==================== block 1
Block 1, zoomed window:
Window x 106 to 131, y 106 to 131 um. Cells in grey, sequential cells in the stronger grey; small squares are vias.
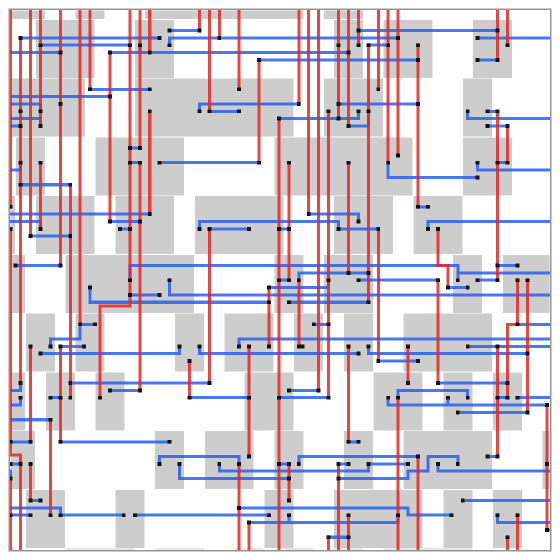
Block 1, track usage over the die:
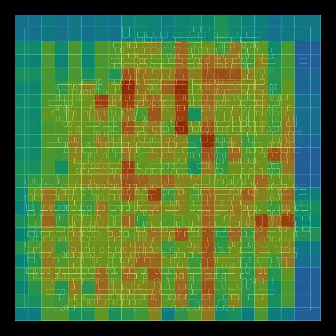
<file path="src/rtl/fp_bf25_pkg.sv">
// Shared definitions for the 25-bit float datapath (sign, 8-bit biased exponent, 16-bit mantissa).
// Holds the field widths, the bias, the field-extract helpers and the divider FSM state type.
// The multiplier and the divider both import this package so the format stays in one place.
package fp_bf25_pkg;

    localparam int EXP_W   = 8;
    localparam int MAN_W   = 16;
    localparam int BIAS    = 127;
    localparam int EXP_MAX = 255;

    localparam int FP_W  = 1 + EXP_W + MAN_W;
    localparam int Q_W   = MAN_W + 3;      // quotient bits produced by the divider
    localparam int R_W   = MAN_W + 2;      // partial remainder width
    localparam int E_W   = EXP_W + 2;      // signed exponent working width
    localparam int CNT_W = $clog2(Q_W);

    typedef logic [FP_W-1:0] fp_t;

    typedef enum logic [1:0] {
        IDLE = 2'd0,
        DIV  = 2'd1,
        NORM = 2'd2
    } div_state_t;

    function automatic logic fp_sign(fp_t v);
        return v[FP_W-1];
    endfunction

    function automatic logic [EXP_W-1:0] fp_exp(fp_t v);
        return v[FP_W-2:MAN_W];
    endfunction

    function automatic logic [MAN_W-1:0] fp_man(fp_t v);
        return v[MAN_W-1:0];
    endfunction

    // A zero exponent means zero; the mantissa bits are don't-care.
    function automatic logic fp_is_zero(fp_t v);
        return (fp_exp(v) == '0);
    endfunction

endpackage

</file>
<file path="src/rtl/fp_division_bfloat16_if.sv">
// Operand/result handshake bundle for the divider.
// Ports: values_rdy/fp_value_1/fp_value_2 from the producer, in_ready back to it;
// result_rdy/result towards the consumer. master = producer side, slave = divider side.
interface fp_division_bfloat16_if;
    import fp_bf25_pkg::*;

    logic values_rdy;
    logic in_ready;
    fp_t  fp_value_1;
    fp_t  fp_value_2;
    logic result_rdy;
    fp_t  result;

    modport master (
        output values_rdy, fp_value_1, fp_value_2,
        input  in_ready, result_rdy, result
    );

    modport slave (
        input  values_rdy, fp_value_1, fp_value_2,
        output in_ready, result_rdy, result
    );

endinterface

</file>
<file path="src/rtl/fp_mantissa_divider_seq.sv">
// Restoring mantissa divider, one quotient bit per cycle, MSB first.
// Ports: start loads dividend/divisor; quotient is valid after the cycle where last=1.
// Latency Q_W cycles after start; no backpressure, start always restarts it.
module fp_mantissa_divider_seq
    import fp_bf25_pkg::*;
(
    input  logic             clk,
    input  logic             rstn,
    input  logic             start,
    input  logic [MAN_W:0]   dividend,
    input  logic [MAN_W:0]   divisor,
    output logic [Q_W-1:0]   quotient,
    output logic             last
);

    logic [R_W-1:0]   rem;
    logic [MAN_W:0]   den;
    logic [CNT_W-1:0] cnt;
    logic             busy;
    logic [R_W:0]     diff;
    logic             q_bit;

    // Borrow out of the trial subtraction decides the quotient bit.
    assign diff  = {1'b0, rem} - {2'b00, den};
    assign q_bit = ~diff[R_W];
    assign last  = busy && (cnt == CNT_W'(Q_W - 1));

    // After a successful subtract the remainder is below den (< 2^(MAN_W+1)),
    // so dropping its top bit before the shift loses nothing.
    always_ff @(posedge clk) begin
        if (!rstn) begin
            rem      <= '0;
            den      <= '0;
            cnt      <= '0;
            busy     <= 1'b0;
            quotient <= '0;
        end else if (start) begin
            rem      <= {1'b0, dividend};
            den      <= divisor;
            cnt      <= '0;
            busy     <= 1'b1;
            quotient <= '0;
        end else if (busy) begin
            quotient <= {quotient[Q_W-2:0], q_bit};
            rem      <= q_bit ? {diff[R_W-2:0], 1'b0} : {rem[R_W-2:0], 1'b0};
            cnt      <= cnt + 1'b1;
            if (last) begin
                busy <= 1'b0;
            end
        end
    end

endmodule

</file>
<file path="src/rtl/fp_division_bfloat16.sv">
// Iterative 25-bit float divider: result = fp_value_1 / fp_value_2, flush-to-zero, round-half-up.
// Ports: clk, rstn (sync, active-low), bus (slave handshake). Fixed latency MAN_W+4 edges after accept.
// in_ready only in IDLE; strobes while busy are dropped, result held until the next result_rdy pulse.
module fp_division_bfloat16
    import fp_bf25_pkg::*;
(
    input  logic                  clk,
    input  logic                  rstn,
    fp_division_bfloat16_if.slave bus
);

    div_state_t        state, state_nxt;
    logic              accept;
    logic              in_ready;
    logic              load_result;
    logic              div_last;
    logic [Q_W-1:0]    quot;

    logic              sgn;
    logic [EXP_W-1:0]  exp_a, exp_b;
    logic              zero_a, zero_b;

    fp_t               result_q;
    logic              result_rdy_q;
    fp_t               result_nxt;

    logic signed [E_W-1:0] e_base, e_pre, e_rnd;
    logic [MAN_W-1:0]      mant, mant_rnd;
    logic                  guard, carry;

    localparam logic signed [E_W-1:0] E_MAX_S = E_W'(EXP_MAX);

    fp_mantissa_divider_seq u_mant_div (
        .clk      (clk),
        .rstn     (rstn),
        .start    (accept),
        .dividend ({1'b1, fp_man(bus.fp_value_1)}),
        .divisor  ({1'b1, fp_man(bus.fp_value_2)}),
        .quotient (quot),
        .last     (div_last)
    );

    // State register.
    always_ff @(posedge clk) begin
        if (!rstn) begin
            state <= IDLE;
        end else begin
            state <= state_nxt;
        end
    end

    // Next-state logic.
    always_comb begin
        state_nxt = state;
        case (state)
            IDLE:    if (bus.values_rdy) state_nxt = DIV;
            DIV:     if (div_last)       state_nxt = NORM;
            NORM:                        state_nxt = IDLE;
            default:                     state_nxt = IDLE;
        endcase
    end

    // FSM outputs.
    always_comb begin
        in_ready    = (state == IDLE);
        accept      = (state == IDLE) && bus.values_rdy;
        load_result = (state == NORM);
    end

    // Operand side-information captured at accept; the mantissas live in the divider.
    always_ff @(posedge clk) begin
        if (!rstn) begin
            sgn    <= 1'b0;
            exp_a  <= '0;
            exp_b  <= '0;
            zero_a <= 1'b0;
            zero_b <= 1'b0;
        end else if (accept) begin
            sgn    <= fp_sign(bus.fp_value_1) ^ fp_sign(bus.fp_value_2);
            exp_a  <= fp_exp(bus.fp_value_1);
            exp_b  <= fp_exp(bus.fp_value_2);
            zero_a <= fp_is_zero(bus.fp_value_1);
            zero_b <= fp_is_zero(bus.fp_value_2);
        end
    end

    assign e_base = $signed({2'b00, exp_a}) - $signed({2'b00, exp_b}) + $signed(E_W'(BIAS));

    // Quotient of two [1,2) mantissas lies in (0.5,2): its top bit picks the normalising shift.
    always_comb begin
        if (quot[Q_W-1]) begin
            mant  = quot[MAN_W+1:2];
            guard = quot[1];
            e_pre = e_base;
        end else begin
            mant  = quot[MAN_W:1];
            guard = quot[0];
            e_pre = e_base - $signed(E_W'(1));
        end
        {carry, mant_rnd} = {1'b0, mant} + {{MAN_W{1'b0}}, guard};
        e_rnd = e_pre + $signed({{(E_W-1){1'b0}}, carry});

        if (zero_b) begin
            result_nxt = {sgn, EXP_W'(EXP_MAX), {MAN_W{1'b0}}};
        end else if (zero_a) begin
            result_nxt = {sgn, {(FP_W-1){1'b0}}};
        end else if (e_rnd >= E_MAX_S) begin
            result_nxt = {sgn, EXP_W'(EXP_MAX), {MAN_W{1'b0}}};
        end else if (e_rnd <= $signed(E_W'(0))) begin
            result_nxt = {sgn, {(FP_W-1){1'b0}}};
        end else begin
            result_nxt = {sgn, e_rnd[EXP_W-1:0], mant_rnd};
        end
    end

    always_ff @(posedge clk) begin
        if (!rstn) begin
            result_q     <= '0;
            result_rdy_q <= 1'b0;
        end else begin
            result_rdy_q <= load_result;
            if (load_result) begin
                result_q <= result_nxt;
            end
        end
    end

    assign bus.in_ready   = in_ready;
    assign bus.result_rdy = result_rdy_q;
    assign bus.result     = result_q;

endmodule

</file>
<file path="src/flat_wrapper.sv">
// flat-port wrapper written by rule: the top's interface ports become plain ports
module fp_division_bfloat16_flat import fp_bf25_pkg::*;
  (clk, rstn, bus_values_rdy, bus_fp_value_1, bus_fp_value_2, bus_in_ready, bus_result_rdy, bus_result);
  fp_division_bfloat16_if bus_i ();
  input  logic clk;
  input  logic rstn;
  input wire logic [$bits(bus_i.values_rdy)-1:0] bus_values_rdy;
  input wire logic [$bits(bus_i.fp_value_1)-1:0] bus_fp_value_1;
  input wire logic [$bits(bus_i.fp_value_2)-1:0] bus_fp_value_2;
  output wire logic [$bits(bus_i.in_ready)-1:0] bus_in_ready;
  output wire logic [$bits(bus_i.result_rdy)-1:0] bus_result_rdy;
  output wire logic [$bits(bus_i.result)-1:0] bus_result;
  assign bus_i.values_rdy = bus_values_rdy;
  assign bus_i.fp_value_1 = bus_fp_value_1;
  assign bus_i.fp_value_2 = bus_fp_value_2;
  assign bus_in_ready = bus_i.in_ready;
  assign bus_result_rdy = bus_i.result_rdy;
  assign bus_result = bus_i.result;
  fp_division_bfloat16 u_core (.clk(clk), .rstn(rstn), .bus(bus_i));
endmodule
</file>
<file path="config.mk">
export PLATFORM = sky130hd
export DESIGN_NAME = fp_division_bfloat16_flat
export DESIGN_NICKNAME = d
export VERILOG_FILES = /design/src/rtl/fp_bf25_pkg.sv /design/src/rtl/fp_division_bfloat16_if.sv /design/src/rtl/fp_mantissa_divider_seq.sv /design/src/rtl/fp_division_bfloat16.sv /design/src/flat_wrapper.sv
export SDC_FILE = /design/constraint.sdc
export NUM_CORES = 1
export LEC_CHECK = 0
export ABC_AREA = 1
export CAP_MARGIN = 20
export CELL_PAD_IN_SITES_DETAIL_PLACEMENT = 1
export CELL_PAD_IN_SITES_GLOBAL_PLACEMENT = 1
export CORE_MARGIN = 5
export CORE_UTILIZATION = 30
export DETAILED_ROUTE_END_ITERATION = 16
export PLACE_DENSITY = 0.66
export SLEW_MARGIN = 20
export SYNTH_ARGS = -nofsm -noshare
export SYNTH_HDL_FRONTEND = slang
export SYNTH_SLANG_ARGS = --single-unit
</file>
<file path="constraint.sdc">
create_clock -name clk -period 3.9 [get_ports clk]
set_input_delay 0.975 -clock clk [delete_from_list [all_inputs] [get_ports clk]]
set_output_delay 0.975 -clock clk [all_outputs]
set_load 0.02 [all_outputs]
</file>
==> PnR_summary.wiki <==
== Run summary ==
{| class="wikitable"
! Metric !! Value
|-
| Number of cells on the worst hold path || 2
|-
| Half-perimeter wire length of the detailed placement result || roughly 15 mm
|-
| Count of fill cells added during filler insertion || 2768
|-
| Cell taking the most area after synthesis || sky130_fd_sc_hd__dfxtp_1
|-
| R2r worst-path depth || 30
|-
| Crit path to || u_core.bus.result[13]
|-
| Wire length on met1 || roughly 10 mm
|-
| Total Routing Usage GR || 0.165
|-
| Die ar. || 25100 um^2
|-
| Adder and majority gate portion of the synthesized area || 0.0685
|-
| Vias in the first global route || between 6000 and 7000
|-
| Result of the run || finished, violations left
|-
| Violations in the final reports || setup timing
|-
| Flop area || around 2100 um^2
|-
| Cell count listed in synth_stat.txt || about 1000
|-
| TritonCTS sink count || roughly 110
|-
| Critical-path top delay cell || sky130_fd_sc_hd__dfxtp_1
|-
| Final setup fails || 4
|-
| Leak pwr || between 0.003 and 0.004 uW
|-
| TritonCTS clock tree || built
|-
| Number of warning messages in the logs || 29
|-
| CTS root buffer || sky130_fd_sc_hd__clkbuf_16
|-
| I/O pin count || 80
|-
| Simple-gate area share of the yosys netlist || 0.331
|-
| Max incr delay on CP || between 0.4 and 0.5 ns
|-
| PnR worst setup slack || -0.00580 ns
|}
About 'zoomed window' of block 1:
blue -> metal 1
red -> metal 2
sequential cells in the window = 0
most frequent = nand2_1 (14), inv_1 (5), nand2_2 (5)
cells with their middle in the window = 50

About 'track usage over the die' of block 1:
Global Route met3 Usage: 0.0220
Wirelength per Cell: 14.8 um

## power breakdown
| part | internal, uW | total (uW) | switching [uW] |
|---|---|---|---|
| registers | 1140 | 1180 | 33.8 |
| clock network | 452 | 929 | 477 |
| logic | 557 | 1540 | 979 |
| total | 2150 | 3640 | 1490 |
## layout make-up
cell class                      instances  share of cell area
Multi-Input combinational cell        754               0.493
Sequential cell                       107               0.254
Timing Repair Buffer                  111               0.126
Inverter                              113              0.0508
Tap cell                              280              0.0415
Clock buffer                            9              0.0267
Clock inverter                          7             0.00800

==================== block 2
$ cat config.mk
export PLATFORM = sky130hd
export DESIGN_NAME = midi_byte_parser
export DESIGN_NICKNAME = d
export VERILOG_FILES = /design/src/rtl/midi_byte_parser.sv
export SDC_FILE = /design/constraint.sdc
export NUM_CORES = 1
export LEC_CHECK = 0
export CORE_ASPECT_RATIO = 0.6
export CORE_MARGIN = 2
export CORE_UTILIZATION = 40
export CTS_CLUSTER_DIAMETER = 150
export CTS_CLUSTER_SIZE = 8
export DETAILED_ROUTE_END_ITERATION = 6
export PLACE_DENSITY = 0.66
export SYNTH_ARGS = -nofsm -noshare
export SYNTH_HDL_FRONTEND = slang
export SYNTH_SLANG_ARGS = --single-unit
$ cat constraint.sdc
create_clock -name clk -period 4.3 [get_ports clk]
set_input_delay 0.86 -clock clk [delete_from_list [all_inputs] [get_ports clk]]
set_output_delay 0.86 -clock clk [all_outputs]
set_load 0.005 [all_outputs]
$ cat src/rtl/midi_byte_parser.sv
// midi_byte_parser: pops bytes from the UART receive buffer, parses MIDI
// channel-voice messages (running status, 1/2 data-byte messages, realtime
// pass-over, sysex/system-common skipping) and presents one decoded event
// at a time on a valid/ready port.
//
// Optional feature macro: MIDI_PARSER_CHANNEL_FILTER_EN
//   defined   : only completed messages on channel MIDI_CHANNEL raise an event
//   undefined : events for all 16 channels, MIDI_CHANNEL unused
//
// Ports
//   clk, resetn          clock, synchronous active-low reset
//   rx_valid, rx_data    UART buffered byte and its valid
//   rx_re                read strobe to UART (combinational), byte taken this edge
//   ev_valid, ev_ready   event handshake, event held until accepted
//   ev_type, ev_chan     status[6:4] (note-on vel 0 reported as 0), status[3:0]
//   ev_data1, ev_data2   data bytes (ev_data2 = 0 for 1-data-byte messages)
module midi_byte_parser #(
  parameter int unsigned MIDI_CHANNEL = 0
) (
  input  logic       clk,
  input  logic       resetn,
  input  logic       rx_valid,
  input  logic [7:0] rx_data,
  output logic       rx_re,
  output logic       ev_valid,
  input  logic       ev_ready,
  output logic [2:0] ev_type,
  output logic [3:0] ev_chan,
  output logic [6:0] ev_data1,
  output logic [6:0] ev_data2
);

  localparam int unsigned TYPE_W = 3;
  localparam int unsigned CHAN_W = 4;
  localparam int unsigned DATA_W = 7;

  typedef enum logic [1:0] {
    IDLE    = 2'd0,
    WAIT_D1 = 2'd1,
    WAIT_D2 = 2'd2,
    SKIP    = 2'd3
  } state_e;

  state_e              state_q, state_d;
  logic [TYPE_W-1:0]   rs_type_q, rs_type_d;
  logic [CHAN_W-1:0]   rs_chan_q, rs_chan_d;
  logic [DATA_W-1:0]   d1_q, d1_d;
  logic                ev_valid_q, ev_valid_d;
  logic [TYPE_W-1:0]   ev_type_q, ev_type_d;
  logic [CHAN_W-1:0]   ev_chan_q, ev_chan_d;
  logic [DATA_W-1:0]   ev_data1_q, ev_data1_d;
  logic [DATA_W-1:0]   ev_data2_q, ev_data2_d;

  logic                emit_c;
  logic [DATA_W-1:0]   emit_d2_c;
  logic                chan_ok_c;
  logic                one_byte_c;

  // Never pop a byte while an event is still waiting for the consumer.
  assign rx_re = rx_valid & ~ev_valid_q;

  // Program change and channel aftertouch carry a single data byte.
  assign one_byte_c = (rs_type_q == TYPE_W'(4)) || (rs_type_q == TYPE_W'(5));

`ifdef MIDI_PARSER_CHANNEL_FILTER_EN
  localparam logic [CHAN_W-1:0] FILT_CHAN = CHAN_W'(MIDI_CHANNEL);
  assign chan_ok_c = (rs_chan_q == FILT_CHAN);
`else
  logic unused_chan_c;
  assign unused_chan_c = ^32'(MIDI_CHANNEL);
  assign chan_ok_c     = 1'b1;
`endif

  // State register
  always_ff @(posedge clk) begin
    if (!resetn) begin
      state_q    <= IDLE;
      rs_type_q  <= '0;
      rs_chan_q  <= '0;
      d1_q       <= '0;
      ev_valid_q <= 1'b0;
      ev_type_q  <= '0;
      ev_chan_q  <= '0;
      ev_data1_q <= '0;
      ev_data2_q <= '0;
    end else begin
      state_q    <= state_d;
      rs_type_q  <= rs_type_d;
      rs_chan_q  <= rs_chan_d;
      d1_q       <= d1_d;
      ev_valid_q <= ev_valid_d;
      ev_type_q  <= ev_type_d;
      ev_chan_q  <= ev_chan_d;
      ev_data1_q <= ev_data1_d;
      ev_data2_q <= ev_data2_d;
    end
  end

  // Byte classification, message assembly and event generation
  always_comb begin
    state_d    = state_q;
    rs_type_d  = rs_type_q;
    rs_chan_d  = rs_chan_q;
    d1_d       = d1_q;
    ev_valid_d = ev_valid_q;
    ev_type_d  = ev_type_q;
    ev_chan_d  = ev_chan_q;
    ev_data1_d = ev_data1_q;
    ev_data2_d = ev_data2_q;
    emit_c     = 1'b0;
    emit_d2_c  = '0;

    if (ev_valid_q && ev_ready) begin
      ev_valid_d = 1'b0;
    end

    if (rx_re) begin
      if (rx_data[7]) begin
        if (rx_data[7:4] != 4'hF) begin
          // Channel status: new running status, any partial message dropped.
          rs_type_d = rx_data[6:4];
          rs_chan_d = rx_data[3:0];
          state_d   = WAIT_D1;
        end else if (!rx_data[3]) begin
          // System common / sysex: running status lost until next status.
          rs_type_d = '0;
          rs_chan_d = '0;
          state_d   = SKIP;
        end
        // 0xF8-0xFF realtime bytes fall through untouched.
      end else begin
        unique case (state_q)
          WAIT_D1: begin
            d1_d = rx_data[6:0];
            if (one_byte_c) begin
              emit_c = 1'b1;
            end else begin
              state_d = WAIT_D2;
            end
          end
          WAIT_D2: begin
            emit_c    = 1'b1;
            emit_d2_c = rx_data[6:0];
            state_d   = WAIT_D1;
          end
          default: ;
        endcase
      end
    end

    // emit_c only happens with rx_re, i.e. while no event is pending.
    if (emit_c && chan_ok_c) begin
      ev_valid_d = 1'b1;
      ev_type_d  = ((rs_type_q == TYPE_W'(1)) && (emit_d2_c == '0)) ? TYPE_W'(0) : rs_type_q;
      ev_chan_d  = rs_chan_q;
      ev_data1_d = d1_d;
      ev_data2_d = emit_d2_c;
    end
  end

  assign ev_valid = ev_valid_q;
  assign ev_type  = ev_type_q;
  assign ev_chan  = ev_chan_q;
  assign ev_data1 = ev_data1_q;
  assign ev_data2 = ev_data2_q;

endmodule
Block 2, sequential cells coloured by netlist name:
Drawn at 8 px/um. Other sequential cells in the stronger grey, the rest of the logic in the fainter grey.
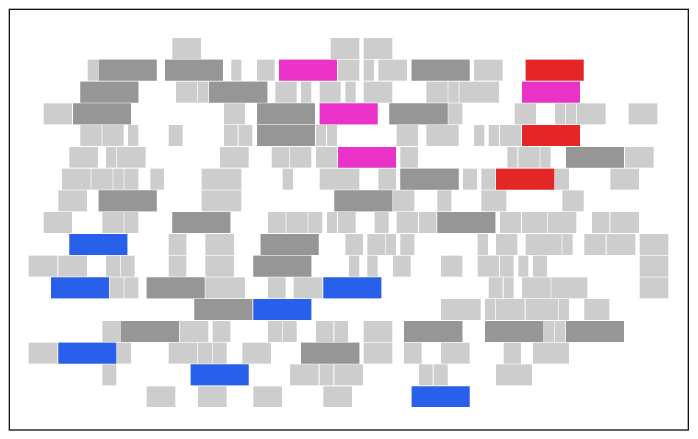
red -> ev_type  # flops 3
magenta -> ev_chan  # flops 4, where top middle
blue -> ev_data1  # flops 7
not coloured = 24

Block 2, track usage over the die:
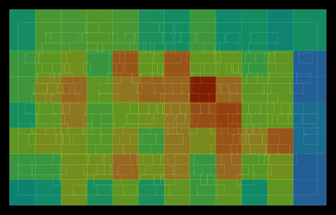
peak-usage layer in the global routing report: met2
Total Routing Usage GR: 0.177
Wirelength per Cell: 14.1 um
Global Route met3 Usage: 0.0551
met1 track utilization from global routing: 0.230

==> PnR_summary.wiki <==
== Run summary ==
{| class="wikitable"
! Metric !! Value
|-
| Number of hold violations in the final report || 0
|-
| Synth mux share || 0.0448
|-
| Result of the run || complete, no violations
|-
| Min Tclk post-route || around 3 ns
|-
| Top cell types by occurrence after synthesis || sky130_fd_sc_hd__dfxtp_1 (38), sky130_fd_sc_hd__nand2_1 (24), sky130_fd_sc_hd__a21boi_1 (14)
|-
| Pwr dens || around 340 nW/um^2
|-
| Adder and majority gate portion of the synthesized area || 0.0160
|-
| Core footprint || between 3000 and 4000 um^2
|-
| CP Data Arrival Time || 2.10 ns
|-
| Area of the mapped netlist || 1560 um^2
|-
| Leading cell type by number of instances after synthesis || sky130_fd_sc_hd__dfxtp_1
|-
| Maximum number of pins on one net before global-route repair || approximately 40
|-
| Xor/xnor cell area share of the yosys netlist || 0
|-
| Initial antenna violation count || 0
|-
| Placed instance area || around 1900 um^2
|-
| Clock transition time at the flip-flop clock pins of the worst setup and hold paths || around 0.07 ns
|-
| Combinational group power || roughly 61 uW
|-
| Portion of the post-synthesis area used by sequential elements || 0.487
|-
| Number of remaining DRC errors || 0
|-
| Synthesized Nets || about 180
|-
| Required time at the endpoint of the critical path || between 3 and 4 ns
|-
| Vias || about 1300
|-
| Width of the die || 84.7 um
|-
| Global routing usage on met2 || 0.282
|-
| Number of antenna-violating nets in the routed design || 0
|-
| Post-layout utilization of the core || 0.543
|-
| Worst setup slack before clock tree synthesis || 1.35 ns
|-
| Clock network power || 251 uW
|-
| PnR worst setup slack || ~1.3 ns
|}
==> layout make-up <==
type | instances | area, um^2 | share of cell area
multi-input combinational | 116 | 728 | 0.362
inverter | 5 | 18.8 | 0.00934
timing repair buffer | 35 | 348 | 0.173
clock buffer | 6 | 82.6 | 0.0411
tap | 47 | 58.8 | 0.0293
clock inverter | 2 | 12.5 | 0.00623
sequential | 38 | 761 | 0.379
==> metal layers <==
layer  part of all wire  wire [um]  vias up
li1                   -          -      649
met1               0.50       1770      575
met2               0.42       1490       34
met3              0.062        218        5
met4              0.010         36        0
met5                  0          0        -

==================== block 3
File: src/rtl/spi_pwm_regbank.sv
// SPI command decoder and per-channel freq/duty register bank for NUM_CH PWM channels.
// Optional macro SPI_PWM_AUTOINC_EN: advance the channel after every word of a streamed frame.
module spi_pwm_regbank #(
  parameter int NUM_CH       = 4,
  parameter int DATA_W       = 16,
  parameter int DEFAULT_FREQ = 490,
  parameter int DEFAULT_DUTY = 1250
) (
  input  logic                     clk,
  input  logic                     rst,
  input  logic                     ss,
  input  logic                     rx_byte_available,
  input  logic [7:0]               rx_byte,
  output logic [7:0]               tx_byte,
  output logic [NUM_CH*DATA_W-1:0] pwm_freq,
  output logic [NUM_CH*DATA_W-1:0] pwm_duty_cycle_usec,
  output logic                     wr_strobe,
  output logic [3:0]               wr_ch,
  output logic                     err
);

  localparam int NB    = DATA_W / 8;
  localparam int CNT_W = (NB > 1) ? $clog2(NB) : 1;
  localparam int ASM_W = (NB > 1) ? (NB - 1) * 8 : 8;
  localparam logic [CNT_W-1:0] LAST = CNT_W'(NB - 1);

  typedef enum logic {S_CMD, S_DATA} state_t;

  state_t                    state_q, state_d;
  logic [CNT_W-1:0]          byte_cnt_q, byte_cnt_d;
  logic [ASM_W-1:0]          asm_q, asm_d;
  logic [3:0]                ch_q, ch_d;
  logic                      sel_q, sel_d;
  logic                      write_q, write_d;
  logic                      avail_q, avail_d;
  logic [7:0]                tx_q, tx_d;
  logic                      wr_strobe_q, wr_strobe_d;
  logic [3:0]                wr_ch_q, wr_ch_d;
  logic                      err_q, err_d;
  logic [NUM_CH*DATA_W-1:0]  freq_q, freq_d;
  logic [NUM_CH*DATA_W-1:0]  duty_q, duty_d;
  logic                      byte_ev;
  logic [DATA_W-1:0]         word;
  logic [3:0]                ch_nxt;

  function automatic logic ch_valid(input logic [3:0] c);
    return {1'b0, c} < 5'(NUM_CH);
  endfunction

  function automatic logic [DATA_W-1:0] rd_word(input logic [3:0] c, input logic s,
                                                input logic [NUM_CH*DATA_W-1:0] fq,
                                                input logic [NUM_CH*DATA_W-1:0] dq);
    logic [DATA_W-1:0] w;
    w = '0;
    for (int k = 0; k < NUM_CH; k++) begin
      if (c == 4'(k)) w = s ? dq[k*DATA_W +: DATA_W] : fq[k*DATA_W +: DATA_W];
    end
    return w;
  endfunction

  // Invalid channels read back as all-ones so the master can detect them.
  function automatic logic [7:0] rd_byte(input logic [3:0] c, input logic s,
                                         input logic [CNT_W-1:0] idx,
                                         input logic [NUM_CH*DATA_W-1:0] fq,
                                         input logic [NUM_CH*DATA_W-1:0] dq);
    logic [DATA_W-1:0] w;
    if (!ch_valid(c)) return 8'hFF;
    w = rd_word(c, s, fq, dq);
    return w[8*idx +: 8];
  endfunction

  function automatic logic [3:0] ch_step(input logic [3:0] c);
`ifdef SPI_PWM_AUTOINC_EN
    if (ch_valid(c) && c == 4'(NUM_CH - 1)) return 4'd0;
    return c + 4'd1;
`else
    return c;
`endif
  endfunction

  assign byte_ev = rx_byte_available & ~avail_q;
  assign word    = (NB == 1) ? DATA_W'(rx_byte) : DATA_W'({rx_byte, asm_q});
  assign ch_nxt  = ch_step(ch_q);

  always_comb begin
    state_d     = state_q;
    byte_cnt_d  = byte_cnt_q;
    asm_d       = asm_q;
    ch_d        = ch_q;
    sel_d       = sel_q;
    write_d     = write_q;
    avail_d     = rx_byte_available;
    tx_d        = tx_q;
    wr_strobe_d = 1'b0;
    wr_ch_d     = wr_ch_q;
    err_d       = err_q;
    freq_d      = freq_q;
    duty_d      = duty_q;
    if (ss) begin
      state_d    = S_CMD;
      byte_cnt_d = '0;
      asm_d      = '0;
    end else if (byte_ev) begin
      case (state_q)
        S_CMD: begin
          ch_d       = rx_byte[3:0];
          sel_d      = rx_byte[4];
          write_d    = rx_byte[5];
          byte_cnt_d = '0;
          asm_d      = '0;
          state_d    = S_DATA;
          tx_d       = rd_byte(rx_byte[3:0], rx_byte[4], '0, freq_q, duty_q);
        end
        default: begin
          if (byte_cnt_q != LAST) begin
            asm_d[8*byte_cnt_q +: 8] = rx_byte;
            byte_cnt_d = byte_cnt_q + 1'b1;
            tx_d       = rd_byte(ch_q, sel_q, byte_cnt_q + 1'b1, freq_q, duty_q);
          end else begin
            if (!ch_valid(ch_q)) begin
              err_d = 1'b1;
            end else if (write_q) begin
              for (int k = 0; k < NUM_CH; k++) begin
                if (ch_q == 4'(k)) begin
                  if (sel_q) duty_d[k*DATA_W +: DATA_W] = word;
                  else       freq_d[k*DATA_W +: DATA_W] = word;
                end
              end
              wr_strobe_d = 1'b1;
              wr_ch_d     = ch_q;
            end
            byte_cnt_d = '0;
            asm_d      = '0;
            ch_d       = ch_nxt;
            // Preload of the next word reads pre-commit register values.
            tx_d       = rd_byte(ch_nxt, sel_q, '0, freq_q, duty_q);
          end
        end
      endcase
    end
  end

  always_ff @(posedge clk) begin
    if (rst) begin
      state_q     <= S_CMD;
      byte_cnt_q  <= '0;
      asm_q       <= '0;
      ch_q        <= '0;
      sel_q       <= 1'b0;
      write_q     <= 1'b0;
      avail_q     <= 1'b0;
      tx_q        <= 8'h00;
      wr_strobe_q <= 1'b0;
      wr_ch_q     <= '0;
      err_q       <= 1'b0;
      freq_q      <= {NUM_CH{DATA_W'(DEFAULT_FREQ)}};
      duty_q      <= {NUM_CH{DATA_W'(DEFAULT_DUTY)}};
    end else begin
      state_q     <= state_d;
      byte_cnt_q  <= byte_cnt_d;
      asm_q       <= asm_d;
      ch_q        <= ch_d;
      sel_q       <= sel_d;
      write_q     <= write_d;
      avail_q     <= avail_d;
      tx_q        <= tx_d;
      wr_strobe_q <= wr_strobe_d;
      wr_ch_q     <= wr_ch_d;
      err_q       <= err_d;
      freq_q      <= freq_d;
      duty_q      <= duty_d;
    end
  end

  assign tx_byte             = tx_q;
  assign pwm_freq            = freq_q;
  assign pwm_duty_cycle_usec = duty_q;
  assign wr_strobe           = wr_strobe_q;
  assign wr_ch               = wr_ch_q;
  assign err                 = err_q;

endmodule

File: config.mk
export PLATFORM = sky130hd
export DESIGN_NAME = spi_pwm_regbank
export DESIGN_NICKNAME = d
export VERILOG_FILES = /design/src/rtl/spi_pwm_regbank.sv
export SDC_FILE = /design/constraint.sdc
export NUM_CORES = 1
export LEC_CHECK = 0
export CAP_MARGIN = 30
export CORE_AREA = 10 10 125 138
export DETAILED_ROUTE_END_ITERATION = 10
export DIE_AREA = 0 0 135 148
export DONT_BUFFER_PORTS = 1
export GPL_ROUTABILITY_DRIVEN = 0
export PLACE_DENSITY = 0.68
export SKIP_CTS_REPAIR_TIMING = 1
export SLEW_MARGIN = 5
export SYNTH_ARGS = -nofsm -noshare
export SYNTH_HDL_FRONTEND = slang
export SYNTH_SLANG_ARGS = --single-unit
File: constraint.sdc
create_clock -name clk -period 2.65 [get_ports clk]
set_input_delay 0.265 -clock clk [delete_from_list [all_inputs] [get_ports clk]]
set_output_delay 0.265 -clock clk [all_outputs]
set_load 0.05 [all_outputs]
Block 3, gate families picked out:
Drawn at 2 px/um.
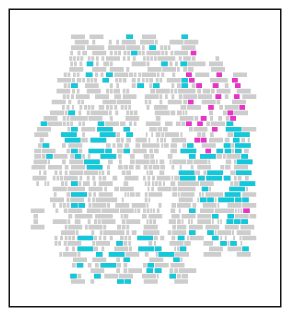
cyan -> multiplexers  # cells 106, most used mux2i_1
magenta -> AND-OR and OR-AND gates  # cells 23, most used a211o_1

==> PnR_summary.wiki <==
== Run summary ==
{| class="wikitable"
! Metric !! Value
|-
| Violation count after the first detailed-routing iteration || between 700 and 800
|-
| Routed via count divided by cell count || around 6.8
|-
| Headroom to the max-slew limit || 0.517
|-
| Result of the run || finished, violations left
|-
| Syn Inst Count || 804
|-
| Proportion of cell area occupied by multi-input gates || 0.483
|-
| R2r startpoint || ch_nxt[1]
|-
| Adder and majority gate portion of the synthesized area || 0
|-
| Global Route met3 Usage || 0.123
|-
| Placed instance area || 7650 um^2
|-
| Met1 track utilization from global routing || 0.272
|-
| Number of cells on the worst hold path || 2
|-
| Initial antenna violation count || 0
|-
| Warnings from Yosys || 0
|-
| Number of hold violations in the final report || 13
|-
| Critical Path Fanout Max || 21
|-
| Number of warning messages in the logs || 27
|-
| Synthesized Nets || slightly above 800
|-
| Ys async rst share || 0
|-
| Leak pwr || about 0.0028 uW
|-
| Violations in the final reports || hold timing
|-
| Total congestion overflow after global routing || 0
|-
| Post-route worst hold slack || -0.0219 ns
|-
| Fraction of layout instances using a drive strength above 1 || 0.127
|-
| R2r worst-path depth || 4
|-
| Dpl cells || a little over 900
|-
| Most instantiated logic cells after routing || sky130_fd_sc_hd__dfxtp_1 (158), sky130_fd_sc_hd__a21oi_1 (82), sky130_fd_sc_hd__mux2i_1 (74)
|-
| Min Tclk post-route || about 2.3 ns
|-
| Cell count listed in synth_stat.txt || around 800
|-
| Width of the die || 135 um
|}
Block 3, zoomed window:
Window x 89 to 114, y 98 to 123 um. Cells in grey, sequential cells in the stronger grey; small squares are vias.
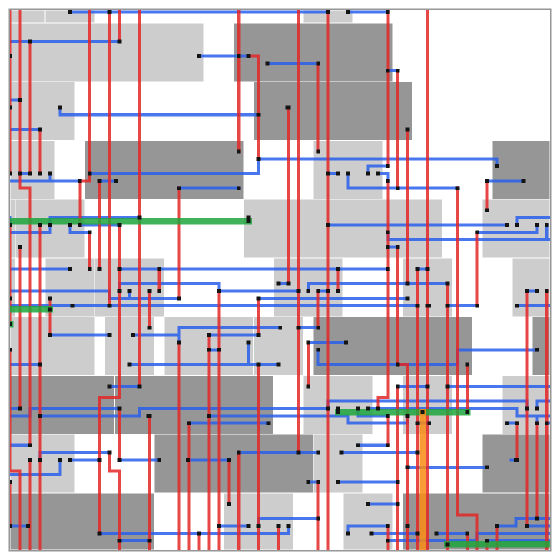
orange -> metal 4
blue -> metal 1
red -> metal 2
green -> metal 3
cells with their middle in the window = 31
sequential cells in the window = 9
netlist names of flops here include = pwm_duty_cycle_usec (5), pwm_freq (4)
most frequent = a211o_1 (11), dfxtp_1 (9), and3_1 (7)

[worst max-delay path, stage by stage, from the launching register on]
cell and delay (ns):
sky130_fd_sc_hd__dfxtp_1 0.56, sky130_fd_sc_hd__nand2b_1 0.40, sky130_fd_sc_hd__or4_1 0.84, sky130_fd_sc_hd__o21ai_0 0.31, sky130_fd_sc_hd__a21oi_1 0.09
[sequential cells by signal, summed over array words and instances (netlist names)]
name,cells
byte_cnt_q,1
write_q,1
sel_q,1
tx_byte,8
wr_ch,4
err,1
asm_q,8
state_q,1
ch_nxt,4
avail_q,1
wr_strobe,1
pwm_duty_cycle_usec,64
pwm_freq,64

==================== block 4
**src/rtl/uart_tx_sched_if.sv**
```systemverilog
// Signal bundle between the byte requesters / baud generator and uart_tx_sched.
interface uart_tx_sched_if #(
    parameter int NREQ   = 4,
    parameter int DATA_W = 8
);
    logic [NREQ-1:0]        req;
    logic [NREQ*DATA_W-1:0] data_in;
    logic [NREQ-1:0]        ack;
    logic                   bps_start;
    logic                   bps_clk;
    logic                   txd;
    logic                   busy;
    logic [2:0]             grant_id;
    logic                   tx_done;

    modport master (
        output req, data_in, bps_clk,
        input  ack, bps_start, txd, busy, grant_id, tx_done
    );

    modport slave (
        input  req, data_in, bps_clk,
        output ack, bps_start, txd, busy, grant_id, tx_done
    );
endinterface

```
**src/rtl/uart_tx_sched.sv**
```systemverilog
// Round-robin scheduler serialising one requester byte at a time onto a shared 8N1 UART line.
// Optional even-parity bit before the stop bit when TX_PARITY_EN is defined.
module uart_tx_sched #(
    parameter int NREQ    = 4,
    parameter int DATA_W  = 8,
    parameter int GAP_CYC = 16
) (
    input logic            clk,
    input logic            rst,
    uart_tx_sched_if.slave bus
);
    localparam int IW = (NREQ > 1) ? $clog2(NREQ) : 1;
    localparam int CW = (DATA_W > 1) ? $clog2(DATA_W) : 1;
    localparam int GW = (GAP_CYC > 1) ? $clog2(GAP_CYC) : 1;

    typedef enum logic [2:0] {
        IDLE  = 3'd0,
        LEAD  = 3'd1,
        START = 3'd2,
        DATA  = 3'd3,
        STOP  = 3'd4,
        GAP   = 3'd5
`ifdef TX_PARITY_EN
        , PARITY = 3'd6
`endif
    } state_t;

    // First set request at or after the pointer, wrapping modulo NREQ.
    function automatic logic [2:0] rr_pick(input logic [NREQ-1:0] r, input logic [2:0] p);
        logic [2:0] s;
        int         k;
        s = 3'd0;
        for (int i = NREQ - 1; i >= 0; i--) begin
            k = (int'(p) + i) % NREQ;
            s = r[k[IW-1:0]] ? k[2:0] : s;
        end
        return s;
    endfunction

`ifdef TX_PARITY_EN
    function automatic logic even_par(input logic [DATA_W-1:0] d);
        return ^d;
    endfunction
`endif

    state_t            state_r, state_s;
    logic [2:0]        ptr_r, ptr_s, sel_s;
    logic [DATA_W-1:0] shift_r, shift_s, byte_s;
    logic [NREQ-1:0]   onehot_s;
    logic [CW-1:0]     bit_cnt_r, bit_cnt_s;
    logic [GW-1:0]     gap_cnt_r, gap_cnt_s;
    logic [NREQ-1:0]   ack_r, ack_s;
    logic              bps_start_r, bps_start_s;
    logic              txd_r, txd_s;
    logic              busy_r, busy_s;
    logic              tx_done_r, tx_done_s;
    logic [2:0]        grant_id_r, grant_id_s;
`ifdef TX_PARITY_EN
    logic              par_r, par_s;
`endif

    // Round-robin winner with its byte and one-hot ack pattern.
    always_comb begin
        sel_s    = rr_pick(bus.req, ptr_r);
        byte_s   = '0;
        onehot_s = '0;
        for (int i = 0; i < NREQ; i++) begin
            byte_s      = (sel_s == 3'(i)) ? bus.data_in[i*DATA_W +: DATA_W] : byte_s;
            onehot_s[i] = (sel_s == 3'(i));
        end
    end

    // Next-state and next-output logic of the frame sequencer.
    always_comb begin
        state_s     = state_r;
        ptr_s       = ptr_r;
        shift_s     = shift_r;
        bit_cnt_s   = bit_cnt_r;
        gap_cnt_s   = gap_cnt_r;
        ack_s       = '0;
        bps_start_s = bps_start_r;
        txd_s       = txd_r;
        busy_s      = busy_r;
        grant_id_s  = grant_id_r;
        tx_done_s   = 1'b0;
`ifdef TX_PARITY_EN
        par_s       = par_r;
`endif
        case (state_r)
            IDLE: begin
                if (|bus.req) begin
                    ack_s       = onehot_s;
                    shift_s     = byte_s;
                    grant_id_s  = sel_s;
                    ptr_s       = (sel_s == 3'(NREQ - 1)) ? 3'd0 : sel_s + 3'd1;
                    busy_s      = 1'b1;
                    bps_start_s = 1'b1;
                    txd_s       = 1'b1;
`ifdef TX_PARITY_EN
                    par_s       = even_par(byte_s);
`endif
                    state_s     = LEAD;
                end else begin
                    state_s = IDLE;
                end
            end
            // Waiting for the first pulse makes every later bit exactly one pulse period long.
            LEAD: begin
                if (bus.bps_clk) begin
                    txd_s   = 1'b0;
                    state_s = START;
                end else begin
                    state_s = LEAD;
                end
            end
            START: begin
                if (bus.bps_clk) begin
                    txd_s     = shift_r[0];
                    bit_cnt_s = '0;
                    state_s   = DATA;
                end else begin
                    state_s = START;
                end
            end
            DATA: begin
                if (bus.bps_clk) begin
                    if (bit_cnt_r == CW'(DATA_W - 1)) begin
`ifdef TX_PARITY_EN
                        txd_s   = par_r;
                        state_s = PARITY;
`else
                        txd_s   = 1'b1;
                        state_s = STOP;
`endif
                    end else begin
                        shift_s   = shift_r >> 1;
                        bit_cnt_s = bit_cnt_r + CW'(1);
                        txd_s     = shift_r[1];
                    end
                end else begin
                    state_s = DATA;
                end
            end
`ifdef TX_PARITY_EN
            PARITY: begin
                if (bus.bps_clk) begin
                    txd_s   = 1'b1;
                    state_s = STOP;
                end else begin
                    state_s = PARITY;
                end
            end
`endif
            STOP: begin
                if (bus.bps_clk) begin
                    bps_start_s = 1'b0;
                    tx_done_s   = 1'b1;
                    gap_cnt_s   = '0;
                    state_s     = GAP;
                end else begin
                    state_s = STOP;
                end
            end
            GAP: begin
                txd_s = 1'b1;
                if ((GAP_CYC == 0) || (gap_cnt_r == GW'(GAP_CYC - 1))) begin
                    busy_s  = 1'b0;
                    state_s = IDLE;
                end else begin
                    gap_cnt_s = gap_cnt_r + GW'(1);
                end
            end
            default: begin
                txd_s       = 1'b1;
                bps_start_s = 1'b0;
                busy_s      = 1'b0;
                state_s     = IDLE;
            end
        endcase
    end

    // State and output registers; reset forces the idle line immediately.
    always_ff @(posedge clk or posedge rst) begin
        if (rst) begin
            state_r     <= IDLE;
            ptr_r       <= 3'd0;
            shift_r     <= '0;
            bit_cnt_r   <= '0;
            gap_cnt_r   <= '0;
            ack_r       <= '0;
            bps_start_r <= 1'b0;
            txd_r       <= 1'b1;
            busy_r      <= 1'b0;
            grant_id_r  <= 3'd0;
            tx_done_r   <= 1'b0;
`ifdef TX_PARITY_EN
            par_r       <= 1'b0;
`endif
        end else begin
            state_r     <= state_s;
            ptr_r       <= ptr_s;
            shift_r     <= shift_s;
            bit_cnt_r   <= bit_cnt_s;
            gap_cnt_r   <= gap_cnt_s;
            ack_r       <= ack_s;
            bps_start_r <= bps_start_s;
            txd_r       <= txd_s;
            busy_r      <= busy_s;
            grant_id_r  <= grant_id_s;
            tx_done_r   <= tx_done_s;
`ifdef TX_PARITY_EN
            par_r       <= par_s;
`endif
        end
    end

    assign bus.ack       = ack_r;
    assign bus.bps_start = bps_start_r;
    assign bus.txd       = txd_r;
    assign bus.busy      = busy_r;
    assign bus.grant_id  = grant_id_r;
    assign bus.tx_done   = tx_done_r;
endmodule

```
**src/flat_wrapper.sv**
```systemverilog
// flat-port wrapper written by rule: the top's interface ports become plain ports
module uart_tx_sched_flat 
#(
    parameter int NREQ    = 4,
    parameter int DATA_W  = 8,
    parameter int GAP_CYC = 16
)
  (clk, rst, bus_req, bus_data_in, bus_bps_clk, bus_ack, bus_bps_start, bus_txd, bus_busy, bus_grant_id, bus_tx_done);
  uart_tx_sched_if #(.NREQ(NREQ), .DATA_W(DATA_W)) bus_i ();
  input logic clk;
  input logic rst;
  input wire logic [$bits(bus_i.req)-1:0] bus_req;
  input wire logic [$bits(bus_i.data_in)-1:0] bus_data_in;
  input wire logic [$bits(bus_i.bps_clk)-1:0] bus_bps_clk;
  output wire logic [$bits(bus_i.ack)-1:0] bus_ack;
  output wire logic [$bits(bus_i.bps_start)-1:0] bus_bps_start;
  output wire logic [$bits(bus_i.txd)-1:0] bus_txd;
  output wire logic [$bits(bus_i.busy)-1:0] bus_busy;
  output wire logic [$bits(bus_i.grant_id)-1:0] bus_grant_id;
  output wire logic [$bits(bus_i.tx_done)-1:0] bus_tx_done;
  assign bus_i.req = bus_req;
  assign bus_i.data_in = bus_data_in;
  assign bus_i.bps_clk = bus_bps_clk;
  assign bus_ack = bus_i.ack;
  assign bus_bps_start = bus_i.bps_start;
  assign bus_txd = bus_i.txd;
  assign bus_busy = bus_i.busy;
  assign bus_grant_id = bus_i.grant_id;
  assign bus_tx_done = bus_i.tx_done;
  uart_tx_sched #(.NREQ(NREQ), .DATA_W(DATA_W), .GAP_CYC(GAP_CYC)) u_core (.clk(clk), .rst(rst), .bus(bus_i));
endmodule
```
**config.mk**
```make
export PLATFORM = sky130hd
export DESIGN_NAME = uart_tx_sched_flat
export DESIGN_NICKNAME = d
export VERILOG_FILES = /design/src/rtl/uart_tx_sched_if.sv /design/src/rtl/uart_tx_sched.sv /design/src/flat_wrapper.sv
export SDC_FILE = /design/constraint.sdc
export NUM_CORES = 1
export LEC_CHECK = 0
export CAP_MARGIN = 20
export CORE_MARGIN = 2
export CORE_UTILIZATION = 30
export CTS_BUF_LIST = sky130_fd_sc_hd__clkbuf_8 sky130_fd_sc_hd__clkbuf_16
export DETAILED_ROUTE_END_ITERATION = 16
export GPL_ROUTABILITY_DRIVEN = 0
export PLACE_DENSITY = 0.54
export SLEW_MARGIN = 25
export SYNTH_ARGS = -nofsm -noshare
export SYNTH_HDL_FRONTEND = slang
export SYNTH_SLANG_ARGS = --single-unit
```
**constraint.sdc**
```tcl
create_clock -name clk -period 3.2 [get_ports clk]
set_clock_uncertainty 0.2 [all_clocks]
set_input_delay 0.48 -clock clk [delete_from_list [all_inputs] [get_ports clk]]
set_output_delay 0.48 -clock clk [all_outputs]
set_load 0.01 [all_outputs]
```
Block 4, the metal 1 layer:
Drawn at 3 px/um.
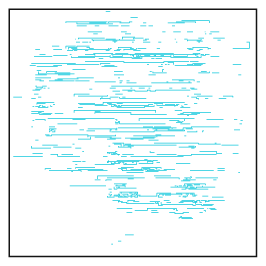
nets with wire on the layer = 243
main direction = horizontal
share of all routed wire = 48%
longest straight run = 29.0 um
wire length on this layer = 1960 um

Block 4, track usage over the die:
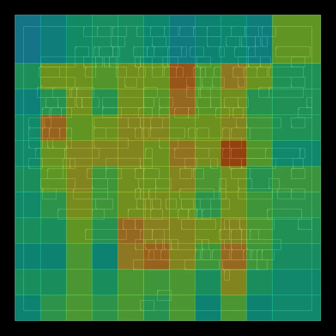
peak-usage layer in the global routing report: met2
met1 track utilization from global routing: 0.169

==> PnR_summary.wiki <==
== Run summary ==
{| class="wikitable"
! Metric !! Value
|-
| Maximum buffer depth of the clock tree || 2
|-
| TritonCTS sink count || 30
|-
| Leading cell type by number of instances after synthesis || sky130_fd_sc_hd__dfrtp_1
|-
| Cell taking the most area after synthesis || sky130_fd_sc_hd__dfrtp_1
|-
| Clk network pwr share || 0.277
|-
| Met3 wirelength from detailed routing || 127 um
|-
| Clock network power || 482 uW
|-
| Vias in the first global route || 1460
|-
| Layout area overhead || 36.6%
|-
| Result of the run || complete, no violations
|-
| Class of the most critical hold timing path || flop to flop
|-
| Highest-count logic cell in the final layout || sky130_fd_sc_hd__clkdlybuf4s50_1
|-
| Final Power || 1740 uW
|-
| Area share of the largest cell type after synthesis || 0.398
|-
| Die ar. || between 6000 and 7000 um^2
|-
| Top cell types by occurrence after synthesis || sky130_fd_sc_hd__dfrtp_1 (29), sky130_fd_sc_hd__inv_1 (15), sky130_fd_sc_hd__a21oi_1 (14)
|-
| Core footprint || roughly 6000 um^2
|-
| Sequential power || 586 uW
|-
| Clock transition time at the flip-flop clock pins of the worst setup and hold paths || approximately 0.070 ns
|-
| Synthesized Nets || about 230
|-
| Logic family by area || AND-OR/OR-AND gates
|-
| Half-perimeter wire length of the detailed placement result || 3.06 mm
|-
| CTS root buffer || sky130_fd_sc_hd__clkbuf_8
|-
| Placed instance area || between 2000 and 2500 um^2
|-
| Number of antenna-violating nets in the routed design || 0
|-
| Syn Inst Count || roughly 190
|-
| Register share of total power || 0.337
|-
| Wire length on met1 || 1.96 mm
|-
| I/O pin count || roughly 50
|-
| R2r startpoint || u_core.ptr_r[1]
|-
| Crit share post-route || 0.877
|-
| Worst vdd ir || approximately 0.43 mV
|-
| Share of power burned in combinational logic || 0.385
|-
| Post-CTS setup buffers || 0
|}
-- metrics by stage --
step	utilization	setup WS [ns]	instances
4_1_cts	0.423	0.383	307
6_report	0.423	0.393	307
3_3_place_gp	0.399	0.113	299
3_5_place_dp	0.399	0.0738	299
5_1_grt	0.423	0.103	307
2_1_floorplan	-	0.801	186
-- area by class of cell --
class,instances,area (um^2)
fillers,571,3400
multi-input cells,128,942
flip-flops and latches,30,752
repair buffers,51,503
well taps,75,93.8
clock buffers,6,82.6
clock inverters,2,60.1
inverters,15,56.3

==================== block 5
Block 5, the metal 1 layer:
Drawn at 1 px/um.
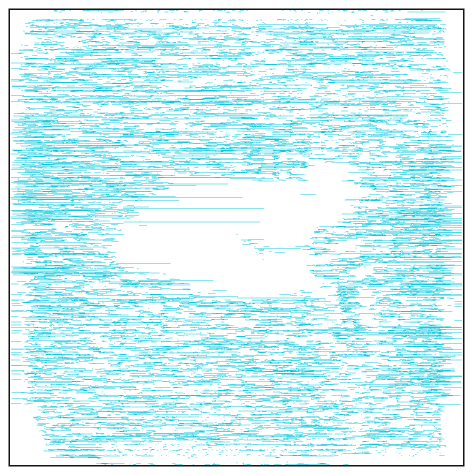
Block 5, sequential cells coloured by netlist name:
Drawn at 1 px/um. Other sequential cells in the stronger grey, the rest of the logic in the fainter grey.
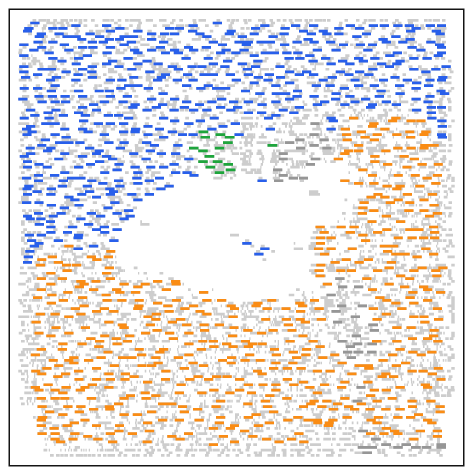
## config.mk

```make
export PLATFORM = sky130hd
export DESIGN_NAME = inner_ebi_link
export DESIGN_NICKNAME = d
export VERILOG_FILES = /design/src/rtl/inner_ebi_link.sv
export SDC_FILE = /design/constraint.sdc
export NUM_CORES = 2
export LEC_CHECK = 0
export CAP_MARGIN = 20
export CORE_AREA = 8 8 445 447
export DETAILED_ROUTE_END_ITERATION = 16
export DIE_AREA = 0 0 453 455
export PLACE_DENSITY_LB_ADDON = 0.05
export SYNTH_ARGS = -nofsm -noshare
export SYNTH_HDL_FRONTEND = slang
export SYNTH_SLANG_ARGS = --single-unit
export TNS_END_PERCENT = 20
```

## constraint.sdc

```tcl
create_clock -name clk -period 80.4 [get_ports clk]
set_clock_uncertainty 0.15 [all_clocks]
set_input_delay 24.12 -clock clk [delete_from_list [all_inputs] [get_ports clk]]
set_output_delay 24.12 -clock clk [all_outputs]
set_load 0.01 [all_outputs]
```

## src/rtl/inner_ebi_link.sv

```systemverilog
// rtl/inner_ebi_link.sv - cache-side EBI link: frames requests onto 16-bit half-duplex pins and deframes responses
module inner_ebi_link #(
  parameter int EBI_WIDTH        = 16,
  parameter int PADDR_WIDTH      = 32,
  parameter int CACHELINE_LENGTH = 512,
  parameter int TX_BUF_LENGTH    = PADDR_WIDTH + EBI_WIDTH + CACHELINE_LENGTH,
  parameter int RX_BUF_LENGTH    = CACHELINE_LENGTH + EBI_WIDTH
) (
  input  logic                     clk,
  input  logic                     rst,
  output logic [EBI_WIDTH-1:0]     ebi_o,
  input  logic [EBI_WIDTH-1:0]     ebi_i,
  output logic [EBI_WIDTH-1:0]     ebi_oen,
  input  logic                     tx_valid,
  output logic                     tx_ready,
  input  logic [3:0]               tx_opcode,
  input  logic [TX_BUF_LENGTH-1:0] tx_data,
  output logic                     tx_done,
  output logic                     rx_valid,
  output logic [3:0]               rx_opcode,
  output logic [RX_BUF_LENGTH-1:0] rx_data,
  output logic                     rx_err,
  output logic                     busy
);
  localparam int RX_WORDS = RX_BUF_LENGTH / EBI_WIDTH;
  localparam logic [EBI_WIDTH-1:0] START_WORD = {{(EBI_WIDTH-1){1'b1}}, 1'b0};
  localparam logic [EBI_WIDTH-1:0] STOP_WORD  = '1;
  localparam logic [EBI_WIDTH-1:0] OP_RD_RESP = EBI_WIDTH'(7);
  localparam logic [EBI_WIDTH-1:0] OP_SNP_REQ = EBI_WIDTH'(6);

  typedef enum logic [2:0] {T_IDLE, T_START, T_OP, T_DATA, T_STOP} tx_state_t;
  typedef enum logic [1:0] {R_IDLE, R_OP, R_DATA, R_STOP} rx_state_t;

  tx_state_t              tx_state;
  rx_state_t              rx_state;
  logic [EBI_WIDTH-1:0]   rff;
  logic [TX_BUF_LENGTH-1:0] tx_buf;
  logic [3:0]             tx_op;
  logic [5:0]             tx_n;
  logic [5:0]             tx_cnt;
  logic [5:0]             rx_n;
  logic [5:0]             rx_cnt;

  function automatic logic [5:0] tx_len(input logic [3:0] op);
    case (op)
      4'd0:    tx_len = 6'd4;
      4'd1:    tx_len = 6'd35;
      4'd2:    tx_len = 6'd3;
      4'd3:    tx_len = 6'd32;
      default: tx_len = 6'd0;
    endcase
  endfunction

  assign tx_ready = (tx_state == T_IDLE) && (rx_state == R_IDLE) && rff[0];
  assign busy     = (tx_state != T_IDLE) || (rx_state != R_IDLE);

  // Pin outputs are loaded with the word belonging to the state being entered,
  // so each state name matches what is currently on the bus.
  always_ff @(posedge clk or posedge rst) begin
    if (rst) begin
      tx_state <= T_IDLE;
      ebi_o    <= '1;
      ebi_oen  <= '1;
      tx_done  <= 1'b0;
      tx_buf   <= '0;
      tx_op    <= 4'd0;
      tx_n     <= 6'd0;
      tx_cnt   <= 6'd0;
    end else begin
      tx_done <= 1'b0;
      case (tx_state)
        T_IDLE: begin
          if (tx_valid && tx_ready) begin
            tx_buf <= tx_data;
            tx_op  <= tx_opcode;
            tx_n   <= tx_len(tx_opcode);
            // Unknown opcodes complete the handshake but never touch the pins.
            if (tx_opcode <= 4'd4) begin
              tx_state <= T_START;
              ebi_o    <= START_WORD;
              ebi_oen  <= '0;
            end
          end
        end
        T_START: begin
          ebi_o    <= {{(EBI_WIDTH-4){1'b0}}, tx_op};
          tx_state <= T_OP;
        end
        T_OP: begin
          if (tx_n == 6'd0) begin
            ebi_o    <= STOP_WORD;
            tx_state <= T_STOP;
          end else begin
            ebi_o    <= tx_buf[EBI_WIDTH-1:0];
            tx_buf   <= tx_buf >> EBI_WIDTH;
            tx_cnt   <= 6'd1;
            tx_state <= T_DATA;
          end
        end
        T_DATA: begin
          if (tx_cnt == tx_n) begin
            ebi_o    <= STOP_WORD;
            tx_state <= T_STOP;
          end else begin
            ebi_o  <= tx_buf[EBI_WIDTH-1:0];
            tx_buf <= tx_buf >> EBI_WIDTH;
            tx_cnt <= tx_cnt + 6'd1;
          end
        end
        T_STOP: begin
          ebi_o    <= '1;
          ebi_oen  <= '1;
          tx_done  <= 1'b1;
          tx_state <= T_IDLE;
        end
        default: tx_state <= T_IDLE;
      endcase
    end
  end

  always_ff @(posedge clk or posedge rst) begin
    if (rst) begin
      rff       <= '1;
      rx_state  <= R_IDLE;
      rx_valid  <= 1'b0;
      rx_err    <= 1'b0;
      rx_opcode <= 4'd0;
      rx_data   <= '0;
      rx_n      <= 6'd0;
      rx_cnt    <= 6'd0;
    end else begin
      rff      <= ebi_i;
      rx_valid <= 1'b0;
      rx_err   <= 1'b0;
      case (rx_state)
        R_IDLE: begin
          // Our own transmission echoes back on rff; only listen when TX is quiet.
          if (!rff[0] && tx_state == T_IDLE) rx_state <= R_OP;
        end
        R_OP: begin
          rx_state <= R_IDLE;
          if (rff == OP_RD_RESP || rff == OP_SNP_REQ) begin
            rx_opcode <= rff[3:0];
            rx_data   <= '0;
            rx_n      <= (rff == OP_RD_RESP) ? 6'd33 : 6'd3;
            rx_cnt    <= 6'd0;
            rx_state  <= R_DATA;
          end else if (rff == STOP_WORD) begin
            rx_opcode <= 4'hF;
            rx_valid  <= 1'b1;
          end else begin
            rx_err <= 1'b1;
          end
        end
        R_DATA: begin
          for (int k = 0; k < RX_WORDS; k++)
            if (rx_cnt == 6'(k)) rx_data[k*EBI_WIDTH +: EBI_WIDTH] <= rff;
          rx_cnt <= rx_cnt + 6'd1;
          if (rx_cnt == rx_n - 6'd1) rx_state <= R_STOP;
        end
        R_STOP: begin
          if (rff == STOP_WORD) rx_valid <= 1'b1;
          else                  rx_err   <= 1'b1;
          rx_state <= R_IDLE;
        end
        default: rx_state <= R_IDLE;
      endcase
    end
  end

endmodule

```

==> PnR_summary.wiki <==
== Run summary ==
{| class="wikitable"
! Metric !! Value
|-
| Flop area || between 20000 and 30000 um^2
|-
| Global Route met3 Usage || 0.0473
|-
| Register-to-register setup slack || ~75 ns
|-
| Post-layout utilization of the core || 0.373
|-
| I/O pin count || between 1000 and 1500
|-
| Number of cells on the worst hold path || 1
|-
| Synthesized Nets || a little over 5000
|-
| Number of remaining DRC errors || 0
|-
| Headroom to the max-slew limit || 0.203
|-
| Result of the run || complete, no violations
|-
| Wire length on met1 || roughly 90 mm
|-
| Wirelength per Cell || ~26 um
|-
| Cell taking the most area after synthesis || sky130_fd_sc_hd__dfrtp_1
|-
| Placement row count || ~160
|-
| Met1 track utilization from global routing || 0.245
|-
| Port Buf Inserts || approximately 1200
|}
Notes on 'the metal 1 layer' of block 5 above:
longest straight run = 141 um
main direction = horizontal
wire length on this layer = 87.8 mm
nets with wire on the layer = 5573

Notes on 'sequential cells coloured by netlist name' of block 5 above:
orange -> tx_buf  # flops 560
blue -> rx_data  # flops 528
green -> rff  # flops 16
not coloured = 51

## power breakdown
group | total (uW) | internal (uW) | leakage (uW) | switching (uW)
combinational | 788 | 411 | 0.0166 | 377
sequential | 834 | 744 | 0.0149 | 90.5
clock | 678 | 396 | 0.00245 | 282
total | 2300 | 1550 | 0.0340 | 749
## cell families (layout without fill, tap and decap cells)
logic type               after synthesis  after routing
AND/OR/NAND/NOR                     1784           1784
flip-flops                          1155           1155
adder cells (fa/ha/maj)                6              6
AND-OR/OR-AND                        117            117
XOR/XNOR                              10             10
buffers and inverters                340           1502
other                                  0             33
multiplexers                        1077           1077

==================== block 6
Block 6, sequential cells coloured by netlist name:
Drawn at 10 px/um. Other sequential cells in the stronger grey, the rest of the logic in the fainter grey.
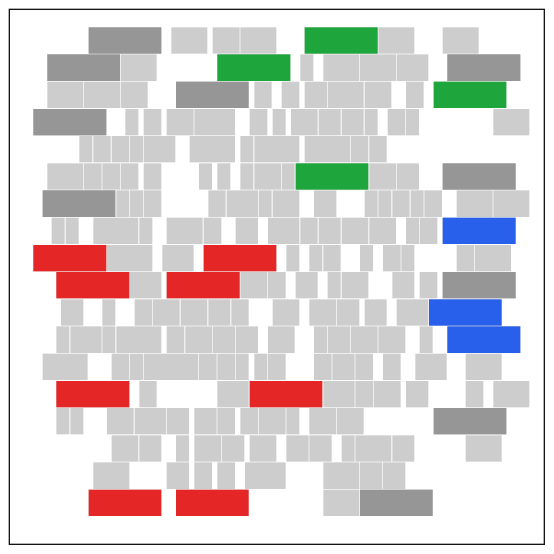
**src/rtl/pong_match_ctrl.sv**
```systemverilog
// rtl/pong_match_ctrl.sv - match-level sequencer for the pong datapath
//
// Orders the game phases IDLE -> SERVE -> PLAY (pausable) -> OVER, gates ball
// motion, issues the serve pulse, selects serve direction and keeps scores.
// All phase timing is counted in frame ticks, not clocks.
//
// Ports:
//   clk_i           system clock
//   rst_i           synchronous active-high reset
//   frame_tick_i    1-cycle pulse per frame (vsync rising edge)
//   start_i         start/pause key level (edge-detected internally)
//   miss_left_i     ball lost on the computer side; player scores
//   miss_right_i    ball lost on the player side; computer scores
//   ball_run_o      ball movement enable
//   serve_o         1-cycle pulse on the first PLAY cycle after SERVE
//   serve_dir_o     0 = serve toward +x (player), 1 = toward -x (computer)
//   score_player_o  player score
//   score_pc_o      computer score
//   game_over_o     high while in OVER
//   winner_o        0 = player won, 1 = computer won (valid with game_over_o)
//   state_o         IDLE=0 SERVE=1 PLAY=2 PAUSE=3 OVER=4
module pong_match_ctrl #(
    parameter int SCORE_W      = 4,
    parameter int WIN_SCORE    = 9,
    parameter int SERVE_FRAMES = 60,
    parameter int OVER_FRAMES  = 180
) (
    input  logic               clk_i,
    input  logic               rst_i,
    input  logic               frame_tick_i,
    input  logic               start_i,
    input  logic               miss_left_i,
    input  logic               miss_right_i,
    output logic               ball_run_o,
    output logic               serve_o,
    output logic               serve_dir_o,
    output logic [SCORE_W-1:0] score_player_o,
    output logic [SCORE_W-1:0] score_pc_o,
    output logic               game_over_o,
    output logic               winner_o,
    output logic [2:0]         state_o
);

    localparam int CNT_MAX = (SERVE_FRAMES > OVER_FRAMES) ? SERVE_FRAMES : OVER_FRAMES;
    localparam int CNT_W   = $clog2(CNT_MAX + 1);

    localparam logic [CNT_W-1:0]   SERVE_LAST = CNT_W'(SERVE_FRAMES - 1);
    localparam logic [CNT_W-1:0]   OVER_LAST  = CNT_W'(OVER_FRAMES);
    localparam logic [SCORE_W-1:0] WIN_VAL    = SCORE_W'(WIN_SCORE);

    typedef enum logic [2:0] {
        ST_IDLE  = 3'd0,
        ST_SERVE = 3'd1,
        ST_PLAY  = 3'd2,
        ST_PAUSE = 3'd3,
        ST_OVER  = 3'd4
    } state_e;

    state_e             state_q, state_d;
    logic [CNT_W-1:0]   cnt_q, cnt_d;
    logic [SCORE_W-1:0] score_player_q, score_player_d;
    logic [SCORE_W-1:0] score_pc_q, score_pc_d;
    logic               serve_dir_q, serve_dir_d;
    logic               winner_q, winner_d;
    logic               serve_q, serve_d;
    logic               ball_run_q;
    logic               game_over_q;
    logic               start_q;

    logic               start_edge;
    logic [SCORE_W-1:0] player_inc;
    logic [SCORE_W-1:0] pc_inc;

    assign start_edge = start_i & ~start_q;
    assign player_inc = score_player_q + SCORE_W'(1);
    assign pc_inc     = score_pc_q + SCORE_W'(1);

    always_comb begin
        state_d        = state_q;
        cnt_d          = cnt_q;
        score_player_d = score_player_q;
        score_pc_d     = score_pc_q;
        serve_dir_d    = serve_dir_q;
        winner_d       = winner_q;
        serve_d        = 1'b0;

        case (state_q)
            ST_IDLE: begin
                if (start_edge) begin
                    state_d        = ST_SERVE;
                    cnt_d          = '0;
                    score_player_d = '0;
                    score_pc_d     = '0;
                    serve_dir_d    = 1'b0;
                end
            end

            ST_SERVE: begin
                if (frame_tick_i) begin
                    if (cnt_q == SERVE_LAST) begin
                        state_d = ST_PLAY;
                        cnt_d   = '0;
                        serve_d = 1'b1;
                    end else begin
                        cnt_d = cnt_q + CNT_W'(1);
                    end
                end
            end

            ST_PLAY: begin
                // A miss always wins over a pause request in the same cycle.
                if (miss_left_i && miss_right_i) begin
                    state_d = ST_SERVE;
                    cnt_d   = '0;
                end else if (miss_left_i) begin
                    score_player_d = player_inc;
                    serve_dir_d    = 1'b1;
                    cnt_d          = '0;
                    if (player_inc == WIN_VAL) begin
                        state_d  = ST_OVER;
                        winner_d = 1'b0;
                    end else begin
                        state_d = ST_SERVE;
                    end
                end else if (miss_right_i) begin
                    score_pc_d  = pc_inc;
                    serve_dir_d = 1'b0;
                    cnt_d       = '0;
                    if (pc_inc == WIN_VAL) begin
                        state_d  = ST_OVER;
                        winner_d = 1'b1;
                    end else begin
                        state_d = ST_SERVE;
                    end
                end else if (start_edge) begin
                    state_d = ST_PAUSE;
                end
            end

            ST_PAUSE: begin
                if (start_edge) begin
                    state_d = ST_PLAY;
                end
            end

            ST_OVER: begin
                // Lockout: the counter saturates at OVER_LAST, which is
                // also the condition that re-arms the start key.
                if (start_edge && (cnt_q == OVER_LAST)) begin
                    state_d        = ST_SERVE;
                    cnt_d          = '0;
                    score_player_d = '0;
                    score_pc_d     = '0;
                    serve_dir_d    = 1'b0;
                end else if (frame_tick_i && (cnt_q != OVER_LAST)) begin
                    cnt_d = cnt_q + CNT_W'(1);
                end
            end

            default: begin
                state_d = ST_IDLE;
                cnt_d   = '0;
            end
        endcase
    end

    always_ff @(posedge clk_i) begin
        if (rst_i) begin
            state_q        <= ST_IDLE;
            cnt_q          <= '0;
            score_player_q <= '0;
            score_pc_q     <= '0;
            serve_dir_q    <= 1'b0;
            winner_q       <= 1'b0;
            serve_q        <= 1'b0;
            ball_run_q     <= 1'b0;
            game_over_q    <= 1'b0;
            // Held high so a key pressed through reset is not seen as an edge.
            start_q        <= 1'b1;
        end else begin
            state_q        <= state_d;
            cnt_q          <= cnt_d;
            score_player_q <= score_player_d;
            score_pc_q     <= score_pc_d;
            serve_dir_q    <= serve_dir_d;
            winner_q       <= winner_d;
            serve_q        <= serve_d;
            ball_run_q     <= (state_d == ST_PLAY);
            game_over_q    <= (state_d == ST_OVER);
            start_q        <= start_i;
        end
    end

    assign ball_run_o     = ball_run_q;
    assign serve_o        = serve_q;
    assign serve_dir_o    = serve_dir_q;
    assign score_player_o = score_player_q;
    assign score_pc_o     = score_pc_q;
    assign game_over_o    = game_over_q;
    assign winner_o       = winner_q;
    assign state_o        = state_q;

endmodule

```
**config.mk**
```make
export PLATFORM = sky130hd
export DESIGN_NAME = pong_match_ctrl
export DESIGN_NICKNAME = d
export VERILOG_FILES = /design/src/rtl/pong_match_ctrl.sv
export SDC_FILE = /design/constraint.sdc
export NUM_CORES = 1
export LEC_CHECK = 0
export CAP_MARGIN = 15
export CORE_UTILIZATION = 57
export DETAILED_ROUTE_END_ITERATION = 8
export GPL_ROUTABILITY_DRIVEN = 0
export GPL_TIMING_DRIVEN = 0
export PLACE_DENSITY = 0.9
export SLEW_MARGIN = 0
export SYNTH_ARGS = -nofsm -noshare
export SYNTH_HDL_FRONTEND = slang
export SYNTH_SLANG_ARGS = --single-unit
```
**constraint.sdc**
```tcl
create_clock -name clk_i -period 5.1 [get_ports clk_i]
set_clock_uncertainty 0.05 [all_clocks]
set_input_delay 1.02 -clock clk_i [delete_from_list [all_inputs] [get_ports clk_i]]
set_output_delay 1.02 -clock clk_i [all_outputs]
set_load 0.05 [all_outputs]
```
==> PnR_summary.wiki <==
== Run summary ==
{| class="wikitable"
! Metric !! Value
|-
| Number of cells on the worst hold path || 1
|-
| Routed via count divided by cell count || between 6 and 7
|-
| Number of cells in the finished layout apart from fillers || between 200 and 250
|-
| N_taps || 30
|-
| Result of the run || complete, no violations
|-
| PnR worst setup slack || approximately 2.4 ns
|-
| Peak-usage layer in the global routing report || met2
|-
| Width of the die || 53.4 um
|-
| Xor/xnor cell area share of the yosys netlist || 0.0175
|-
| Bufs w/o clock || 28
|-
| Setup repair after global routing missed its margin || false
|-
| Maximum buffer depth of the clock tree || 2
|-
| Mean area per synthesized cell || 8.04 um^2
|-
| Port Buf Inserts || 18
|-
| Synthesized Nets || 199
|-
| Syn Inst Count || approximately 190
|-
| Logic family by area || simple AND/OR/NAND/NOR gates
|-
| Cells taking the most area after synthesis || sky130_fd_sc_hd__dfxtp_1 (33%), sky130_fd_sc_hd__ha_1 (5.0%), sky130_fd_sc_hd__a21oi_1 (4.7%), sky130_fd_sc_hd__nor2_1 (4.0%), sky130_fd_sc_hd__nand3_1 (3.7%)
|-
| Worst vdd ir || ~0.22 mV
|-
| Total negative slack for setup checks || 0 ns
|-
| Critical Path Fanout Max || 4
|-
| Post_cts resized || 0
|-
| Total congestion overflow after global routing || 0
|-
| Clk network pwr share || 0.281
|-
| Synth mux share || 0.00666
|-
| Antenna Cells || 0
|-
| Cell type group with the largest total delay on the critical path || AND-OR/OR-AND gates
|-
| Dpl cells || about 240
|}
## Picture notes: 'sequential cells coloured by netlist name' of block 6
green -> score_pc_o  # flops 4
blue -> state_o  # flops 3
red -> cnt_q  # flops 8
not coloured = 10

## registers in the layout, summed over array words and instances, names as in the netlist
signal,flops
state_o,3
score_pc_o,4
serve_o,1
serve_dir_o,1
cnt_q,8
game_over_o,1
winner_o,1
score_player_o,4
ball_run_o,1
start_q,1
## power groups by stage
| stage | Combinational, uW | Clock, uW | Sequential (uW) |
|---|---|---|---|
| detailed placement | 43.4 | 0 | 203 |
| floorplan | 26.1 | 0 | 208 |
| finish | 44.3 | 95.0 | 199 |
| global placement | 42.4 | 0 | 203 |
| CTS | 43.5 | 97.2 | 199 |
| global route | 48.9 | 101 | 199 |

==================== block 7
<file path="src/rtl/instr_fetch_unit_if.sv">
// instr_fetch_unit_if: fetch bus bundling the RAM read port, the redirect request and the instruction-queue handshake.
`timescale 1ns/1ps
interface instr_fetch_unit_if #(
  parameter int ADDR_BITS   = 8,
  parameter int DATA_BITS   = 8,
  parameter int QUEUE_DEPTH = 4
) ();
  localparam int CW = $clog2(QUEUE_DEPTH) + 1;
  logic                   fetch_enable;
  logic                   rd_ram_en;
  logic [ADDR_BITS-1:0]   rd_ram_addr;
  logic [DATA_BITS-1:0]   rd_ram_data;
  logic                   redirect_valid;
  logic [ADDR_BITS-1:0]   redirect_pc;
  logic                   inst_valid;
  logic                   inst_ready;
  logic [2*DATA_BITS-1:0] inst_data;
  logic [ADDR_BITS-1:0]   inst_pc;
  logic [CW-1:0]          queue_count;
  modport slave (
    input  fetch_enable, rd_ram_data, redirect_valid, redirect_pc, inst_ready,
    output rd_ram_en, rd_ram_addr, inst_valid, inst_data, inst_pc, queue_count
  );
  modport master (
    output fetch_enable, rd_ram_data, redirect_valid, redirect_pc, inst_ready,
    input  rd_ram_en, rd_ram_addr, inst_valid, inst_data, inst_pc, queue_count
  );
endinterface

</file>
<file path="src/rtl/instr_fetch_unit.sv">
// instr_fetch_unit: fetches 16-bit big-endian instructions into a circular queue; FETCH_PERF_EN adds push/flush counters.
`timescale 1ns/1ps
module instr_fetch_unit #(
  parameter int ADDR_BITS   = 8,
  parameter int DATA_BITS   = 8,
  parameter int QUEUE_DEPTH = 4,
  parameter int RESET_PC    = 0
) (
  input logic clk,
  input logic reset,
  instr_fetch_unit_if.slave bus
`ifdef FETCH_PERF_EN
  ,
  output logic [15:0] perf_fetched,
  output logic [15:0] perf_flushes
`endif
);
  localparam int PW = $clog2(QUEUE_DEPTH);
  localparam int CW = PW + 1;
  typedef enum logic [1:0] {IDLE, ISSUE_MSB, ISSUE_LSB, COMPLETE} state_e;
  state_e                 state_q, state_d;
  logic [ADDR_BITS-1:0]   fetch_pc_q, fetch_pc_d, addr_q;
  logic [DATA_BITS-1:0]   msb_q;
  logic [2*DATA_BITS-1:0] data_q [QUEUE_DEPTH];
  logic [ADDR_BITS-1:0]   pc_q [QUEUE_DEPTH];
  logic [PW-1:0]          head_q, tail_q;
  logic [CW-1:0]          count_q;
  logic                   push, pop;

  assign bus.inst_valid  = (count_q != '0) && !bus.redirect_valid;
  assign bus.inst_data   = data_q[head_q];
  assign bus.inst_pc     = pc_q[head_q];
  assign bus.queue_count = count_q;
  assign pop             = bus.inst_valid && bus.inst_ready;

  always_ff @(posedge clk or posedge reset) begin
    if (reset) state_q <= IDLE;
    else state_q <= state_d;
  end

  // Full check uses the registered count, so a same-cycle pop cannot unblock an issue.
  always_comb begin
    state_d         = state_q;
    fetch_pc_d      = fetch_pc_q;
    bus.rd_ram_en   = 1'b0;
    bus.rd_ram_addr = addr_q;
    push            = 1'b0;
    case (state_q)
      IDLE: state_d = ISSUE_MSB;
      ISSUE_MSB: begin
        if (bus.fetch_enable && count_q < CW'(QUEUE_DEPTH)) begin
          bus.rd_ram_en   = 1'b1;
          bus.rd_ram_addr = fetch_pc_q;
          state_d         = ISSUE_LSB;
        end
      end
      ISSUE_LSB: begin
        bus.rd_ram_en   = 1'b1;
        bus.rd_ram_addr = fetch_pc_q + ADDR_BITS'(1);
        state_d         = COMPLETE;
      end
      COMPLETE: begin
        push       = 1'b1;
        fetch_pc_d = fetch_pc_q + ADDR_BITS'(2);
        state_d    = ISSUE_MSB;
      end
    endcase
    if (bus.redirect_valid) begin
      push       = 1'b0;
      fetch_pc_d = bus.redirect_pc;
      state_d    = ISSUE_MSB;
    end
  end

  always_ff @(posedge clk or posedge reset) begin
    if (reset) begin
      fetch_pc_q <= ADDR_BITS'(RESET_PC);
      addr_q     <= '0;
      msb_q      <= '0;
      head_q     <= '0;
      tail_q     <= '0;
      count_q    <= '0;
      for (int i = 0; i < QUEUE_DEPTH; i++) begin
        data_q[i] <= '0;
        pc_q[i]   <= '0;
      end
    end else begin
      fetch_pc_q <= fetch_pc_d;
      if (bus.rd_ram_en) addr_q <= bus.rd_ram_addr;
      if (state_q == ISSUE_LSB) msb_q <= bus.rd_ram_data;
      if (bus.redirect_valid) begin
        head_q  <= '0;
        tail_q  <= '0;
        count_q <= '0;
      end else begin
        if (push) begin
          data_q[tail_q] <= {msb_q, bus.rd_ram_data};
          pc_q[tail_q]   <= fetch_pc_q;
          tail_q         <= tail_q + PW'(1);
        end
        if (pop) head_q <= head_q + PW'(1);
        count_q <= count_q + CW'(push) - CW'(pop);
      end
    end
  end

`ifdef FETCH_PERF_EN
  always_ff @(posedge clk or posedge reset) begin
    if (reset) begin
      perf_fetched <= '0;
      perf_flushes <= '0;
    end else begin
      if (push && perf_fetched != 16'hFFFF) perf_fetched <= perf_fetched + 16'd1;
      if (bus.redirect_valid && (count_q != '0 || state_q != ISSUE_MSB) && perf_flushes != 16'hFFFF)
        perf_flushes <= perf_flushes + 16'd1;
    end
  end
`endif
endmodule

</file>
<file path="src/flat_wrapper.sv">
// flat-port wrapper written by rule: the top's interface ports become plain ports
module instr_fetch_unit_flat 
#(
  parameter int ADDR_BITS   = 8,
  parameter int DATA_BITS   = 8,
  parameter int QUEUE_DEPTH = 4,
  parameter int RESET_PC    = 0
)
  (clk, reset, bus_fetch_enable, bus_rd_ram_data, bus_redirect_valid, bus_redirect_pc, bus_inst_ready, bus_rd_ram_en, bus_rd_ram_addr, bus_inst_valid, bus_inst_data, bus_inst_pc, bus_queue_count);
  instr_fetch_unit_if #(.ADDR_BITS(ADDR_BITS), .DATA_BITS(DATA_BITS), .QUEUE_DEPTH(QUEUE_DEPTH)) bus_i ();
  input logic clk;
  input logic reset;
  input wire logic [$bits(bus_i.fetch_enable)-1:0] bus_fetch_enable;
  input wire logic [$bits(bus_i.rd_ram_data)-1:0] bus_rd_ram_data;
  input wire logic [$bits(bus_i.redirect_valid)-1:0] bus_redirect_valid;
  input wire logic [$bits(bus_i.redirect_pc)-1:0] bus_redirect_pc;
  input wire logic [$bits(bus_i.inst_ready)-1:0] bus_inst_ready;
  output wire logic [$bits(bus_i.rd_ram_en)-1:0] bus_rd_ram_en;
  output wire logic [$bits(bus_i.rd_ram_addr)-1:0] bus_rd_ram_addr;
  output wire logic [$bits(bus_i.inst_valid)-1:0] bus_inst_valid;
  output wire logic [$bits(bus_i.inst_data)-1:0] bus_inst_data;
  output wire logic [$bits(bus_i.inst_pc)-1:0] bus_inst_pc;
  output wire logic [$bits(bus_i.queue_count)-1:0] bus_queue_count;
  assign bus_i.fetch_enable = bus_fetch_enable;
  assign bus_i.rd_ram_data = bus_rd_ram_data;
  assign bus_i.redirect_valid = bus_redirect_valid;
  assign bus_i.redirect_pc = bus_redirect_pc;
  assign bus_i.inst_ready = bus_inst_ready;
  assign bus_rd_ram_en = bus_i.rd_ram_en;
  assign bus_rd_ram_addr = bus_i.rd_ram_addr;
  assign bus_inst_valid = bus_i.inst_valid;
  assign bus_inst_data = bus_i.inst_data;
  assign bus_inst_pc = bus_i.inst_pc;
  assign bus_queue_count = bus_i.queue_count;
  instr_fetch_unit #(.ADDR_BITS(ADDR_BITS), .DATA_BITS(DATA_BITS), .QUEUE_DEPTH(QUEUE_DEPTH), .RESET_PC(RESET_PC)) u_core (.clk(clk), .reset(reset), .bus(bus_i));
endmodule
</file>
<file path="config.mk">
export PLATFORM = sky130hd
export DESIGN_NAME = instr_fetch_unit_flat
export DESIGN_NICKNAME = d
export VERILOG_FILES = /design/src/rtl/instr_fetch_unit_if.sv /design/src/rtl/instr_fetch_unit.sv /design/src/flat_wrapper.sv
export SDC_FILE = /design/constraint.sdc
export NUM_CORES = 1
export LEC_CHECK = 0
export CAP_MARGIN = 5
export CORE_UTILIZATION = 62
export CTS_CLUSTER_SIZE = 16
export DETAILED_ROUTE_END_ITERATION = 12
export PLACE_DENSITY = 0.81
export SLEW_MARGIN = 10
export SYNTH_ARGS = -nofsm -noshare
export SYNTH_HDL_FRONTEND = slang
export SYNTH_SLANG_ARGS = --single-unit
</file>
<file path="constraint.sdc">
create_clock -name clk -period 7.9 [get_ports clk]
set_input_delay 1.58 -clock clk [delete_from_list [all_inputs] [get_ports clk]]
set_output_delay 1.58 -clock clk [all_outputs]
set_load 0.02 [all_outputs]
</file>
Block 7, zoomed window:
Window x 66 to 91, y 66 to 91 um. Cells in grey, sequential cells in the stronger grey; small squares are vias.
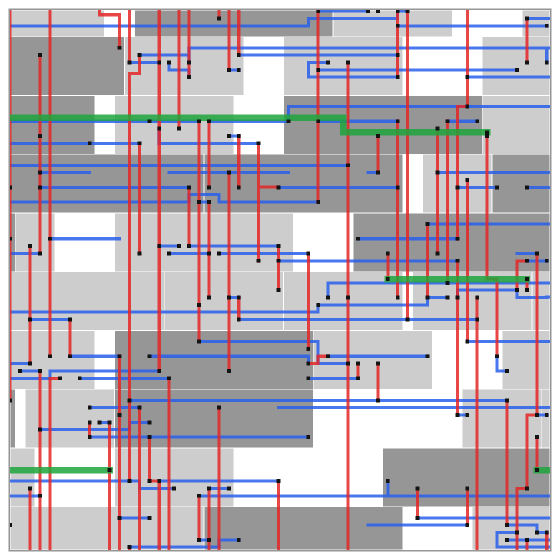
blue -> metal 1
green -> metal 3
red -> metal 2
cells with their middle in the window = 26
netlist names of flops here include = u_core.pc_q (6), u_core.data_q (2)
most frequent = mux2_4 (10), dfrtp_1 (9)
sequential cells in the window = 9

Block 7, track usage over the die:
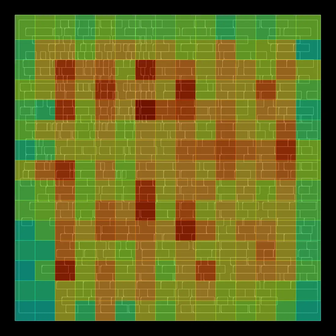
peak-usage layer in the global routing report: met2
Global Route met3 Usage: 0.0661
Total Routing Usage GR: 0.257
Wirelength per Cell: 20.2 um

==> report_power, final <==
part | internal (uW) | switching, uW | leakage [uW]
combinational | 746 | 563 | 0.00168
clock | 516 | 304 | 0.000299
sequential | 895 | 182 | 0.00167
total | 2160 | 1050 | 0.00365
==> placed cells by master (no fill, tap or decap), drive strengths merged, types with 7 or more instances in the layout <==
cell type,n
a21o,8
a21oi,13
clkbuf,17
clkdlybuf4s50,57
clkinv,7
dfrtp,129
ha,12
inv,11
mux2,108
mux4,24
nand2,18
nor2,12
o21ai,15
==> PnR_summary.wiki <==
== Run summary ==
{| class="wikitable"
! Metric !! Value
|-
| Result of the run || complete, no violations
|-
| Bufs w/o clock || approximately 60
|-
| Maximum buffer depth of the clock tree || 2
|-
| Fraction of layout instances using a drive strength above 1 || 0.352
|-
| R2r worst-path depth || 7
|-
| Logic inverters || 9
|-
| I/O pin count || just under 60
|-
| Port Buf Inserts || roughly 57
|-
| Half-perimeter wire length of the detailed placement result || 7.78 mm
|-
| Syn Inst Count || approximately 440
|-
| Class of the most critical hold timing path || flop to flop
|-
| TritonCTS sink count || 129
|-
| Clock transition time at the flip-flop clock pins of the worst setup and hold paths || 0.06 ns
|-
| Met1 track utilization from global routing || 0.352
|-
| Leading cell type by number of instances after synthesis || sky130_fd_sc_hd__dfrtp_1
|-
| Wire length of the first global-routing pass || between 20 and 25 mm
|-
| Levels on crit path || 3
|}

==================== block 8
Block 8, track usage over the die:
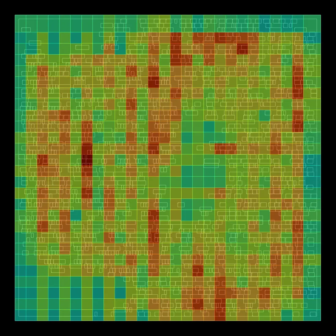
==> config.mk <==
export PLATFORM = sky130hd
export DESIGN_NAME = l2_store_merge_buffer
export DESIGN_NICKNAME = d
export VERILOG_FILES = /design/src/rtl/l2_store_merge_buffer_pkg.sv /design/src/rtl/replace_word_l2.sv /design/src/rtl/l2_store_merge_buffer.sv
export SDC_FILE = /design/constraint.sdc
export NUM_CORES = 1
export LEC_CHECK = 0
export CAP_MARGIN = 20
export CORE_MARGIN = 2
export CORE_UTILIZATION = 35
export CTS_BUF_LIST = sky130_fd_sc_hd__clkbuf_4 sky130_fd_sc_hd__clkbuf_8 sky130_fd_sc_hd__clkbuf_16
export CTS_CLUSTER_DIAMETER = 150
export CTS_CLUSTER_SIZE = 12
export DETAILED_ROUTE_END_ITERATION = 12
export GPL_TIMING_DRIVEN = 0
export HOLD_SLACK_MARGIN = 0.15
export PLACE_DENSITY_LB_ADDON = 0.12
export REMOVE_ABC_BUFFERS = 1
export SLEW_MARGIN = 10
export SYNTH_ARGS = -nofsm -noshare
export SYNTH_HDL_FRONTEND = slang
export SYNTH_SLANG_ARGS = --single-unit
export TNS_END_PERCENT = 30
==> constraint.sdc <==
create_clock -name i_clk -period 3.2 [get_ports i_clk]
set_input_delay 0.64 -clock i_clk [delete_from_list [all_inputs] [get_ports i_clk]]
set_output_delay 0.64 -clock i_clk [all_outputs]
set_load 0.03 [all_outputs]
==> src/rtl/l2_store_merge_buffer_pkg.sv <==
// l2_store_merge_buffer_pkg: LC-3b bus types plus store-buffer entry and sequencer state
package l2_store_merge_buffer_pkg;
    typedef logic [15:0]  lc3b_word;
    typedef logic [127:0] lc3b_burst;
    typedef logic [3:0]   lc3b_cache_offset;
    typedef struct packed {
        lc3b_word   addr;
        lc3b_word   data;
        logic [1:0] be;
    } l2_store_entry;
    typedef enum logic [1:0] {SMB_IDLE, SMB_READ, SMB_WRITE} l2_smb_state_t;
endpackage

==> src/rtl/replace_word_l2.sv <==
// replace_word_l2: overlays the enabled bytes of a 16-bit word onto a 128-bit line
module replace_word_l2
    import l2_store_merge_buffer_pkg::*;
(
    input  lc3b_burst        i_line,
    input  lc3b_cache_offset i_offset,
    input  lc3b_word         i_word,
    input  logic [1:0]       i_be,
    output lc3b_burst        o_line
);
    logic w_unused;
    assign w_unused = i_offset[0];
    for (genvar b = 0; b < 16; b++) begin : g_byte
        assign o_line[b*8 +: 8] = (i_offset[3:1] == 3'(b / 2) && i_be[b % 2]) ? i_word[(b % 2)*8 +: 8] : i_line[b*8 +: 8];
    end
endmodule

==> src/rtl/l2_store_merge_buffer.sv <==
// l2_store_merge_buffer: FIFO of L1 stores, each retired as a read-modify-write of its L2 line
module l2_store_merge_buffer
    import l2_store_merge_buffer_pkg::*;
#(
    parameter int DEPTH = 4,
    parameter int PTR_W = $clog2(DEPTH)
) (
    input  logic        i_clk,
    input  logic        i_reset,
    input  logic        i_req_write,
    input  lc3b_word    i_req_address,
    input  lc3b_word    i_req_wdata,
    input  logic [1:0]  i_req_byte_enable,
    output logic        o_req_resp,
    output logic        o_line_read,
    output logic        o_line_write,
    output lc3b_word    o_line_address,
    input  lc3b_burst   i_line_rdata,
    output lc3b_burst   o_line_wdata,
    input  logic        i_line_resp,
    input  lc3b_word    i_snoop_address,
    output logic        o_snoop_hit,
    output logic        o_empty
);
    l2_store_entry r_mem [DEPTH];
    logic [PTR_W-1:0] r_head, r_tail;
    logic [PTR_W:0]   r_count;
    l2_smb_state_t    r_state, w_state_next;
    lc3b_burst        r_wbuf, w_merged;
    l2_store_entry    w_head;
    logic             w_full, w_enq, w_pop, w_unused;

    assign w_unused       = ^i_snoop_address[3:0];
    assign w_head         = r_mem[r_head];
    assign w_full         = r_count == (PTR_W+1)'(DEPTH);
    // Zero byte-enable stores are acknowledged but never queued
    assign o_req_resp     = i_req_write & ~w_full;
    assign w_enq          = o_req_resp & (i_req_byte_enable != 2'b00);
    assign w_pop          = (r_state == SMB_WRITE) & i_line_resp;
    assign o_line_read    = r_state == SMB_READ;
    assign o_line_write   = r_state == SMB_WRITE;
    assign o_line_address = {w_head.addr[15:4], 4'h0};
    assign o_line_wdata   = r_wbuf;
    assign o_empty        = (r_count == '0) & (r_state == SMB_IDLE);
    assign w_state_next   = r_state == SMB_IDLE ? (r_count != '0 ? SMB_READ : SMB_IDLE) :
                            r_state == SMB_READ ? (i_line_resp ? SMB_WRITE : SMB_READ) :
                                                  (i_line_resp ? SMB_IDLE : SMB_WRITE);

    replace_word_l2 u_merge (
        .i_line   (i_line_rdata),
        .i_offset (w_head.addr[3:0]),
        .i_word   (w_head.data),
        .i_be     (w_head.be),
        .o_line   (w_merged)
    );

    // An entry is valid when its distance from head is below count
    always_comb begin
        o_snoop_hit = 1'b0;
        for (int i = 0; i < DEPTH; i++)
            o_snoop_hit = o_snoop_hit | (({1'b0, PTR_W'(i) - r_head} < r_count) && r_mem[PTR_W'(i)].addr[15:4] == i_snoop_address[15:4]);
    end

    always_ff @(posedge i_clk) begin
        if (i_reset) begin
            r_mem   <= '{default: '0};
            r_head  <= '0;
            r_tail  <= '0;
            r_count <= '0;
            r_state <= SMB_IDLE;
            r_wbuf  <= '0;
        end else begin
            if (w_enq) begin
                r_mem[r_tail] <= '{addr: i_req_address, data: i_req_wdata, be: i_req_byte_enable};
                r_tail        <= r_tail + PTR_W'(1);
            end
            if (w_pop)
                r_head <= r_head + PTR_W'(1);
            if (r_state == SMB_READ && i_line_resp)
                r_wbuf <= w_merged;
            r_count <= r_count + (PTR_W+1)'(w_enq) - (PTR_W+1)'(w_pop);
            r_state <= w_state_next;
        end
    end
endmodule
==> PnR_summary.wiki <==
== Run summary ==
{| class="wikitable"
! Metric !! Value
|-
| Flip-flops || ~270
|-
| Crit share post-route || 0.948
|-
| Width of the die || around 190 um
|-
| Leak pwr || ~0.0065 uW
|-
| Result of the run || complete, no violations
|-
| Wire length of the first global-routing pass || 61.0 mm
|-
| Vias in the first global route || a little over 10000
|-
| Die span in y || 190 um
|-
| Logic family by area || multiplexers
|-
| Top_reg_cell synth || sky130_fd_sc_hd__dfxtp_1
|-
| Area share of the largest cell type after synthesis || 0.444
|-
| Largest contributor to cell area by class || combinational gates
|-
| WL final || roughly 40 mm
|-
| Ys async rst share || 0
|-
| Slew at the pin closest to its max-slew limit || ~0.85 ns
|-
| Buffer share of cell area || 0.223
|-
| Initial core utilization || 0.354
|-
| Count of hold buffers inserted by post-cts repair || 0
|-
| P_int || roughly 6900 uW
|-
| Tally of clock buffers in the finished layout || 28
|-
| Warnings from Yosys || 0
|-
| Buffer-and-inverter tally for the worst setup path || 3
|-
| WHS Endpoint || r_mem[54]
|-
| Worst R2R End || o_line_wdata[28]
|-
| Post_cts resized || 4
|-
| Maximum number of pins on one net before global-route repair || ~130
|-
| Dpl cells || 1982
|-
| R2r startpoint || r_head[0]
|-
| Xor/xnor cell area share of the yosys netlist || 0.0217
|-
| Logic inverters || 9
|}
About 'track usage over the die' of block 8:
Wirelength per Cell: 19.7 um
Global Route met3 Usage: 0.0389
met1 track utilization from global routing: 0.294
global routing usage on met2: 0.349
post-layout utilization of the core: 0.483

## routing by layer
metal  up-vias  global-route usage  wire length (um)
li1       5188                   -                 -
met1      4871               0.294             18200
met2       304               0.349             18300
met3        52              0.0389              2460
met4         4              0.0519               849
met5         -                   0                23
## flip-flops by register name, indices dropped and copies added (netlist names)
| signal | count |
|---|---|
| r_count | 3 |
| r_head | 2 |
| r_tail | 2 |
| r_state | 2 |
| o_line_wdata | 128 |
| r_mem | 132 |

==================== block 9
Block 9, the metal 1 layer:
Drawn at 3 px/um.
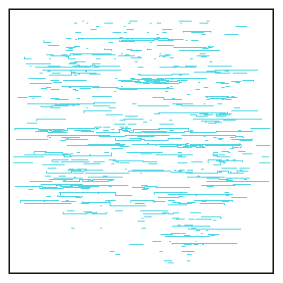
Block 9, zoomed window:
Window x 53 to 78, y 53 to 78 um. Cells in grey, sequential cells in the stronger grey; small squares are vias.
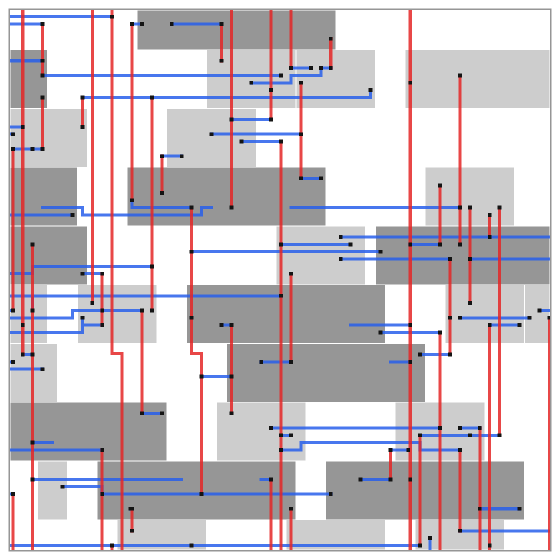
## src/rtl/alu_stage_pkg.sv

```systemverilog
// Shared types and helpers for the ALU result stage: op encoding, buffer entry
// layout and the conditional-execution rules.
package alu_stage_pkg;

    localparam int DATA_W = 16;
    localparam int REG_AW = 3;
    localparam int DEPTH  = 2;
    localparam int CNT_W  = 16;

    typedef enum logic [2:0] {
        OP_ADD  = 3'b000,
        OP_ADC  = 3'b001,
        OP_ADZ  = 3'b010,
        OP_NAND = 3'b100,
        OP_NDC  = 3'b101,
        OP_NDZ  = 3'b110
    } op_e;

    // op is kept as raw bits so the unused codes survive the buffer unchanged
    typedef struct packed {
        logic [2:0]        op;
        logic [REG_AW-1:0] rd;
        logic [DATA_W:0]   res;
    } entry_t;

    localparam int ENTRY_W = $bits(entry_t);

    function automatic logic is_add_fam(logic [2:0] op);
        return (op == OP_ADD) || (op == OP_ADC) || (op == OP_ADZ);
    endfunction

    function automatic logic is_known_op(logic [2:0] op);
        return op[1:0] != 2'b11;
    endfunction

    function automatic logic cond_ok(logic [2:0] op, logic c, logic z);
        logic ok;
        case (op)
            OP_ADD, OP_NAND: ok = 1'b1;
            OP_ADC, OP_NDC:  ok = c;
            OP_ADZ, OP_NDZ:  ok = z;
            default:         ok = 1'b0;
        endcase
        return ok;
    endfunction

endpackage

```

## src/rtl/alu_result_fifo2.sv

```systemverilog
// Generic two-entry valid/ready FIFO with synchronous flush. in_ready is a
// register (not full); a pop in the flush cycle still completes.
module alu_result_fifo2 #(
    parameter int W = 8
) (
    input  logic         clk,
    input  logic         rst_n,
    input  logic         flush,
    input  logic         in_valid,
    output logic         in_ready,
    input  logic [W-1:0] in_data,
    output logic         out_valid,
    input  logic         out_ready,
    output logic [W-1:0] out_data
);

    logic [W-1:0] mem_q [2];
    logic         wr_ptr_q, wr_ptr_d;
    logic         rd_ptr_q, rd_ptr_d;
    logic [1:0]   cnt_q, cnt_d;
    logic         ready_q, ready_d;
    logic         push_s, pop_s;

    assign push_s    = in_valid & ready_q & ~flush;
    assign pop_s     = (cnt_q != 2'd0) & out_ready;
    assign in_ready  = ready_q;
    assign out_valid = cnt_q != 2'd0;
    assign out_data  = mem_q[rd_ptr_q];

    // Pointer and occupancy next-state
    always_comb begin
        wr_ptr_d = wr_ptr_q;
        rd_ptr_d = rd_ptr_q;
        cnt_d    = cnt_q;
        if (flush) begin
            wr_ptr_d = 1'b0;
            rd_ptr_d = 1'b0;
            cnt_d    = 2'd0;
        end else begin
            wr_ptr_d = wr_ptr_q ^ push_s;
            rd_ptr_d = rd_ptr_q ^ pop_s;
            cnt_d    = cnt_q + 2'(push_s) - 2'(pop_s);
        end
        ready_d = cnt_d != 2'd2;
    end

    // Control registers
    always_ff @(posedge clk or negedge rst_n) begin
        if (!rst_n) begin
            wr_ptr_q <= 1'b0;
            rd_ptr_q <= 1'b0;
            cnt_q    <= 2'd0;
            ready_q  <= 1'b1;
        end else begin
            wr_ptr_q <= wr_ptr_d;
            rd_ptr_q <= rd_ptr_d;
            cnt_q    <= cnt_d;
            ready_q  <= ready_d;
        end
    end

    // Entry storage
    always_ff @(posedge clk or negedge rst_n) begin
        if (!rst_n) begin
            for (int i = 0; i < 2; i++) begin
                mem_q[i] <= '0;
            end
        end else if (push_s) begin
            mem_q[wr_ptr_q] <= in_data;
        end
    end

endmodule

```

## src/rtl/alu_result_stage.sv

```systemverilog
// ALU result stage: buffers EX results, resolves conditional ops against the
// architectural C/Z flags at the buffer head and presents writeback to WB.
// Optional ALU_STAGE_PERF_EN adds saturating exec/squash retire counters.
module alu_result_stage
    import alu_stage_pkg::*;
(
    input  logic              clk,
    input  logic              rst_n,
    input  logic              in_valid,
    output logic              in_ready,
    input  logic [2:0]        in_op,
    input  logic [REG_AW-1:0] in_rd,
    input  logic [DATA_W:0]   alu_res,
    input  logic              flush,
    output logic              out_valid,
    input  logic              out_ready,
    output logic              wb_en,
    output logic [REG_AW-1:0] wb_rd,
    output logic [DATA_W-1:0] wb_data,
    output logic              cond_fail,
    output logic              carry_flag,
    output logic              zero_flag
`ifdef ALU_STAGE_PERF_EN
    ,
    output logic [CNT_W-1:0]  perf_exec,
    output logic [CNT_W-1:0]  perf_squash
`endif
);

    entry_t in_entry_s;
    entry_t head_s;
    logic   head_valid_s;
    logic   retire_s;
    logic   exec_s;
    logic   squash_s;
    logic   carry_q, carry_d;
    logic   zero_q, zero_d;

    assign in_entry_s.op  = in_op;
    assign in_entry_s.rd  = in_rd;
    assign in_entry_s.res = alu_res;

    alu_result_fifo2 #(
        .W (ENTRY_W)
    ) u_fifo (
        .clk       (clk),
        .rst_n     (rst_n),
        .flush     (flush),
        .in_valid  (in_valid),
        .in_ready  (in_ready),
        .in_data   (in_entry_s),
        .out_valid (head_valid_s),
        .out_ready (out_ready),
        .out_data  (head_s)
    );

    assign retire_s = head_valid_s & out_ready;

    // Head resolution and flag next-state; flags only move on an executing retire
    always_comb begin
        exec_s   = 1'b0;
        squash_s = 1'b0;
        wb_rd    = '0;
        wb_data  = '0;
        carry_d  = carry_q;
        zero_d   = zero_q;
        if (head_valid_s) begin
            exec_s   = cond_ok(head_s.op, carry_q, zero_q);
            squash_s = is_known_op(head_s.op) & ~exec_s;
            wb_rd    = head_s.rd;
            wb_data  = head_s.res[DATA_W-1:0];
        end else begin
            exec_s   = 1'b0;
            squash_s = 1'b0;
        end
        if (retire_s && exec_s) begin
            zero_d = head_s.res[DATA_W-1:0] == '0;
            if (is_add_fam(head_s.op)) begin
                carry_d = head_s.res[DATA_W];
            end else begin
                carry_d = carry_q;
            end
        end else begin
            zero_d = zero_q;
        end
    end

    // Architectural flags
    always_ff @(posedge clk or negedge rst_n) begin
        if (!rst_n) begin
            carry_q <= 1'b0;
            zero_q  <= 1'b0;
        end else begin
            carry_q <= carry_d;
            zero_q  <= zero_d;
        end
    end

    assign out_valid  = head_valid_s;
    assign wb_en      = exec_s;
    assign cond_fail  = squash_s;
    assign carry_flag = carry_q;
    assign zero_flag  = zero_q;

`ifdef ALU_STAGE_PERF_EN
    logic [CNT_W-1:0] perf_exec_q, perf_exec_d;
    logic [CNT_W-1:0] perf_squash_q, perf_squash_d;

    // Saturating retire counters; flush does not clear them
    always_comb begin
        perf_exec_d   = perf_exec_q;
        perf_squash_d = perf_squash_q;
        if (retire_s && exec_s && (perf_exec_q != '1)) begin
            perf_exec_d = perf_exec_q + CNT_W'(1);
        end else begin
            perf_exec_d = perf_exec_q;
        end
        if (retire_s && squash_s && (perf_squash_q != '1)) begin
            perf_squash_d = perf_squash_q + CNT_W'(1);
        end else begin
            perf_squash_d = perf_squash_q;
        end
    end

    // Counter registers
    always_ff @(posedge clk or negedge rst_n) begin
        if (!rst_n) begin
            perf_exec_q   <= '0;
            perf_squash_q <= '0;
        end else begin
            perf_exec_q   <= perf_exec_d;
            perf_squash_q <= perf_squash_d;
        end
    end

    assign perf_exec   = perf_exec_q;
    assign perf_squash = perf_squash_q;
`endif

endmodule
```

## config.mk

```make
export PLATFORM = sky130hd
export DESIGN_NAME = alu_result_stage
export DESIGN_NICKNAME = d
export VERILOG_FILES = /design/src/rtl/alu_stage_pkg.sv /design/src/rtl/alu_result_fifo2.sv /design/src/rtl/alu_result_stage.sv
export SDC_FILE = /design/constraint.sdc
export NUM_CORES = 1
export LEC_CHECK = 0
export CAP_MARGIN = 0
export CORE_UTILIZATION = 34
export DETAILED_ROUTE_END_ITERATION = 16
export SLEW_MARGIN = 20
export SYNTH_ARGS = -nofsm -noshare
export SYNTH_HDL_FRONTEND = slang
export SYNTH_SLANG_ARGS = --single-unit
```

## constraint.sdc

```tcl
create_clock -name clk -period 2.4 [get_ports clk]
set_input_delay 0.48 -clock clk [delete_from_list [all_inputs] [get_ports clk]]
set_output_delay 0.48 -clock clk [all_outputs]
set_load 0.01 [all_outputs]
```

==> PnR_summary.wiki <==
== Run summary ==
{| class="wikitable"
! Metric !! Value
|-
| Vias in the first global route || 1720
|-
| Logic inverters || 6
|-
| Cells taking the most area after synthesis || sky130_fd_sc_hd__dfrtp_1 (52%), sky130_fd_sc_hd__mux2_2 (21%), sky130_fd_sc_hd__mux2i_1 (8.9%), sky130_fd_sc_hd__nor2_1 (3.9%), sky130_fd_sc_hd__ha_1 (2.0%)
|-
| Number of remaining DRC errors || 0
|-
| Cell count listed in synth_stat.txt || a little under 200
|-
| TritonCTS clock tree || built
|-
| Critical-path top delay cell || sky130_fd_sc_hd__clkdlybuf4s50_1
|-
| Switching power share of the total || 0.347
|-
| Combinational group power || ~1900 uW
|-
| Highest clock rate || roughly 440 MHz
|-
| Leak pwr || between 0.001 and 0.0015 uW
|-
| Most instantiated logic cells after routing || sky130_fd_sc_hd__dfrtp_1 (51), sky130_fd_sc_hd__clkdlybuf4s50_1 (49), sky130_fd_sc_hd__mux2_2 (47)
|-
| Routed via count divided by cell count || 4.74
|-
| Clock network power || 485 uW
|-
| Result of the run || complete, no violations
|-
| Dpl cells || 343
|-
| Layout area overhead || 32.7%
|-
| Crit share post-route || 0.952
|-
| Maximum buffer depth of the clock tree || 2
|-
| Distinct cell type count of the synthesized netlist || 26
|-
| Port Buf Inserts || 52
|-
| Vias || roughly 1700
|-
| Iteration tally of the first detailed-router pass || 4
|-
| Global routing usage on met2 || 0.244
|-
| Cell taking the most area after synthesis || sky130_fd_sc_hd__dfrtp_1
|}
## Picture notes: 'the metal 1 layer' of block 9
wire length on this layer = 2420 um
main direction = horizontal

## Picture notes: 'zoomed window' of block 9
red -> metal 2
blue -> metal 1
most frequent = mux2_2 (9), dfrtp_1 (8), mux2i_1 (4)
cells with their middle in the window = 25
netlist names of flops here include = u_fifo.mem_q (8)
sequential cells in the window = 8

registers in the layout (all words and copies together), names as in the netlist:
signal / flops
u_fifo.mem_q: 46
u_fifo.cnt_q: 2
carry_flag: 1
u_fifo.in_ready: 1
u_fifo.rd_ptr_q: 1
u_fifo.wr_ptr_q: 1
zero_flag: 1
through the flow:
| stage | util | setup WS, ns |
|---|---|---|
| after global routing | 0.475 | 0.0236 |
| after global placement | 0.459 | 0.208 |
| final | 0.475 | 0.115 |
| after detailed placement | 0.459 | 0.212 |
| after floorplan | - | 0.394 |
| after CTS | 0.474 | 0.00613 |

==================== block 10
Block 10, zoomed window:
Window x 37 to 62, y 37 to 62 um. Cells in grey, sequential cells in the stronger grey; small squares are vias.
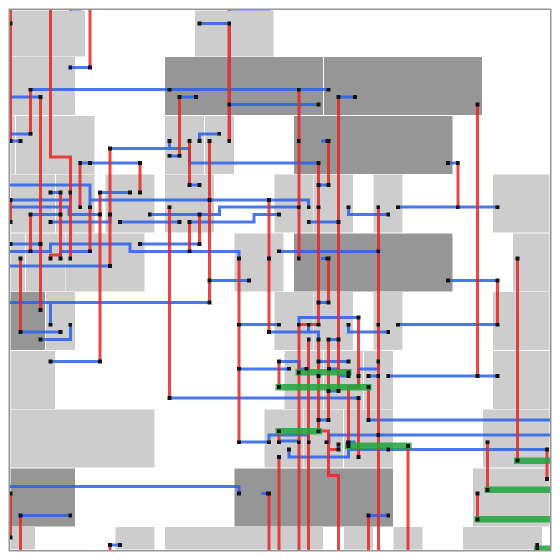
File: src/rtl/alu_sequencer.sv
`timescale 1ns/1ps
// Byte-stream front-end for the 8-bit combinational ALU: gathers opcode and
// operands, then captures the ALU result with zero/sign flags for a consumer.
//
// Handshake rules (both streams):
// - A beat or result moves only on a cycle where valid && ready.
// - The producer holds valid and its data stable until that cycle.
// - ready never depends combinationally on valid.
module alu_sequencer #(
  parameter int CNT_W = 8
) (
  input  logic             clk,
  input  logic             rst,
  input  logic             in_valid,
  input  logic [7:0]       in_data,
  output logic             in_ready,
  output logic             opc2,
  output logic             opc1,
  output logic             opc0,
  output logic [7:0]       alu_a,
  output logic [7:0]       alu_b,
  input  logic [7:0]       alu_s,
  output logic             res_valid,
  output logic [7:0]       res_data,
  output logic             res_zero,
  output logic             res_neg,
  input  logic             res_ready,
  output logic [CNT_W-1:0] op_count,
  output logic [2:0]       state_dbg
);

  typedef enum logic [2:0] {
    GET_OP = 3'd0,
    GET_A  = 3'd1,
    GET_B  = 3'd2,
    EXEC   = 3'd3,
    HOLD   = 3'd4
  } state_t;

  state_t     state;
  logic [2:0] opc;
  logic       in_fire;
  logic       unary_a;

  assign {opc2, opc1, opc0} = opc;
  assign state_dbg = state;
  assign in_fire   = in_valid && in_ready;
  // Opcodes 011 and 110 only use operand a, so the b beat is skipped.
  assign unary_a   = (opc == 3'b011) || (opc == 3'b110);

  always_ff @(posedge clk) begin
    if (rst) begin
      state     <= GET_OP;
      opc       <= 3'b000;
      alu_a     <= 8'h00;
      alu_b     <= 8'h00;
      res_data  <= 8'h00;
      res_zero  <= 1'b0;
      res_neg   <= 1'b0;
      res_valid <= 1'b0;
      op_count  <= '0;
      in_ready  <= 1'b1;
    end else begin
      case (state)
        GET_OP: begin
          if (in_fire) begin
            opc   <= in_data[2:0];
            state <= (in_data[2:0] == 3'b111) ? GET_B : GET_A;
          end
        end
        GET_A: begin
          if (in_fire) begin
            alu_a <= in_data;
            if (unary_a) begin
              state    <= EXEC;
              in_ready <= 1'b0;
            end else begin
              state <= GET_B;
            end
          end
        end
        GET_B: begin
          if (in_fire) begin
            alu_b    <= in_data;
            state    <= EXEC;
            in_ready <= 1'b0;
          end
        end
        EXEC: begin
          // opc and operands have been stable for a full cycle here.
          res_data  <= alu_s;
          res_zero  <= (alu_s == 8'h00);
          res_neg   <= alu_s[7];
          res_valid <= 1'b1;
          state     <= HOLD;
        end
        HOLD: begin
          if (res_ready) begin
            res_valid <= 1'b0;
            op_count  <= op_count + CNT_W'(1);
            state     <= GET_OP;
            in_ready  <= 1'b1;
          end
        end
        default: begin
          state     <= GET_OP;
          res_valid <= 1'b0;
          in_ready  <= 1'b1;
        end
      endcase
    end
  end

endmodule

File: config.mk
export PLATFORM = sky130hd
export DESIGN_NAME = alu_sequencer
export DESIGN_NICKNAME = d
export VERILOG_FILES = /design/src/rtl/alu_sequencer.sv
export SDC_FILE = /design/constraint.sdc
export NUM_CORES = 1
export LEC_CHECK = 0
export CAP_MARGIN = 20
export CORE_MARGIN = 2
export CORE_UTILIZATION = 44
export DETAILED_ROUTE_END_ITERATION = 16
export HOLD_SLACK_MARGIN = 0.08
export PLACE_DENSITY = 0.79
export RECOVER_POWER = 25
export SYNTH_ARGS = -nofsm -noshare
export SYNTH_HDL_FRONTEND = slang
export SYNTH_SLANG_ARGS = --single-unit
export TNS_END_PERCENT = 50
File: constraint.sdc
create_clock -name clk -period 1.4 [get_ports clk]
set_input_delay 0.14 -clock clk [delete_from_list [all_inputs] [get_ports clk]]
set_output_delay 0.14 -clock clk [all_outputs]
set_load 0.01 [all_outputs]
==> PnR_summary.wiki <==
== Run summary ==
{| class="wikitable"
! Metric !! Value
|-
| Highest clock rate || 724 MHz
|-
| Class of the most critical hold timing path || flop to flop
|-
| Result of the run || complete, no violations
|-
| Top_reg_cell synth || sky130_fd_sc_hd__dfxtp_1
|-
| Most instantiated logic cells after routing || sky130_fd_sc_hd__clkdlybuf4s50_1 (51), sky130_fd_sc_hd__dfxtp_1 (33), sky130_fd_sc_hd__nor2_1 (26)
|-
| Syn Inst Count || 188
|-
| Crit share post-route || 0.986
|-
| Post-route worst hold slack || approximately 0.45 ns
|-
| Adder and majority gate portion of the synthesized area || 0.00736
|-
| Clk network pwr share || 0.351
|-
| Cell Chain, Critical Path || clkdlybuf4s50_1
|-
| Required time at the endpoint of the critical path || approximately 1.3 ns
|-
| WL final || ~4 mm
|-
| Maximum buffer depth of the clock tree || 2
|-
| Peak-usage layer in the global routing report || met2
|-
| Critical Path Fanout Max || 7
|-
| Number of warning messages in the logs || 27
|-
| Total CTS buffers || 5
|-
| Buffer share of cell area || 0.292
|-
| Number of synthesized register bits || 41
|-
| Worst vdd ir || 0.844 mV
|-
| Xor/xnor cell area share of the yosys netlist || 0.0309
|-
| Highest-count logic cell in the final layout || sky130_fd_sc_hd__clkdlybuf4s50_1
|-
| Bufs w/o clock || 80
|-
| Post-synthesis share of cell area spent on and-or and or-and gates || 0.0987
|-
| Core footprint || 3690 um^2
|}
Notes on 'zoomed window' of block 10 above:
green -> metal 3
blue -> metal 1
red -> metal 2
netlist names of flops here include = res_data (4), res_zero (1)
most frequent = clkdlybuf4s50_1 (12), nand3_1 (7)
cells with their middle in the window = 38
sequential cells in the window = 5

-- through the flow --
stage	worst slack (ns)	TNS, ns	util
floorplan	0.111	0	-
finish	0.0196	0	0.710
detailed placement	-0.0910	-0.677	0.664
global placement	-0.0684	-0.412	0.664
global route	-0.0319	-0.101	0.710
CTS	0.000576	0	0.708
-- cells by family (layout without fill, tap and decap cells) --
kind of cell | after synthesis | after routing
AOI/OAI and AO/OA | 29 | 29
buffers and inverters | 15 | 89
DFF | 41 | 41
muxes | 19 | 19
and+or+nand+nor | 77 | 77
xor gates and xnor gates | 6 | 6
adders and majority gates | 1 | 1

==================== block 11
$ cat src/rtl/mux_4way_arbiter.sv
// mux_4way_arbiter: round-robin merger of four valid/ready word channels
// into one registered output stage. A channel that wins a multi-beat
// packet keeps the output until the packet's last beat. out_sel tags each
// word with its source (a=00, b=01, c=10, d=11) so a demux can route it back.
module mux_4way_arbiter #(
    parameter int WIDTH = 16
) (
    input  logic             clk,
    input  logic             rst_n,
    input  logic [WIDTH-1:0] in_a,
    input  logic [WIDTH-1:0] in_b,
    input  logic [WIDTH-1:0] in_c,
    input  logic [WIDTH-1:0] in_d,
    input  logic             valid_a,
    input  logic             valid_b,
    input  logic             valid_c,
    input  logic             valid_d,
    input  logic             last_a,
    input  logic             last_b,
    input  logic             last_c,
    input  logic             last_d,
    output logic             ready_a,
    output logic             ready_b,
    output logic             ready_c,
    output logic             ready_d,
    output logic [WIDTH-1:0] out,
    output logic             out_valid,
    output logic             out_last,
    output logic [1:0]       out_sel,
    input  logic             out_ready
);

    typedef enum logic {
        ARB,
        LOCK
    } state_t;

    state_t           state;
    logic [1:0]       owner;
    logic [1:0]       ptr;

    logic [3:0]       valid_vec;
    logic [3:0]       last_vec;
    logic [WIDTH-1:0] data_vec [4];

    logic             grant_any;
    logic [1:0]       grant_idx;
    logic [1:0]       cand;
    logic             load_en;
    logic             accept;
    logic [3:0]       ready_vec;

    assign valid_vec   = {valid_d, valid_c, valid_b, valid_a};
    assign last_vec    = {last_d, last_c, last_b, last_a};
    assign data_vec[0] = in_a;
    assign data_vec[1] = in_b;
    assign data_vec[2] = in_c;
    assign data_vec[3] = in_d;

    // The output stage can take a word when it is empty or being drained.
    assign load_en = !out_valid || out_ready;
    assign accept  = load_en && grant_any;

    // Pick the granted channel: the packet owner while locked, otherwise the
    // first valid channel after the previous packet winner.
    always_comb begin
        grant_any = 1'b0;
        grant_idx = 2'd0;
        cand      = 2'd0;
        if (state == LOCK) begin
            if (valid_vec[owner]) begin
                grant_any = 1'b1;
                grant_idx = owner;
            end
        end else begin
            for (int k = 1; k <= 4; k++) begin
                cand = ptr + 2'(k);
                if (!grant_any && valid_vec[cand]) begin
                    grant_any = 1'b1;
                    grant_idx = cand;
                end
            end
        end
    end

    // Only the granted channel sees ready, and only when its word can load.
    always_comb begin
        ready_vec = 4'b0000;
        if (rst_n && accept) begin
            ready_vec[grant_idx] = 1'b1;
        end
    end

    assign ready_a = ready_vec[0];
    assign ready_b = ready_vec[1];
    assign ready_c = ready_vec[2];
    assign ready_d = ready_vec[3];

    // Output register and packet-lock state machine, updated together so a
    // consumed word is replaced on the same edge without a bubble.
    always_ff @(posedge clk or negedge rst_n) begin
        if (!rst_n) begin
            out       <= '0;
            out_valid <= 1'b0;
            out_last  <= 1'b0;
            out_sel   <= 2'b00;
            state     <= ARB;
            owner     <= 2'b00;
            ptr       <= 2'b11;
        end else begin
            if (load_en) begin
                if (grant_any) begin
                    out       <= data_vec[grant_idx];
                    out_last  <= last_vec[grant_idx];
                    out_sel   <= grant_idx;
                    out_valid <= 1'b1;
                end else begin
                    out_valid <= 1'b0;
                end
            end

            case (state)
                ARB: begin
                    if (accept) begin
                        if (last_vec[grant_idx]) begin
                            ptr <= grant_idx;
                        end else begin
                            owner <= grant_idx;
                            state <= LOCK;
                        end
                    end
                end
                LOCK: begin
                    if (accept && last_vec[owner]) begin
                        ptr   <= owner;
                        state <= ARB;
                    end
                end
                default: state <= ARB;
            endcase
        end
    end

endmodule

$ cat config.mk
export PLATFORM = sky130hd
export DESIGN_NAME = mux_4way_arbiter
export DESIGN_NICKNAME = d
export VERILOG_FILES = /design/src/rtl/mux_4way_arbiter.sv
export SDC_FILE = /design/constraint.sdc
export NUM_CORES = 1
export LEC_CHECK = 0
export CORE_ASPECT_RATIO = 1.5
export CORE_MARGIN = 2
export CORE_UTILIZATION = 42
export CTS_BUF_LIST = sky130_fd_sc_hd__clkbuf_2
export DETAILED_ROUTE_END_ITERATION = 8
export MAX_ROUTING_LAYER = met4
export PLACE_DENSITY_LB_ADDON = 0.15
export SYNTH_ARGS = -nofsm -noshare
export SYNTH_HDL_FRONTEND = slang
export SYNTH_SLANG_ARGS = --single-unit
$ cat constraint.sdc
create_clock -name clk -period 2.7 [get_ports clk]
set_clock_uncertainty 0.1 [all_clocks]
set_input_delay 0.405 -clock clk [delete_from_list [all_inputs] [get_ports clk]]
set_output_delay 0.405 -clock clk [all_outputs]
set_load 0.01 [all_outputs]
Block 11, gate families picked out:
Drawn at 3 px/um.
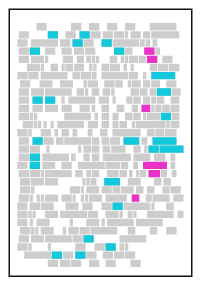
cyan -> multiplexers  # cells 24, most used mux2i_1, where all over the die
magenta -> AND-OR and OR-AND gates  # cells 6

Block 11, zoomed window:
Window x 33 to 58, y 54 to 79 um. Cells in grey, sequential cells in the stronger grey; small squares are vias.
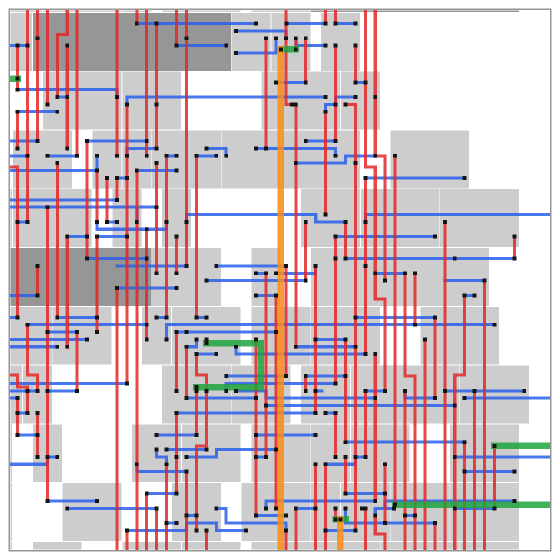
green -> metal 3
blue -> metal 1
red -> metal 2
orange -> metal 4
cells with their middle in the window = 52
sequential cells in the window = 2
most frequent = buf_4 (10), clkdlybuf4s50_1 (6), nand2_1 (5)
netlist names of flops here include = out (2)

Block 11, sequential cells coloured by netlist name:
Drawn at 6 px/um. Other sequential cells in the stronger grey, the rest of the logic in the fainter grey.
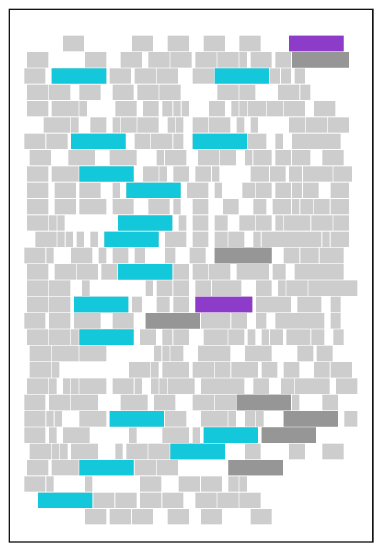
cyan -> out  # flops 16
purple -> owner  # flops 2

## path summary, 6_finish.rpt
check                        endpoint  slack, ns  cells after the start
hold reg to reg            out_sel[1]       0.45                      2
setup / recovery              ready_c      -0.03                      7
hold / removal                out[12]       0.16                      1
setup reg to reg             owner[0]       0.17                      8
min in group clk           out_sel[1]       0.45                      2
max in group asynchronous      ptr[1]       1.74                      2
## layer usage
layer  vias up  part of all wire  track usage
met1      1022              0.38        0.294
met4         0             0.028       0.0970
met3        13             0.040       0.0263
met2        75              0.56        0.480
li1       1003                 -            -
met5         -                 0            -
==> PnR_summary.wiki <==
== Run summary ==
{| class="wikitable"
! Metric !! Value
|-
| Result of the run || finished, violations left
|-
| Violations in the final reports || setup timing
|-
| Cells taking the most area after synthesis || sky130_fd_sc_hd__dfrtp_1 (29%), sky130_fd_sc_hd__a211oi_2 (13%), sky130_fd_sc_hd__mux2i_1 (9.5%), sky130_fd_sc_hd__nor2_1 (6.9%), sky130_fd_sc_hd__nand2_1 (4.7%)
|-
| Initial antenna violation count || 0
|-
| Vias || 2113
|-
| Logic family by area || AND-OR/OR-AND gates
|-
| Area of the mapped netlist || between 2000 and 2500 um^2
|-
| Slew at the pin closest to its max-slew limit || ~0.44 ns
|-
| Register containing the most flip-flops in the final layout || out
|-
| Dpl cells || approximately 380
|-
| Synthesized Nets || approximately 280
|-
| Wire length of the first global-routing pass || ~10 mm
|-
| Crit share post-route || 1.01
|-
| Post-synthesis share of cell area spent on and-or and or-and gates || 0.273
|-
| Cell Chain, Critical Path || mux2i_2, nor2_1, o31a_1, nor2b_4, buf_4, and3_1, buf_2
|-
| P_int || 1910 uW
|-
| PnR worst setup slack || -0.0319 ns
|-
| Logic Gate Count || around 160
|-
| Warnings from Yosys || 0
|-
| Max incr delay on CP || between 0.6 and 0.7 ns
|-
| Placement row count || 30
|-
| Count of flip-flops with a built-in enable after synthesis || 0
|-
| Die ar. || 5340 um^2
|-
| Headroom to the max-slew limit || 0.700
|-
| Cell taking the most area after synthesis || sky130_fd_sc_hd__dfrtp_1
|-
| Simple-gate area share of the yosys netlist || 0.205
|-
| Count of hold buffers inserted by post-cts repair || 0
|-
| Post-route worst hold slack || around 0.16 ns
|-
| Max reg flops || 16
|-
| Worst setup slack before clock tree synthesis || -0.490 ns
|-
| Most instantiated logic cells after routing || sky130_fd_sc_hd__clkdlybuf4s50_1 (90), sky130_fd_sc_hd__buf_4 (38), sky130_fd_sc_hd__nor2_1 (37)
|-
| Number of antenna-violating nets in the routed design || 0
|-
| Fraction of area in registers || 0.192
|-
| Category of the worst setup path capture point || output port
|-
| Half-perimeter wire length of the detailed placement result || ~5 mm
|-
| I/O pin count || 99
|-
| Cell type group with the largest total delay on the critical path || flip-flops
|-
| Final setup fails || 2
|-
| Worst vdd ir || ~0.52 mV
|-
| Xor/xnor cell area share of the yosys netlist || 0
|-
| Core footprint || around 4500 um^2
|-
| Cell count listed in synth_stat.txt || 205
|-
| Min Tclk post-route || ~2.7 ns
|-
| Port Buf Inserts || 98
|-
| Flop area || 629 um^2
|}

==================== block 12
Block 12, gate families picked out:
Drawn at 4 px/um.
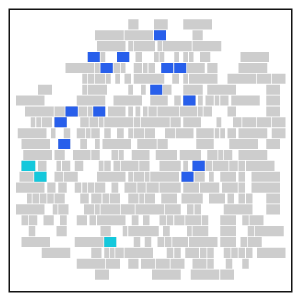
Block 12, track usage over the die:
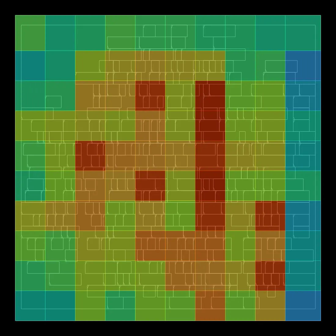
**src/rtl/video_timing_pkg.sv**
```systemverilog
`default_nettype none
// ============================================================================
// Module   : video_timing_pkg
// Summary  : Default raster timing, pattern-mode encoding and FSM state type.
// Revision : 1.0
// ============================================================================
package video_timing_pkg;

    localparam int c_def_h_active = 1600;
    localparam int c_def_h_fp     = 48;
    localparam int c_def_h_sync   = 32;
    localparam int c_def_h_bp     = 80;
    localparam int c_def_v_active = 900;
    localparam int c_def_v_fp     = 3;
    localparam int c_def_v_sync   = 5;
    localparam int c_def_v_bp     = 18;

    typedef enum logic [1:0] {
        MODE_HRAMP   = 2'd0,
        MODE_VRAMP   = 2'd1,
        MODE_CHECKER = 2'd2,
        MODE_FLAT    = 2'd3
    } vtg_mode_e;

    typedef enum logic [1:0] {
        ST_IDLE  = 2'd0,
        ST_RUN   = 2'd1,
        ST_DRAIN = 2'd2
    } vtg_state_e;

    // Counters are never narrower than 8 bits so the ramp patterns can
    // always take the low byte directly.
    function automatic int cnt_width(input int total);
        int w;
        w = $clog2(total);
        return (w < 8) ? 8 : w;
    endfunction

endpackage
`default_nettype wire

```
**src/rtl/vtg_pattern.sv**
```systemverilog
`default_nettype none
// ============================================================================
// Module   : vtg_pattern
// Summary  : Combinational luma decode from raster position; VTG_SCROLL_EN adds
//            a frame offset to the ramp patterns.
// Revision : 1.0
// ============================================================================
module vtg_pattern
    import video_timing_pkg::*;
(
    input  logic [7:0] h_i,
    input  logic [7:0] v_i,
    input  vtg_mode_e  mode_i,
    input  logic [7:0] level_i,
`ifdef VTG_SCROLL_EN
    input  logic [7:0] offset_i,
`endif
    output logic [7:0] luma_o
);

    logic [7:0] w_h_ramp;
    logic [7:0] w_v_ramp;

`ifdef VTG_SCROLL_EN
    // 8-bit sum wraps naturally, giving the modulo-256 scroll.
    assign w_h_ramp = h_i + offset_i;
    assign w_v_ramp = v_i + offset_i;
`else
    assign w_h_ramp = h_i;
    assign w_v_ramp = v_i;
`endif

    always_comb begin
        luma_o = 8'h00;
        case (mode_i)
            MODE_HRAMP:   luma_o = w_h_ramp;
            MODE_VRAMP:   luma_o = w_v_ramp;
            MODE_CHECKER: luma_o = (h_i[5] ^ v_i[5]) ? 8'hFF : 8'h00;
            MODE_FLAT:    luma_o = level_i;
            default:      luma_o = 8'h00;
        endcase
    end

endmodule
`default_nettype wire

```
**src/rtl/video_timing_gen.sv**
```systemverilog
`default_nettype none
// ============================================================================
// Module   : video_timing_gen
// Summary  : Raster timing and test-pattern generator with IDLE/RUN/DRAIN
//            control; define VTG_SCROLL_EN for a per-frame ramp scroll.
// Revision : 1.0
// ============================================================================
module video_timing_gen
    import video_timing_pkg::*;
#(
    parameter int H_ACTIVE = c_def_h_active,
    parameter int H_FP     = c_def_h_fp,
    parameter int H_SYNC   = c_def_h_sync,
    parameter int H_BP     = c_def_h_bp,
    parameter int V_ACTIVE = c_def_v_active,
    parameter int V_FP     = c_def_v_fp,
    parameter int V_SYNC   = c_def_v_sync,
    parameter int V_BP     = c_def_v_bp
) (
    input  logic       clk,
    input  logic       rst,
    input  logic       en,
    input  logic [1:0] mode_i,
    input  logic [7:0] level_i,
    output logic [7:0] y_o,
    output logic       dv_o,
    output logic       hs_o,
    output logic       vs_o,
    output logic       sof_o,
    output logic       busy_o
);

    localparam int c_h_total = H_ACTIVE + H_FP + H_SYNC + H_BP;
    localparam int c_v_total = V_ACTIVE + V_FP + V_SYNC + V_BP;
    localparam int c_hw      = cnt_width(c_h_total);
    localparam int c_vw      = cnt_width(c_v_total);

    localparam logic [c_hw-1:0] c_h_last    = c_hw'(c_h_total - 1);
    localparam logic [c_hw-1:0] c_h_act_end = c_hw'(H_ACTIVE);
    localparam logic [c_hw-1:0] c_hs_begin  = c_hw'(H_ACTIVE + H_FP);
    localparam logic [c_hw-1:0] c_hs_end    = c_hw'(H_ACTIVE + H_FP + H_SYNC);
    localparam logic [c_vw-1:0] c_v_last    = c_vw'(c_v_total - 1);
    localparam logic [c_vw-1:0] c_v_act_end = c_vw'(V_ACTIVE);
    localparam logic [c_vw-1:0] c_vs_begin  = c_vw'(V_ACTIVE + V_FP);
    localparam logic [c_vw-1:0] c_vs_end    = c_vw'(V_ACTIVE + V_FP + V_SYNC);

    vtg_state_e      state_q, state_d;
    logic [c_hw-1:0] h_q, h_d;
    logic [c_vw-1:0] v_q, v_d;
    vtg_mode_e       mode_q;
    logic [7:0]      level_q;

    logic [7:0] y_q;
    logic       dv_q, hs_q, vs_q, sof_q, busy_q;

    logic       w_active;
    logic       w_h_end;
    logic       w_frame_end;
    logic       w_first;
    logic       w_dv, w_hs, w_vs;
    vtg_mode_e  w_mode;
    logic [7:0] w_level;
    logic [7:0] w_luma;

    assign w_active    = (state_q != ST_IDLE);
    assign w_h_end     = (h_q == c_h_last);
    assign w_frame_end = w_h_end && (v_q == c_v_last);
    assign w_first     = (h_q == '0) && (v_q == '0);

    // ------------------------------------------------------------------
    // Control FSM and raster counters
    // ------------------------------------------------------------------
    always_comb begin
        state_d = state_q;
        h_d     = h_q;
        v_d     = v_q;

        case (state_q)
            ST_IDLE:  if (en) state_d = ST_RUN;
            ST_RUN:   if (!en) state_d = ST_DRAIN;
            ST_DRAIN: begin
                if (en)               state_d = ST_RUN;
                else if (w_frame_end) state_d = ST_IDLE;
            end
            default:  state_d = ST_IDLE;
        endcase

        if (!w_active) begin
            h_d = '0;
            v_d = '0;
        end else if (w_h_end) begin
            h_d = '0;
            v_d = (v_q == c_v_last) ? '0 : v_q + c_vw'(1);
        end else begin
            h_d = h_q + c_hw'(1);
        end
    end

    always_ff @(posedge clk) begin
        if (rst) begin
            state_q <= ST_IDLE;
            h_q     <= '0;
            v_q     <= '0;
        end else begin
            state_q <= state_d;
            h_q     <= h_d;
            v_q     <= v_d;
        end
    end

    // ------------------------------------------------------------------
    // Pattern selection: the frame's first pixel already uses the newly
    // sampled mode/level, later pixels use the held copy.
    // ------------------------------------------------------------------
    assign w_mode  = w_first ? vtg_mode_e'(mode_i) : mode_q;
    assign w_level = w_first ? level_i : level_q;

    always_ff @(posedge clk) begin
        if (rst) begin
            mode_q  <= MODE_HRAMP;
            level_q <= 8'h00;
        end else if (w_active && w_first) begin
            mode_q  <= vtg_mode_e'(mode_i);
            level_q <= level_i;
        end
    end

`ifdef VTG_SCROLL_EN
    logic [7:0] offset_q;

    always_ff @(posedge clk) begin
        if (rst) begin
            offset_q <= 8'h00;
        end else if (w_active && w_frame_end) begin
            offset_q <= offset_q + 8'd1;
        end
    end
`endif

    vtg_pattern u_pattern (
        .h_i      (h_q[7:0]),
        .v_i      (v_q[7:0]),
        .mode_i   (w_mode),
        .level_i  (w_level),
`ifdef VTG_SCROLL_EN
        .offset_i (offset_q),
`endif
        .luma_o   (w_luma)
    );

    // ------------------------------------------------------------------
    // Registered outputs, one cycle behind the counters they decode
    // ------------------------------------------------------------------
    assign w_dv = w_active && (h_q < c_h_act_end) && (v_q < c_v_act_end);
    assign w_hs = w_active && (h_q >= c_hs_begin) && (h_q < c_hs_end);
    assign w_vs = w_active && (v_q >= c_vs_begin) && (v_q < c_vs_end);

    always_ff @(posedge clk) begin
        if (rst) begin
            y_q    <= 8'h00;
            dv_q   <= 1'b0;
            hs_q   <= 1'b0;
            vs_q   <= 1'b0;
            sof_q  <= 1'b0;
            busy_q <= 1'b0;
        end else begin
            y_q    <= w_dv ? w_luma : 8'h00;
            dv_q   <= w_dv;
            hs_q   <= w_hs;
            vs_q   <= w_vs;
            sof_q  <= w_active && w_first;
            busy_q <= w_active;
        end
    end

    assign y_o    = y_q;
    assign dv_o   = dv_q;
    assign hs_o   = hs_q;
    assign vs_o   = vs_q;
    assign sof_o  = sof_q;
    assign busy_o = busy_q;

endmodule
`default_nettype wire

```
**config.mk**
```make
export PLATFORM = sky130hd
export DESIGN_NAME = video_timing_gen
export DESIGN_NICKNAME = d
export VERILOG_FILES = /design/src/rtl/video_timing_pkg.sv /design/src/rtl/vtg_pattern.sv /design/src/rtl/video_timing_gen.sv
export SDC_FILE = /design/constraint.sdc
export NUM_CORES = 1
export LEC_CHECK = 0
export CORE_UTILIZATION = 50
export DETAILED_ROUTE_END_ITERATION = 7
export PLACE_DENSITY = 0.8
export SLEW_MARGIN = 20
export SYNTH_ARGS = -nofsm -noshare
export SYNTH_HDL_FRONTEND = slang
export SYNTH_HIERARCHICAL = 1
export SYNTH_SLANG_ARGS = --single-unit
```
**constraint.sdc**
```tcl
create_clock -name clk -period 2.85 [get_ports clk]
set_input_delay 0.4275 -clock clk [delete_from_list [all_inputs] [get_ports clk]]
set_output_delay 0.4275 -clock clk [all_outputs]
set_load 0.01 [all_outputs]
```
==> PnR_summary.wiki <==
== Run summary ==
{| class="wikitable"
! Metric !! Value
|-
| Combinational group power || ~140 uW
|-
| Adder and majority gate portion of the synthesized area || 0.0269
|-
| Fraction of layout instances using a drive strength above 1 || 0.177
|-
| Max layer used || met4
|-
| Violation count after the first detailed-routing iteration || around 100
|-
| Result of the run || complete, no violations
|-
| Share of power burned in combinational logic || 0.122
|-
| Routed via count divided by cell count || 5.73
|-
| Wire length of the first global-routing pass || about 8.7 mm
|-
| Number of antenna-violating nets in the routed design || 0
|-
| Die ar. || between 4000 and 5000 um^2
|-
| Layout area overhead || 21.3%
|-
| Crit path to || y_o[4]
|-
| CTS root buffer || sky130_fd_sc_hd__clkbuf_8
|-
| Vias in the first global route || 1880
|-
| Number of hold violations in the final report || 0
|-
| Number of synthesized register bits || ~46
|-
| Worst R2R End || y_o[4]
|-
| Vias || slightly above 2000
|-
| Power group with the highest consumption || registers
|-
| Peak-usage layer in the global routing report || met2
|-
| Most instantiated logic cells after routing || sky130_fd_sc_hd__dfxtp_1 (46), sky130_fd_sc_hd__clkdlybuf4s50_1 (25), sky130_fd_sc_hd__nor2_1 (23)
|-
| Clk network pwr share || 0.315
|}
About 'gate families picked out' of block 12:
cyan -> AND-OR and OR-AND gates  # cells 3, most used o31a_1
blue -> XOR/XNOR gates  # cells 14, most used xnor2_1

About 'track usage over the die' of block 12:
global routing usage on met2: 0.372
Wirelength per Cell: 14.9 um

-- area by class of cell --
| type | count | area, um^2 |
|---|---|---|
| flip-flops and latches | 46 | 921 |
| repair buffers | 45 | 400 |
| fillers | 369 | 1590 |
| well taps | 52 | 65.1 |
| multi-input cells | 193 | 1330 |
| inverters | 9 | 33.8 |
| clock buffers | 7 | 76.3 |
-- logic make-up (layout without fill, tap and decap cells) --
kind of cell / after synthesis / after routing
xor+xnor: 14 / 14
buf+inv: 20 / 61
fa+ha+maj: 5 / 5
mux: 19 / 19
flops: 46 / 46
simple gates: 109 / 109
compound gates: 46 / 46

==================== block 13
Block 13, zoomed window:
Window x 79 to 104, y 79 to 104 um. Cells in grey, sequential cells in the stronger grey; small squares are vias.
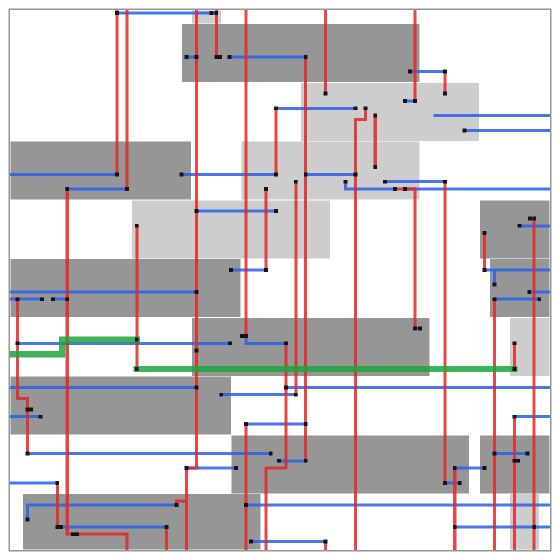
===== config.mk =====
export PLATFORM = sky130hd
export DESIGN_NAME = kb_scr_term_flat
export DESIGN_NICKNAME = d
export VERILOG_FILES = /design/src/rtl/kb_scr_term_if.sv /design/src/rtl/kb_scr_term.sv /design/src/flat_wrapper.sv
export SDC_FILE = /design/constraint.sdc
export NUM_CORES = 1
export LEC_CHECK = 0
export CAP_MARGIN = 20
export CORE_UTILIZATION = 30
export DETAILED_ROUTE_END_ITERATION = 12
export DONT_BUFFER_PORTS = 1
export SYNTH_ARGS = -nofsm -noshare
export SYNTH_HDL_FRONTEND = slang
export SYNTH_SLANG_ARGS = --single-unit
export TNS_END_PERCENT = 20

===== constraint.sdc =====
create_clock -name clk -period 1.96 [get_ports clk]
set_input_delay 0.392 -clock clk [delete_from_list [all_inputs] [get_ports clk]]
set_output_delay 0.392 -clock clk [all_outputs]
set_load 0.05 [all_outputs]

===== src/rtl/kb_scr_term_if.sv =====
// kb_scr_term_if: host keyboard/screen streams and the byte-wide device link of the terminal peer.
interface kb_scr_term_if;
    logic [7:0] kb_data_i;
    logic       kb_valid_i;
    logic       kb_ready_o;
    logic [7:0] scr_data_o;
    logic       scr_valid_o;
    logic       scr_ready_i;
    logic [7:0] dev_data_o;
    logic [7:0] dev_data_i;
    logic [1:0] dev_ctrl_o;
    logic [1:0] dev_ctrl_i;
    modport master (
        input  kb_data_i, kb_valid_i, scr_ready_i, dev_data_i, dev_ctrl_i,
        output kb_ready_o, scr_data_o, scr_valid_o, dev_data_o, dev_ctrl_o
    );
    modport slave (
        output kb_data_i, kb_valid_i, scr_ready_i, dev_data_i, dev_ctrl_i,
        input  kb_ready_o, scr_data_o, scr_valid_o, dev_data_o, dev_ctrl_o
    );
endinterface


===== src/rtl/kb_scr_term.sv =====
// kb_scr_term: terminal-side link peer; buffered keyboard send (write_en/write_ok) and screen receive (read_en/read_ok).
module kb_scr_term #(
    parameter int FIFO_DEPTH  = 4,
    parameter int ACK_TIMEOUT = 255
) (
    input  logic                          clk,
    input  logic                          rst_n,
    kb_scr_term_if.master                 bus,
    input  logic                          clr_i,
    output logic                          tx_timeout_o,
    output logic                          rx_overflow_o,
    output logic [$clog2(FIFO_DEPTH):0]   kb_level_o,
    output logic [$clog2(FIFO_DEPTH):0]   scr_level_o
);
    localparam int AW = $clog2(FIFO_DEPTH);
    localparam int LW = AW + 1;
    localparam int TW = $clog2(ACK_TIMEOUT + 1);
    localparam logic [LW-1:0] FULL = LW'(FIFO_DEPTH);
    localparam logic [1:0] TX_IDLE  = 2'd0;
    localparam logic [1:0] TX_SETUP = 2'd1;
    localparam logic [1:0] TX_WAIT  = 2'd2;
    localparam logic [1:0] TX_REL   = 2'd3;
    localparam logic [0:0] RX_IDLE  = 1'b0;
    localparam logic [0:0] RX_WAIT  = 1'b1;

    logic [7:0]    kb_mem [FIFO_DEPTH];
    logic [AW-1:0] kb_wp, kb_rp;
    logic [LW-1:0] kb_cnt;
    logic          kb_push, kb_pop;
    logic [7:0]    scr_mem [FIFO_DEPTH];
    logic [AW-1:0] scr_wp, scr_rp;
    logic [LW-1:0] scr_cnt;
    logic          scr_push, scr_pop;
    logic [1:0]    tx_st;
    logic [TW-1:0] tmo;
    logic          wr_en, tx_set;
    logic [7:0]    dout;
    logic [0:0]    rx_st;
    logic          rd_seen, rd_ok, capture, rx_set;

    assign bus.kb_ready_o  = kb_cnt != FULL;
    assign bus.scr_valid_o = scr_cnt != '0;
    assign bus.scr_data_o  = scr_mem[scr_rp];
    assign bus.dev_data_o  = dout;
    assign bus.dev_ctrl_o  = {wr_en, rd_ok};
    assign kb_level_o      = kb_cnt;
    assign scr_level_o     = scr_cnt;

    assign kb_push = bus.kb_valid_i && bus.kb_ready_o;
    assign kb_pop  = tx_st == TX_WAIT && !bus.dev_ctrl_i[0];
    assign tx_set  = tx_st == TX_WAIT && bus.dev_ctrl_i[0] && tmo == TW'(ACK_TIMEOUT - 1);

    // read_en must be low on two consecutive edges before the byte is trusted
    assign capture  = rx_st == RX_IDLE && rd_seen && !bus.dev_ctrl_i[1];
    assign scr_pop  = bus.scr_valid_o && bus.scr_ready_i;
    assign scr_push = capture && (scr_cnt != FULL || scr_pop);
    assign rx_set   = capture && !scr_push;

    always_ff @(posedge clk) begin
        if (kb_push)
            kb_mem[kb_wp] <= bus.kb_data_i;
        if (scr_push)
            scr_mem[scr_wp] <= ~bus.dev_data_i;
    end

    always_ff @(posedge clk) begin
        if (!rst_n) begin
            kb_wp   <= '0;
            kb_rp   <= '0;
            kb_cnt  <= '0;
            scr_wp  <= '0;
            scr_rp  <= '0;
            scr_cnt <= '0;
        end else begin
            kb_wp   <= kb_push ? kb_wp + 1'b1 : kb_wp;
            kb_rp   <= kb_pop ? kb_rp + 1'b1 : kb_rp;
            kb_cnt  <= kb_cnt + LW'(kb_push) - LW'(kb_pop);
            scr_wp  <= scr_push ? scr_wp + 1'b1 : scr_wp;
            scr_rp  <= scr_pop ? scr_rp + 1'b1 : scr_rp;
            scr_cnt <= scr_cnt + LW'(scr_push) - LW'(scr_pop);
        end
    end

    always_ff @(posedge clk) begin
        if (!rst_n) begin
            tx_st        <= TX_IDLE;
            wr_en        <= 1'b0;
            tmo          <= '0;
            dout         <= 8'h00;
            tx_timeout_o <= 1'b0;
        end else begin
            tx_timeout_o <= tx_set ? 1'b1 : clr_i ? 1'b0 : tx_timeout_o;
            case (tx_st)
                TX_IDLE:
                    if (kb_cnt != '0) begin
                        dout  <= kb_mem[kb_rp];
                        tx_st <= TX_SETUP;
                    end
                TX_SETUP: begin
                    wr_en <= 1'b1;
                    tx_st <= TX_WAIT;
                end
                TX_WAIT:
                    if (!bus.dev_ctrl_i[0]) begin
                        wr_en <= 1'b0;
                        tmo   <= '0;
                        tx_st <= TX_REL;
                    end else if (tx_set) begin
                        wr_en <= 1'b0;
                        tmo   <= '0;
                        tx_st <= TX_IDLE;
                    end else begin
                        tmo <= tmo + 1'b1;
                    end
                default:
                    if (bus.dev_ctrl_i[0])
                        tx_st <= TX_IDLE;
            endcase
        end
    end

    always_ff @(posedge clk) begin
        if (!rst_n) begin
            rx_st         <= RX_IDLE;
            rd_seen       <= 1'b0;
            rd_ok         <= 1'b0;
            rx_overflow_o <= 1'b0;
        end else begin
            rx_overflow_o <= rx_set ? 1'b1 : clr_i ? 1'b0 : rx_overflow_o;
            rd_ok         <= capture;
            rd_seen       <= rx_st == RX_IDLE && !bus.dev_ctrl_i[1] && !rd_seen;
            rx_st         <= capture ? RX_WAIT : (rx_st == RX_WAIT && bus.dev_ctrl_i[1]) ? RX_IDLE : rx_st;
        end
    end
endmodule


===== src/flat_wrapper.sv =====
// flat-port wrapper written by rule: the top's interface ports become plain ports
module kb_scr_term_flat 
#(
    parameter int FIFO_DEPTH  = 4,
    parameter int ACK_TIMEOUT = 255
)
  (clk, rst_n, clr_i, tx_timeout_o, rx_overflow_o, kb_level_o, scr_level_o, bus_kb_data_i, bus_kb_valid_i, bus_scr_ready_i, bus_dev_data_i, bus_dev_ctrl_i, bus_kb_ready_o, bus_scr_data_o, bus_scr_valid_o, bus_dev_data_o, bus_dev_ctrl_o);
  kb_scr_term_if bus_i ();
  input  logic clk;
  input  logic rst_n;
  input  logic clr_i;
  output logic tx_timeout_o;
  output logic rx_overflow_o;
  output logic [$clog2(FIFO_DEPTH):0] kb_level_o;
  output logic [$clog2(FIFO_DEPTH):0] scr_level_o;
  input wire logic [$bits(bus_i.kb_data_i)-1:0] bus_kb_data_i;
  input wire logic [$bits(bus_i.kb_valid_i)-1:0] bus_kb_valid_i;
  input wire logic [$bits(bus_i.scr_ready_i)-1:0] bus_scr_ready_i;
  input wire logic [$bits(bus_i.dev_data_i)-1:0] bus_dev_data_i;
  input wire logic [$bits(bus_i.dev_ctrl_i)-1:0] bus_dev_ctrl_i;
  output wire logic [$bits(bus_i.kb_ready_o)-1:0] bus_kb_ready_o;
  output wire logic [$bits(bus_i.scr_data_o)-1:0] bus_scr_data_o;
  output wire logic [$bits(bus_i.scr_valid_o)-1:0] bus_scr_valid_o;
  output wire logic [$bits(bus_i.dev_data_o)-1:0] bus_dev_data_o;
  output wire logic [$bits(bus_i.dev_ctrl_o)-1:0] bus_dev_ctrl_o;
  assign bus_i.kb_data_i = bus_kb_data_i;
  assign bus_i.kb_valid_i = bus_kb_valid_i;
  assign bus_i.scr_ready_i = bus_scr_ready_i;
  assign bus_i.dev_data_i = bus_dev_data_i;
  assign bus_i.dev_ctrl_i = bus_dev_ctrl_i;
  assign bus_kb_ready_o = bus_i.kb_ready_o;
  assign bus_scr_data_o = bus_i.scr_data_o;
  assign bus_scr_valid_o = bus_i.scr_valid_o;
  assign bus_dev_data_o = bus_i.dev_data_o;
  assign bus_dev_ctrl_o = bus_i.dev_ctrl_o;
  kb_scr_term #(.FIFO_DEPTH(FIFO_DEPTH), .ACK_TIMEOUT(ACK_TIMEOUT)) u_core (.clk(clk), .rst_n(rst_n), .bus(bus_i), .clr_i(clr_i), .tx_timeout_o(tx_timeout_o), .rx_overflow_o(rx_overflow_o), .kb_level_o(kb_level_o), .scr_level_o(scr_level_o));
endmodule

==> PnR_summary.wiki <==
== Run summary ==
{| class="wikitable"
! Metric !! Value
|-
| Violations in the final reports || setup timing
|-
| I/O pin count || approximately 50
|-
| Width of the die || around 120 um
|-
| Share of power burned in combinational logic || 0.281
|-
| Type of the worst setup path || flop to flop
|-
| Top_reg_cell synth || sky130_fd_sc_hd__edfxtp_1
|-
| Die ar. || between 15000 and 20000 um^2
|-
| Number of synthesized register bits || around 100
|-
| Total CTS buffers || 9
|-
| Cell Chain, Critical Path || o31a_1, ha_1, inv_1, ha_1, inv_1, fa_2, xor2_1, xnor2_1, nor2_1
|-
| Launch point of the worst hold path || bus_kb_data_i[2]
|-
| Synth mux share || 0.0921
|-
| Leak pwr || approximately 0.0018 uW
|-
| Portion of the post-synthesis area used by sequential elements || 0.625
|-
| Cell count listed in synth_stat.txt || roughly 320
|-
| Setup repair after global routing missed its margin || true
|-
| Ys async rst share || 0
|-
| Most instantiated logic cells after routing || sky130_fd_sc_hd__edfxtp_1 (64), sky130_fd_sc_hd__dfxtp_1 (34), sky130_fd_sc_hd__nand2_1 (28)
|-
| Adder and majority gate portion of the synthesized area || 0.0580
|-
| Largest contributor to cell area by class || registers
|-
| Fraction of area in registers || 0.543
|-
| Area share of the largest cell type after synthesis || 0.441
|-
| Core footprint || 14000 um^2
|-
| Slew Limit Fails || 0
|-
| Syn Inst Count || 317
|-
| Final setup fails || 1
|-
| Fraction of layout instances using a drive strength above 1 || 0.222
|-
| Buffer-and-inverter tally for the worst setup path || 2
|-
| Category of the worst setup path capture point || flop
|-
| Crit share post-route || 1.01
|-
| PnR worst setup slack || -0.0174 ns
|-
| Simple-gate area share of the yosys netlist || 0.106
|-
| WL final || between 7 and 8 mm
|-
| Post-route worst hold slack || approximately 0.14 ns
|-
| Result of the run || finished, violations left
|-
| Number of warning messages in the logs || 38
|-
| Switching power share of the total || 0.350
|-
| Cells taking the most area after synthesis || sky130_fd_sc_hd__edfxtp_1 (44%), sky130_fd_sc_hd__dfxtp_1 (18%), sky130_fd_sc_hd__mux4_2 (8.3%), sky130_fd_sc_hd__ha_1 (4.9%), sky130_fd_sc_hd__nand2_1 (2.4%)
|-
| Headroom to the max-slew limit || 0.598
|-
| Die span in y || 123 um
|-
| Highest clock rate || about 510 MHz
|-
| Placer congestion estimate || roughly 0.73
|-
| Cell type group with the largest total delay on the critical path || adder cells
|-
| Mean area per synthesized cell || roughly 14 um^2
|-
| Flip-flops || ~100
|}
About 'zoomed window' of block 13:
blue -> metal 1
red -> metal 2
green -> metal 3
most frequent = edfxtp_1 (7), mux4_2 (2)
cells with their middle in the window = 11
netlist names of flops here include = u_core.scr_mem (7)
sequential cells in the window = 7

[metal layers]
metal,share of wire,up-vias,global-route usage
met2,0.52,48,0.200
li1,-,1168,-
met4,0.012,0,0.0366
met1,0.40,1161,0.119
met5,0,-,0
met3,0.065,7,0.0562
[through the flow]
stage,std cells,power (uW)
2_1_floorplan,317,4500
3_3_place_gp,503,4860
3_5_place_dp,503,4900
4_1_cts,521,6720
5_1_grt,523,7020
6_report,523,6630

==================== block 14
===== src/rtl/dmem_handshake_ctrl.sv =====
// M-stage data-memory controller: req/stall/done handshake toward a multi-cycle memory.
// Optional WAIT timeout abort is compiled in with DMEM_TIMEOUT_EN.
module dmem_handshake_ctrl #(
    parameter int DATA_W   = 16,
    parameter int ADDR_W   = 16,
    parameter int MAX_WAIT = 31
) (
    input  logic              clk,
    input  logic              rst,
    input  logic              memReadM,
    input  logic              memWriteM,
    input  logic [ADDR_W-1:0] addrM,
    input  logic [DATA_W-1:0] wrDataM,
    output logic [DATA_W-1:0] memOutM,
    output logic              dmemStall,
    output logic              err,
    output logic              mem_en,
    output logic              mem_wr,
    output logic [ADDR_W-1:0] mem_addr,
    output logic [DATA_W-1:0] mem_wdata,
    input  logic [DATA_W-1:0] mem_rdata,
    input  logic              mem_stall,
    input  logic              mem_done
);

    typedef enum logic [1:0] {
        IDLE = 2'd0,
        WAIT = 2'd1,
        DONE = 2'd2
    } state_t;

    state_t            state_q, state_d;
    logic [DATA_W-1:0] rdata_q, rdata_d;
    logic              err_q, err_d;
    logic              is_read_q, is_read_d;
    logic              access;
    logic              aligned;

`ifdef DMEM_TIMEOUT_EN
    localparam int CNT_W = $clog2(MAX_WAIT + 1);
    logic [CNT_W-1:0]  cnt_q, cnt_d;
`endif

    assign access    = memReadM | memWriteM;
    assign aligned   = ~addrM[0];
    assign mem_wr    = memWriteM;
    assign mem_addr  = addrM;
    assign mem_wdata = wrDataM;
    // err_d already contains err_q, so a fresh error is visible in the cycle it is detected
    assign err       = rst & err_d;

    always_comb begin
        state_d   = state_q;
        rdata_d   = rdata_q;
        err_d     = err_q;
        is_read_d = is_read_q;
        mem_en    = 1'b0;
        dmemStall = 1'b0;
        memOutM   = rdata_q;
`ifdef DMEM_TIMEOUT_EN
        cnt_d     = cnt_q;
`endif
        case (state_q)
            IDLE: begin
                if (access) begin
                    if (!aligned) begin
                        err_d = 1'b1;
                    end else begin
                        mem_en = 1'b1;
                        if (mem_stall) begin
                            dmemStall = 1'b1;
                        end else if (mem_done) begin
                            if (!memWriteM) begin
                                memOutM = mem_rdata;
                                rdata_d = mem_rdata;
                            end
                        end else begin
                            dmemStall = 1'b1;
                            is_read_d = ~memWriteM;
                            state_d   = WAIT;
`ifdef DMEM_TIMEOUT_EN
                            cnt_d     = '0;
`endif
                        end
                    end
                end
            end
            WAIT: begin
                dmemStall = 1'b1;
                if (mem_done) begin
                    if (is_read_q) begin
                        rdata_d = mem_rdata;
                    end
                    state_d = DONE;
                end
`ifdef DMEM_TIMEOUT_EN
                else if (cnt_q == CNT_W'(MAX_WAIT - 1)) begin
                    err_d   = 1'b1;
                    state_d = DONE;
                end else begin
                    cnt_d = cnt_q + CNT_W'(1);
                end
`endif
            end
            DONE: begin
                state_d = IDLE;
            end
            default: begin
                state_d = IDLE;
            end
        endcase
        // Outputs must show reset values while rst is held, independent of inputs
        if (!rst) begin
            mem_en    = 1'b0;
            dmemStall = 1'b0;
            memOutM   = '0;
        end
    end

    always_ff @(posedge clk or negedge rst) begin
        if (!rst) begin
            state_q   <= IDLE;
            rdata_q   <= '0;
            err_q     <= 1'b0;
            is_read_q <= 1'b0;
`ifdef DMEM_TIMEOUT_EN
            cnt_q     <= '0;
`endif
        end else begin
            state_q   <= state_d;
            rdata_q   <= rdata_d;
            err_q     <= err_d;
            is_read_q <= is_read_d;
`ifdef DMEM_TIMEOUT_EN
            cnt_q     <= cnt_d;
`endif
        end
    end

endmodule

===== config.mk =====
export PLATFORM = sky130hd
export DESIGN_NAME = dmem_handshake_ctrl
export DESIGN_NICKNAME = d
export VERILOG_FILES = /design/src/rtl/dmem_handshake_ctrl.sv
export SDC_FILE = /design/constraint.sdc
export NUM_CORES = 1
export LEC_CHECK = 0
export CORE_ASPECT_RATIO = 0.6
export CORE_MARGIN = 5
export CORE_UTILIZATION = 37
export DETAILED_ROUTE_END_ITERATION = 12
export PLACE_DENSITY = 0.95
export SKIP_LAST_GASP = 1
export SLEW_MARGIN = 20
export SYNTH_ARGS = -nofsm -noshare
export SYNTH_HDL_FRONTEND = slang
export SYNTH_SLANG_ARGS = --single-unit

===== constraint.sdc =====
create_clock -name clk -period 2.25 [get_ports clk]
set_input_delay 0.3375 -clock clk [delete_from_list [all_inputs] [get_ports clk]]
set_output_delay 0.3375 -clock clk [all_outputs]
set_load 0.02 [all_outputs]

Block 14, track usage over the die:
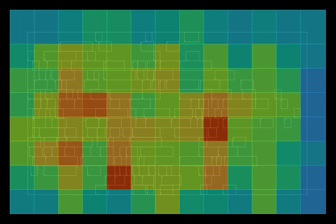
met1 track utilization from global routing: 0.173
Wirelength per Cell: 15.7 um
Total Routing Usage GR: 0.127
post-layout utilization of the core: 0.461

==> PnR_summary.wiki <==
== Run summary ==
{| class="wikitable"
! Metric !! Value
|-
| Setup repair after global routing missed its margin || true
|-
| Logic inverters || 2
|-
| Proportion of cell area occupied by multi-input gates || 0.360
|-
| Flop area || between 500 and 600 um^2
|-
| Number of remaining DRC errors || 0
|-
| Post-synthesis chip area from yosys || approximately 1400 um^2
|-
| Clock insertion delay at the later pin of the skew report || ~0.25 ns
|-
| Placer congestion estimate || between 0.7 and 0.8
|-
| TritonCTS clock tree || built
|-
| Global routing usage on met2 || 0.188
|-
| Final setup fails || 0
|-
| Total congestion overflow after global routing || 0
|-
| Flip-flops || 20
|-
| Mean area per synthesized cell || just under 10 um^2
|-
| TritonCTS sink count || 20
|-
| Iteration tally of the first detailed-router pass || 4
|-
| Clock transition time at the flip-flop clock pins of the worst setup and hold paths || roughly 0.07 ns
|-
| Category of the worst setup path capture point || output port
|-
| Width of the die || 90.0 um
|-
| Number of synthesized register bits || 20
|-
| Required time at the endpoint of the critical path || 1.91 ns
|-
| Final Power || 1240 uW
|-
| Logic Gate Count || between 80 and 90
|-
| Met3 wirelength from detailed routing || between 200 and 300 um
|-
| Syn Inst Count || roughly 150
|-
| Ys async rst share || 1.00
|-
| Fraction of layout instances using a drive strength above 1 || 0.337
|-
| Initial core utilization || 0.386
|-
| Cells taking the most area after synthesis || sky130_fd_sc_hd__dfrtp_1 (35%), sky130_fd_sc_hd__buf_4 (17%), sky130_fd_sc_hd__mux2_4 (11%), sky130_fd_sc_hd__nand4_1 (7.0%), sky130_fd_sc_hd__o21ai_0 (5.6%)
|-
| Worst setup slack before clock tree synthesis || -0.358 ns
|-
| Most instantiated logic cells after routing || sky130_fd_sc_hd__clkdlybuf4s50_1 (23), sky130_fd_sc_hd__dfrtp_1 (20), sky130_fd_sc_hd__nand2_1 (16), sky130_fd_sc_hd__nand4_1 (16), sky130_fd_sc_hd__o21ai_0 (12)
|-
| Routed via count divided by cell count || roughly 5.2
|-
| Leak pwr || 0.000794 uW
|-
| Critical Path Fanout Max || 8
|-
| Cell count listed in synth_stat.txt || 146
|-
| Area share of the largest cell type after synthesis || 0.352
|-
| Number of warning messages in the logs || 28
|-
| Xor/xnor cell area share of the yosys netlist || 0
|-
| Max-cap viol count || 0
|-
| Post_cts resized || 38
|-
| Result of the run || complete, no violations
|-
| Gate Area || 611 um^2
|-
| Min Tclk post-route || 2.18 ns
|-
| Headroom to the max-slew limit || 0.832
|-
| Global Route met3 Usage || 0.0597
|}
Block 14, zoomed window:
Window x 55 to 80, y 31 to 56 um. Cells in grey, sequential cells in the stronger grey; small squares are vias.
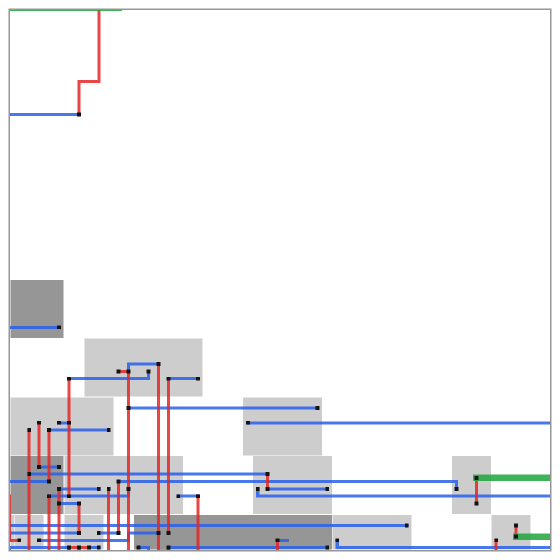
red -> metal 2
blue -> metal 1
green -> metal 3
most frequent = mux2_4 (3), clkdlybuf4s50_1 (3), buf_2 (2)
cells with their middle in the window = 11
netlist names of flops here include = rdata_q (1)
sequential cells in the window = 1

[power by group]
group | total [uW] | internal [uW] | switching (uW)
Combinational | 476 | 251 | 225
Sequential | 534 | 468 | 66.3
Clock | 226 | 119 | 107
Total | 1240 | 838 | 399
[critical path: stages]
cell and delay, ns:
sky130_fd_sc_hd__clkdlybuf4s50_1 0.47, sky130_fd_sc_hd__and4bb_1 0.22, sky130_fd_sc_hd__and2_0 0.17, sky130_fd_sc_hd__buf_4 0.17, sky130_fd_sc_hd__o21ai_0 0.25, sky130_fd_sc_hd__clkbuf_2 0.22

==================== block 15
### config.mk
export PLATFORM = sky130hd
export DESIGN_NAME = letter_div_arb
export DESIGN_NICKNAME = d
export VERILOG_FILES = /design/src/rtl/letter_div_arb_pkg.sv /design/src/rtl/letter_div_arb_rr_pick.sv /design/src/rtl/letter_div_arb.sv
export SDC_FILE = /design/constraint.sdc
export NUM_CORES = 1
export LEC_CHECK = 0
export CAP_MARGIN = 10
export CORE_MARGIN = 2
export CORE_UTILIZATION = 34
export CTS_BUF_LIST = sky130_fd_sc_hd__clkbuf_16
export DETAILED_ROUTE_END_ITERATION = 10
export GPL_TIMING_DRIVEN = 0
export HOLD_SLACK_MARGIN = 0.03
export PLACE_DENSITY = 0.8
export REMOVE_ABC_BUFFERS = 1
export SLEW_MARGIN = 20
export SYNTH_ARGS = -nofsm -noshare
export SYNTH_HDL_FRONTEND = slang
export SYNTH_SLANG_ARGS = --single-unit
### constraint.sdc
create_clock -name clk -period 1.9 [get_ports clk]
set_input_delay 0.285 -clock clk [delete_from_list [all_inputs] [get_ports clk]]
set_output_delay 0.285 -clock clk [all_outputs]
set_load 0.005 [all_outputs]
### src/rtl/letter_div_arb_pkg.sv
// Shared types and defaults for the letter_div round-robin arbiter.
package letter_div_arb_pkg;

  typedef enum logic [1:0] {
    ST_IDLE      = 2'd0,
    ST_ISSUE     = 2'd1,
    ST_WAIT_BUSY = 2'd2,
    ST_WAIT_FREE = 2'd3
  } arb_state_e;

  localparam int DATA_SIZE_DEF = 32;
  localparam int MIN_GAP_DEF   = 8;
  localparam int WORD_CNT_W    = 16;

endpackage

### src/rtl/letter_div_arb_rr_pick.sv
// rr_pick: combinational round-robin picker; searches upward from rr_ptr_i+1 with wrap.
module rr_pick
  import letter_div_arb_pkg::*;
#(
  parameter int NUM_REQ = 4,
  parameter int REQ_IDW = 2
) (
  input  logic [NUM_REQ-1:0] req_i,
  input  logic [REQ_IDW-1:0] rr_ptr_i,
  output logic               valid_o,
  output logic [REQ_IDW-1:0] winner_o
);

  logic [REQ_IDW-1:0] idx;

  // Walk offsets from farthest to nearest so the nearest set request is the last write.
  always_comb begin
    valid_o  = 1'b0;
    winner_o = '0;
    idx      = '0;
    for (int i = NUM_REQ; i >= 1; i--) begin
      idx = REQ_IDW'((int'(rr_ptr_i) + i) % NUM_REQ);
      if (req_i[idx]) begin
        valid_o  = 1'b1;
        winner_o = idx;
      end
    end
  end

endmodule

### src/rtl/letter_div_arb.sv
// letter_div_arb: round-robin sequencer sharing one letter_div across NUM_REQ ports.
// Optional watchdog on the handshake wait states enabled by `LETTER_ARB_WDOG_EN.
`default_nettype none
module letter_div_arb
  import letter_div_arb_pkg::*;
#(
  parameter int DATA_SIZE   = DATA_SIZE_DEF,
  parameter int NUM_REQ     = 4,
  parameter int REQ_IDW     = 2,
`ifdef LETTER_ARB_WDOG_EN
  parameter int WDOG_CYCLES = 64,
`endif
  parameter int MIN_GAP     = MIN_GAP_DEF
) (
  input  logic                           clk,
  input  logic                           rst,
  input  logic [NUM_REQ-1:0]             req,
  input  logic [NUM_REQ*DATA_SIZE-1:0]   req_data,
  output logic [NUM_REQ-1:0]             ack,
  input  logic                           write_free,
  output logic [DATA_SIZE-1:0]           data_out,
  output logic                           data_wr,
  output logic [REQ_IDW-1:0]             grant_id,
  output logic                           busy,
`ifdef LETTER_ARB_WDOG_EN
  output logic                           wdog_err,
`endif
  output logic [WORD_CNT_W-1:0]          word_cnt
);

  localparam int GAP_W = $clog2(MIN_GAP + 1);

  arb_state_e              state_q, state_d;
  logic [REQ_IDW-1:0]      rr_ptr_q, rr_ptr_d;
  logic [GAP_W-1:0]        gap_q, gap_d;
  logic [NUM_REQ-1:0]      ack_q, ack_d;
  logic [DATA_SIZE-1:0]    data_out_q, data_out_d;
  logic                    data_wr_q, data_wr_d;
  logic [REQ_IDW-1:0]      grant_q, grant_d;
  logic                    busy_q;
  logic [WORD_CNT_W-1:0]   word_cnt_q, word_cnt_d;

  logic                    pick_valid;
  logic [REQ_IDW-1:0]      pick_winner;
  logic [DATA_SIZE-1:0]    sel_data;
  logic [NUM_REQ-1:0]      sel_onehot;

  rr_pick #(
    .NUM_REQ (NUM_REQ),
    .REQ_IDW (REQ_IDW)
  ) u_rr_pick (
    .req_i    (req),
    .rr_ptr_i (rr_ptr_q),
    .valid_o  (pick_valid),
    .winner_o (pick_winner)
  );

  always_comb begin
    sel_data   = '0;
    sel_onehot = '0;
    for (int i = 0; i < NUM_REQ; i++) begin
      if (pick_winner == REQ_IDW'(i)) begin
        sel_data      = req_data[i*DATA_SIZE +: DATA_SIZE];
        sel_onehot[i] = 1'b1;
      end
    end
  end

`ifdef LETTER_ARB_WDOG_EN
  localparam int WDOG_W = $clog2(WDOG_CYCLES + 1);
  logic [WDOG_W-1:0] wdog_cnt_q, wdog_cnt_d;
  logic              wdog_err_q, wdog_err_d;
`endif

  always_comb begin
    state_d    = state_q;
    rr_ptr_d   = rr_ptr_q;
    gap_d      = (gap_q != '0) ? gap_q - 1'b1 : '0;
    ack_d      = '0;
    data_wr_d  = 1'b0;
    data_out_d = data_out_q;
    grant_d    = grant_q;
    word_cnt_d = word_cnt_q;
`ifdef LETTER_ARB_WDOG_EN
    wdog_cnt_d = wdog_cnt_q;
    wdog_err_d = 1'b0;
`endif
    case (state_q)
      ST_IDLE: begin
        if (pick_valid && write_free && (gap_q == '0)) begin
          state_d    = ST_ISSUE;
          data_wr_d  = 1'b1;
          data_out_d = sel_data;
          ack_d      = sel_onehot;
          grant_d    = pick_winner;
          rr_ptr_d   = pick_winner;
          gap_d      = GAP_W'(MIN_GAP - 1);
          word_cnt_d = word_cnt_q + 1'b1;
        end
      end
      ST_ISSUE:     state_d = ST_WAIT_BUSY;
      ST_WAIT_BUSY: if (!write_free) state_d = ST_WAIT_FREE;
      ST_WAIT_FREE: if (write_free)  state_d = ST_IDLE;
      default:      state_d = ST_IDLE;
    endcase
`ifdef LETTER_ARB_WDOG_EN
    // Counter restarts on every state change, so it measures time spent in one wait state.
    if (state_d != state_q) begin
      wdog_cnt_d = '0;
    end else if (state_q == ST_WAIT_BUSY || state_q == ST_WAIT_FREE) begin
      if (wdog_cnt_q == WDOG_W'(WDOG_CYCLES - 1)) begin
        state_d    = ST_IDLE;
        wdog_err_d = 1'b1;
        gap_d      = GAP_W'(MIN_GAP - 1);
        wdog_cnt_d = '0;
      end else begin
        wdog_cnt_d = wdog_cnt_q + 1'b1;
      end
    end
`endif
  end

  always_ff @(posedge clk or negedge rst) begin
    if (!rst) begin
      state_q    <= ST_IDLE;
      rr_ptr_q   <= REQ_IDW'(NUM_REQ - 1);
      gap_q      <= '0;
      ack_q      <= '0;
      data_out_q <= '0;
      data_wr_q  <= 1'b0;
      grant_q    <= '0;
      busy_q     <= 1'b0;
      word_cnt_q <= '0;
`ifdef LETTER_ARB_WDOG_EN
      wdog_cnt_q <= '0;
      wdog_err_q <= 1'b0;
`endif
    end else begin
      state_q    <= state_d;
      rr_ptr_q   <= rr_ptr_d;
      gap_q      <= gap_d;
      ack_q      <= ack_d;
      data_out_q <= data_out_d;
      data_wr_q  <= data_wr_d;
      grant_q    <= grant_d;
      busy_q     <= (state_d != ST_IDLE);
      word_cnt_q <= word_cnt_d;
`ifdef LETTER_ARB_WDOG_EN
      wdog_cnt_q <= wdog_cnt_d;
      wdog_err_q <= wdog_err_d;
`endif
    end
  end

  assign ack      = ack_q;
  assign data_out = data_out_q;
  assign data_wr  = data_wr_q;
  assign grant_id = grant_q;
  assign busy     = busy_q;
  assign word_cnt = word_cnt_q;
`ifdef LETTER_ARB_WDOG_EN
  assign wdog_err = wdog_err_q;
`endif

endmodule
`default_nettype wire

Block 15, gate families picked out:
Drawn at 3 px/um.
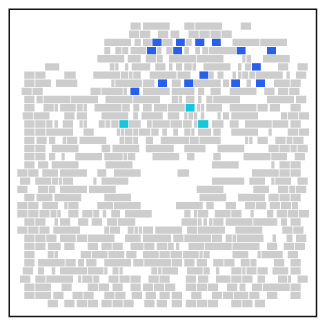
blue -> XOR/XNOR gates  # cells 15, most used xnor2_1
cyan -> AND-OR and OR-AND gates  # cells 3

==> PnR_summary.wiki <==
== Run summary ==
{| class="wikitable"
! Metric !! Value
|-
| Wirelength per Cell || around 19 um
|-
| Power group with the highest consumption || combinational logic
|-
| Met1 track utilization from global routing || 0.246
|-
| PnR worst setup slack || -0.0872 ns
|-
| Crit share post-route || 1.05
|-
| Port Buf Inserts || roughly 190
|-
| Area of the mapped netlist || between 3000 and 4000 um^2
|-
| Post-layout utilization of the core || 0.665
|-
| Final setup fails || 34
|-
| Initial core utilization || 0.351
|-
| Leak pwr || 0.00258 uW
|-
| Vias in the first global route || 3671
|-
| Max-cap viol count || 0
|-
| Worst setup path startpoint || gap_q[0]
|-
| Core footprint || 9280 um^2
|-
| Simple-gate area share of the yosys netlist || 0.136
|-
| Class of the most critical hold timing path || primary input to async pin
|-
| Violations in the final reports || setup timing
|-
| Wire length on met1 || 4.68 mm
|-
| Wire length of the first global-routing pass || about 18 mm
|-
| Result of the run || finished, violations left
|-
| Clock insertion delay at the later pin of the skew report || 0.32 ns
|}
Block 15, the metal 1 layer:
Drawn at 3 px/um.
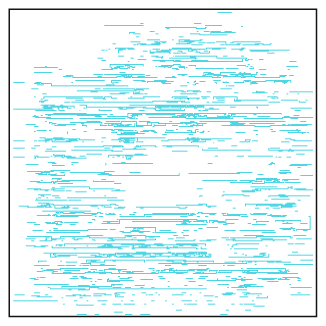
main direction = horizontal
share of all routed wire = 38%

[through the flow]
stage                     cells  hold slack (ns)  setup TNS (ns)
final                       660            0.438           -1.73
after global routing        660            0.490           -4.73
after detailed placement    619            0.241          -66.55
after CTS                   654            0.450           -1.94
after floorplan             295          -0.0106         -121.52
after global placement      614            0.461         -304.81
[cell type report]
cell class | count | area, um^2
repair inverters | 2 | 27.5
flip-flops and latches | 64 | 1600
clock buffers | 9 | 225
fillers | 740 | 3110
inverters | 5 | 35.0
clock inverters | 6 | 51.3
repair buffers | 215 | 2180
well taps | 129 | 161
multi-input cells | 230 | 1890

==================== block 16
Block 16, zoomed window:
Window x 95 to 120, y 53 to 78 um. Cells in grey, sequential cells in the stronger grey; small squares are vias.
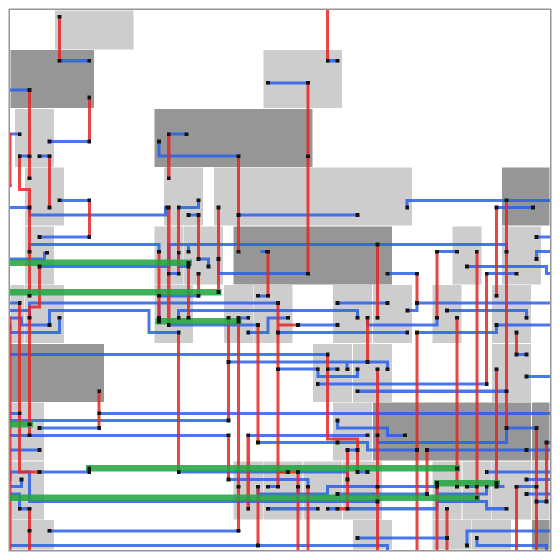
Block 16, the metal 1 layer:
Drawn at 2 px/um.
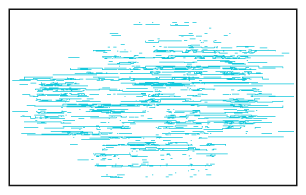
===== src/rtl/vector_sweeper_if.sv =====
// Bundle between the vector sweeper and its environment: sweep control,
// the stimulus vector, the response under test and the captured results.
interface vector_sweeper_if;
  logic        start;
  logic [15:0] expected;
  logic        dut_out;
  logic        a;
  logic        b;
  logic        c;
  logic        d;
  logic        busy;
  logic        done;
  logic [15:0] truth_table;
  logic [4:0]  err_count;
  logic [3:0]  first_err_idx;
  logic        mismatch;

  // The sweeper is the master: it drives the vector and publishes results.
  modport master (
    input  start, expected, dut_out,
    output a, b, c, d, busy, done, truth_table, err_count, first_err_idx, mismatch
  );

  modport slave (
    output start, expected, dut_out,
    input  a, b, c, d, busy, done, truth_table, err_count, first_err_idx, mismatch
  );
endinterface


===== src/rtl/vector_sweeper.sv =====
// Exhaustive sweeper for a 4-input combinational stage: applies all 16 vectors,
// holds each for HOLD cycles, captures the response and counts mismatches.
module vector_sweeper #(
  parameter int unsigned HOLD = 20
) (
  input  logic             clk,
  input  logic             rst,
  vector_sweeper_if.master bus
);

  typedef enum logic [1:0] {
    IDLE,
    RUN,
    FINISH
  } state_e;

  localparam logic [7:0] HOLD_LAST = 8'(HOLD - 1);

  state_e      state_q;
  logic [3:0]  index_q;
  logic [7:0]  holdCnt_q;
  logic [15:0] expLatch_q;
  logic [3:0]  vector_q;
  logic        busy_q;
  logic        done_q;
  logic [15:0] truthTable_q;
  logic [4:0]  errCount_q;
  logic [3:0]  firstErrIdx_q;

  logic [15:0] truthTable_d;
  logic [4:0]  errCount_d;
  logic [3:0]  firstErrIdx_d;

  // Result update that takes effect only on the last hold cycle of an index.
  always_comb begin
    truthTable_d  = truthTable_q;
    errCount_d    = errCount_q;
    firstErrIdx_d = firstErrIdx_q;
    truthTable_d[index_q] = bus.dut_out;
    if (bus.dut_out != expLatch_q[index_q]) begin
      errCount_d = errCount_q + 5'd1;
      if (errCount_q == 5'd0) begin
        firstErrIdx_d = index_q;
      end
    end
  end

  always_ff @(posedge clk) begin
    if (rst) begin
      state_q       <= IDLE;
      index_q       <= 4'd0;
      holdCnt_q     <= 8'd0;
      expLatch_q    <= 16'd0;
      vector_q      <= 4'd0;
      busy_q        <= 1'b0;
      done_q        <= 1'b0;
      truthTable_q  <= 16'd0;
      errCount_q    <= 5'd0;
      firstErrIdx_q <= 4'd0;
    end else begin
      done_q <= 1'b0;
      unique case (state_q)
        IDLE: begin
          if (bus.start) begin
            expLatch_q    <= bus.expected;
            truthTable_q  <= 16'd0;
            errCount_q    <= 5'd0;
            firstErrIdx_q <= 4'd0;
            index_q       <= 4'd0;
            holdCnt_q     <= 8'd0;
            vector_q      <= 4'd0;
            busy_q        <= 1'b1;
            state_q       <= RUN;
          end
        end
        RUN: begin
          if (holdCnt_q == HOLD_LAST) begin
            truthTable_q  <= truthTable_d;
            errCount_q    <= errCount_d;
            firstErrIdx_q <= firstErrIdx_d;
            holdCnt_q     <= 8'd0;
            // Index 15 is terminal; it is never wrapped back to 0.
            if (index_q == 4'hF) begin
              busy_q   <= 1'b0;
              done_q   <= 1'b1;
              vector_q <= 4'hF;
              state_q  <= FINISH;
            end else begin
              index_q  <= index_q + 4'd1;
              vector_q <= index_q + 4'd1;
            end
          end else begin
            holdCnt_q <= holdCnt_q + 8'd1;
          end
        end
        FINISH: begin
          vector_q <= 4'd0;
          state_q  <= IDLE;
        end
        default: begin
          state_q <= IDLE;
        end
      endcase
    end
  end

  assign bus.a             = vector_q[3];
  assign bus.b             = vector_q[2];
  assign bus.c             = vector_q[1];
  assign bus.d             = vector_q[0];
  assign bus.busy          = busy_q;
  assign bus.done          = done_q;
  assign bus.truth_table   = truthTable_q;
  assign bus.err_count     = errCount_q;
  assign bus.first_err_idx = firstErrIdx_q;
  assign bus.mismatch      = (errCount_q != 5'd0);

endmodule

===== src/flat_wrapper.sv =====
// flat-port wrapper written by rule: the top's interface ports become plain ports
module vector_sweeper_flat 
#(
  parameter int unsigned HOLD = 20
)
  (clk, rst, bus_start, bus_expected, bus_dut_out, bus_a, bus_b, bus_c, bus_d, bus_busy, bus_done, bus_truth_table, bus_err_count, bus_first_err_idx, bus_mismatch);
  vector_sweeper_if bus_i ();
  input  logic clk;
  input  logic rst;
  input wire logic [$bits(bus_i.start)-1:0] bus_start;
  input wire logic [$bits(bus_i.expected)-1:0] bus_expected;
  input wire logic [$bits(bus_i.dut_out)-1:0] bus_dut_out;
  output wire logic [$bits(bus_i.a)-1:0] bus_a;
  output wire logic [$bits(bus_i.b)-1:0] bus_b;
  output wire logic [$bits(bus_i.c)-1:0] bus_c;
  output wire logic [$bits(bus_i.d)-1:0] bus_d;
  output wire logic [$bits(bus_i.busy)-1:0] bus_busy;
  output wire logic [$bits(bus_i.done)-1:0] bus_done;
  output wire logic [$bits(bus_i.truth_table)-1:0] bus_truth_table;
  output wire logic [$bits(bus_i.err_count)-1:0] bus_err_count;
  output wire logic [$bits(bus_i.first_err_idx)-1:0] bus_first_err_idx;
  output wire logic [$bits(bus_i.mismatch)-1:0] bus_mismatch;
  assign bus_i.start = bus_start;
  assign bus_i.expected = bus_expected;
  assign bus_i.dut_out = bus_dut_out;
  assign bus_a = bus_i.a;
  assign bus_b = bus_i.b;
  assign bus_c = bus_i.c;
  assign bus_d = bus_i.d;
  assign bus_busy = bus_i.busy;
  assign bus_done = bus_i.done;
  assign bus_truth_table = bus_i.truth_table;
  assign bus_err_count = bus_i.err_count;
  assign bus_first_err_idx = bus_i.first_err_idx;
  assign bus_mismatch = bus_i.mismatch;
  vector_sweeper #(.HOLD(HOLD)) u_core (.clk(clk), .rst(rst), .bus(bus_i));
endmodule

===== config.mk =====
export PLATFORM = sky130hd
export DESIGN_NAME = vector_sweeper_flat
export DESIGN_NICKNAME = d
export VERILOG_FILES = /design/src/rtl/vector_sweeper_if.sv /design/src/rtl/vector_sweeper.sv /design/src/flat_wrapper.sv
export SDC_FILE = /design/constraint.sdc
export NUM_CORES = 1
export LEC_CHECK = 0
export CORE_ASPECT_RATIO = 0.6
export CORE_MARGIN = 2
export CORE_UTILIZATION = 25
export DETAILED_ROUTE_END_ITERATION = 8
export PLACE_DENSITY = 0.5
export SKIP_CTS_REPAIR_TIMING = 1
export SYNTH_ARGS = -nofsm -noshare
export SYNTH_HDL_FRONTEND = slang
export SYNTH_SLANG_ARGS = --single-unit

===== constraint.sdc =====
create_clock -name clk -period 4.32 [get_ports clk]
set_input_delay 0.864 -clock clk [delete_from_list [all_inputs] [get_ports clk]]
set_output_delay 0.864 -clock clk [all_outputs]
set_load 0.03 [all_outputs]

==> PnR_summary.wiki <==
== Run summary ==
{| class="wikitable"
! Metric !! Value
|-
| Met1 track utilization from global routing || 0.203
|-
| Leak pwr || around 0.0014 uW
|-
| Post-synthesis chip area from yosys || 2900 um^2
|-
| Worst R2R End || u_core.bus.err_count[0]
|-
| R2r worst-path depth || 5
|-
| Placed instance area || ~3500 um^2
|-
| Area share of the largest cell type after synthesis || 0.421
|-
| N_taps || 160
|-
| Min Tclk post-route || about 3 ns
|-
| Post-layout utilization of the core || 0.342
|-
| Sequential power || around 600 uW
|-
| WL final || 7.87 mm
|-
| Initial antenna violation count || 0
|-
| Syn Inst Count || between 300 and 400
|-
| Number of synthesized register bits || a little over 60
|-
| Crit-path most repeated cell || sky130_fd_sc_hd__inv_1
|-
| Buffer share of cell area || 0.137
|-
| Result of the run || complete, no violations
|}
Notes on 'zoomed window' of block 16 above:
blue -> metal 1
green -> metal 3
red -> metal 2
cells with their middle in the window = 41
most frequent = a21oi_1 (14), o21ai_1 (9), nand2_1 (8)
sequential cells in the window = 5
netlist names of flops here include = u_core.bus.truth_table (5)

Notes on 'the metal 1 layer' of block 16 above:
share of all routed wire = 55%
wire length on this layer = 4320 um

==> flip-flops by register name, summed over array words and instances, names as in the netlist <==
name                      flops
u_core.bus.busy               1
u_core.state_q                2
u_core.vector_q               4
u_core.holdCnt_q              8
u_core.bus.first_err_idx      4
u_core.expLatch_q            16
u_core.bus.truth_table       16
u_core.bus.err_count          5
u_core.index_q                4
u_core.bus.done               1
==> cell families after synthesis <==
| group | share of synthesized area |
|---|---|
| mux | 0.0738 |
| simple gates | 0.222 |
| compound gates | 0.201 |
| buf+inv | 0.0458 |
| xor+xnor | 0.00561 |
| fa+ha+maj | 0.0302 |
| flops | 0.421 |

==================== block 17
## config.mk

```make
export PLATFORM = sky130hd
export DESIGN_NAME = lvds_tx_framer
export DESIGN_NICKNAME = d
export VERILOG_FILES = /design/src/rtl/lvds_tx_pkg.sv /design/src/rtl/lvds_tx_prbs7.sv /design/src/rtl/lvds_tx_framer.sv
export SDC_FILE = /design/constraint.sdc
export NUM_CORES = 1
export LEC_CHECK = 0
export CAP_MARGIN = 30
export CORE_MARGIN = 2
export CORE_UTILIZATION = 52
export CTS_CLUSTER_DIAMETER = 50
export DETAILED_ROUTE_END_ITERATION = 8
export PLACE_DENSITY_LB_ADDON = 0.2
export SETUP_SLACK_MARGIN = 0.05
export SLEW_MARGIN = 15
export SYNTH_ARGS = -nofsm -noshare
export SYNTH_HDL_FRONTEND = slang
export SYNTH_SLANG_ARGS = --single-unit
```

## constraint.sdc

```tcl
create_clock -name gclk -period 2.7 [get_ports gclk]
set_clock_uncertainty 0.15 [all_clocks]
set_input_delay 0.54 -clock gclk [delete_from_list [all_inputs] [get_ports gclk]]
set_output_delay 0.54 -clock gclk [all_outputs]
set_load 0.02 [all_outputs]
```

## src/rtl/lvds_tx_pkg.sv

```systemverilog
// Shared state encodings, default framing codes and PRBS7 constants for the LVDS transmit framer.
package lvds_tx_pkg;

  typedef enum logic [2:0] {
    StIdle  = 3'd0,
    StTrain = 3'd1,
    StReady = 3'd2,
    StSol   = 3'd3,
    StData  = 3'd4,
    StEol   = 3'd5,
    StPrbs  = 3'd6
  } tx_state_e;

  localparam logic [6:0] TrainPatDef = 7'h63;
  localparam logic [6:0] SolCodeDef  = 7'h7E;
  localparam logic [6:0] EolCodeDef  = 7'h01;
  localparam logic [6:0] IdleCodeDef = 7'h00;

  // x^7 + x^6 + 1: feedback from the two oldest bits of the 7-bit window.
  localparam int unsigned Prbs7TapHi = 6;
  localparam int unsigned Prbs7TapLo = 5;
  localparam logic [6:0]  Prbs7Seed  = 7'h7F;

endpackage

```

## src/rtl/lvds_tx_prbs7.sv

```systemverilog
// One-lane PRBS7 step: produces SER_W bits (earliest generated bit in the MSB) and the next state.
module lvds_tx_prbs7
  import lvds_tx_pkg::*;
#(
  parameter int unsigned SER_W = 7
) (
  input  logic [6:0]       lfsr_i,
  output logic [SER_W-1:0] word_o,
  output logic [6:0]       lfsr_o
);

  always_comb begin
    logic [6:0] s;
    logic       b;
    s      = lfsr_i;
    b      = 1'b0;
    word_o = '0;
    for (int unsigned j = 0; j < SER_W; j++) begin
      b                   = s[Prbs7TapHi] ^ s[Prbs7TapLo];
      word_o[SER_W-1-j]   = b;
      s                   = {s[5:0], b};
    end
    lfsr_o = s;
  end

endmodule

```

## src/rtl/lvds_tx_framer.sv

```systemverilog
// Multi-lane LVDS transmit framer: training, SOL/payload/EOL line framing, per-lane inversion.
// Optional PRBS7 link-test mode when LVDS_TX_PRBS_EN is defined.
module lvds_tx_framer
  import lvds_tx_pkg::*;
#(
  parameter int unsigned      LANES       = 4,
  parameter int unsigned      SER_W       = 7,
  parameter int unsigned      LINE_WORDS  = 512,
  parameter int unsigned      TRAIN_WORDS = 64,
  parameter logic [SER_W-1:0] TRAIN_PAT   = SER_W'(TrainPatDef),
  parameter logic [SER_W-1:0] SOL_CODE    = SER_W'(SolCodeDef),
  parameter logic [SER_W-1:0] EOL_CODE    = SER_W'(EolCodeDef),
  parameter logic [SER_W-1:0] IDLE_CODE   = SER_W'(IdleCodeDef)
) (
  input  logic                   gclk,
  input  logic                   reset_n,
  input  logic                   enable,
  input  logic                   train_req,
  input  logic [LANES-1:0]       tx_invert,
  input  logic                   s_valid,
  output logic                   s_ready,
  input  logic [LANES*SER_W-1:0] s_data,
  input  logic                   s_sol,
`ifdef LVDS_TX_PRBS_EN
  input  logic                   prbs_mode,
`endif
  output logic [LANES*SER_W-1:0] tx_data,
  output logic [2:0]             tx_state,
  output logic [15:0]            line_cnt,
  output logic                   underrun,
  output logic                   drop_err
);

  localparam int unsigned WcW = $clog2(LINE_WORDS + 1);
  localparam int unsigned TcW = $clog2(TRAIN_WORDS + 1);

  tx_state_e              state_q, state_d, tx_state_q;
  logic [WcW-1:0]         word_cnt_q, word_cnt_d;
  logic [TcW-1:0]         train_cnt_q, train_cnt_d;
  logic [15:0]            line_cnt_q, line_cnt_d;
  logic                   underrun_q, underrun_d, drop_err_q, drop_err_d;
  logic                   train_pend_q, train_pend_d, dis_pend_q, dis_pend_d;
  logic [LANES*SER_W-1:0] tx_data_q, word, inv_mask;

`ifdef LVDS_TX_PRBS_EN
  logic [LANES-1:0][6:0]  lfsr_q, lfsr_d, lfsr_nxt;
  logic [LANES*SER_W-1:0] prbs_word;

  for (genvar i = 0; i < LANES; i++) begin : g_prbs
    lvds_tx_prbs7 #(
      .SER_W (SER_W)
    ) u_prbs7 (
      .lfsr_i (lfsr_q[i]),
      .word_o (prbs_word[i*SER_W +: SER_W]),
      .lfsr_o (lfsr_nxt[i])
    );
  end

  // Outside PRBS the generators hold the seed, so entry always starts from 7'h7F.
  always_comb lfsr_d = (state_q == StPrbs) ? lfsr_nxt : {LANES{Prbs7Seed}};

  always_ff @(posedge gclk or negedge reset_n) begin
    if (!reset_n) lfsr_q <= {LANES{Prbs7Seed}};
    else          lfsr_q <= lfsr_d;
  end
`endif

  always_comb begin
    inv_mask = '0;
    for (int unsigned i = 0; i < LANES; i++) begin
      inv_mask[i*SER_W +: SER_W] = {SER_W{tx_invert[i]}};
    end
  end

  always_comb begin
    state_d      = state_q;
    word         = {LANES{IDLE_CODE}};
    train_cnt_d  = '0;
    word_cnt_d   = word_cnt_q;
    line_cnt_d   = line_cnt_q;
    underrun_d   = underrun_q;
    drop_err_d   = drop_err_q;
    train_pend_d = train_pend_q;
    dis_pend_d   = dis_pend_q;
    s_ready      = 1'b0;

    // A started line always completes; requests seen during it wait for READY.
    if (state_q inside {StSol, StData, StEol}) begin
      if (train_req) train_pend_d = 1'b1;
      if (!enable)   dis_pend_d   = 1'b1;
    end

    unique case (state_q)
      StIdle: begin
        if (enable) state_d = StTrain;
      end
      StTrain: begin
        word        = {LANES{TRAIN_PAT}};
        train_cnt_d = train_cnt_q + TcW'(1);
        if (!enable)                                    state_d = StIdle;
        else if (train_cnt_q == TcW'(TRAIN_WORDS - 1)) state_d = StReady;
      end
      StReady: begin
        s_ready = !s_sol;
        if (s_valid && !s_sol) drop_err_d = 1'b1;
        if (!enable || dis_pend_q) begin
          state_d      = StIdle;
          dis_pend_d   = 1'b0;
          train_pend_d = 1'b0;
        end else if (train_req || train_pend_q) begin
          state_d      = StTrain;
          train_pend_d = 1'b0;
`ifdef LVDS_TX_PRBS_EN
        end else if (prbs_mode) begin
          state_d = StPrbs;
`endif
        end else if (s_valid && s_sol) begin
          state_d    = StSol;
          word_cnt_d = '0;
        end
      end
      StSol: begin
        word    = {LANES{SOL_CODE}};
        state_d = StData;
      end
      StData: begin
        s_ready = 1'b1;
        if (s_valid) begin
          word       = s_data;
          word_cnt_d = word_cnt_q + WcW'(1);
          if (word_cnt_q == WcW'(LINE_WORDS - 1)) state_d = StEol;
        end else begin
          underrun_d = 1'b1;
        end
      end
      StEol: begin
        word       = {LANES{EOL_CODE}};
        line_cnt_d = line_cnt_q + 16'd1;
        state_d    = StReady;
      end
`ifdef LVDS_TX_PRBS_EN
      StPrbs: begin
        word = prbs_word;
        if (!enable)         state_d = StIdle;
        else if (!prbs_mode) state_d = StReady;
      end
`endif
      default: state_d = StIdle;
    endcase
  end

  always_ff @(posedge gclk or negedge reset_n) begin
    if (!reset_n) begin
      state_q      <= StIdle;
      tx_state_q   <= StIdle;
      tx_data_q    <= '0;
      word_cnt_q   <= '0;
      train_cnt_q  <= '0;
      line_cnt_q   <= '0;
      underrun_q   <= 1'b0;
      drop_err_q   <= 1'b0;
      train_pend_q <= 1'b0;
      dis_pend_q   <= 1'b0;
    end else begin
      state_q      <= state_d;
      tx_state_q   <= state_q;
      tx_data_q    <= word ^ inv_mask;
      word_cnt_q   <= word_cnt_d;
      train_cnt_q  <= train_cnt_d;
      line_cnt_q   <= line_cnt_d;
      underrun_q   <= underrun_d;
      drop_err_q   <= drop_err_d;
      train_pend_q <= train_pend_d;
      dis_pend_q   <= dis_pend_d;
    end
  end

  assign tx_data  = tx_data_q;
  assign tx_state = tx_state_q;
  assign line_cnt = line_cnt_q;
  assign underrun = underrun_q;
  assign drop_err = drop_err_q;

endmodule

```

Block 17, track usage over the die:
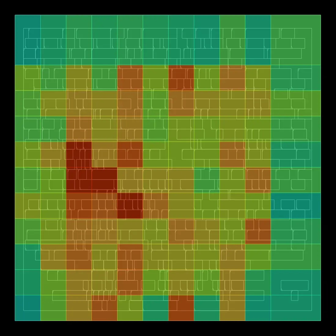
Global Route met3 Usage: 0.0337
peak-usage layer in the global routing report: met2
global routing usage on met2: 0.365
met1 track utilization from global routing: 0.311

==> PnR_summary.wiki <==
== Run summary ==
{| class="wikitable"
! Metric !! Value
|-
| Result of the run || complete, no violations
|-
| TritonCTS sink count || approximately 71
|-
| WL final || ~7.3 mm
|-
| Final setup fails || 0
|-
| Setup repair after global routing missed its margin || false
|-
| Power group with the highest consumption || combinational logic
|-
| Met3 wirelength from detailed routing || roughly 310 um
|-
| Gate Area || 1330 um^2
|-
| Min Tclk post-route || 2.47 ns
|-
| Initial core utilization || 0.541
|-
| Vias || 2502
|-
| Tally of clock buffers in the finished layout || 11
|-
| Flip-flops || 71
|-
| Logic family by area || simple AND/OR/NAND/NOR gates
|-
| Register share of total power || 0.367
|-
| Width of the die || between 80 and 90 um
|-
| Die span in y || 82.5 um
|-
| Vias in the first global route || between 2000 and 2500
|-
| Critical-path top delay cell || sky130_fd_sc_hd__clkdlybuf4s50_1
|-
| Critical Path Fanout Max || 3
|-
| Number of H-tree levels || 3
|-
| NetSw || ~1500 uW
|-
| Switching power share of the total || 0.353
|-
| Highest-count logic cell in the final layout || sky130_fd_sc_hd__clkdlybuf4s50_1
|-
| P_int || between 2000 and 3000 uW
|-
| Count of flip-flops with a built-in enable after synthesis || 0
|-
| Routed via count divided by cell count || ~5.4
|}
Block 17, sequential cells coloured by netlist name:
Drawn at 6 px/um. Other sequential cells in the stronger grey, the rest of the logic in the fainter grey.
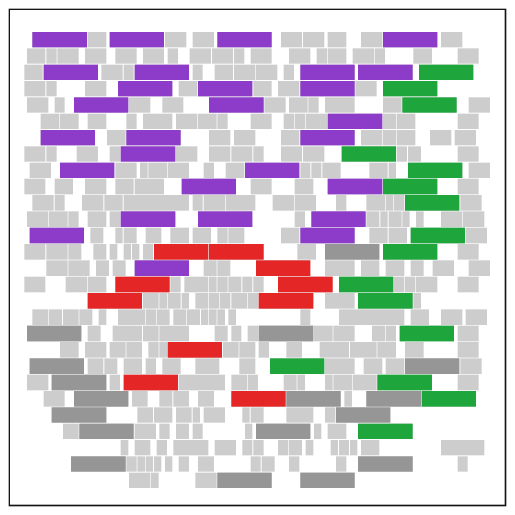
red -> word_cnt_q  # flops 10, where middle
purple -> tx_data  # flops 28
green -> line_cnt  # flops 16
not coloured = 17

## stage by stage
| step | total power, uW | instances | util | setup TNS (ns) |
|---|---|---|---|---|
| final | 4300 | 463 | 0.738 | 0 |
| after global routing | 4570 | 463 | 0.738 | 0 |
| after CTS | 4340 | 463 | 0.738 | 0 |
| after detailed placement | 3390 | 447 | 0.701 | -0.0241 |
| after global placement | 3340 | 447 | 0.701 | -0.0327 |
| after floorplan | 2590 | 295 | - | 0 |

==================== block 18
Block 18, zoomed window:
Window x 32 to 57, y 32 to 57 um. Cells in grey, sequential cells in the stronger grey; small squares are vias.
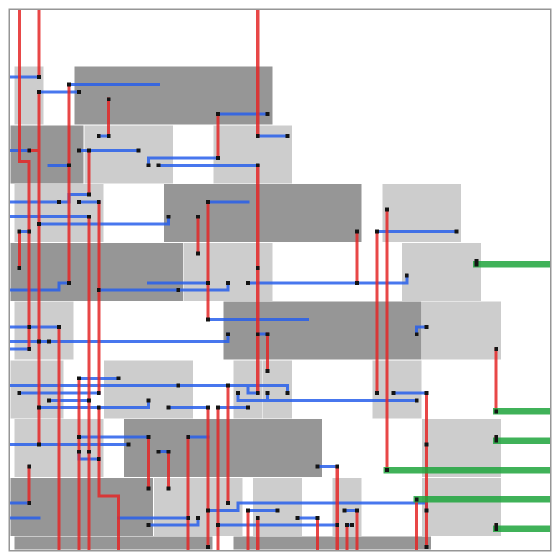
Block 18, gate families picked out:
Drawn at 4 px/um.
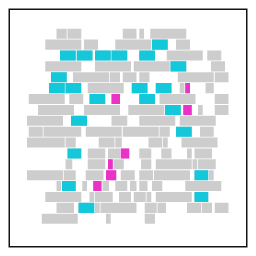
[config.mk]
export PLATFORM = sky130hd
export DESIGN_NAME = uart_rx
export DESIGN_NICKNAME = d
export VERILOG_FILES = /design/src/rtl/uart_pkg.sv /design/src/rtl/bit_synchronizer.sv /design/src/rtl/uart_rx.sv
export SDC_FILE = /design/constraint.sdc
export NUM_CORES = 1
export LEC_CHECK = 0
export CORE_MARGIN = 4
export CORE_UTILIZATION = 53
export DETAILED_ROUTE_END_ITERATION = 8
export PLACE_DENSITY = 0.77
export SLEW_MARGIN = 20
export SYNTH_ARGS = -nofsm -noshare
export SYNTH_HDL_FRONTEND = slang
export SYNTH_SLANG_ARGS = --single-unit
[constraint.sdc]
create_clock -name clk -period 2.22 [get_ports clk]
set_clock_uncertainty 0.05 [all_clocks]
set_input_delay 0.555 -clock clk [delete_from_list [all_inputs] [get_ports clk]]
set_output_delay 0.555 -clock clk [all_outputs]
set_load 0.02 [all_outputs]
[src/rtl/uart_pkg.sv]
// uart_pkg: shared UART state enum, parameter defaults and 8N1 frame constants
package uart_pkg;
    typedef enum logic [1:0] {IDLE, START, DATA, STOP} rx_state_t;
    localparam int OVERSAMPLE_DEFAULT = 8;
    localparam int DATA_BITS_DEFAULT = 8;
    localparam logic START_BIT = 1'b0;
    localparam logic STOP_BIT = 1'b1;
    localparam int STOP_BITS = 1;
    localparam int FRAME_BITS = 1 + DATA_BITS_DEFAULT + STOP_BITS;
endpackage

[src/rtl/bit_synchronizer.sv]
// bit_synchronizer: two-flop synchronizer for an asynchronous input pin
module bit_synchronizer #(
    parameter logic RESET_VAL = 1'b1
) (
    input  logic clk,
    input  logic rst_n,
    input  logic d,
    output logic q
);
    logic meta;
    always_ff @(posedge clk or negedge rst_n) begin
        if (!rst_n) {q, meta} <= {2{RESET_VAL}};
        else        {q, meta} <= {meta, d};
    end
endmodule

[src/rtl/uart_rx.sv]
// uart_rx: oversampling 8N1 UART receiver with valid/ready output and error pulses
module uart_rx import uart_pkg::*; #(
    parameter int OVERSAMPLE = OVERSAMPLE_DEFAULT,
    parameter int DATA_BITS  = DATA_BITS_DEFAULT
) (
    input  logic                 clk,
    input  logic                 rst_n,
    input  logic                 baud_tick,
    input  logic                 rx_serial,
    output logic [DATA_BITS-1:0] rx_data,
    output logic                 rx_valid,
    input  logic                 rx_ready,
    output logic                 frame_err,
    output logic                 overrun_err,
    output logic                 busy
);
    localparam int TW = $clog2(OVERSAMPLE);
    localparam int BW = $clog2(DATA_BITS);
    localparam logic [TW-1:0] HALF_TICK = TW'(OVERSAMPLE / 2 - 1);
    localparam logic [TW-1:0] LAST_TICK = TW'(OVERSAMPLE - 1);
    localparam logic [BW-1:0] LAST_BIT  = BW'(DATA_BITS - 1);

    logic                 rx_s;
    rx_state_t            state, state_n;
    logic [TW-1:0]        tick_cnt, tick_n;
    logic [BW-1:0]        bit_idx, idx_n;
    logic [DATA_BITS-1:0] shreg, shreg_n, data_n;
    logic                 armed, armed_n, valid_n, ferr_n, oerr_n;

    bit_synchronizer #(.RESET_VAL(1'b1)) u_sync (
        .clk  (clk),
        .rst_n(rst_n),
        .d    (rx_serial),
        .q    (rx_s)
    );

    always_ff @(posedge clk or negedge rst_n) begin
        if (!rst_n) begin
            state       <= IDLE;
            tick_cnt    <= '0;
            bit_idx     <= '0;
            shreg       <= '0;
            armed       <= 1'b0;
            rx_data     <= '0;
            rx_valid    <= 1'b0;
            frame_err   <= 1'b0;
            overrun_err <= 1'b0;
            busy        <= 1'b0;
        end else begin
            state       <= state_n;
            tick_cnt    <= tick_n;
            bit_idx     <= idx_n;
            shreg       <= shreg_n;
            armed       <= armed_n;
            rx_data     <= data_n;
            rx_valid    <= valid_n;
            frame_err   <= ferr_n;
            overrun_err <= oerr_n;
            busy        <= state_n != IDLE;
        end
    end

    // armed re-qualifies only after an idle-high tick, so a stuck-low line cannot retrigger
    always_comb begin
        state_n = state;
        tick_n  = tick_cnt;
        idx_n   = bit_idx;
        shreg_n = shreg;
        armed_n = armed;
        data_n  = rx_data;
        valid_n = rx_valid && !rx_ready;
        ferr_n  = 1'b0;
        oerr_n  = 1'b0;
        if (baud_tick && rx_s) armed_n = 1'b1;
        if (baud_tick) begin
            case (state)
                IDLE: if (rx_s == START_BIT && armed) begin
                    state_n = START;
                    tick_n  = '0;
                end
                START: if (tick_cnt == HALF_TICK) begin
                    state_n = rx_s ? IDLE : DATA;
                    tick_n  = '0;
                    idx_n   = '0;
                end else tick_n = tick_cnt + 1'b1;
                DATA: if (tick_cnt == LAST_TICK) begin
                    shreg_n = {rx_s, shreg[DATA_BITS-1:1]};
                    idx_n   = bit_idx + 1'b1;
                    tick_n  = '0;
                    state_n = bit_idx == LAST_BIT ? STOP : DATA;
                end else tick_n = tick_cnt + 1'b1;
                STOP: if (tick_cnt == LAST_TICK) begin
                    state_n = IDLE;
                    tick_n  = '0;
                    armed_n = 1'b0;
                    if (rx_s == STOP_BIT) begin
                        data_n  = shreg;
                        valid_n = 1'b1;
                        oerr_n  = rx_valid && !rx_ready;
                    end else ferr_n = 1'b1;
                end else tick_n = tick_cnt + 1'b1;
                default: state_n = IDLE;
            endcase
        end
    end
endmodule
==> PnR_summary.wiki <==
== Run summary ==
{| class="wikitable"
! Metric !! Value
|-
| Number of antenna-violating nets in the routed design || 0
|-
| Warnings from Yosys || 0
|-
| Fraction of layout instances using a drive strength above 1 || 0.264
|-
| Proportion of cell area occupied by multi-input gates || 0.344
|-
| Share of power burned in combinational logic || 0.217
|-
| Max-cap viol count || 0
|-
| TritonCTS clock tree || built
|-
| R2r worst-path depth || 5
|-
| Switching power share of the total || 0.308
|-
| Max incr delay on CP || a little over 0.6 ns
|-
| Routed via count divided by cell count || about 5.2
|-
| Flip-flops || 31
|-
| Placer congestion estimate || a little over 0.8
|-
| Min Tclk post-route || between 1.5 and 2 ns
|-
| I/O pin count || 17
|-
| Critical Path Fanout Max || 2
|-
| CP Data Arrival Time || 1.28 ns
|-
| Synthesized Nets || 114
|-
| Buffer-and-inverter tally for the worst setup path || 1
|-
| Dpl cells || about 150
|-
| Wire length on met1 || ~940 um
|-
| Max layer used || met3
|-
| Highest-count logic cell in the final layout || sky130_fd_sc_hd__dfrtp_1
|-
| Cell taking the most area after synthesis || sky130_fd_sc_hd__dfrtp_1
|-
| Cell Chain, Critical Path || clkdlybuf4s50_1
|-
| Routed length on met2 || around 1.1 mm
|-
| PnR worst setup slack || around 0.33 ns
|-
| Setup repair after global routing missed its margin || false
|-
| Port Buf Inserts || 16
|-
| Result of the run || complete, no violations
|-
| WHS Endpoint || u_sync.q
|-
| N_taps || 30
|-
| Combinational group power || approximately 290 uW
|-
| Layout area overhead || 17.6%
|-
| Leak pwr || a little over 0.0008 uW
|}
Notes on 'zoomed window' of block 18 above:
green -> metal 3
red -> metal 2
blue -> metal 1
most frequent = mux2_2 (7), clkdlybuf4s50_1 (6), dfrtp_1 (6)
sequential cells in the window = 6
netlist names of flops here include = rx_data (3), shreg (2)
cells with their middle in the window = 26

Notes on 'gate families picked out' of block 18 above:
magenta -> NOR gates  # cells 7, most used nor2b_1
cyan -> multiplexers  # cells 22, most used mux2_2

[state kept, by name (all words and copies together), names as in the netlist]
signal / cells
rx_data: 8
tick_cnt: 3
u_sync.q: 1
bit_idx: 3
u_sync.meta: 1
frame_err: 1
shreg: 8
overrun_err: 1
state: 2
armed: 1
rx_valid: 1
busy: 1
[worst max-delay path by stage]
stage	startpoint	end	depth (start not counted)
finish	rx_data[0]	rx_data[0]	1
global route	tick_cnt[0]	bit_idx[0]	5
CTS	rx_data[7]	rx_data[7]	1
detailed placement	baud_tick	rx_data[1]	4
global placement	baud_tick	rx_data[2]	4
floorplan	tick_cnt[0]	bit_idx[0]	5

==================== block 19
Block 19, the metal 1 layer:
Drawn at 2 px/um.
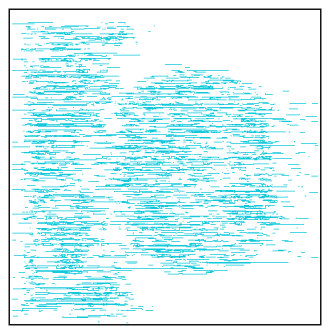
Block 19, gate families picked out:
Drawn at 2 px/um.
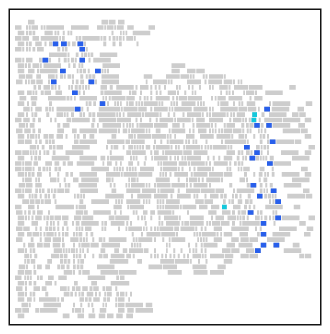
<file path="config.mk">
export PLATFORM = sky130hd
export DESIGN_NAME = mult_rr_arbiter
export DESIGN_NICKNAME = d
export VERILOG_FILES = /design/src/rtl/mult_rr_arbiter.sv
export SDC_FILE = /design/constraint.sdc
export NUM_CORES = 1
export LEC_CHECK = 0
export ABC_AREA = 1
export CORE_AREA = 2 2 153 155
export CTS_CLUSTER_SIZE = 20
export DETAILED_ROUTE_END_ITERATION = 10
export DIE_AREA = 0 0 155 157
export PLACE_DENSITY = 0.71
export SKIP_LAST_GASP = 1
export SLEW_MARGIN = 20
export SYNTH_ARGS = -nofsm -noshare
export SYNTH_HDL_FRONTEND = slang
export SYNTH_SLANG_ARGS = --single-unit
</file>
<file path="constraint.sdc">
create_clock -name clk -period 5.3 [get_ports clk]
set_clock_uncertainty 0.2 [all_clocks]
set_input_delay 1.59 -clock clk [delete_from_list [all_inputs] [get_ports clk]]
set_output_delay 1.59 -clock clk [all_outputs]
set_load 0.03 [all_outputs]
</file>
<file path="src/rtl/mult_rr_arbiter.sv">
// Round-robin front end sharing one pipelined 12x12 multiplier among NREQ
// requesters; products return on one ID-tagged bus exactly two cycles after grant.

module multiplier (
   input  logic        clk,
   input  logic        rst_n,
   input  logic [11:0] a_i,
   input  logic [11:0] b_i,
   output logic [23:0] p_o
);

   logic [11:0] a_q;
   logic [11:0] b_q;
   logic [23:0] p_q;

   // Operand capture stage followed by product stage.
   always_ff @(posedge clk or negedge rst_n) begin
      if (!rst_n) begin
         a_q <= 12'd0;
         b_q <= 12'd0;
         p_q <= 24'd0;
      end else begin
         a_q <= a_i;
         b_q <= b_i;
         p_q <= 24'(a_q) * 24'(b_q);
      end
   end

   assign p_o = p_q;

endmodule

module mult_rr_arbiter #(
   parameter  int NREQ = 4,
   parameter  int CNTW = 16,
   localparam int IDW  = $clog2(NREQ)
) (
   input  logic                 clk,
   input  logic                 rst,
   input  logic                 en,
   input  logic [NREQ-1:0]      req_valid,
   output logic [NREQ-1:0]      req_ready,
   input  logic [12*NREQ-1:0]   req_a,
   input  logic [12*NREQ-1:0]   req_b,
   output logic                 rsp_valid,
   output logic [IDW-1:0]       rsp_id,
   output logic [23:0]          rsp_c,
   output logic                 busy,
   output logic [CNTW-1:0]      op_cnt
);

   logic [IDW-1:0]  ptr_q, ptr_d;
   logic            v1_q, v2_q;
   logic [IDW-1:0]  id1_q, id2_q;
   logic            busy_q;
   logic [CNTW-1:0] op_cnt_q, op_cnt_d;

   logic [NREQ-1:0] grant_s;
   logic [IDW-1:0]  grant_id_s;
   logic            found_s;
   logic            xfer_s;
   logic [IDW:0]    sum_s;
   logic [IDW-1:0]  idx_s;
   logic [11:0]     mul_a_s, mul_b_s;
   logic [11:0]     a_arr_s [NREQ];
   logic [11:0]     b_arr_s [NREQ];

   for (genvar g = 0; g < NREQ; g++) begin : g_unpack
      assign a_arr_s[g] = req_a[12*g +: 12];
      assign b_arr_s[g] = req_b[12*g +: 12];
   end

   // Grant search starting at ptr, wrapping modulo NREQ; first valid wins.
   always_comb begin
      grant_s    = '0;
      grant_id_s = '0;
      found_s    = 1'b0;
      sum_s      = '0;
      idx_s      = '0;
      for (int k = 0; k < NREQ; k++) begin
         sum_s = {1'b0, ptr_q} + (IDW+1)'(k);
         sum_s = (sum_s >= (IDW+1)'(NREQ)) ? (sum_s - (IDW+1)'(NREQ)) : sum_s;
         idx_s = sum_s[IDW-1:0];
         if (!found_s && en && req_valid[idx_s]) begin
            found_s        = 1'b1;
            grant_s[idx_s] = 1'b1;
            grant_id_s     = idx_s;
         end else begin
            found_s = found_s;
         end
      end
   end

   assign xfer_s    = |grant_s;
   // Ready is masked while reset is asserted so no requester sees a phantom grant.
   assign req_ready = rst ? grant_s : '0;

   // Operand mux, pointer advance and counter next-state.
   always_comb begin
      mul_a_s  = 12'd0;
      mul_b_s  = 12'd0;
      ptr_d    = ptr_q;
      op_cnt_d = op_cnt_q;
      if (xfer_s) begin
         mul_a_s  = a_arr_s[grant_id_s];
         mul_b_s  = b_arr_s[grant_id_s];
         ptr_d    = (grant_id_s == IDW'(NREQ-1)) ? '0 : grant_id_s + IDW'(1);
         op_cnt_d = op_cnt_q + CNTW'(1);
      end else begin
         mul_a_s  = 12'd0;
         mul_b_s  = 12'd0;
         ptr_d    = ptr_q;
         op_cnt_d = op_cnt_q;
      end
   end

   // Pointer, tag pipeline, busy flag and operation counter.
   always_ff @(posedge clk or negedge rst) begin
      if (!rst) begin
         ptr_q    <= '0;
         v1_q     <= 1'b0;
         v2_q     <= 1'b0;
         id1_q    <= '0;
         id2_q    <= '0;
         busy_q   <= 1'b0;
         op_cnt_q <= '0;
      end else begin
         ptr_q    <= ptr_d;
         v1_q     <= xfer_s;
         id1_q    <= grant_id_s;
         v2_q     <= v1_q;
         id2_q    <= id1_q;
         busy_q   <= xfer_s | v1_q;
         op_cnt_q <= op_cnt_d;
      end
   end

   multiplier u_mult (
      .clk   (clk),
      .rst_n (rst),
      .a_i   (mul_a_s),
      .b_i   (mul_b_s),
      .p_o   (rsp_c)
   );

   assign rsp_valid = v2_q;
   assign rsp_id    = id2_q;
   assign busy      = busy_q;
   assign op_cnt    = op_cnt_q;

endmodule

</file>
==> PnR_summary.wiki <==
== Run summary ==
{| class="wikitable"
! Metric !! Value
|-
| Half-perimeter wire length of the detailed placement result || between 15 and 20 mm
|-
| Critical Path Fanout Max || 11
|-
| Width of the die || around 160 um
|-
| Die span in y || about 160 um
|-
| Post-CTS setup buffers || 0
|-
| TritonCTS clock tree || built
|-
| Total CTS buffers || 9
|-
| Fraction of layout instances using a drive strength above 1 || 0.0764
|-
| Buffer-and-inverter tally for the worst setup path || 2
|-
| Vias in the first global route || 7834
|-
| Class of the most critical hold timing path || flop to flop
|-
| Vias || between 7000 and 8000
|-
| Critical-path top delay cell || sky130_fd_sc_hd__clkdlybuf4s50_1
|-
| Max-cap viol count || 0
|-
| Final setup fails || 0
|-
| Fraction of area in registers || 0.163
|-
| Wirelength per Cell || roughly 14 um
|-
| Post-synthesis chip area from yosys || around 9000 um^2
|-
| TritonCTS sink count || 73
|-
| Routed via count divided by cell count || a little under 5
|-
| Distinct cell type count of the synthesized netlist || 34
|-
| Die ar. || roughly 24000 um^2
|-
| Initial antenna violation count || 0
|-
| Number of warning messages in the logs || 33
|-
| P_int || between 2000 and 3000 uW
|-
| Slew at the pin closest to its max-slew limit || ~0.94 ns
|-
| Post-layout utilization of the core || 0.500
|-
| Area share of the largest cell type after synthesis || 0.223
|-
| Logic Gate Count || just under 800
|-
| Simple-gate area share of the yosys netlist || 0.244
|-
| Total congestion overflow after global routing || 0
|-
| Min Tclk post-route || just over 5 ns
|-
| Result of the run || complete, no violations
|-
| Top_reg_cell synth || sky130_fd_sc_hd__dfrtp_1
|-
| Clk network pwr share || 0.120
|-
| Cell Chain, Critical Path || clkdlybuf4s50_1, nand2_1, nand3_1, nand2_4, nand2_2, nor2_4, nand3_1, a31oi_1, buf_4
|-
| Leak pwr || ~0.0061 uW
|-
| Cell type group with the largest total delay on the critical path || simple AND/OR/NAND/NOR gates
|}
About 'the metal 1 layer' of block 19:
nets with wire on the layer = 1451
wire length on this layer = 10600 um

About 'gate families picked out' of block 19:
cyan -> AND-OR and OR-AND gates  # cells 3, most used a21o_1
blue -> XOR/XNOR gates  # cells 32, most used xor2_1

[metal layers]
layer | part of all wire | GRT usage
met1 | 0.45 | 0.271
met2 | 0.45 | 0.326
met3 | 0.080 | 0.0496
met4 | 0.022 | 0.0604
met5 | 0 | 0
[final timing paths]
check / endpoint / slack (ns) / cells after the start
max: req_ready[1] / 0.20 / 9
min: rsp_id[1] / 0.15 / 0
max reg2reg: u_mult.p_o[20] / 0.33 / 19
min reg2reg: rsp_id[1] / 0.15 / 0
max in group asynchronous: u_mult.b_q[4] / 2.91 / 2
min in group asynchronous: u_mult.p_o[23] / 0.83 / 1

==================== block 20
## config.mk

```make
export PLATFORM = sky130hd
export DESIGN_NAME = tile_spawner
export DESIGN_NICKNAME = d
export VERILOG_FILES = /design/src/rtl/tile_spawner.sv
export SDC_FILE = /design/constraint.sdc
export NUM_CORES = 1
export LEC_CHECK = 0
export CAP_MARGIN = 20
export CORE_MARGIN = 8
export CORE_UTILIZATION = 44
export CTS_CLUSTER_DIAMETER = 40
export CTS_CLUSTER_SIZE = 25
export DETAILED_ROUTE_END_ITERATION = 10
export HOLD_SLACK_MARGIN = 0.15
export PLACE_DENSITY = 0.86
export SLEW_MARGIN = 5
export SYNTH_ARGS = -nofsm -noshare
export SYNTH_HDL_FRONTEND = slang
export SYNTH_SLANG_ARGS = --single-unit
```

## constraint.sdc

```tcl
create_clock -name CLK100MHZ -period 2.24 [get_ports CLK100MHZ]
set_clock_uncertainty 0.15 [all_clocks]
set_input_delay 0.448 -clock CLK100MHZ [delete_from_list [all_inputs] [get_ports CLK100MHZ]]
set_output_delay 0.448 -clock CLK100MHZ [all_outputs]
set_load 0.03 [all_outputs]
```

## src/rtl/tile_spawner.sv

```systemverilog
// tile_spawner: after each committed move, places a "2" or "4" tile in a
// random empty cell of the 4x4 board. The LFSR value picks the starting cell,
// and the scan wraps around a snapshot of the board taken when the request is
// accepted. The block then issues one write and pulses done, or pulses full
// when no cell is empty.
module tile_spawner #(
  parameter int CELLS    = 16,
  parameter int CELL_W   = 4,
  parameter int FOUR_MIN = 14
) (
  input  logic                    CLK100MHZ,
  input  logic                    CPU_RESET,
  input  logic                    spawn_req,
  input  logic [CELLS*CELL_W-1:0] board,
  input  logic [3:0]              rnd,
  output logic                    busy,
  output logic                    wr_en,
  output logic [3:0]              wr_idx,
  output logic [CELL_W-1:0]       wr_val,
  output logic                    done,
  output logic                    full
);

  typedef enum logic [2:0] {
    IDLE  = 3'd0,
    SCAN  = 3'd1,
    WRITE = 3'd2,
    DONE  = 3'd3,
    FULL  = 3'd4
  } state_t;

  localparam logic [3:0]        FOUR_MIN_RND = 4'(FOUR_MIN);
  localparam logic [CELL_W-1:0] EXP_TWO      = CELL_W'(1);
  localparam logic [CELL_W-1:0] EXP_FOUR     = CELL_W'(2);
  localparam logic [3:0]        LAST_CNT     = 4'(CELLS - 1);

  state_t                  state;
  logic [CELLS*CELL_W-1:0] snap;     // board as it was when the request was accepted
  logic [3:0]              idx;      // cell under examination; wraps 15 -> 0
  logic [3:0]              cnt;      // cells already examined and found occupied
  logic [CELL_W-1:0]       cur_cell;
  logic                    cur_empty;

  // Select the snapshot cell currently addressed by idx.
  // NOTE: every signal written in always_comb is assigned on every path, so no latch is inferred.
  always_comb begin
    cur_cell  = snap[int'(idx) * CELL_W +: CELL_W];
    cur_empty = (cur_cell == '0);
  end

  // Spawn sequencer. Outputs are registered alongside the state, so wr_en,
  // done and full are high exactly while the FSM is in WRITE, DONE and FULL.
  // wr_idx doubles as the selected-cell register and stays put outside WRITE.
  always_ff @(posedge CLK100MHZ) begin
    // NOTE: synchronous reset; the snapshot is a plain register and is cleared with everything else.
    if (CPU_RESET) begin
      state  <= IDLE;
      busy   <= 1'b0;
      wr_en  <= 1'b0;
      done   <= 1'b0;
      full   <= 1'b0;
      wr_idx <= '0;
      wr_val <= '0;
      snap   <= '0;
      idx    <= '0;
      cnt    <= '0;
    end else begin
      // NOTE: non-blocking assignments throughout; the default pulse clears below are overridden later in the block.
      wr_en <= 1'b0;
      done  <= 1'b0;
      full  <= 1'b0;
      case (state)
        IDLE: begin
          if (spawn_req) begin
            snap  <= board;
            idx   <= rnd;
            cnt   <= '0;
            busy  <= 1'b1;
            state <= SCAN;
          end
        end
        SCAN: begin
          if (cur_empty) begin
            wr_idx <= idx;
            wr_val <= (rnd >= FOUR_MIN_RND) ? EXP_FOUR : EXP_TWO;
            wr_en  <= 1'b1;
            state  <= WRITE;
          end else if (cnt == LAST_CNT) begin
            full  <= 1'b1;
            state <= FULL;
          end else begin
            idx <= idx + 4'd1;
            cnt <= cnt + 4'd1;
          end
        end
        WRITE: begin
          done  <= 1'b1;
          state <= DONE;
        end
        DONE, FULL: begin
          busy  <= 1'b0;
          state <= IDLE;
        end
        default: begin
          busy  <= 1'b0;
          state <= IDLE;
        end
      endcase
    end
  end

endmodule

```

Block 20, sequential cells coloured by netlist name:
Drawn at 4 px/um. Other sequential cells in the stronger grey, the rest of the logic in the fainter grey.
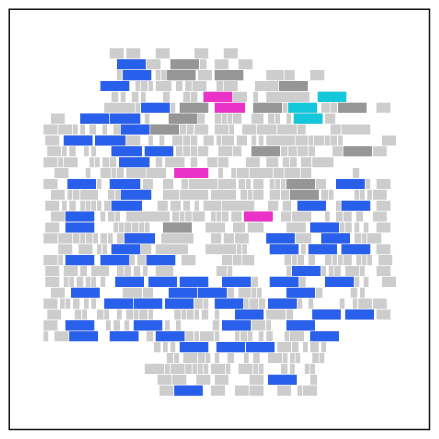
blue -> snap  # flops 64
magenta -> idx  # flops 4
cyan -> state  # flops 3

Block 20, gate families picked out:
Drawn at 3 px/um.
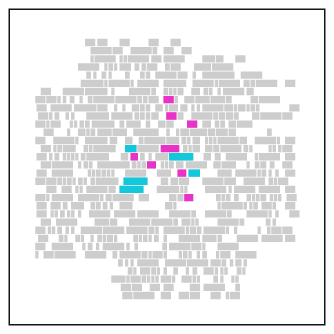
magenta -> AND-OR and OR-AND gates  # cells 8, most used a32o_1, where middle
cyan -> multiplexers  # cells 5, where middle

Block 20, the metal 1 layer:
Drawn at 3 px/um.
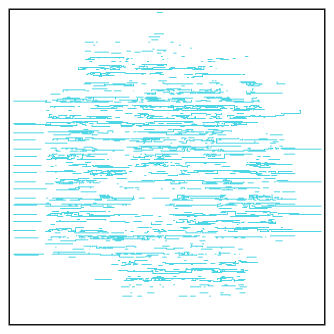
share of all routed wire = 43%
wire length on this layer = 3970 um

==> PnR_summary.wiki <==
== Run summary ==
{| class="wikitable"
! Metric !! Value
|-
| Die ar. || about 11000 um^2
|-
| Class of the most critical hold timing path || flop to flop
|-
| Dpl cells || about 600
|-
| Critical path startpoint category || flop
|-
| Pwr dens || between 1000 and 1500 nW/um^2
|-
| Most instantiated logic cells after routing || sky130_fd_sc_hd__nand2_1 (140), sky130_fd_sc_hd__clkdlybuf4s50_1 (79), sky130_fd_sc_hd__dfxtp_1 (75)
|-
| Max incr delay on CP || between 0.4 and 0.5 ns
|-
| Area share of the largest cell type after synthesis || 0.492
|-
| Total negative slack for setup checks || 0 ns
|-
| Min Tclk post-route || 2.21 ns
|-
| Total CTS buffers || 9
|-
| Antenna Cells || 0
|-
| Total congestion overflow after global routing || 0
|-
| Simple-gate area share of the yosys netlist || 0.249
|-
| Result of the run || complete, no violations
|-
| Number of H-tree levels || 3
|-
| Maximum number of pins on one net before global-route repair || about 65
|-
| Final Power || between 5000 and 6000 uW
|-
| Flop area || around 1700 um^2
|-
| Post-CTS setup buffers || 1
|-
| Post-synthesis share of cell area spent on and-or and or-and gates || 0.182
|-
| Worst vdd ir || around 0.5 mV
|-
| Half-perimeter wire length of the detailed placement result || 6.45 mm
|-
| PnR worst setup slack || ~0.026 ns
|-
| Worst setup path startpoint || idx[0]
|-
| Buffer share of cell area || 0.208
|-
| Setup repair after global routing missed its margin || true
|-
| Category of the worst setup path capture point || flop
|-
| Required time at the endpoint of the critical path || between 2 and 2.5 ns
|-
| Cell taking the most area after synthesis || sky130_fd_sc_hd__dfxtp_1
|-
| N_taps || 102
|-
| Tally of clock buffers in the finished layout || 10
|-
| Number of hold violations in the final report || 0
|-
| Slew at the pin closest to its max-slew limit || approximately 0.53 ns
|}
-- power by group --
| part | total (uW) | internal, uW | switching (uW) |
|---|---|---|---|
| combinational | 2320 | 1090 | 1230 |
| clock | 1190 | 656 | 539 |
| sequential | 2030 | 1810 | 227 |
-- per-layer routing --
layer | wire length (um) | up-vias | track usage | part of all wire
met1 | 3970 | 1525 | 0.189 | 0.43
li1 | - | 1643 | - | -
met2 | 4540 | 83 | 0.269 | 0.49
met3 | 616 | 9 | 0.0479 | 0.067
met4 | 92 | 0 | 0.0622 | 0.010
met5 | 0 | - | 0 | 0

==================== block 21
Block 21, sequential cells coloured by netlist name:
Drawn at 1 px/um. Other sequential cells in the stronger grey, the rest of the logic in the fainter grey.
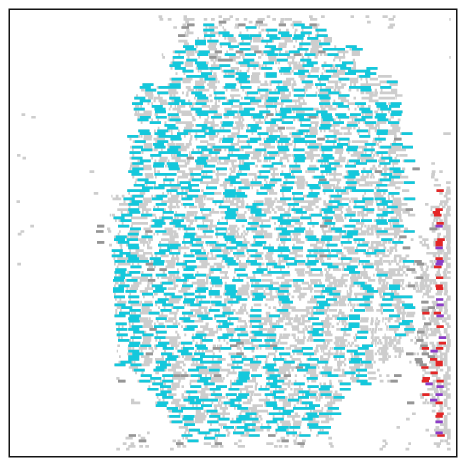
Block 21, track usage over the die:
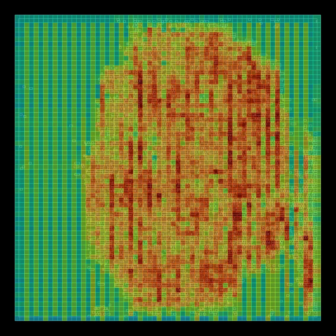
[src/rtl/stage_id.sv]
// Instruction decode stage: decodes a MIPS subset, reads the register file, detects load-use and redirect hazards.
// Latency: one cycle from IFout_* to IDout_*; ID_Stall is combinational from the current ID/EX contents.
// Backpressure: ID_Stall asks upstream to hold PC and IFout_* for one cycle while a bubble is inserted.
module stage_id #(
  parameter int         NREG     = 32,
  parameter logic [9:0] NOP_CTRL = 10'd0
) (
  input  logic        Clk,
  input  logic        Clr,
  input  logic [31:0] IFout_PC4,
  input  logic [31:0] IFout_Inst,
  input  logic        MEM_PCSrc,
  input  logic        WB_RegWrite,
  input  logic [4:0]  WB_Rd,
  input  logic [31:0] WB_Data,
  output logic        ID_Stall,
  output logic [31:0] IDout_PC4,
  output logic [31:0] IDout_RsData,
  output logic [31:0] IDout_RtData,
  output logic [31:0] IDout_Imm,
  output logic [31:0] IDout_Jtarg,
  output logic [4:0]  IDout_Rs,
  output logic [4:0]  IDout_Rt,
  output logic [4:0]  IDout_Rd,
  output logic [5:0]  IDout_Funct,
  output logic [9:0]  IDout_Ctrl
);

  localparam logic [5:0] OP_RTYPE = 6'b000000;
  localparam logic [5:0] OP_LW    = 6'b100011;
  localparam logic [5:0] OP_SW    = 6'b101011;
  localparam logic [5:0] OP_BEQ   = 6'b000100;
  localparam logic [5:0] OP_ADDI  = 6'b001000;
  localparam logic [5:0] OP_J     = 6'b000010;

  logic [31:0] regs [NREG];

  logic [5:0]  opcode;
  logic [4:0]  rs;
  logic [4:0]  rt;
  logic [4:0]  rd;
  logic [31:0] rs_data;
  logic [31:0] rt_data;
  logic [31:0] imm;
  logic [31:0] jtarg;
  logic [9:0]  ctrl;
  logic        uses_rt;

  assign opcode = IFout_Inst[31:26];
  assign rs     = IFout_Inst[25:21];
  assign rt     = IFout_Inst[20:16];
  assign rd     = IFout_Inst[15:11];
  assign imm    = {{16{IFout_Inst[15]}}, IFout_Inst[15:0]};
  assign jtarg  = {IFout_PC4[31:28], IFout_Inst[25:0], 2'b00};

  // Register 0 reads as zero; a same-cycle WB write to the read index is forwarded.
  assign rs_data = (rs == 5'd0) ? 32'd0 :
                   (WB_RegWrite && (WB_Rd == rs)) ? WB_Data : regs[rs];
  assign rt_data = (rt == 5'd0) ? 32'd0 :
                   (WB_RegWrite && (WB_Rd == rt)) ? WB_Data : regs[rt];

  // Control bundle per opcode; unknown opcodes decode as a bubble.
  always_comb begin
    ctrl    = NOP_CTRL;
    uses_rt = 1'b0;
    case (opcode)
      OP_RTYPE: begin ctrl = 10'b1010000001; uses_rt = 1'b1; end
      OP_LW:    ctrl = 10'b0001001011;
      OP_SW:    begin ctrl = 10'b0001000100; uses_rt = 1'b1; end
      OP_BEQ:   begin ctrl = 10'b0100010000; uses_rt = 1'b1; end
      OP_ADDI:  ctrl = 10'b0001000001;
      OP_J:     ctrl = 10'b0000100000;
      default:  ctrl = NOP_CTRL;
    endcase
  end

  // A load in EX whose destination is a source of the instruction in decode.
  assign ID_Stall = IDout_Ctrl[3] && (IDout_Rt != 5'd0) &&
                    ((IDout_Rt == rs) || ((IDout_Rt == rt) && uses_rt));

  // Register file: reset clears everything, register 0 is never written.
  always_ff @(posedge Clk) begin
    if (Clr) begin
      for (int i = 0; i < NREG; i++) regs[i] <= 32'd0;
    end else if (WB_RegWrite && (WB_Rd != 5'd0)) begin
      regs[WB_Rd] <= WB_Data;
    end
  end

  // ID/EX register: reset, then flush, then stall bubble, else decoded fields.
  always_ff @(posedge Clk) begin
    if (Clr) begin
      IDout_PC4    <= 32'd0;
      IDout_RsData <= 32'd0;
      IDout_RtData <= 32'd0;
      IDout_Imm    <= 32'd0;
      IDout_Jtarg  <= 32'd0;
      IDout_Rs     <= 5'd0;
      IDout_Rt     <= 5'd0;
      IDout_Rd     <= 5'd0;
      IDout_Funct  <= 6'd0;
      IDout_Ctrl   <= 10'd0;
    end else if (MEM_PCSrc || ID_Stall) begin
      IDout_PC4    <= 32'd0;
      IDout_RsData <= 32'd0;
      IDout_RtData <= 32'd0;
      IDout_Imm    <= 32'd0;
      IDout_Jtarg  <= 32'd0;
      IDout_Rs     <= 5'd0;
      IDout_Rt     <= 5'd0;
      IDout_Rd     <= 5'd0;
      IDout_Funct  <= 6'd0;
      IDout_Ctrl   <= NOP_CTRL;
    end else begin
      IDout_PC4    <= IFout_PC4;
      IDout_RsData <= rs_data;
      IDout_RtData <= rt_data;
      IDout_Imm    <= imm;
      IDout_Jtarg  <= jtarg;
      IDout_Rs     <= rs;
      IDout_Rt     <= rt;
      IDout_Rd     <= rd;
      IDout_Funct  <= IFout_Inst[5:0];
      IDout_Ctrl   <= ctrl;
    end
  end

endmodule
[config.mk]
export PLATFORM = sky130hd
export DESIGN_NAME = stage_id
export DESIGN_NICKNAME = d
export VERILOG_FILES = /design/src/rtl/stage_id.sv
export SDC_FILE = /design/constraint.sdc
export NUM_CORES = 2
export LEC_CHECK = 0
export CORE_MARGIN = 5
export CORE_UTILIZATION = 30
export CTS_BUF_LIST = sky130_fd_sc_hd__clkbuf_4 sky130_fd_sc_hd__clkbuf_8 sky130_fd_sc_hd__clkbuf_16
export CTS_CLUSTER_DIAMETER = 200
export DETAILED_ROUTE_END_ITERATION = 16
export MAX_ROUTING_LAYER = met4
export PLACE_DENSITY = 0.55
export REMOVE_ABC_BUFFERS = 1
export SKIP_CTS_REPAIR_TIMING = 1
export SYNTH_ARGS = -nofsm -noshare
export SYNTH_HDL_FRONTEND = slang
export SYNTH_SLANG_ARGS = --single-unit
[constraint.sdc]
create_clock -name Clk -period 2.9 [get_ports Clk]
set_input_delay 0.87 -clock Clk [delete_from_list [all_inputs] [get_ports Clk]]
set_output_delay 0.87 -clock Clk [all_outputs]
set_load 0.03 [all_outputs]
==> PnR_summary.wiki <==
== Run summary ==
{| class="wikitable"
! Metric !! Value
|-
| Ys async rst share || 0
|-
| Count of flip-flops with a built-in enable after synthesis || about 1000
|-
| Final setup fails || 1
|-
| Clock transition time at the flip-flop clock pins of the worst setup and hold paths || 0.06 ns
|-
| Max layer used || met4
|-
| Number of antenna-violating nets in the routed design || 0
|-
| Post-synthesis share of cell area spent on and-or and or-and gates || 0.0395
|-
| Flip-flops || 1153
|-
| Max incr delay on CP || between 0.5 and 0.6 ns
|-
| Layout area overhead || 24.5%
|-
| CP Data Arrival Time || between 2 and 2.5 ns
|-
| Max reg flops || just over 1000
|-
| Leading cell type by number of instances after synthesis || sky130_fd_sc_hd__edfxtp_1
|-
| Leak pwr || ~0.023 uW
|-
| R2r startpoint || IDout_Jtarg[20]
|-
| Adder and majority gate portion of the synthesized area || 0
|-
| NetSw || between 10000 and 15000 uW
|-
| Register share of total power || 0.466
|-
| Clk network pwr share || 0.396
|-
| Placed instance area || between 60000 and 70000 um^2
|-
| Result of the run || finished, violations left
|-
| Xor/xnor cell area share of the yosys netlist || 0.00307
|-
| Violations in the final reports || setup timing
|-
| Vias in the first global route || between 40000 and 50000
|-
| Type of the worst setup path || flop to output port
|-
| Post-layout net count || roughly 4400
|-
| Routed length on met2 || 104 mm
|-
| Met1 track utilization from global routing || 0.279
|-
| Final Skew || between 0.02 and 0.03 ns
|-
| Antenna Cells || 3
|-
| PnR worst setup slack || -0.176 ns
|-
| Area of the mapped netlist || 57000 um^2
|-
| Bufs w/o clock || 817
|-
| Setup repair after global routing missed its margin || true
|-
| Count of fill cells added during filler insertion || 17800
|}
Notes on 'sequential cells coloured by netlist name' of block 21 above:
red -> IDout_PC4  # flops 32
purple -> IDout_Imm  # flops 15
cyan -> regs  # flops 1024

Notes on 'track usage over the die' of block 21 above:
global routing usage on met2: 0.352
post-layout utilization of the core: 0.374

[path summary, 6_finish.rpt]
check	endpoint	slack [ns]	cells past startpoint
setup / recovery	ID_Stall	-0.18	5
hold / removal	IDout_Ctrl[2]	0.59	3
setup reg to reg	IDout_RsData[19]	0.13	7
hold reg to reg	IDout_RsData[17]	0.85	3
[power by group through the flow]
stage               logic, uW  registers (uW)  clock network [uW]
floorplan                2360           19800                   0
global placement         5710           19800                   0
detailed placement       5720           19800                   0
CTS                      5740           19500               16800
global route             5960           19500               17500
finish                   5760           19500               16600

==================== block 22
Block 22, zoomed window:
Window x 85 to 110, y 85 to 110 um. Cells in grey, sequential cells in the stronger grey; small squares are vias.
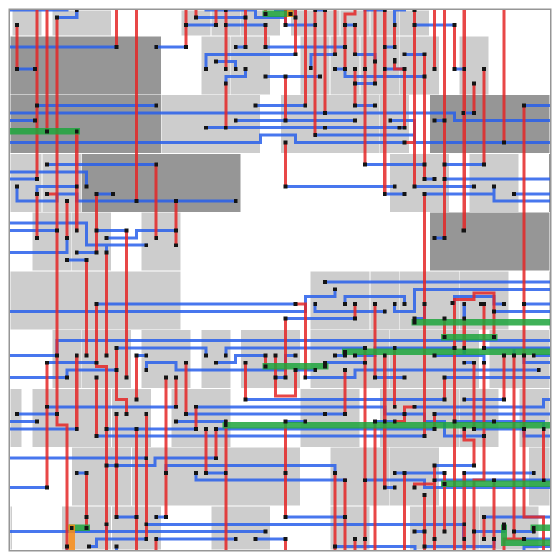
[src/rtl/apb2axi_issue_sched.sv]
// Purpose: round-robin scheduler that picks PENDING directory tags and issues them on AXI AR/AW.
// Latency: a pend_vec bit sampled in IDLE can raise ar_valid/aw_valid on the next edge; dir_issued follows the handshake edge.
// Backpressure: valid and payload hold until ready; at the outstanding cap the granted entry waits in ISSUE with no regrant.
module apb2axi_issue_sched #(
   parameter int TAG_NUM    = 16,
   parameter int MAX_OUT_RD = 8,
   parameter int MAX_OUT_WR = 8,
   parameter int AXI_ID_W   = 4,
   parameter int AXI_ADDR_W = 32,
   parameter int TAG_W      = $clog2(TAG_NUM),
   parameter int REQ_WIDTH  = AXI_ADDR_W + 14,
   parameter int RD_CNT_W   = $clog2(MAX_OUT_RD + 1),
   parameter int WR_CNT_W   = $clog2(MAX_OUT_WR + 1)
) (
   input  logic                  aclk,
   input  logic                  aresetn,
   input  logic [TAG_NUM-1:0]    pend_vec,
   output logic [TAG_W-1:0]      dir_rd_tag,
   input  logic [REQ_WIDTH-1:0]  dir_rd_entry,
   output logic                  dir_issued,
   output logic [TAG_W-1:0]      dir_issued_tag,
   output logic                  ar_valid,
   input  logic                  ar_ready,
   output logic [AXI_ID_W-1:0]   ar_id,
   output logic [AXI_ADDR_W-1:0] ar_addr,
   output logic [7:0]            ar_len,
   output logic [2:0]            ar_size,
   output logic [1:0]            ar_burst,
   output logic                  aw_valid,
   input  logic                  aw_ready,
   output logic [AXI_ID_W-1:0]   aw_id,
   output logic [AXI_ADDR_W-1:0] aw_addr,
   output logic [7:0]            aw_len,
   output logic [2:0]            aw_size,
   output logic [1:0]            aw_burst,
   input  logic                  cpl_valid,
   input  logic                  cpl_is_write,
   output logic [RD_CNT_W-1:0]   rd_out_cnt,
   output logic [WR_CNT_W-1:0]   wr_out_cnt,
   output logic                  sched_err
);

   // Directory entry layout, MSB first: is_write, addr, len, size, burst.
   typedef struct packed {
      logic                  is_write;
      logic [AXI_ADDR_W-1:0] addr;
      logic [7:0]            len;
      logic [2:0]            size;
      logic [1:0]            burst;
   } entry_t;

   typedef enum logic {
      ST_IDLE  = 1'b0,
      ST_ISSUE = 1'b1
   } state_t;

   state_t             state;
   entry_t             rd_entry;
   logic [TAG_W-1:0]   last_grant;
   logic [TAG_W-1:0]   hold_tag;
   logic               hold_wr;
   logic [TAG_NUM-1:0] block_mask;
   logic [TAG_NUM-1:0] eligible;
   logic [TAG_W-1:0]   grant;
   logic [TAG_W-1:0]   scan_idx;
   logic               any_elig;

   logic               hs_rd;
   logic               hs_wr;
   logic               cpl_rd;
   logic               cpl_wr;
   logic [RD_CNT_W-1:0] rd_nxt;
   logic [WR_CNT_W-1:0] wr_nxt;
   logic               rd_uf;
   logic               wr_uf;
   logic               rd_room;
   logic               wr_room;

   assign rd_entry = dir_rd_entry;
   assign eligible = pend_vec & ~block_mask;

   // Tag to AXI ID: zero-extend when the ID is wider, keep the low bits when narrower.
   function automatic logic [AXI_ID_W-1:0] tag_to_id(input logic [TAG_W-1:0] t);
      logic [AXI_ID_W+TAG_W-1:0] ext;
      ext = {{AXI_ID_W{1'b0}}, t};
      return ext[AXI_ID_W-1:0];
   endfunction

   // Round-robin pick: first eligible tag at or after last_grant+1, wrapping at TAG_NUM.
   always_comb begin
      grant    = '0;
      scan_idx = '0;
      any_elig = 1'b0;
      for (int i = 1; i <= TAG_NUM; i++) begin
         scan_idx = TAG_W'((int'(last_grant) + i) % TAG_NUM);
         if (!any_elig && eligible[scan_idx]) begin
            any_elig = 1'b1;
            grant    = scan_idx;
         end
      end
   end

   // The directory is read combinationally at the grant while idle; otherwise park on the held tag.
   always_comb begin
      dir_rd_tag = hold_tag;
      if (state == ST_IDLE && any_elig) begin
         dir_rd_tag = grant;
      end
   end

   assign hs_rd  = ar_valid & ar_ready;
   assign hs_wr  = aw_valid & aw_ready;
   assign cpl_rd = cpl_valid & ~cpl_is_write;
   assign cpl_wr = cpl_valid & cpl_is_write;

   // Next outstanding counts: issue and retire on one direction cancel; retire at zero flags underflow.
   always_comb begin
      rd_nxt = rd_out_cnt;
      rd_uf  = 1'b0;
      if (hs_rd && !cpl_rd) begin
         rd_nxt = rd_out_cnt + RD_CNT_W'(1);
      end else if (cpl_rd && !hs_rd) begin
         if (rd_out_cnt == '0) begin
            rd_uf = 1'b1;
         end else begin
            rd_nxt = rd_out_cnt - RD_CNT_W'(1);
         end
      end
   end

   // Same bookkeeping for the write direction.
   always_comb begin
      wr_nxt = wr_out_cnt;
      wr_uf  = 1'b0;
      if (hs_wr && !cpl_wr) begin
         wr_nxt = wr_out_cnt + WR_CNT_W'(1);
      end else if (cpl_wr && !hs_wr) begin
         if (wr_out_cnt == '0) begin
            wr_uf = 1'b1;
         end else begin
            wr_nxt = wr_out_cnt - WR_CNT_W'(1);
         end
      end
   end

   // Room is judged on the post-retire count so a completion this cycle frees a slot immediately.
   assign rd_room = (rd_nxt < RD_CNT_W'(MAX_OUT_RD));
   assign wr_room = (wr_nxt < WR_CNT_W'(MAX_OUT_WR));

   // Outstanding counters and the sticky underflow flag.
   always_ff @(posedge aclk) begin
      if (!aresetn) begin
         rd_out_cnt <= '0;
         wr_out_cnt <= '0;
         sched_err  <= 1'b0;
      end else begin
         rd_out_cnt <= rd_nxt;
         wr_out_cnt <= wr_nxt;
         if (rd_uf || wr_uf) begin
            sched_err <= 1'b1;
         end
      end
   end

   // Scheduler FSM: grant and latch in IDLE, present on AR or AW in ISSUE until the handshake.
   always_ff @(posedge aclk) begin
      if (!aresetn) begin
         state          <= ST_IDLE;
         last_grant     <= TAG_W'(TAG_NUM - 1);
         hold_tag       <= '0;
         hold_wr        <= 1'b0;
         block_mask     <= '0;
         dir_issued     <= 1'b0;
         dir_issued_tag <= '0;
         ar_valid       <= 1'b0;
         ar_id          <= '0;
         ar_addr        <= '0;
         ar_len         <= '0;
         ar_size        <= '0;
         ar_burst       <= '0;
         aw_valid       <= 1'b0;
         aw_id          <= '0;
         aw_addr        <= '0;
         aw_len         <= '0;
         aw_size        <= '0;
         aw_burst       <= '0;
      end else begin
         dir_issued <= 1'b0;
         block_mask <= '0;
         case (state)
            ST_IDLE: begin
               if (any_elig) begin
                  hold_tag <= grant;
                  hold_wr  <= rd_entry.is_write;
                  if (rd_entry.is_write) begin
                     aw_id    <= tag_to_id(grant);
                     aw_addr  <= rd_entry.addr;
                     aw_len   <= rd_entry.len;
                     aw_size  <= rd_entry.size;
                     aw_burst <= rd_entry.burst;
                     aw_valid <= wr_room;
                  end else begin
                     ar_id    <= tag_to_id(grant);
                     ar_addr  <= rd_entry.addr;
                     ar_len   <= rd_entry.len;
                     ar_size  <= rd_entry.size;
                     ar_burst <= rd_entry.burst;
                     ar_valid <= rd_room;
                  end
                  state <= ST_ISSUE;
               end
            end
            ST_ISSUE: begin
               if (hs_rd || hs_wr) begin
                  ar_valid       <= 1'b0;
                  aw_valid       <= 1'b0;
                  dir_issued     <= 1'b1;
                  dir_issued_tag <= hold_tag;
                  last_grant     <= hold_tag;
                  // The directory may still show this tag pending for one cycle; mask it.
                  block_mask     <= TAG_NUM'(1) << hold_tag;
                  state          <= ST_IDLE;
               end else if (!hold_wr && !ar_valid) begin
                  ar_valid <= rd_room;
               end else if (hold_wr && !aw_valid) begin
                  aw_valid <= wr_room;
               end
            end
            default: state <= ST_IDLE;
         endcase
      end
   end

endmodule

[config.mk]
export PLATFORM = sky130hd
export DESIGN_NAME = apb2axi_issue_sched
export DESIGN_NICKNAME = d
export VERILOG_FILES = /design/src/rtl/apb2axi_issue_sched.sv
export SDC_FILE = /design/constraint.sdc
export NUM_CORES = 1
export LEC_CHECK = 0
export CAP_MARGIN = 20
export CORE_MARGIN = 1
export CORE_UTILIZATION = 52
export DETAILED_ROUTE_END_ITERATION = 8
export PLACE_DENSITY_LB_ADDON = 0.12
export SYNTH_ARGS = -nofsm -noshare
export SYNTH_HDL_FRONTEND = slang
export SYNTH_SLANG_ARGS = --single-unit
[constraint.sdc]
create_clock -name aclk -period 5.6 [get_ports aclk]
set_input_delay 1.12 -clock aclk [delete_from_list [all_inputs] [get_ports aclk]]
set_output_delay 1.12 -clock aclk [all_outputs]
set_load 0.05 [all_outputs]
==> PnR_summary.wiki <==
== Run summary ==
{| class="wikitable"
! Metric !! Value
|-
| Final Skew || approximately 0.01 ns
|-
| Highest clock rate || between 150 and 200 MHz
|-
| Result of the run || complete, no violations
|-
| Total negative slack for setup checks || 0 ns
|-
| Final Power || ~4100 uW
|-
| Xor/xnor cell area share of the yosys netlist || 0.0164
|-
| Levels on crit path || 11
|-
| NetSw || about 1500 uW
|-
| Worst R2R End || ar_id[1]
|-
| Largest contributor to cell area by class || combinational gates
|-
| Syn Inst Count || around 1100
|-
| Highest-count logic cell in the final layout || sky130_fd_sc_hd__nand2_1
|-
| Ys async rst share || 0
|-
| Critical Path Fanout Max || 15
|-
| Number of cells on the worst hold path || 2
|-
| Mean area per synthesized cell || 8.07 um^2
|-
| Switching power share of the total || 0.377
|-
| Count of hold buffers inserted by post-cts repair || 0
|-
| Logic family by area || simple AND/OR/NAND/NOR gates
|-
| Initial core utilization || 0.534
|-
| Top_reg_cell synth || sky130_fd_sc_hd__dfxtp_1
|-
| Number of cells in the finished layout apart from fillers || between 1500 and 2000
|-
| Clock insertion delay at the later pin of the skew report || between 0.4 and 0.5 ns
|}
## Picture notes: 'zoomed window' of block 22
blue -> metal 1
orange -> metal 4
red -> metal 2
green -> metal 3
most frequent = dfxtp_1 (5)
netlist names of flops here include = wr_out_cnt (3)
sequential cells in the window = 5
cells with their middle in the window = 52

## worst max path at each step
| stage | endpoint | startpoint |
|---|---|---|
| after global placement | dir_rd_tag[0] | pend_vec[5] |
| final | dir_rd_tag[1] | last_grant[3] |
| after global routing | dir_rd_tag[1] | last_grant[3] |
| after floorplan | dir_rd_tag[0] | last_grant[0] |
| after CTS | dir_rd_tag[3] | pend_vec[7] |
| after detailed placement | dir_rd_tag[3] | pend_vec[5] |


## Gallery

Gate families picked out.
picture 1
Drawn at 3 px/um.
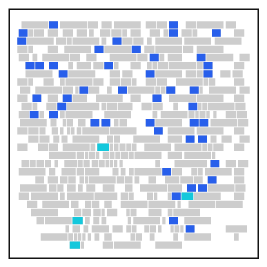
picture 2
Drawn at 2 px/um.
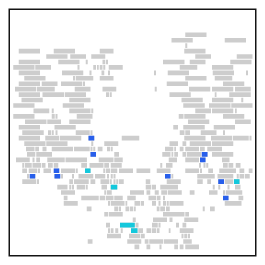
picture 3
Drawn at 1.5 px/um.
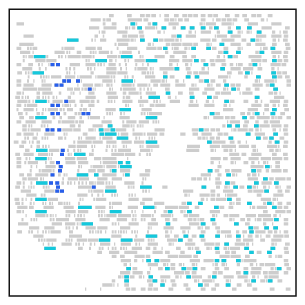
picture 4
Drawn at 3 px/um.
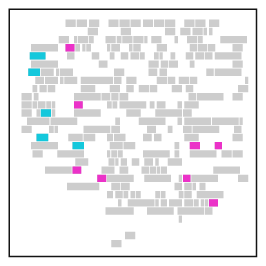
picture 5
Drawn at 4 px/um.
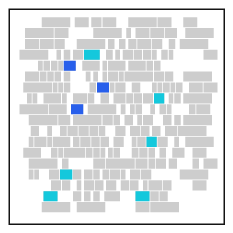
picture 6
Drawn at 1.5 px/um.
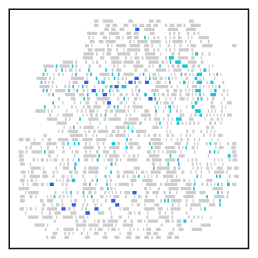
- picture 2 = block 13
- picture 3 = block 8
- picture 5 = block 6
- picture 1 = block 17
- picture 6 = block 1
- picture 4 = block 4

Key to picture 1:
cyan -> multiplexers  # cells 4
blue -> XOR/XNOR gates  # cells 46, most used xnor2_1


==> notes/layouts.md <==
Pictures saved along the way, in no particular order.

Zoomed window.
Plate I
Window x 40 to 65, y 40 to 65 um. Cells in grey, sequential cells in the stronger grey; small squares are vias.
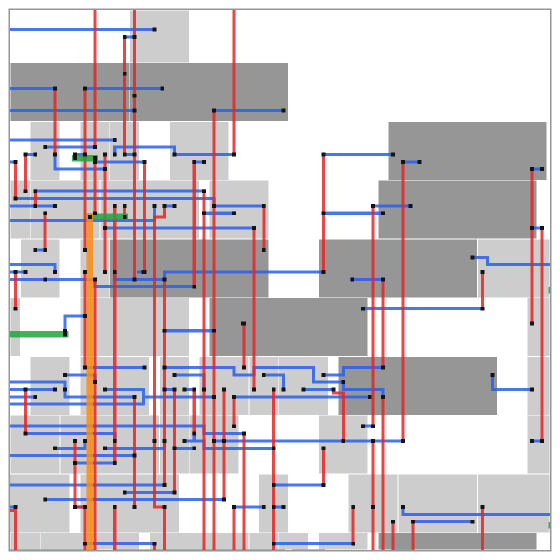
Plate II
Window x 49 to 74, y 49 to 74 um. Cells in grey, sequential cells in the stronger grey; small squares are vias.
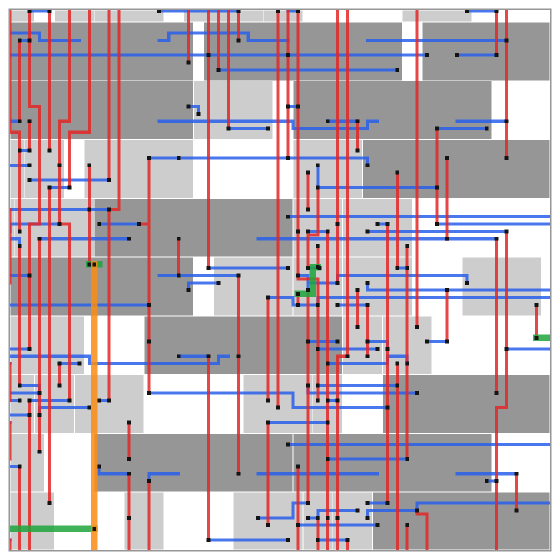
Plate III
Window x 51 to 76, y 27 to 52 um. Cells in grey, sequential cells in the stronger grey; small squares are vias.
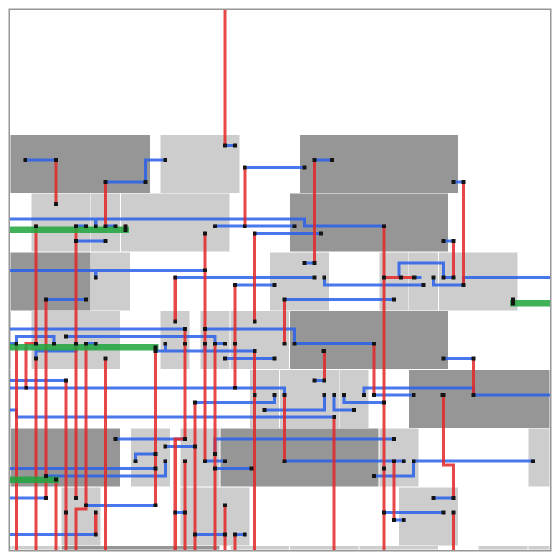
Plate IV
Window x 49 to 74, y 49 to 74 um. Cells in grey, sequential cells in the stronger grey; small squares are vias.
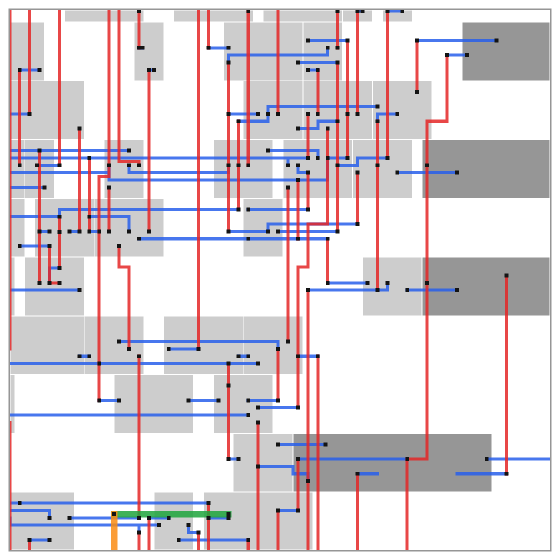
Plate V
Window x 130 to 155, y 130 to 155 um. Cells in grey, sequential cells in the stronger grey; small squares are vias.
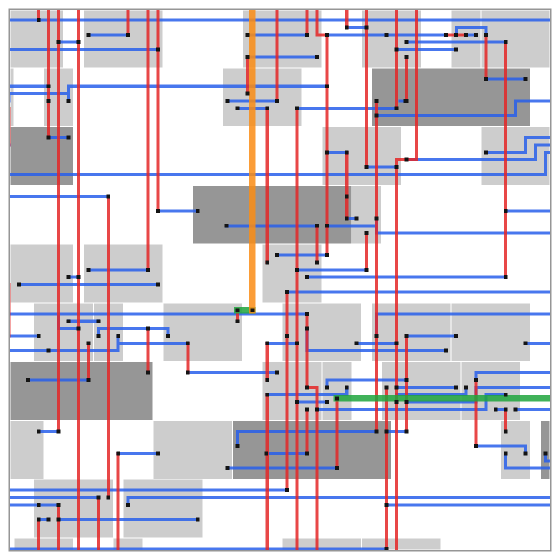
Plate VI
Window x 327 to 352, y 329 to 354 um. Cells in grey, sequential cells in the stronger grey; small squares are vias.
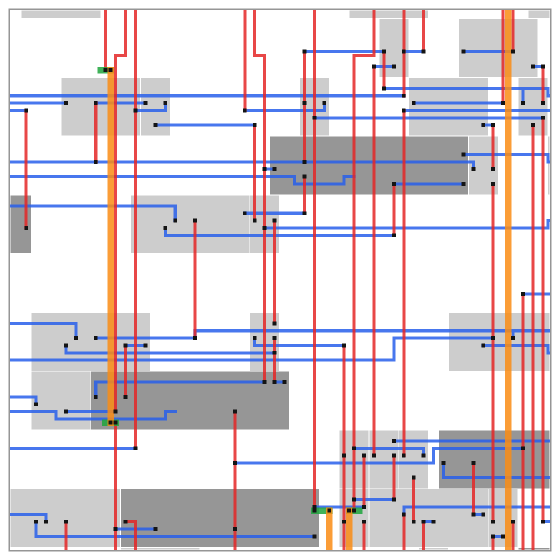
block 8: Plate V
block 17: Plate II
block 4: Plate IV
block 2: Plate III
block 12: Plate I
block 5: Plate VI

No activity file was given, so power comes from the tool's default toggle rates.
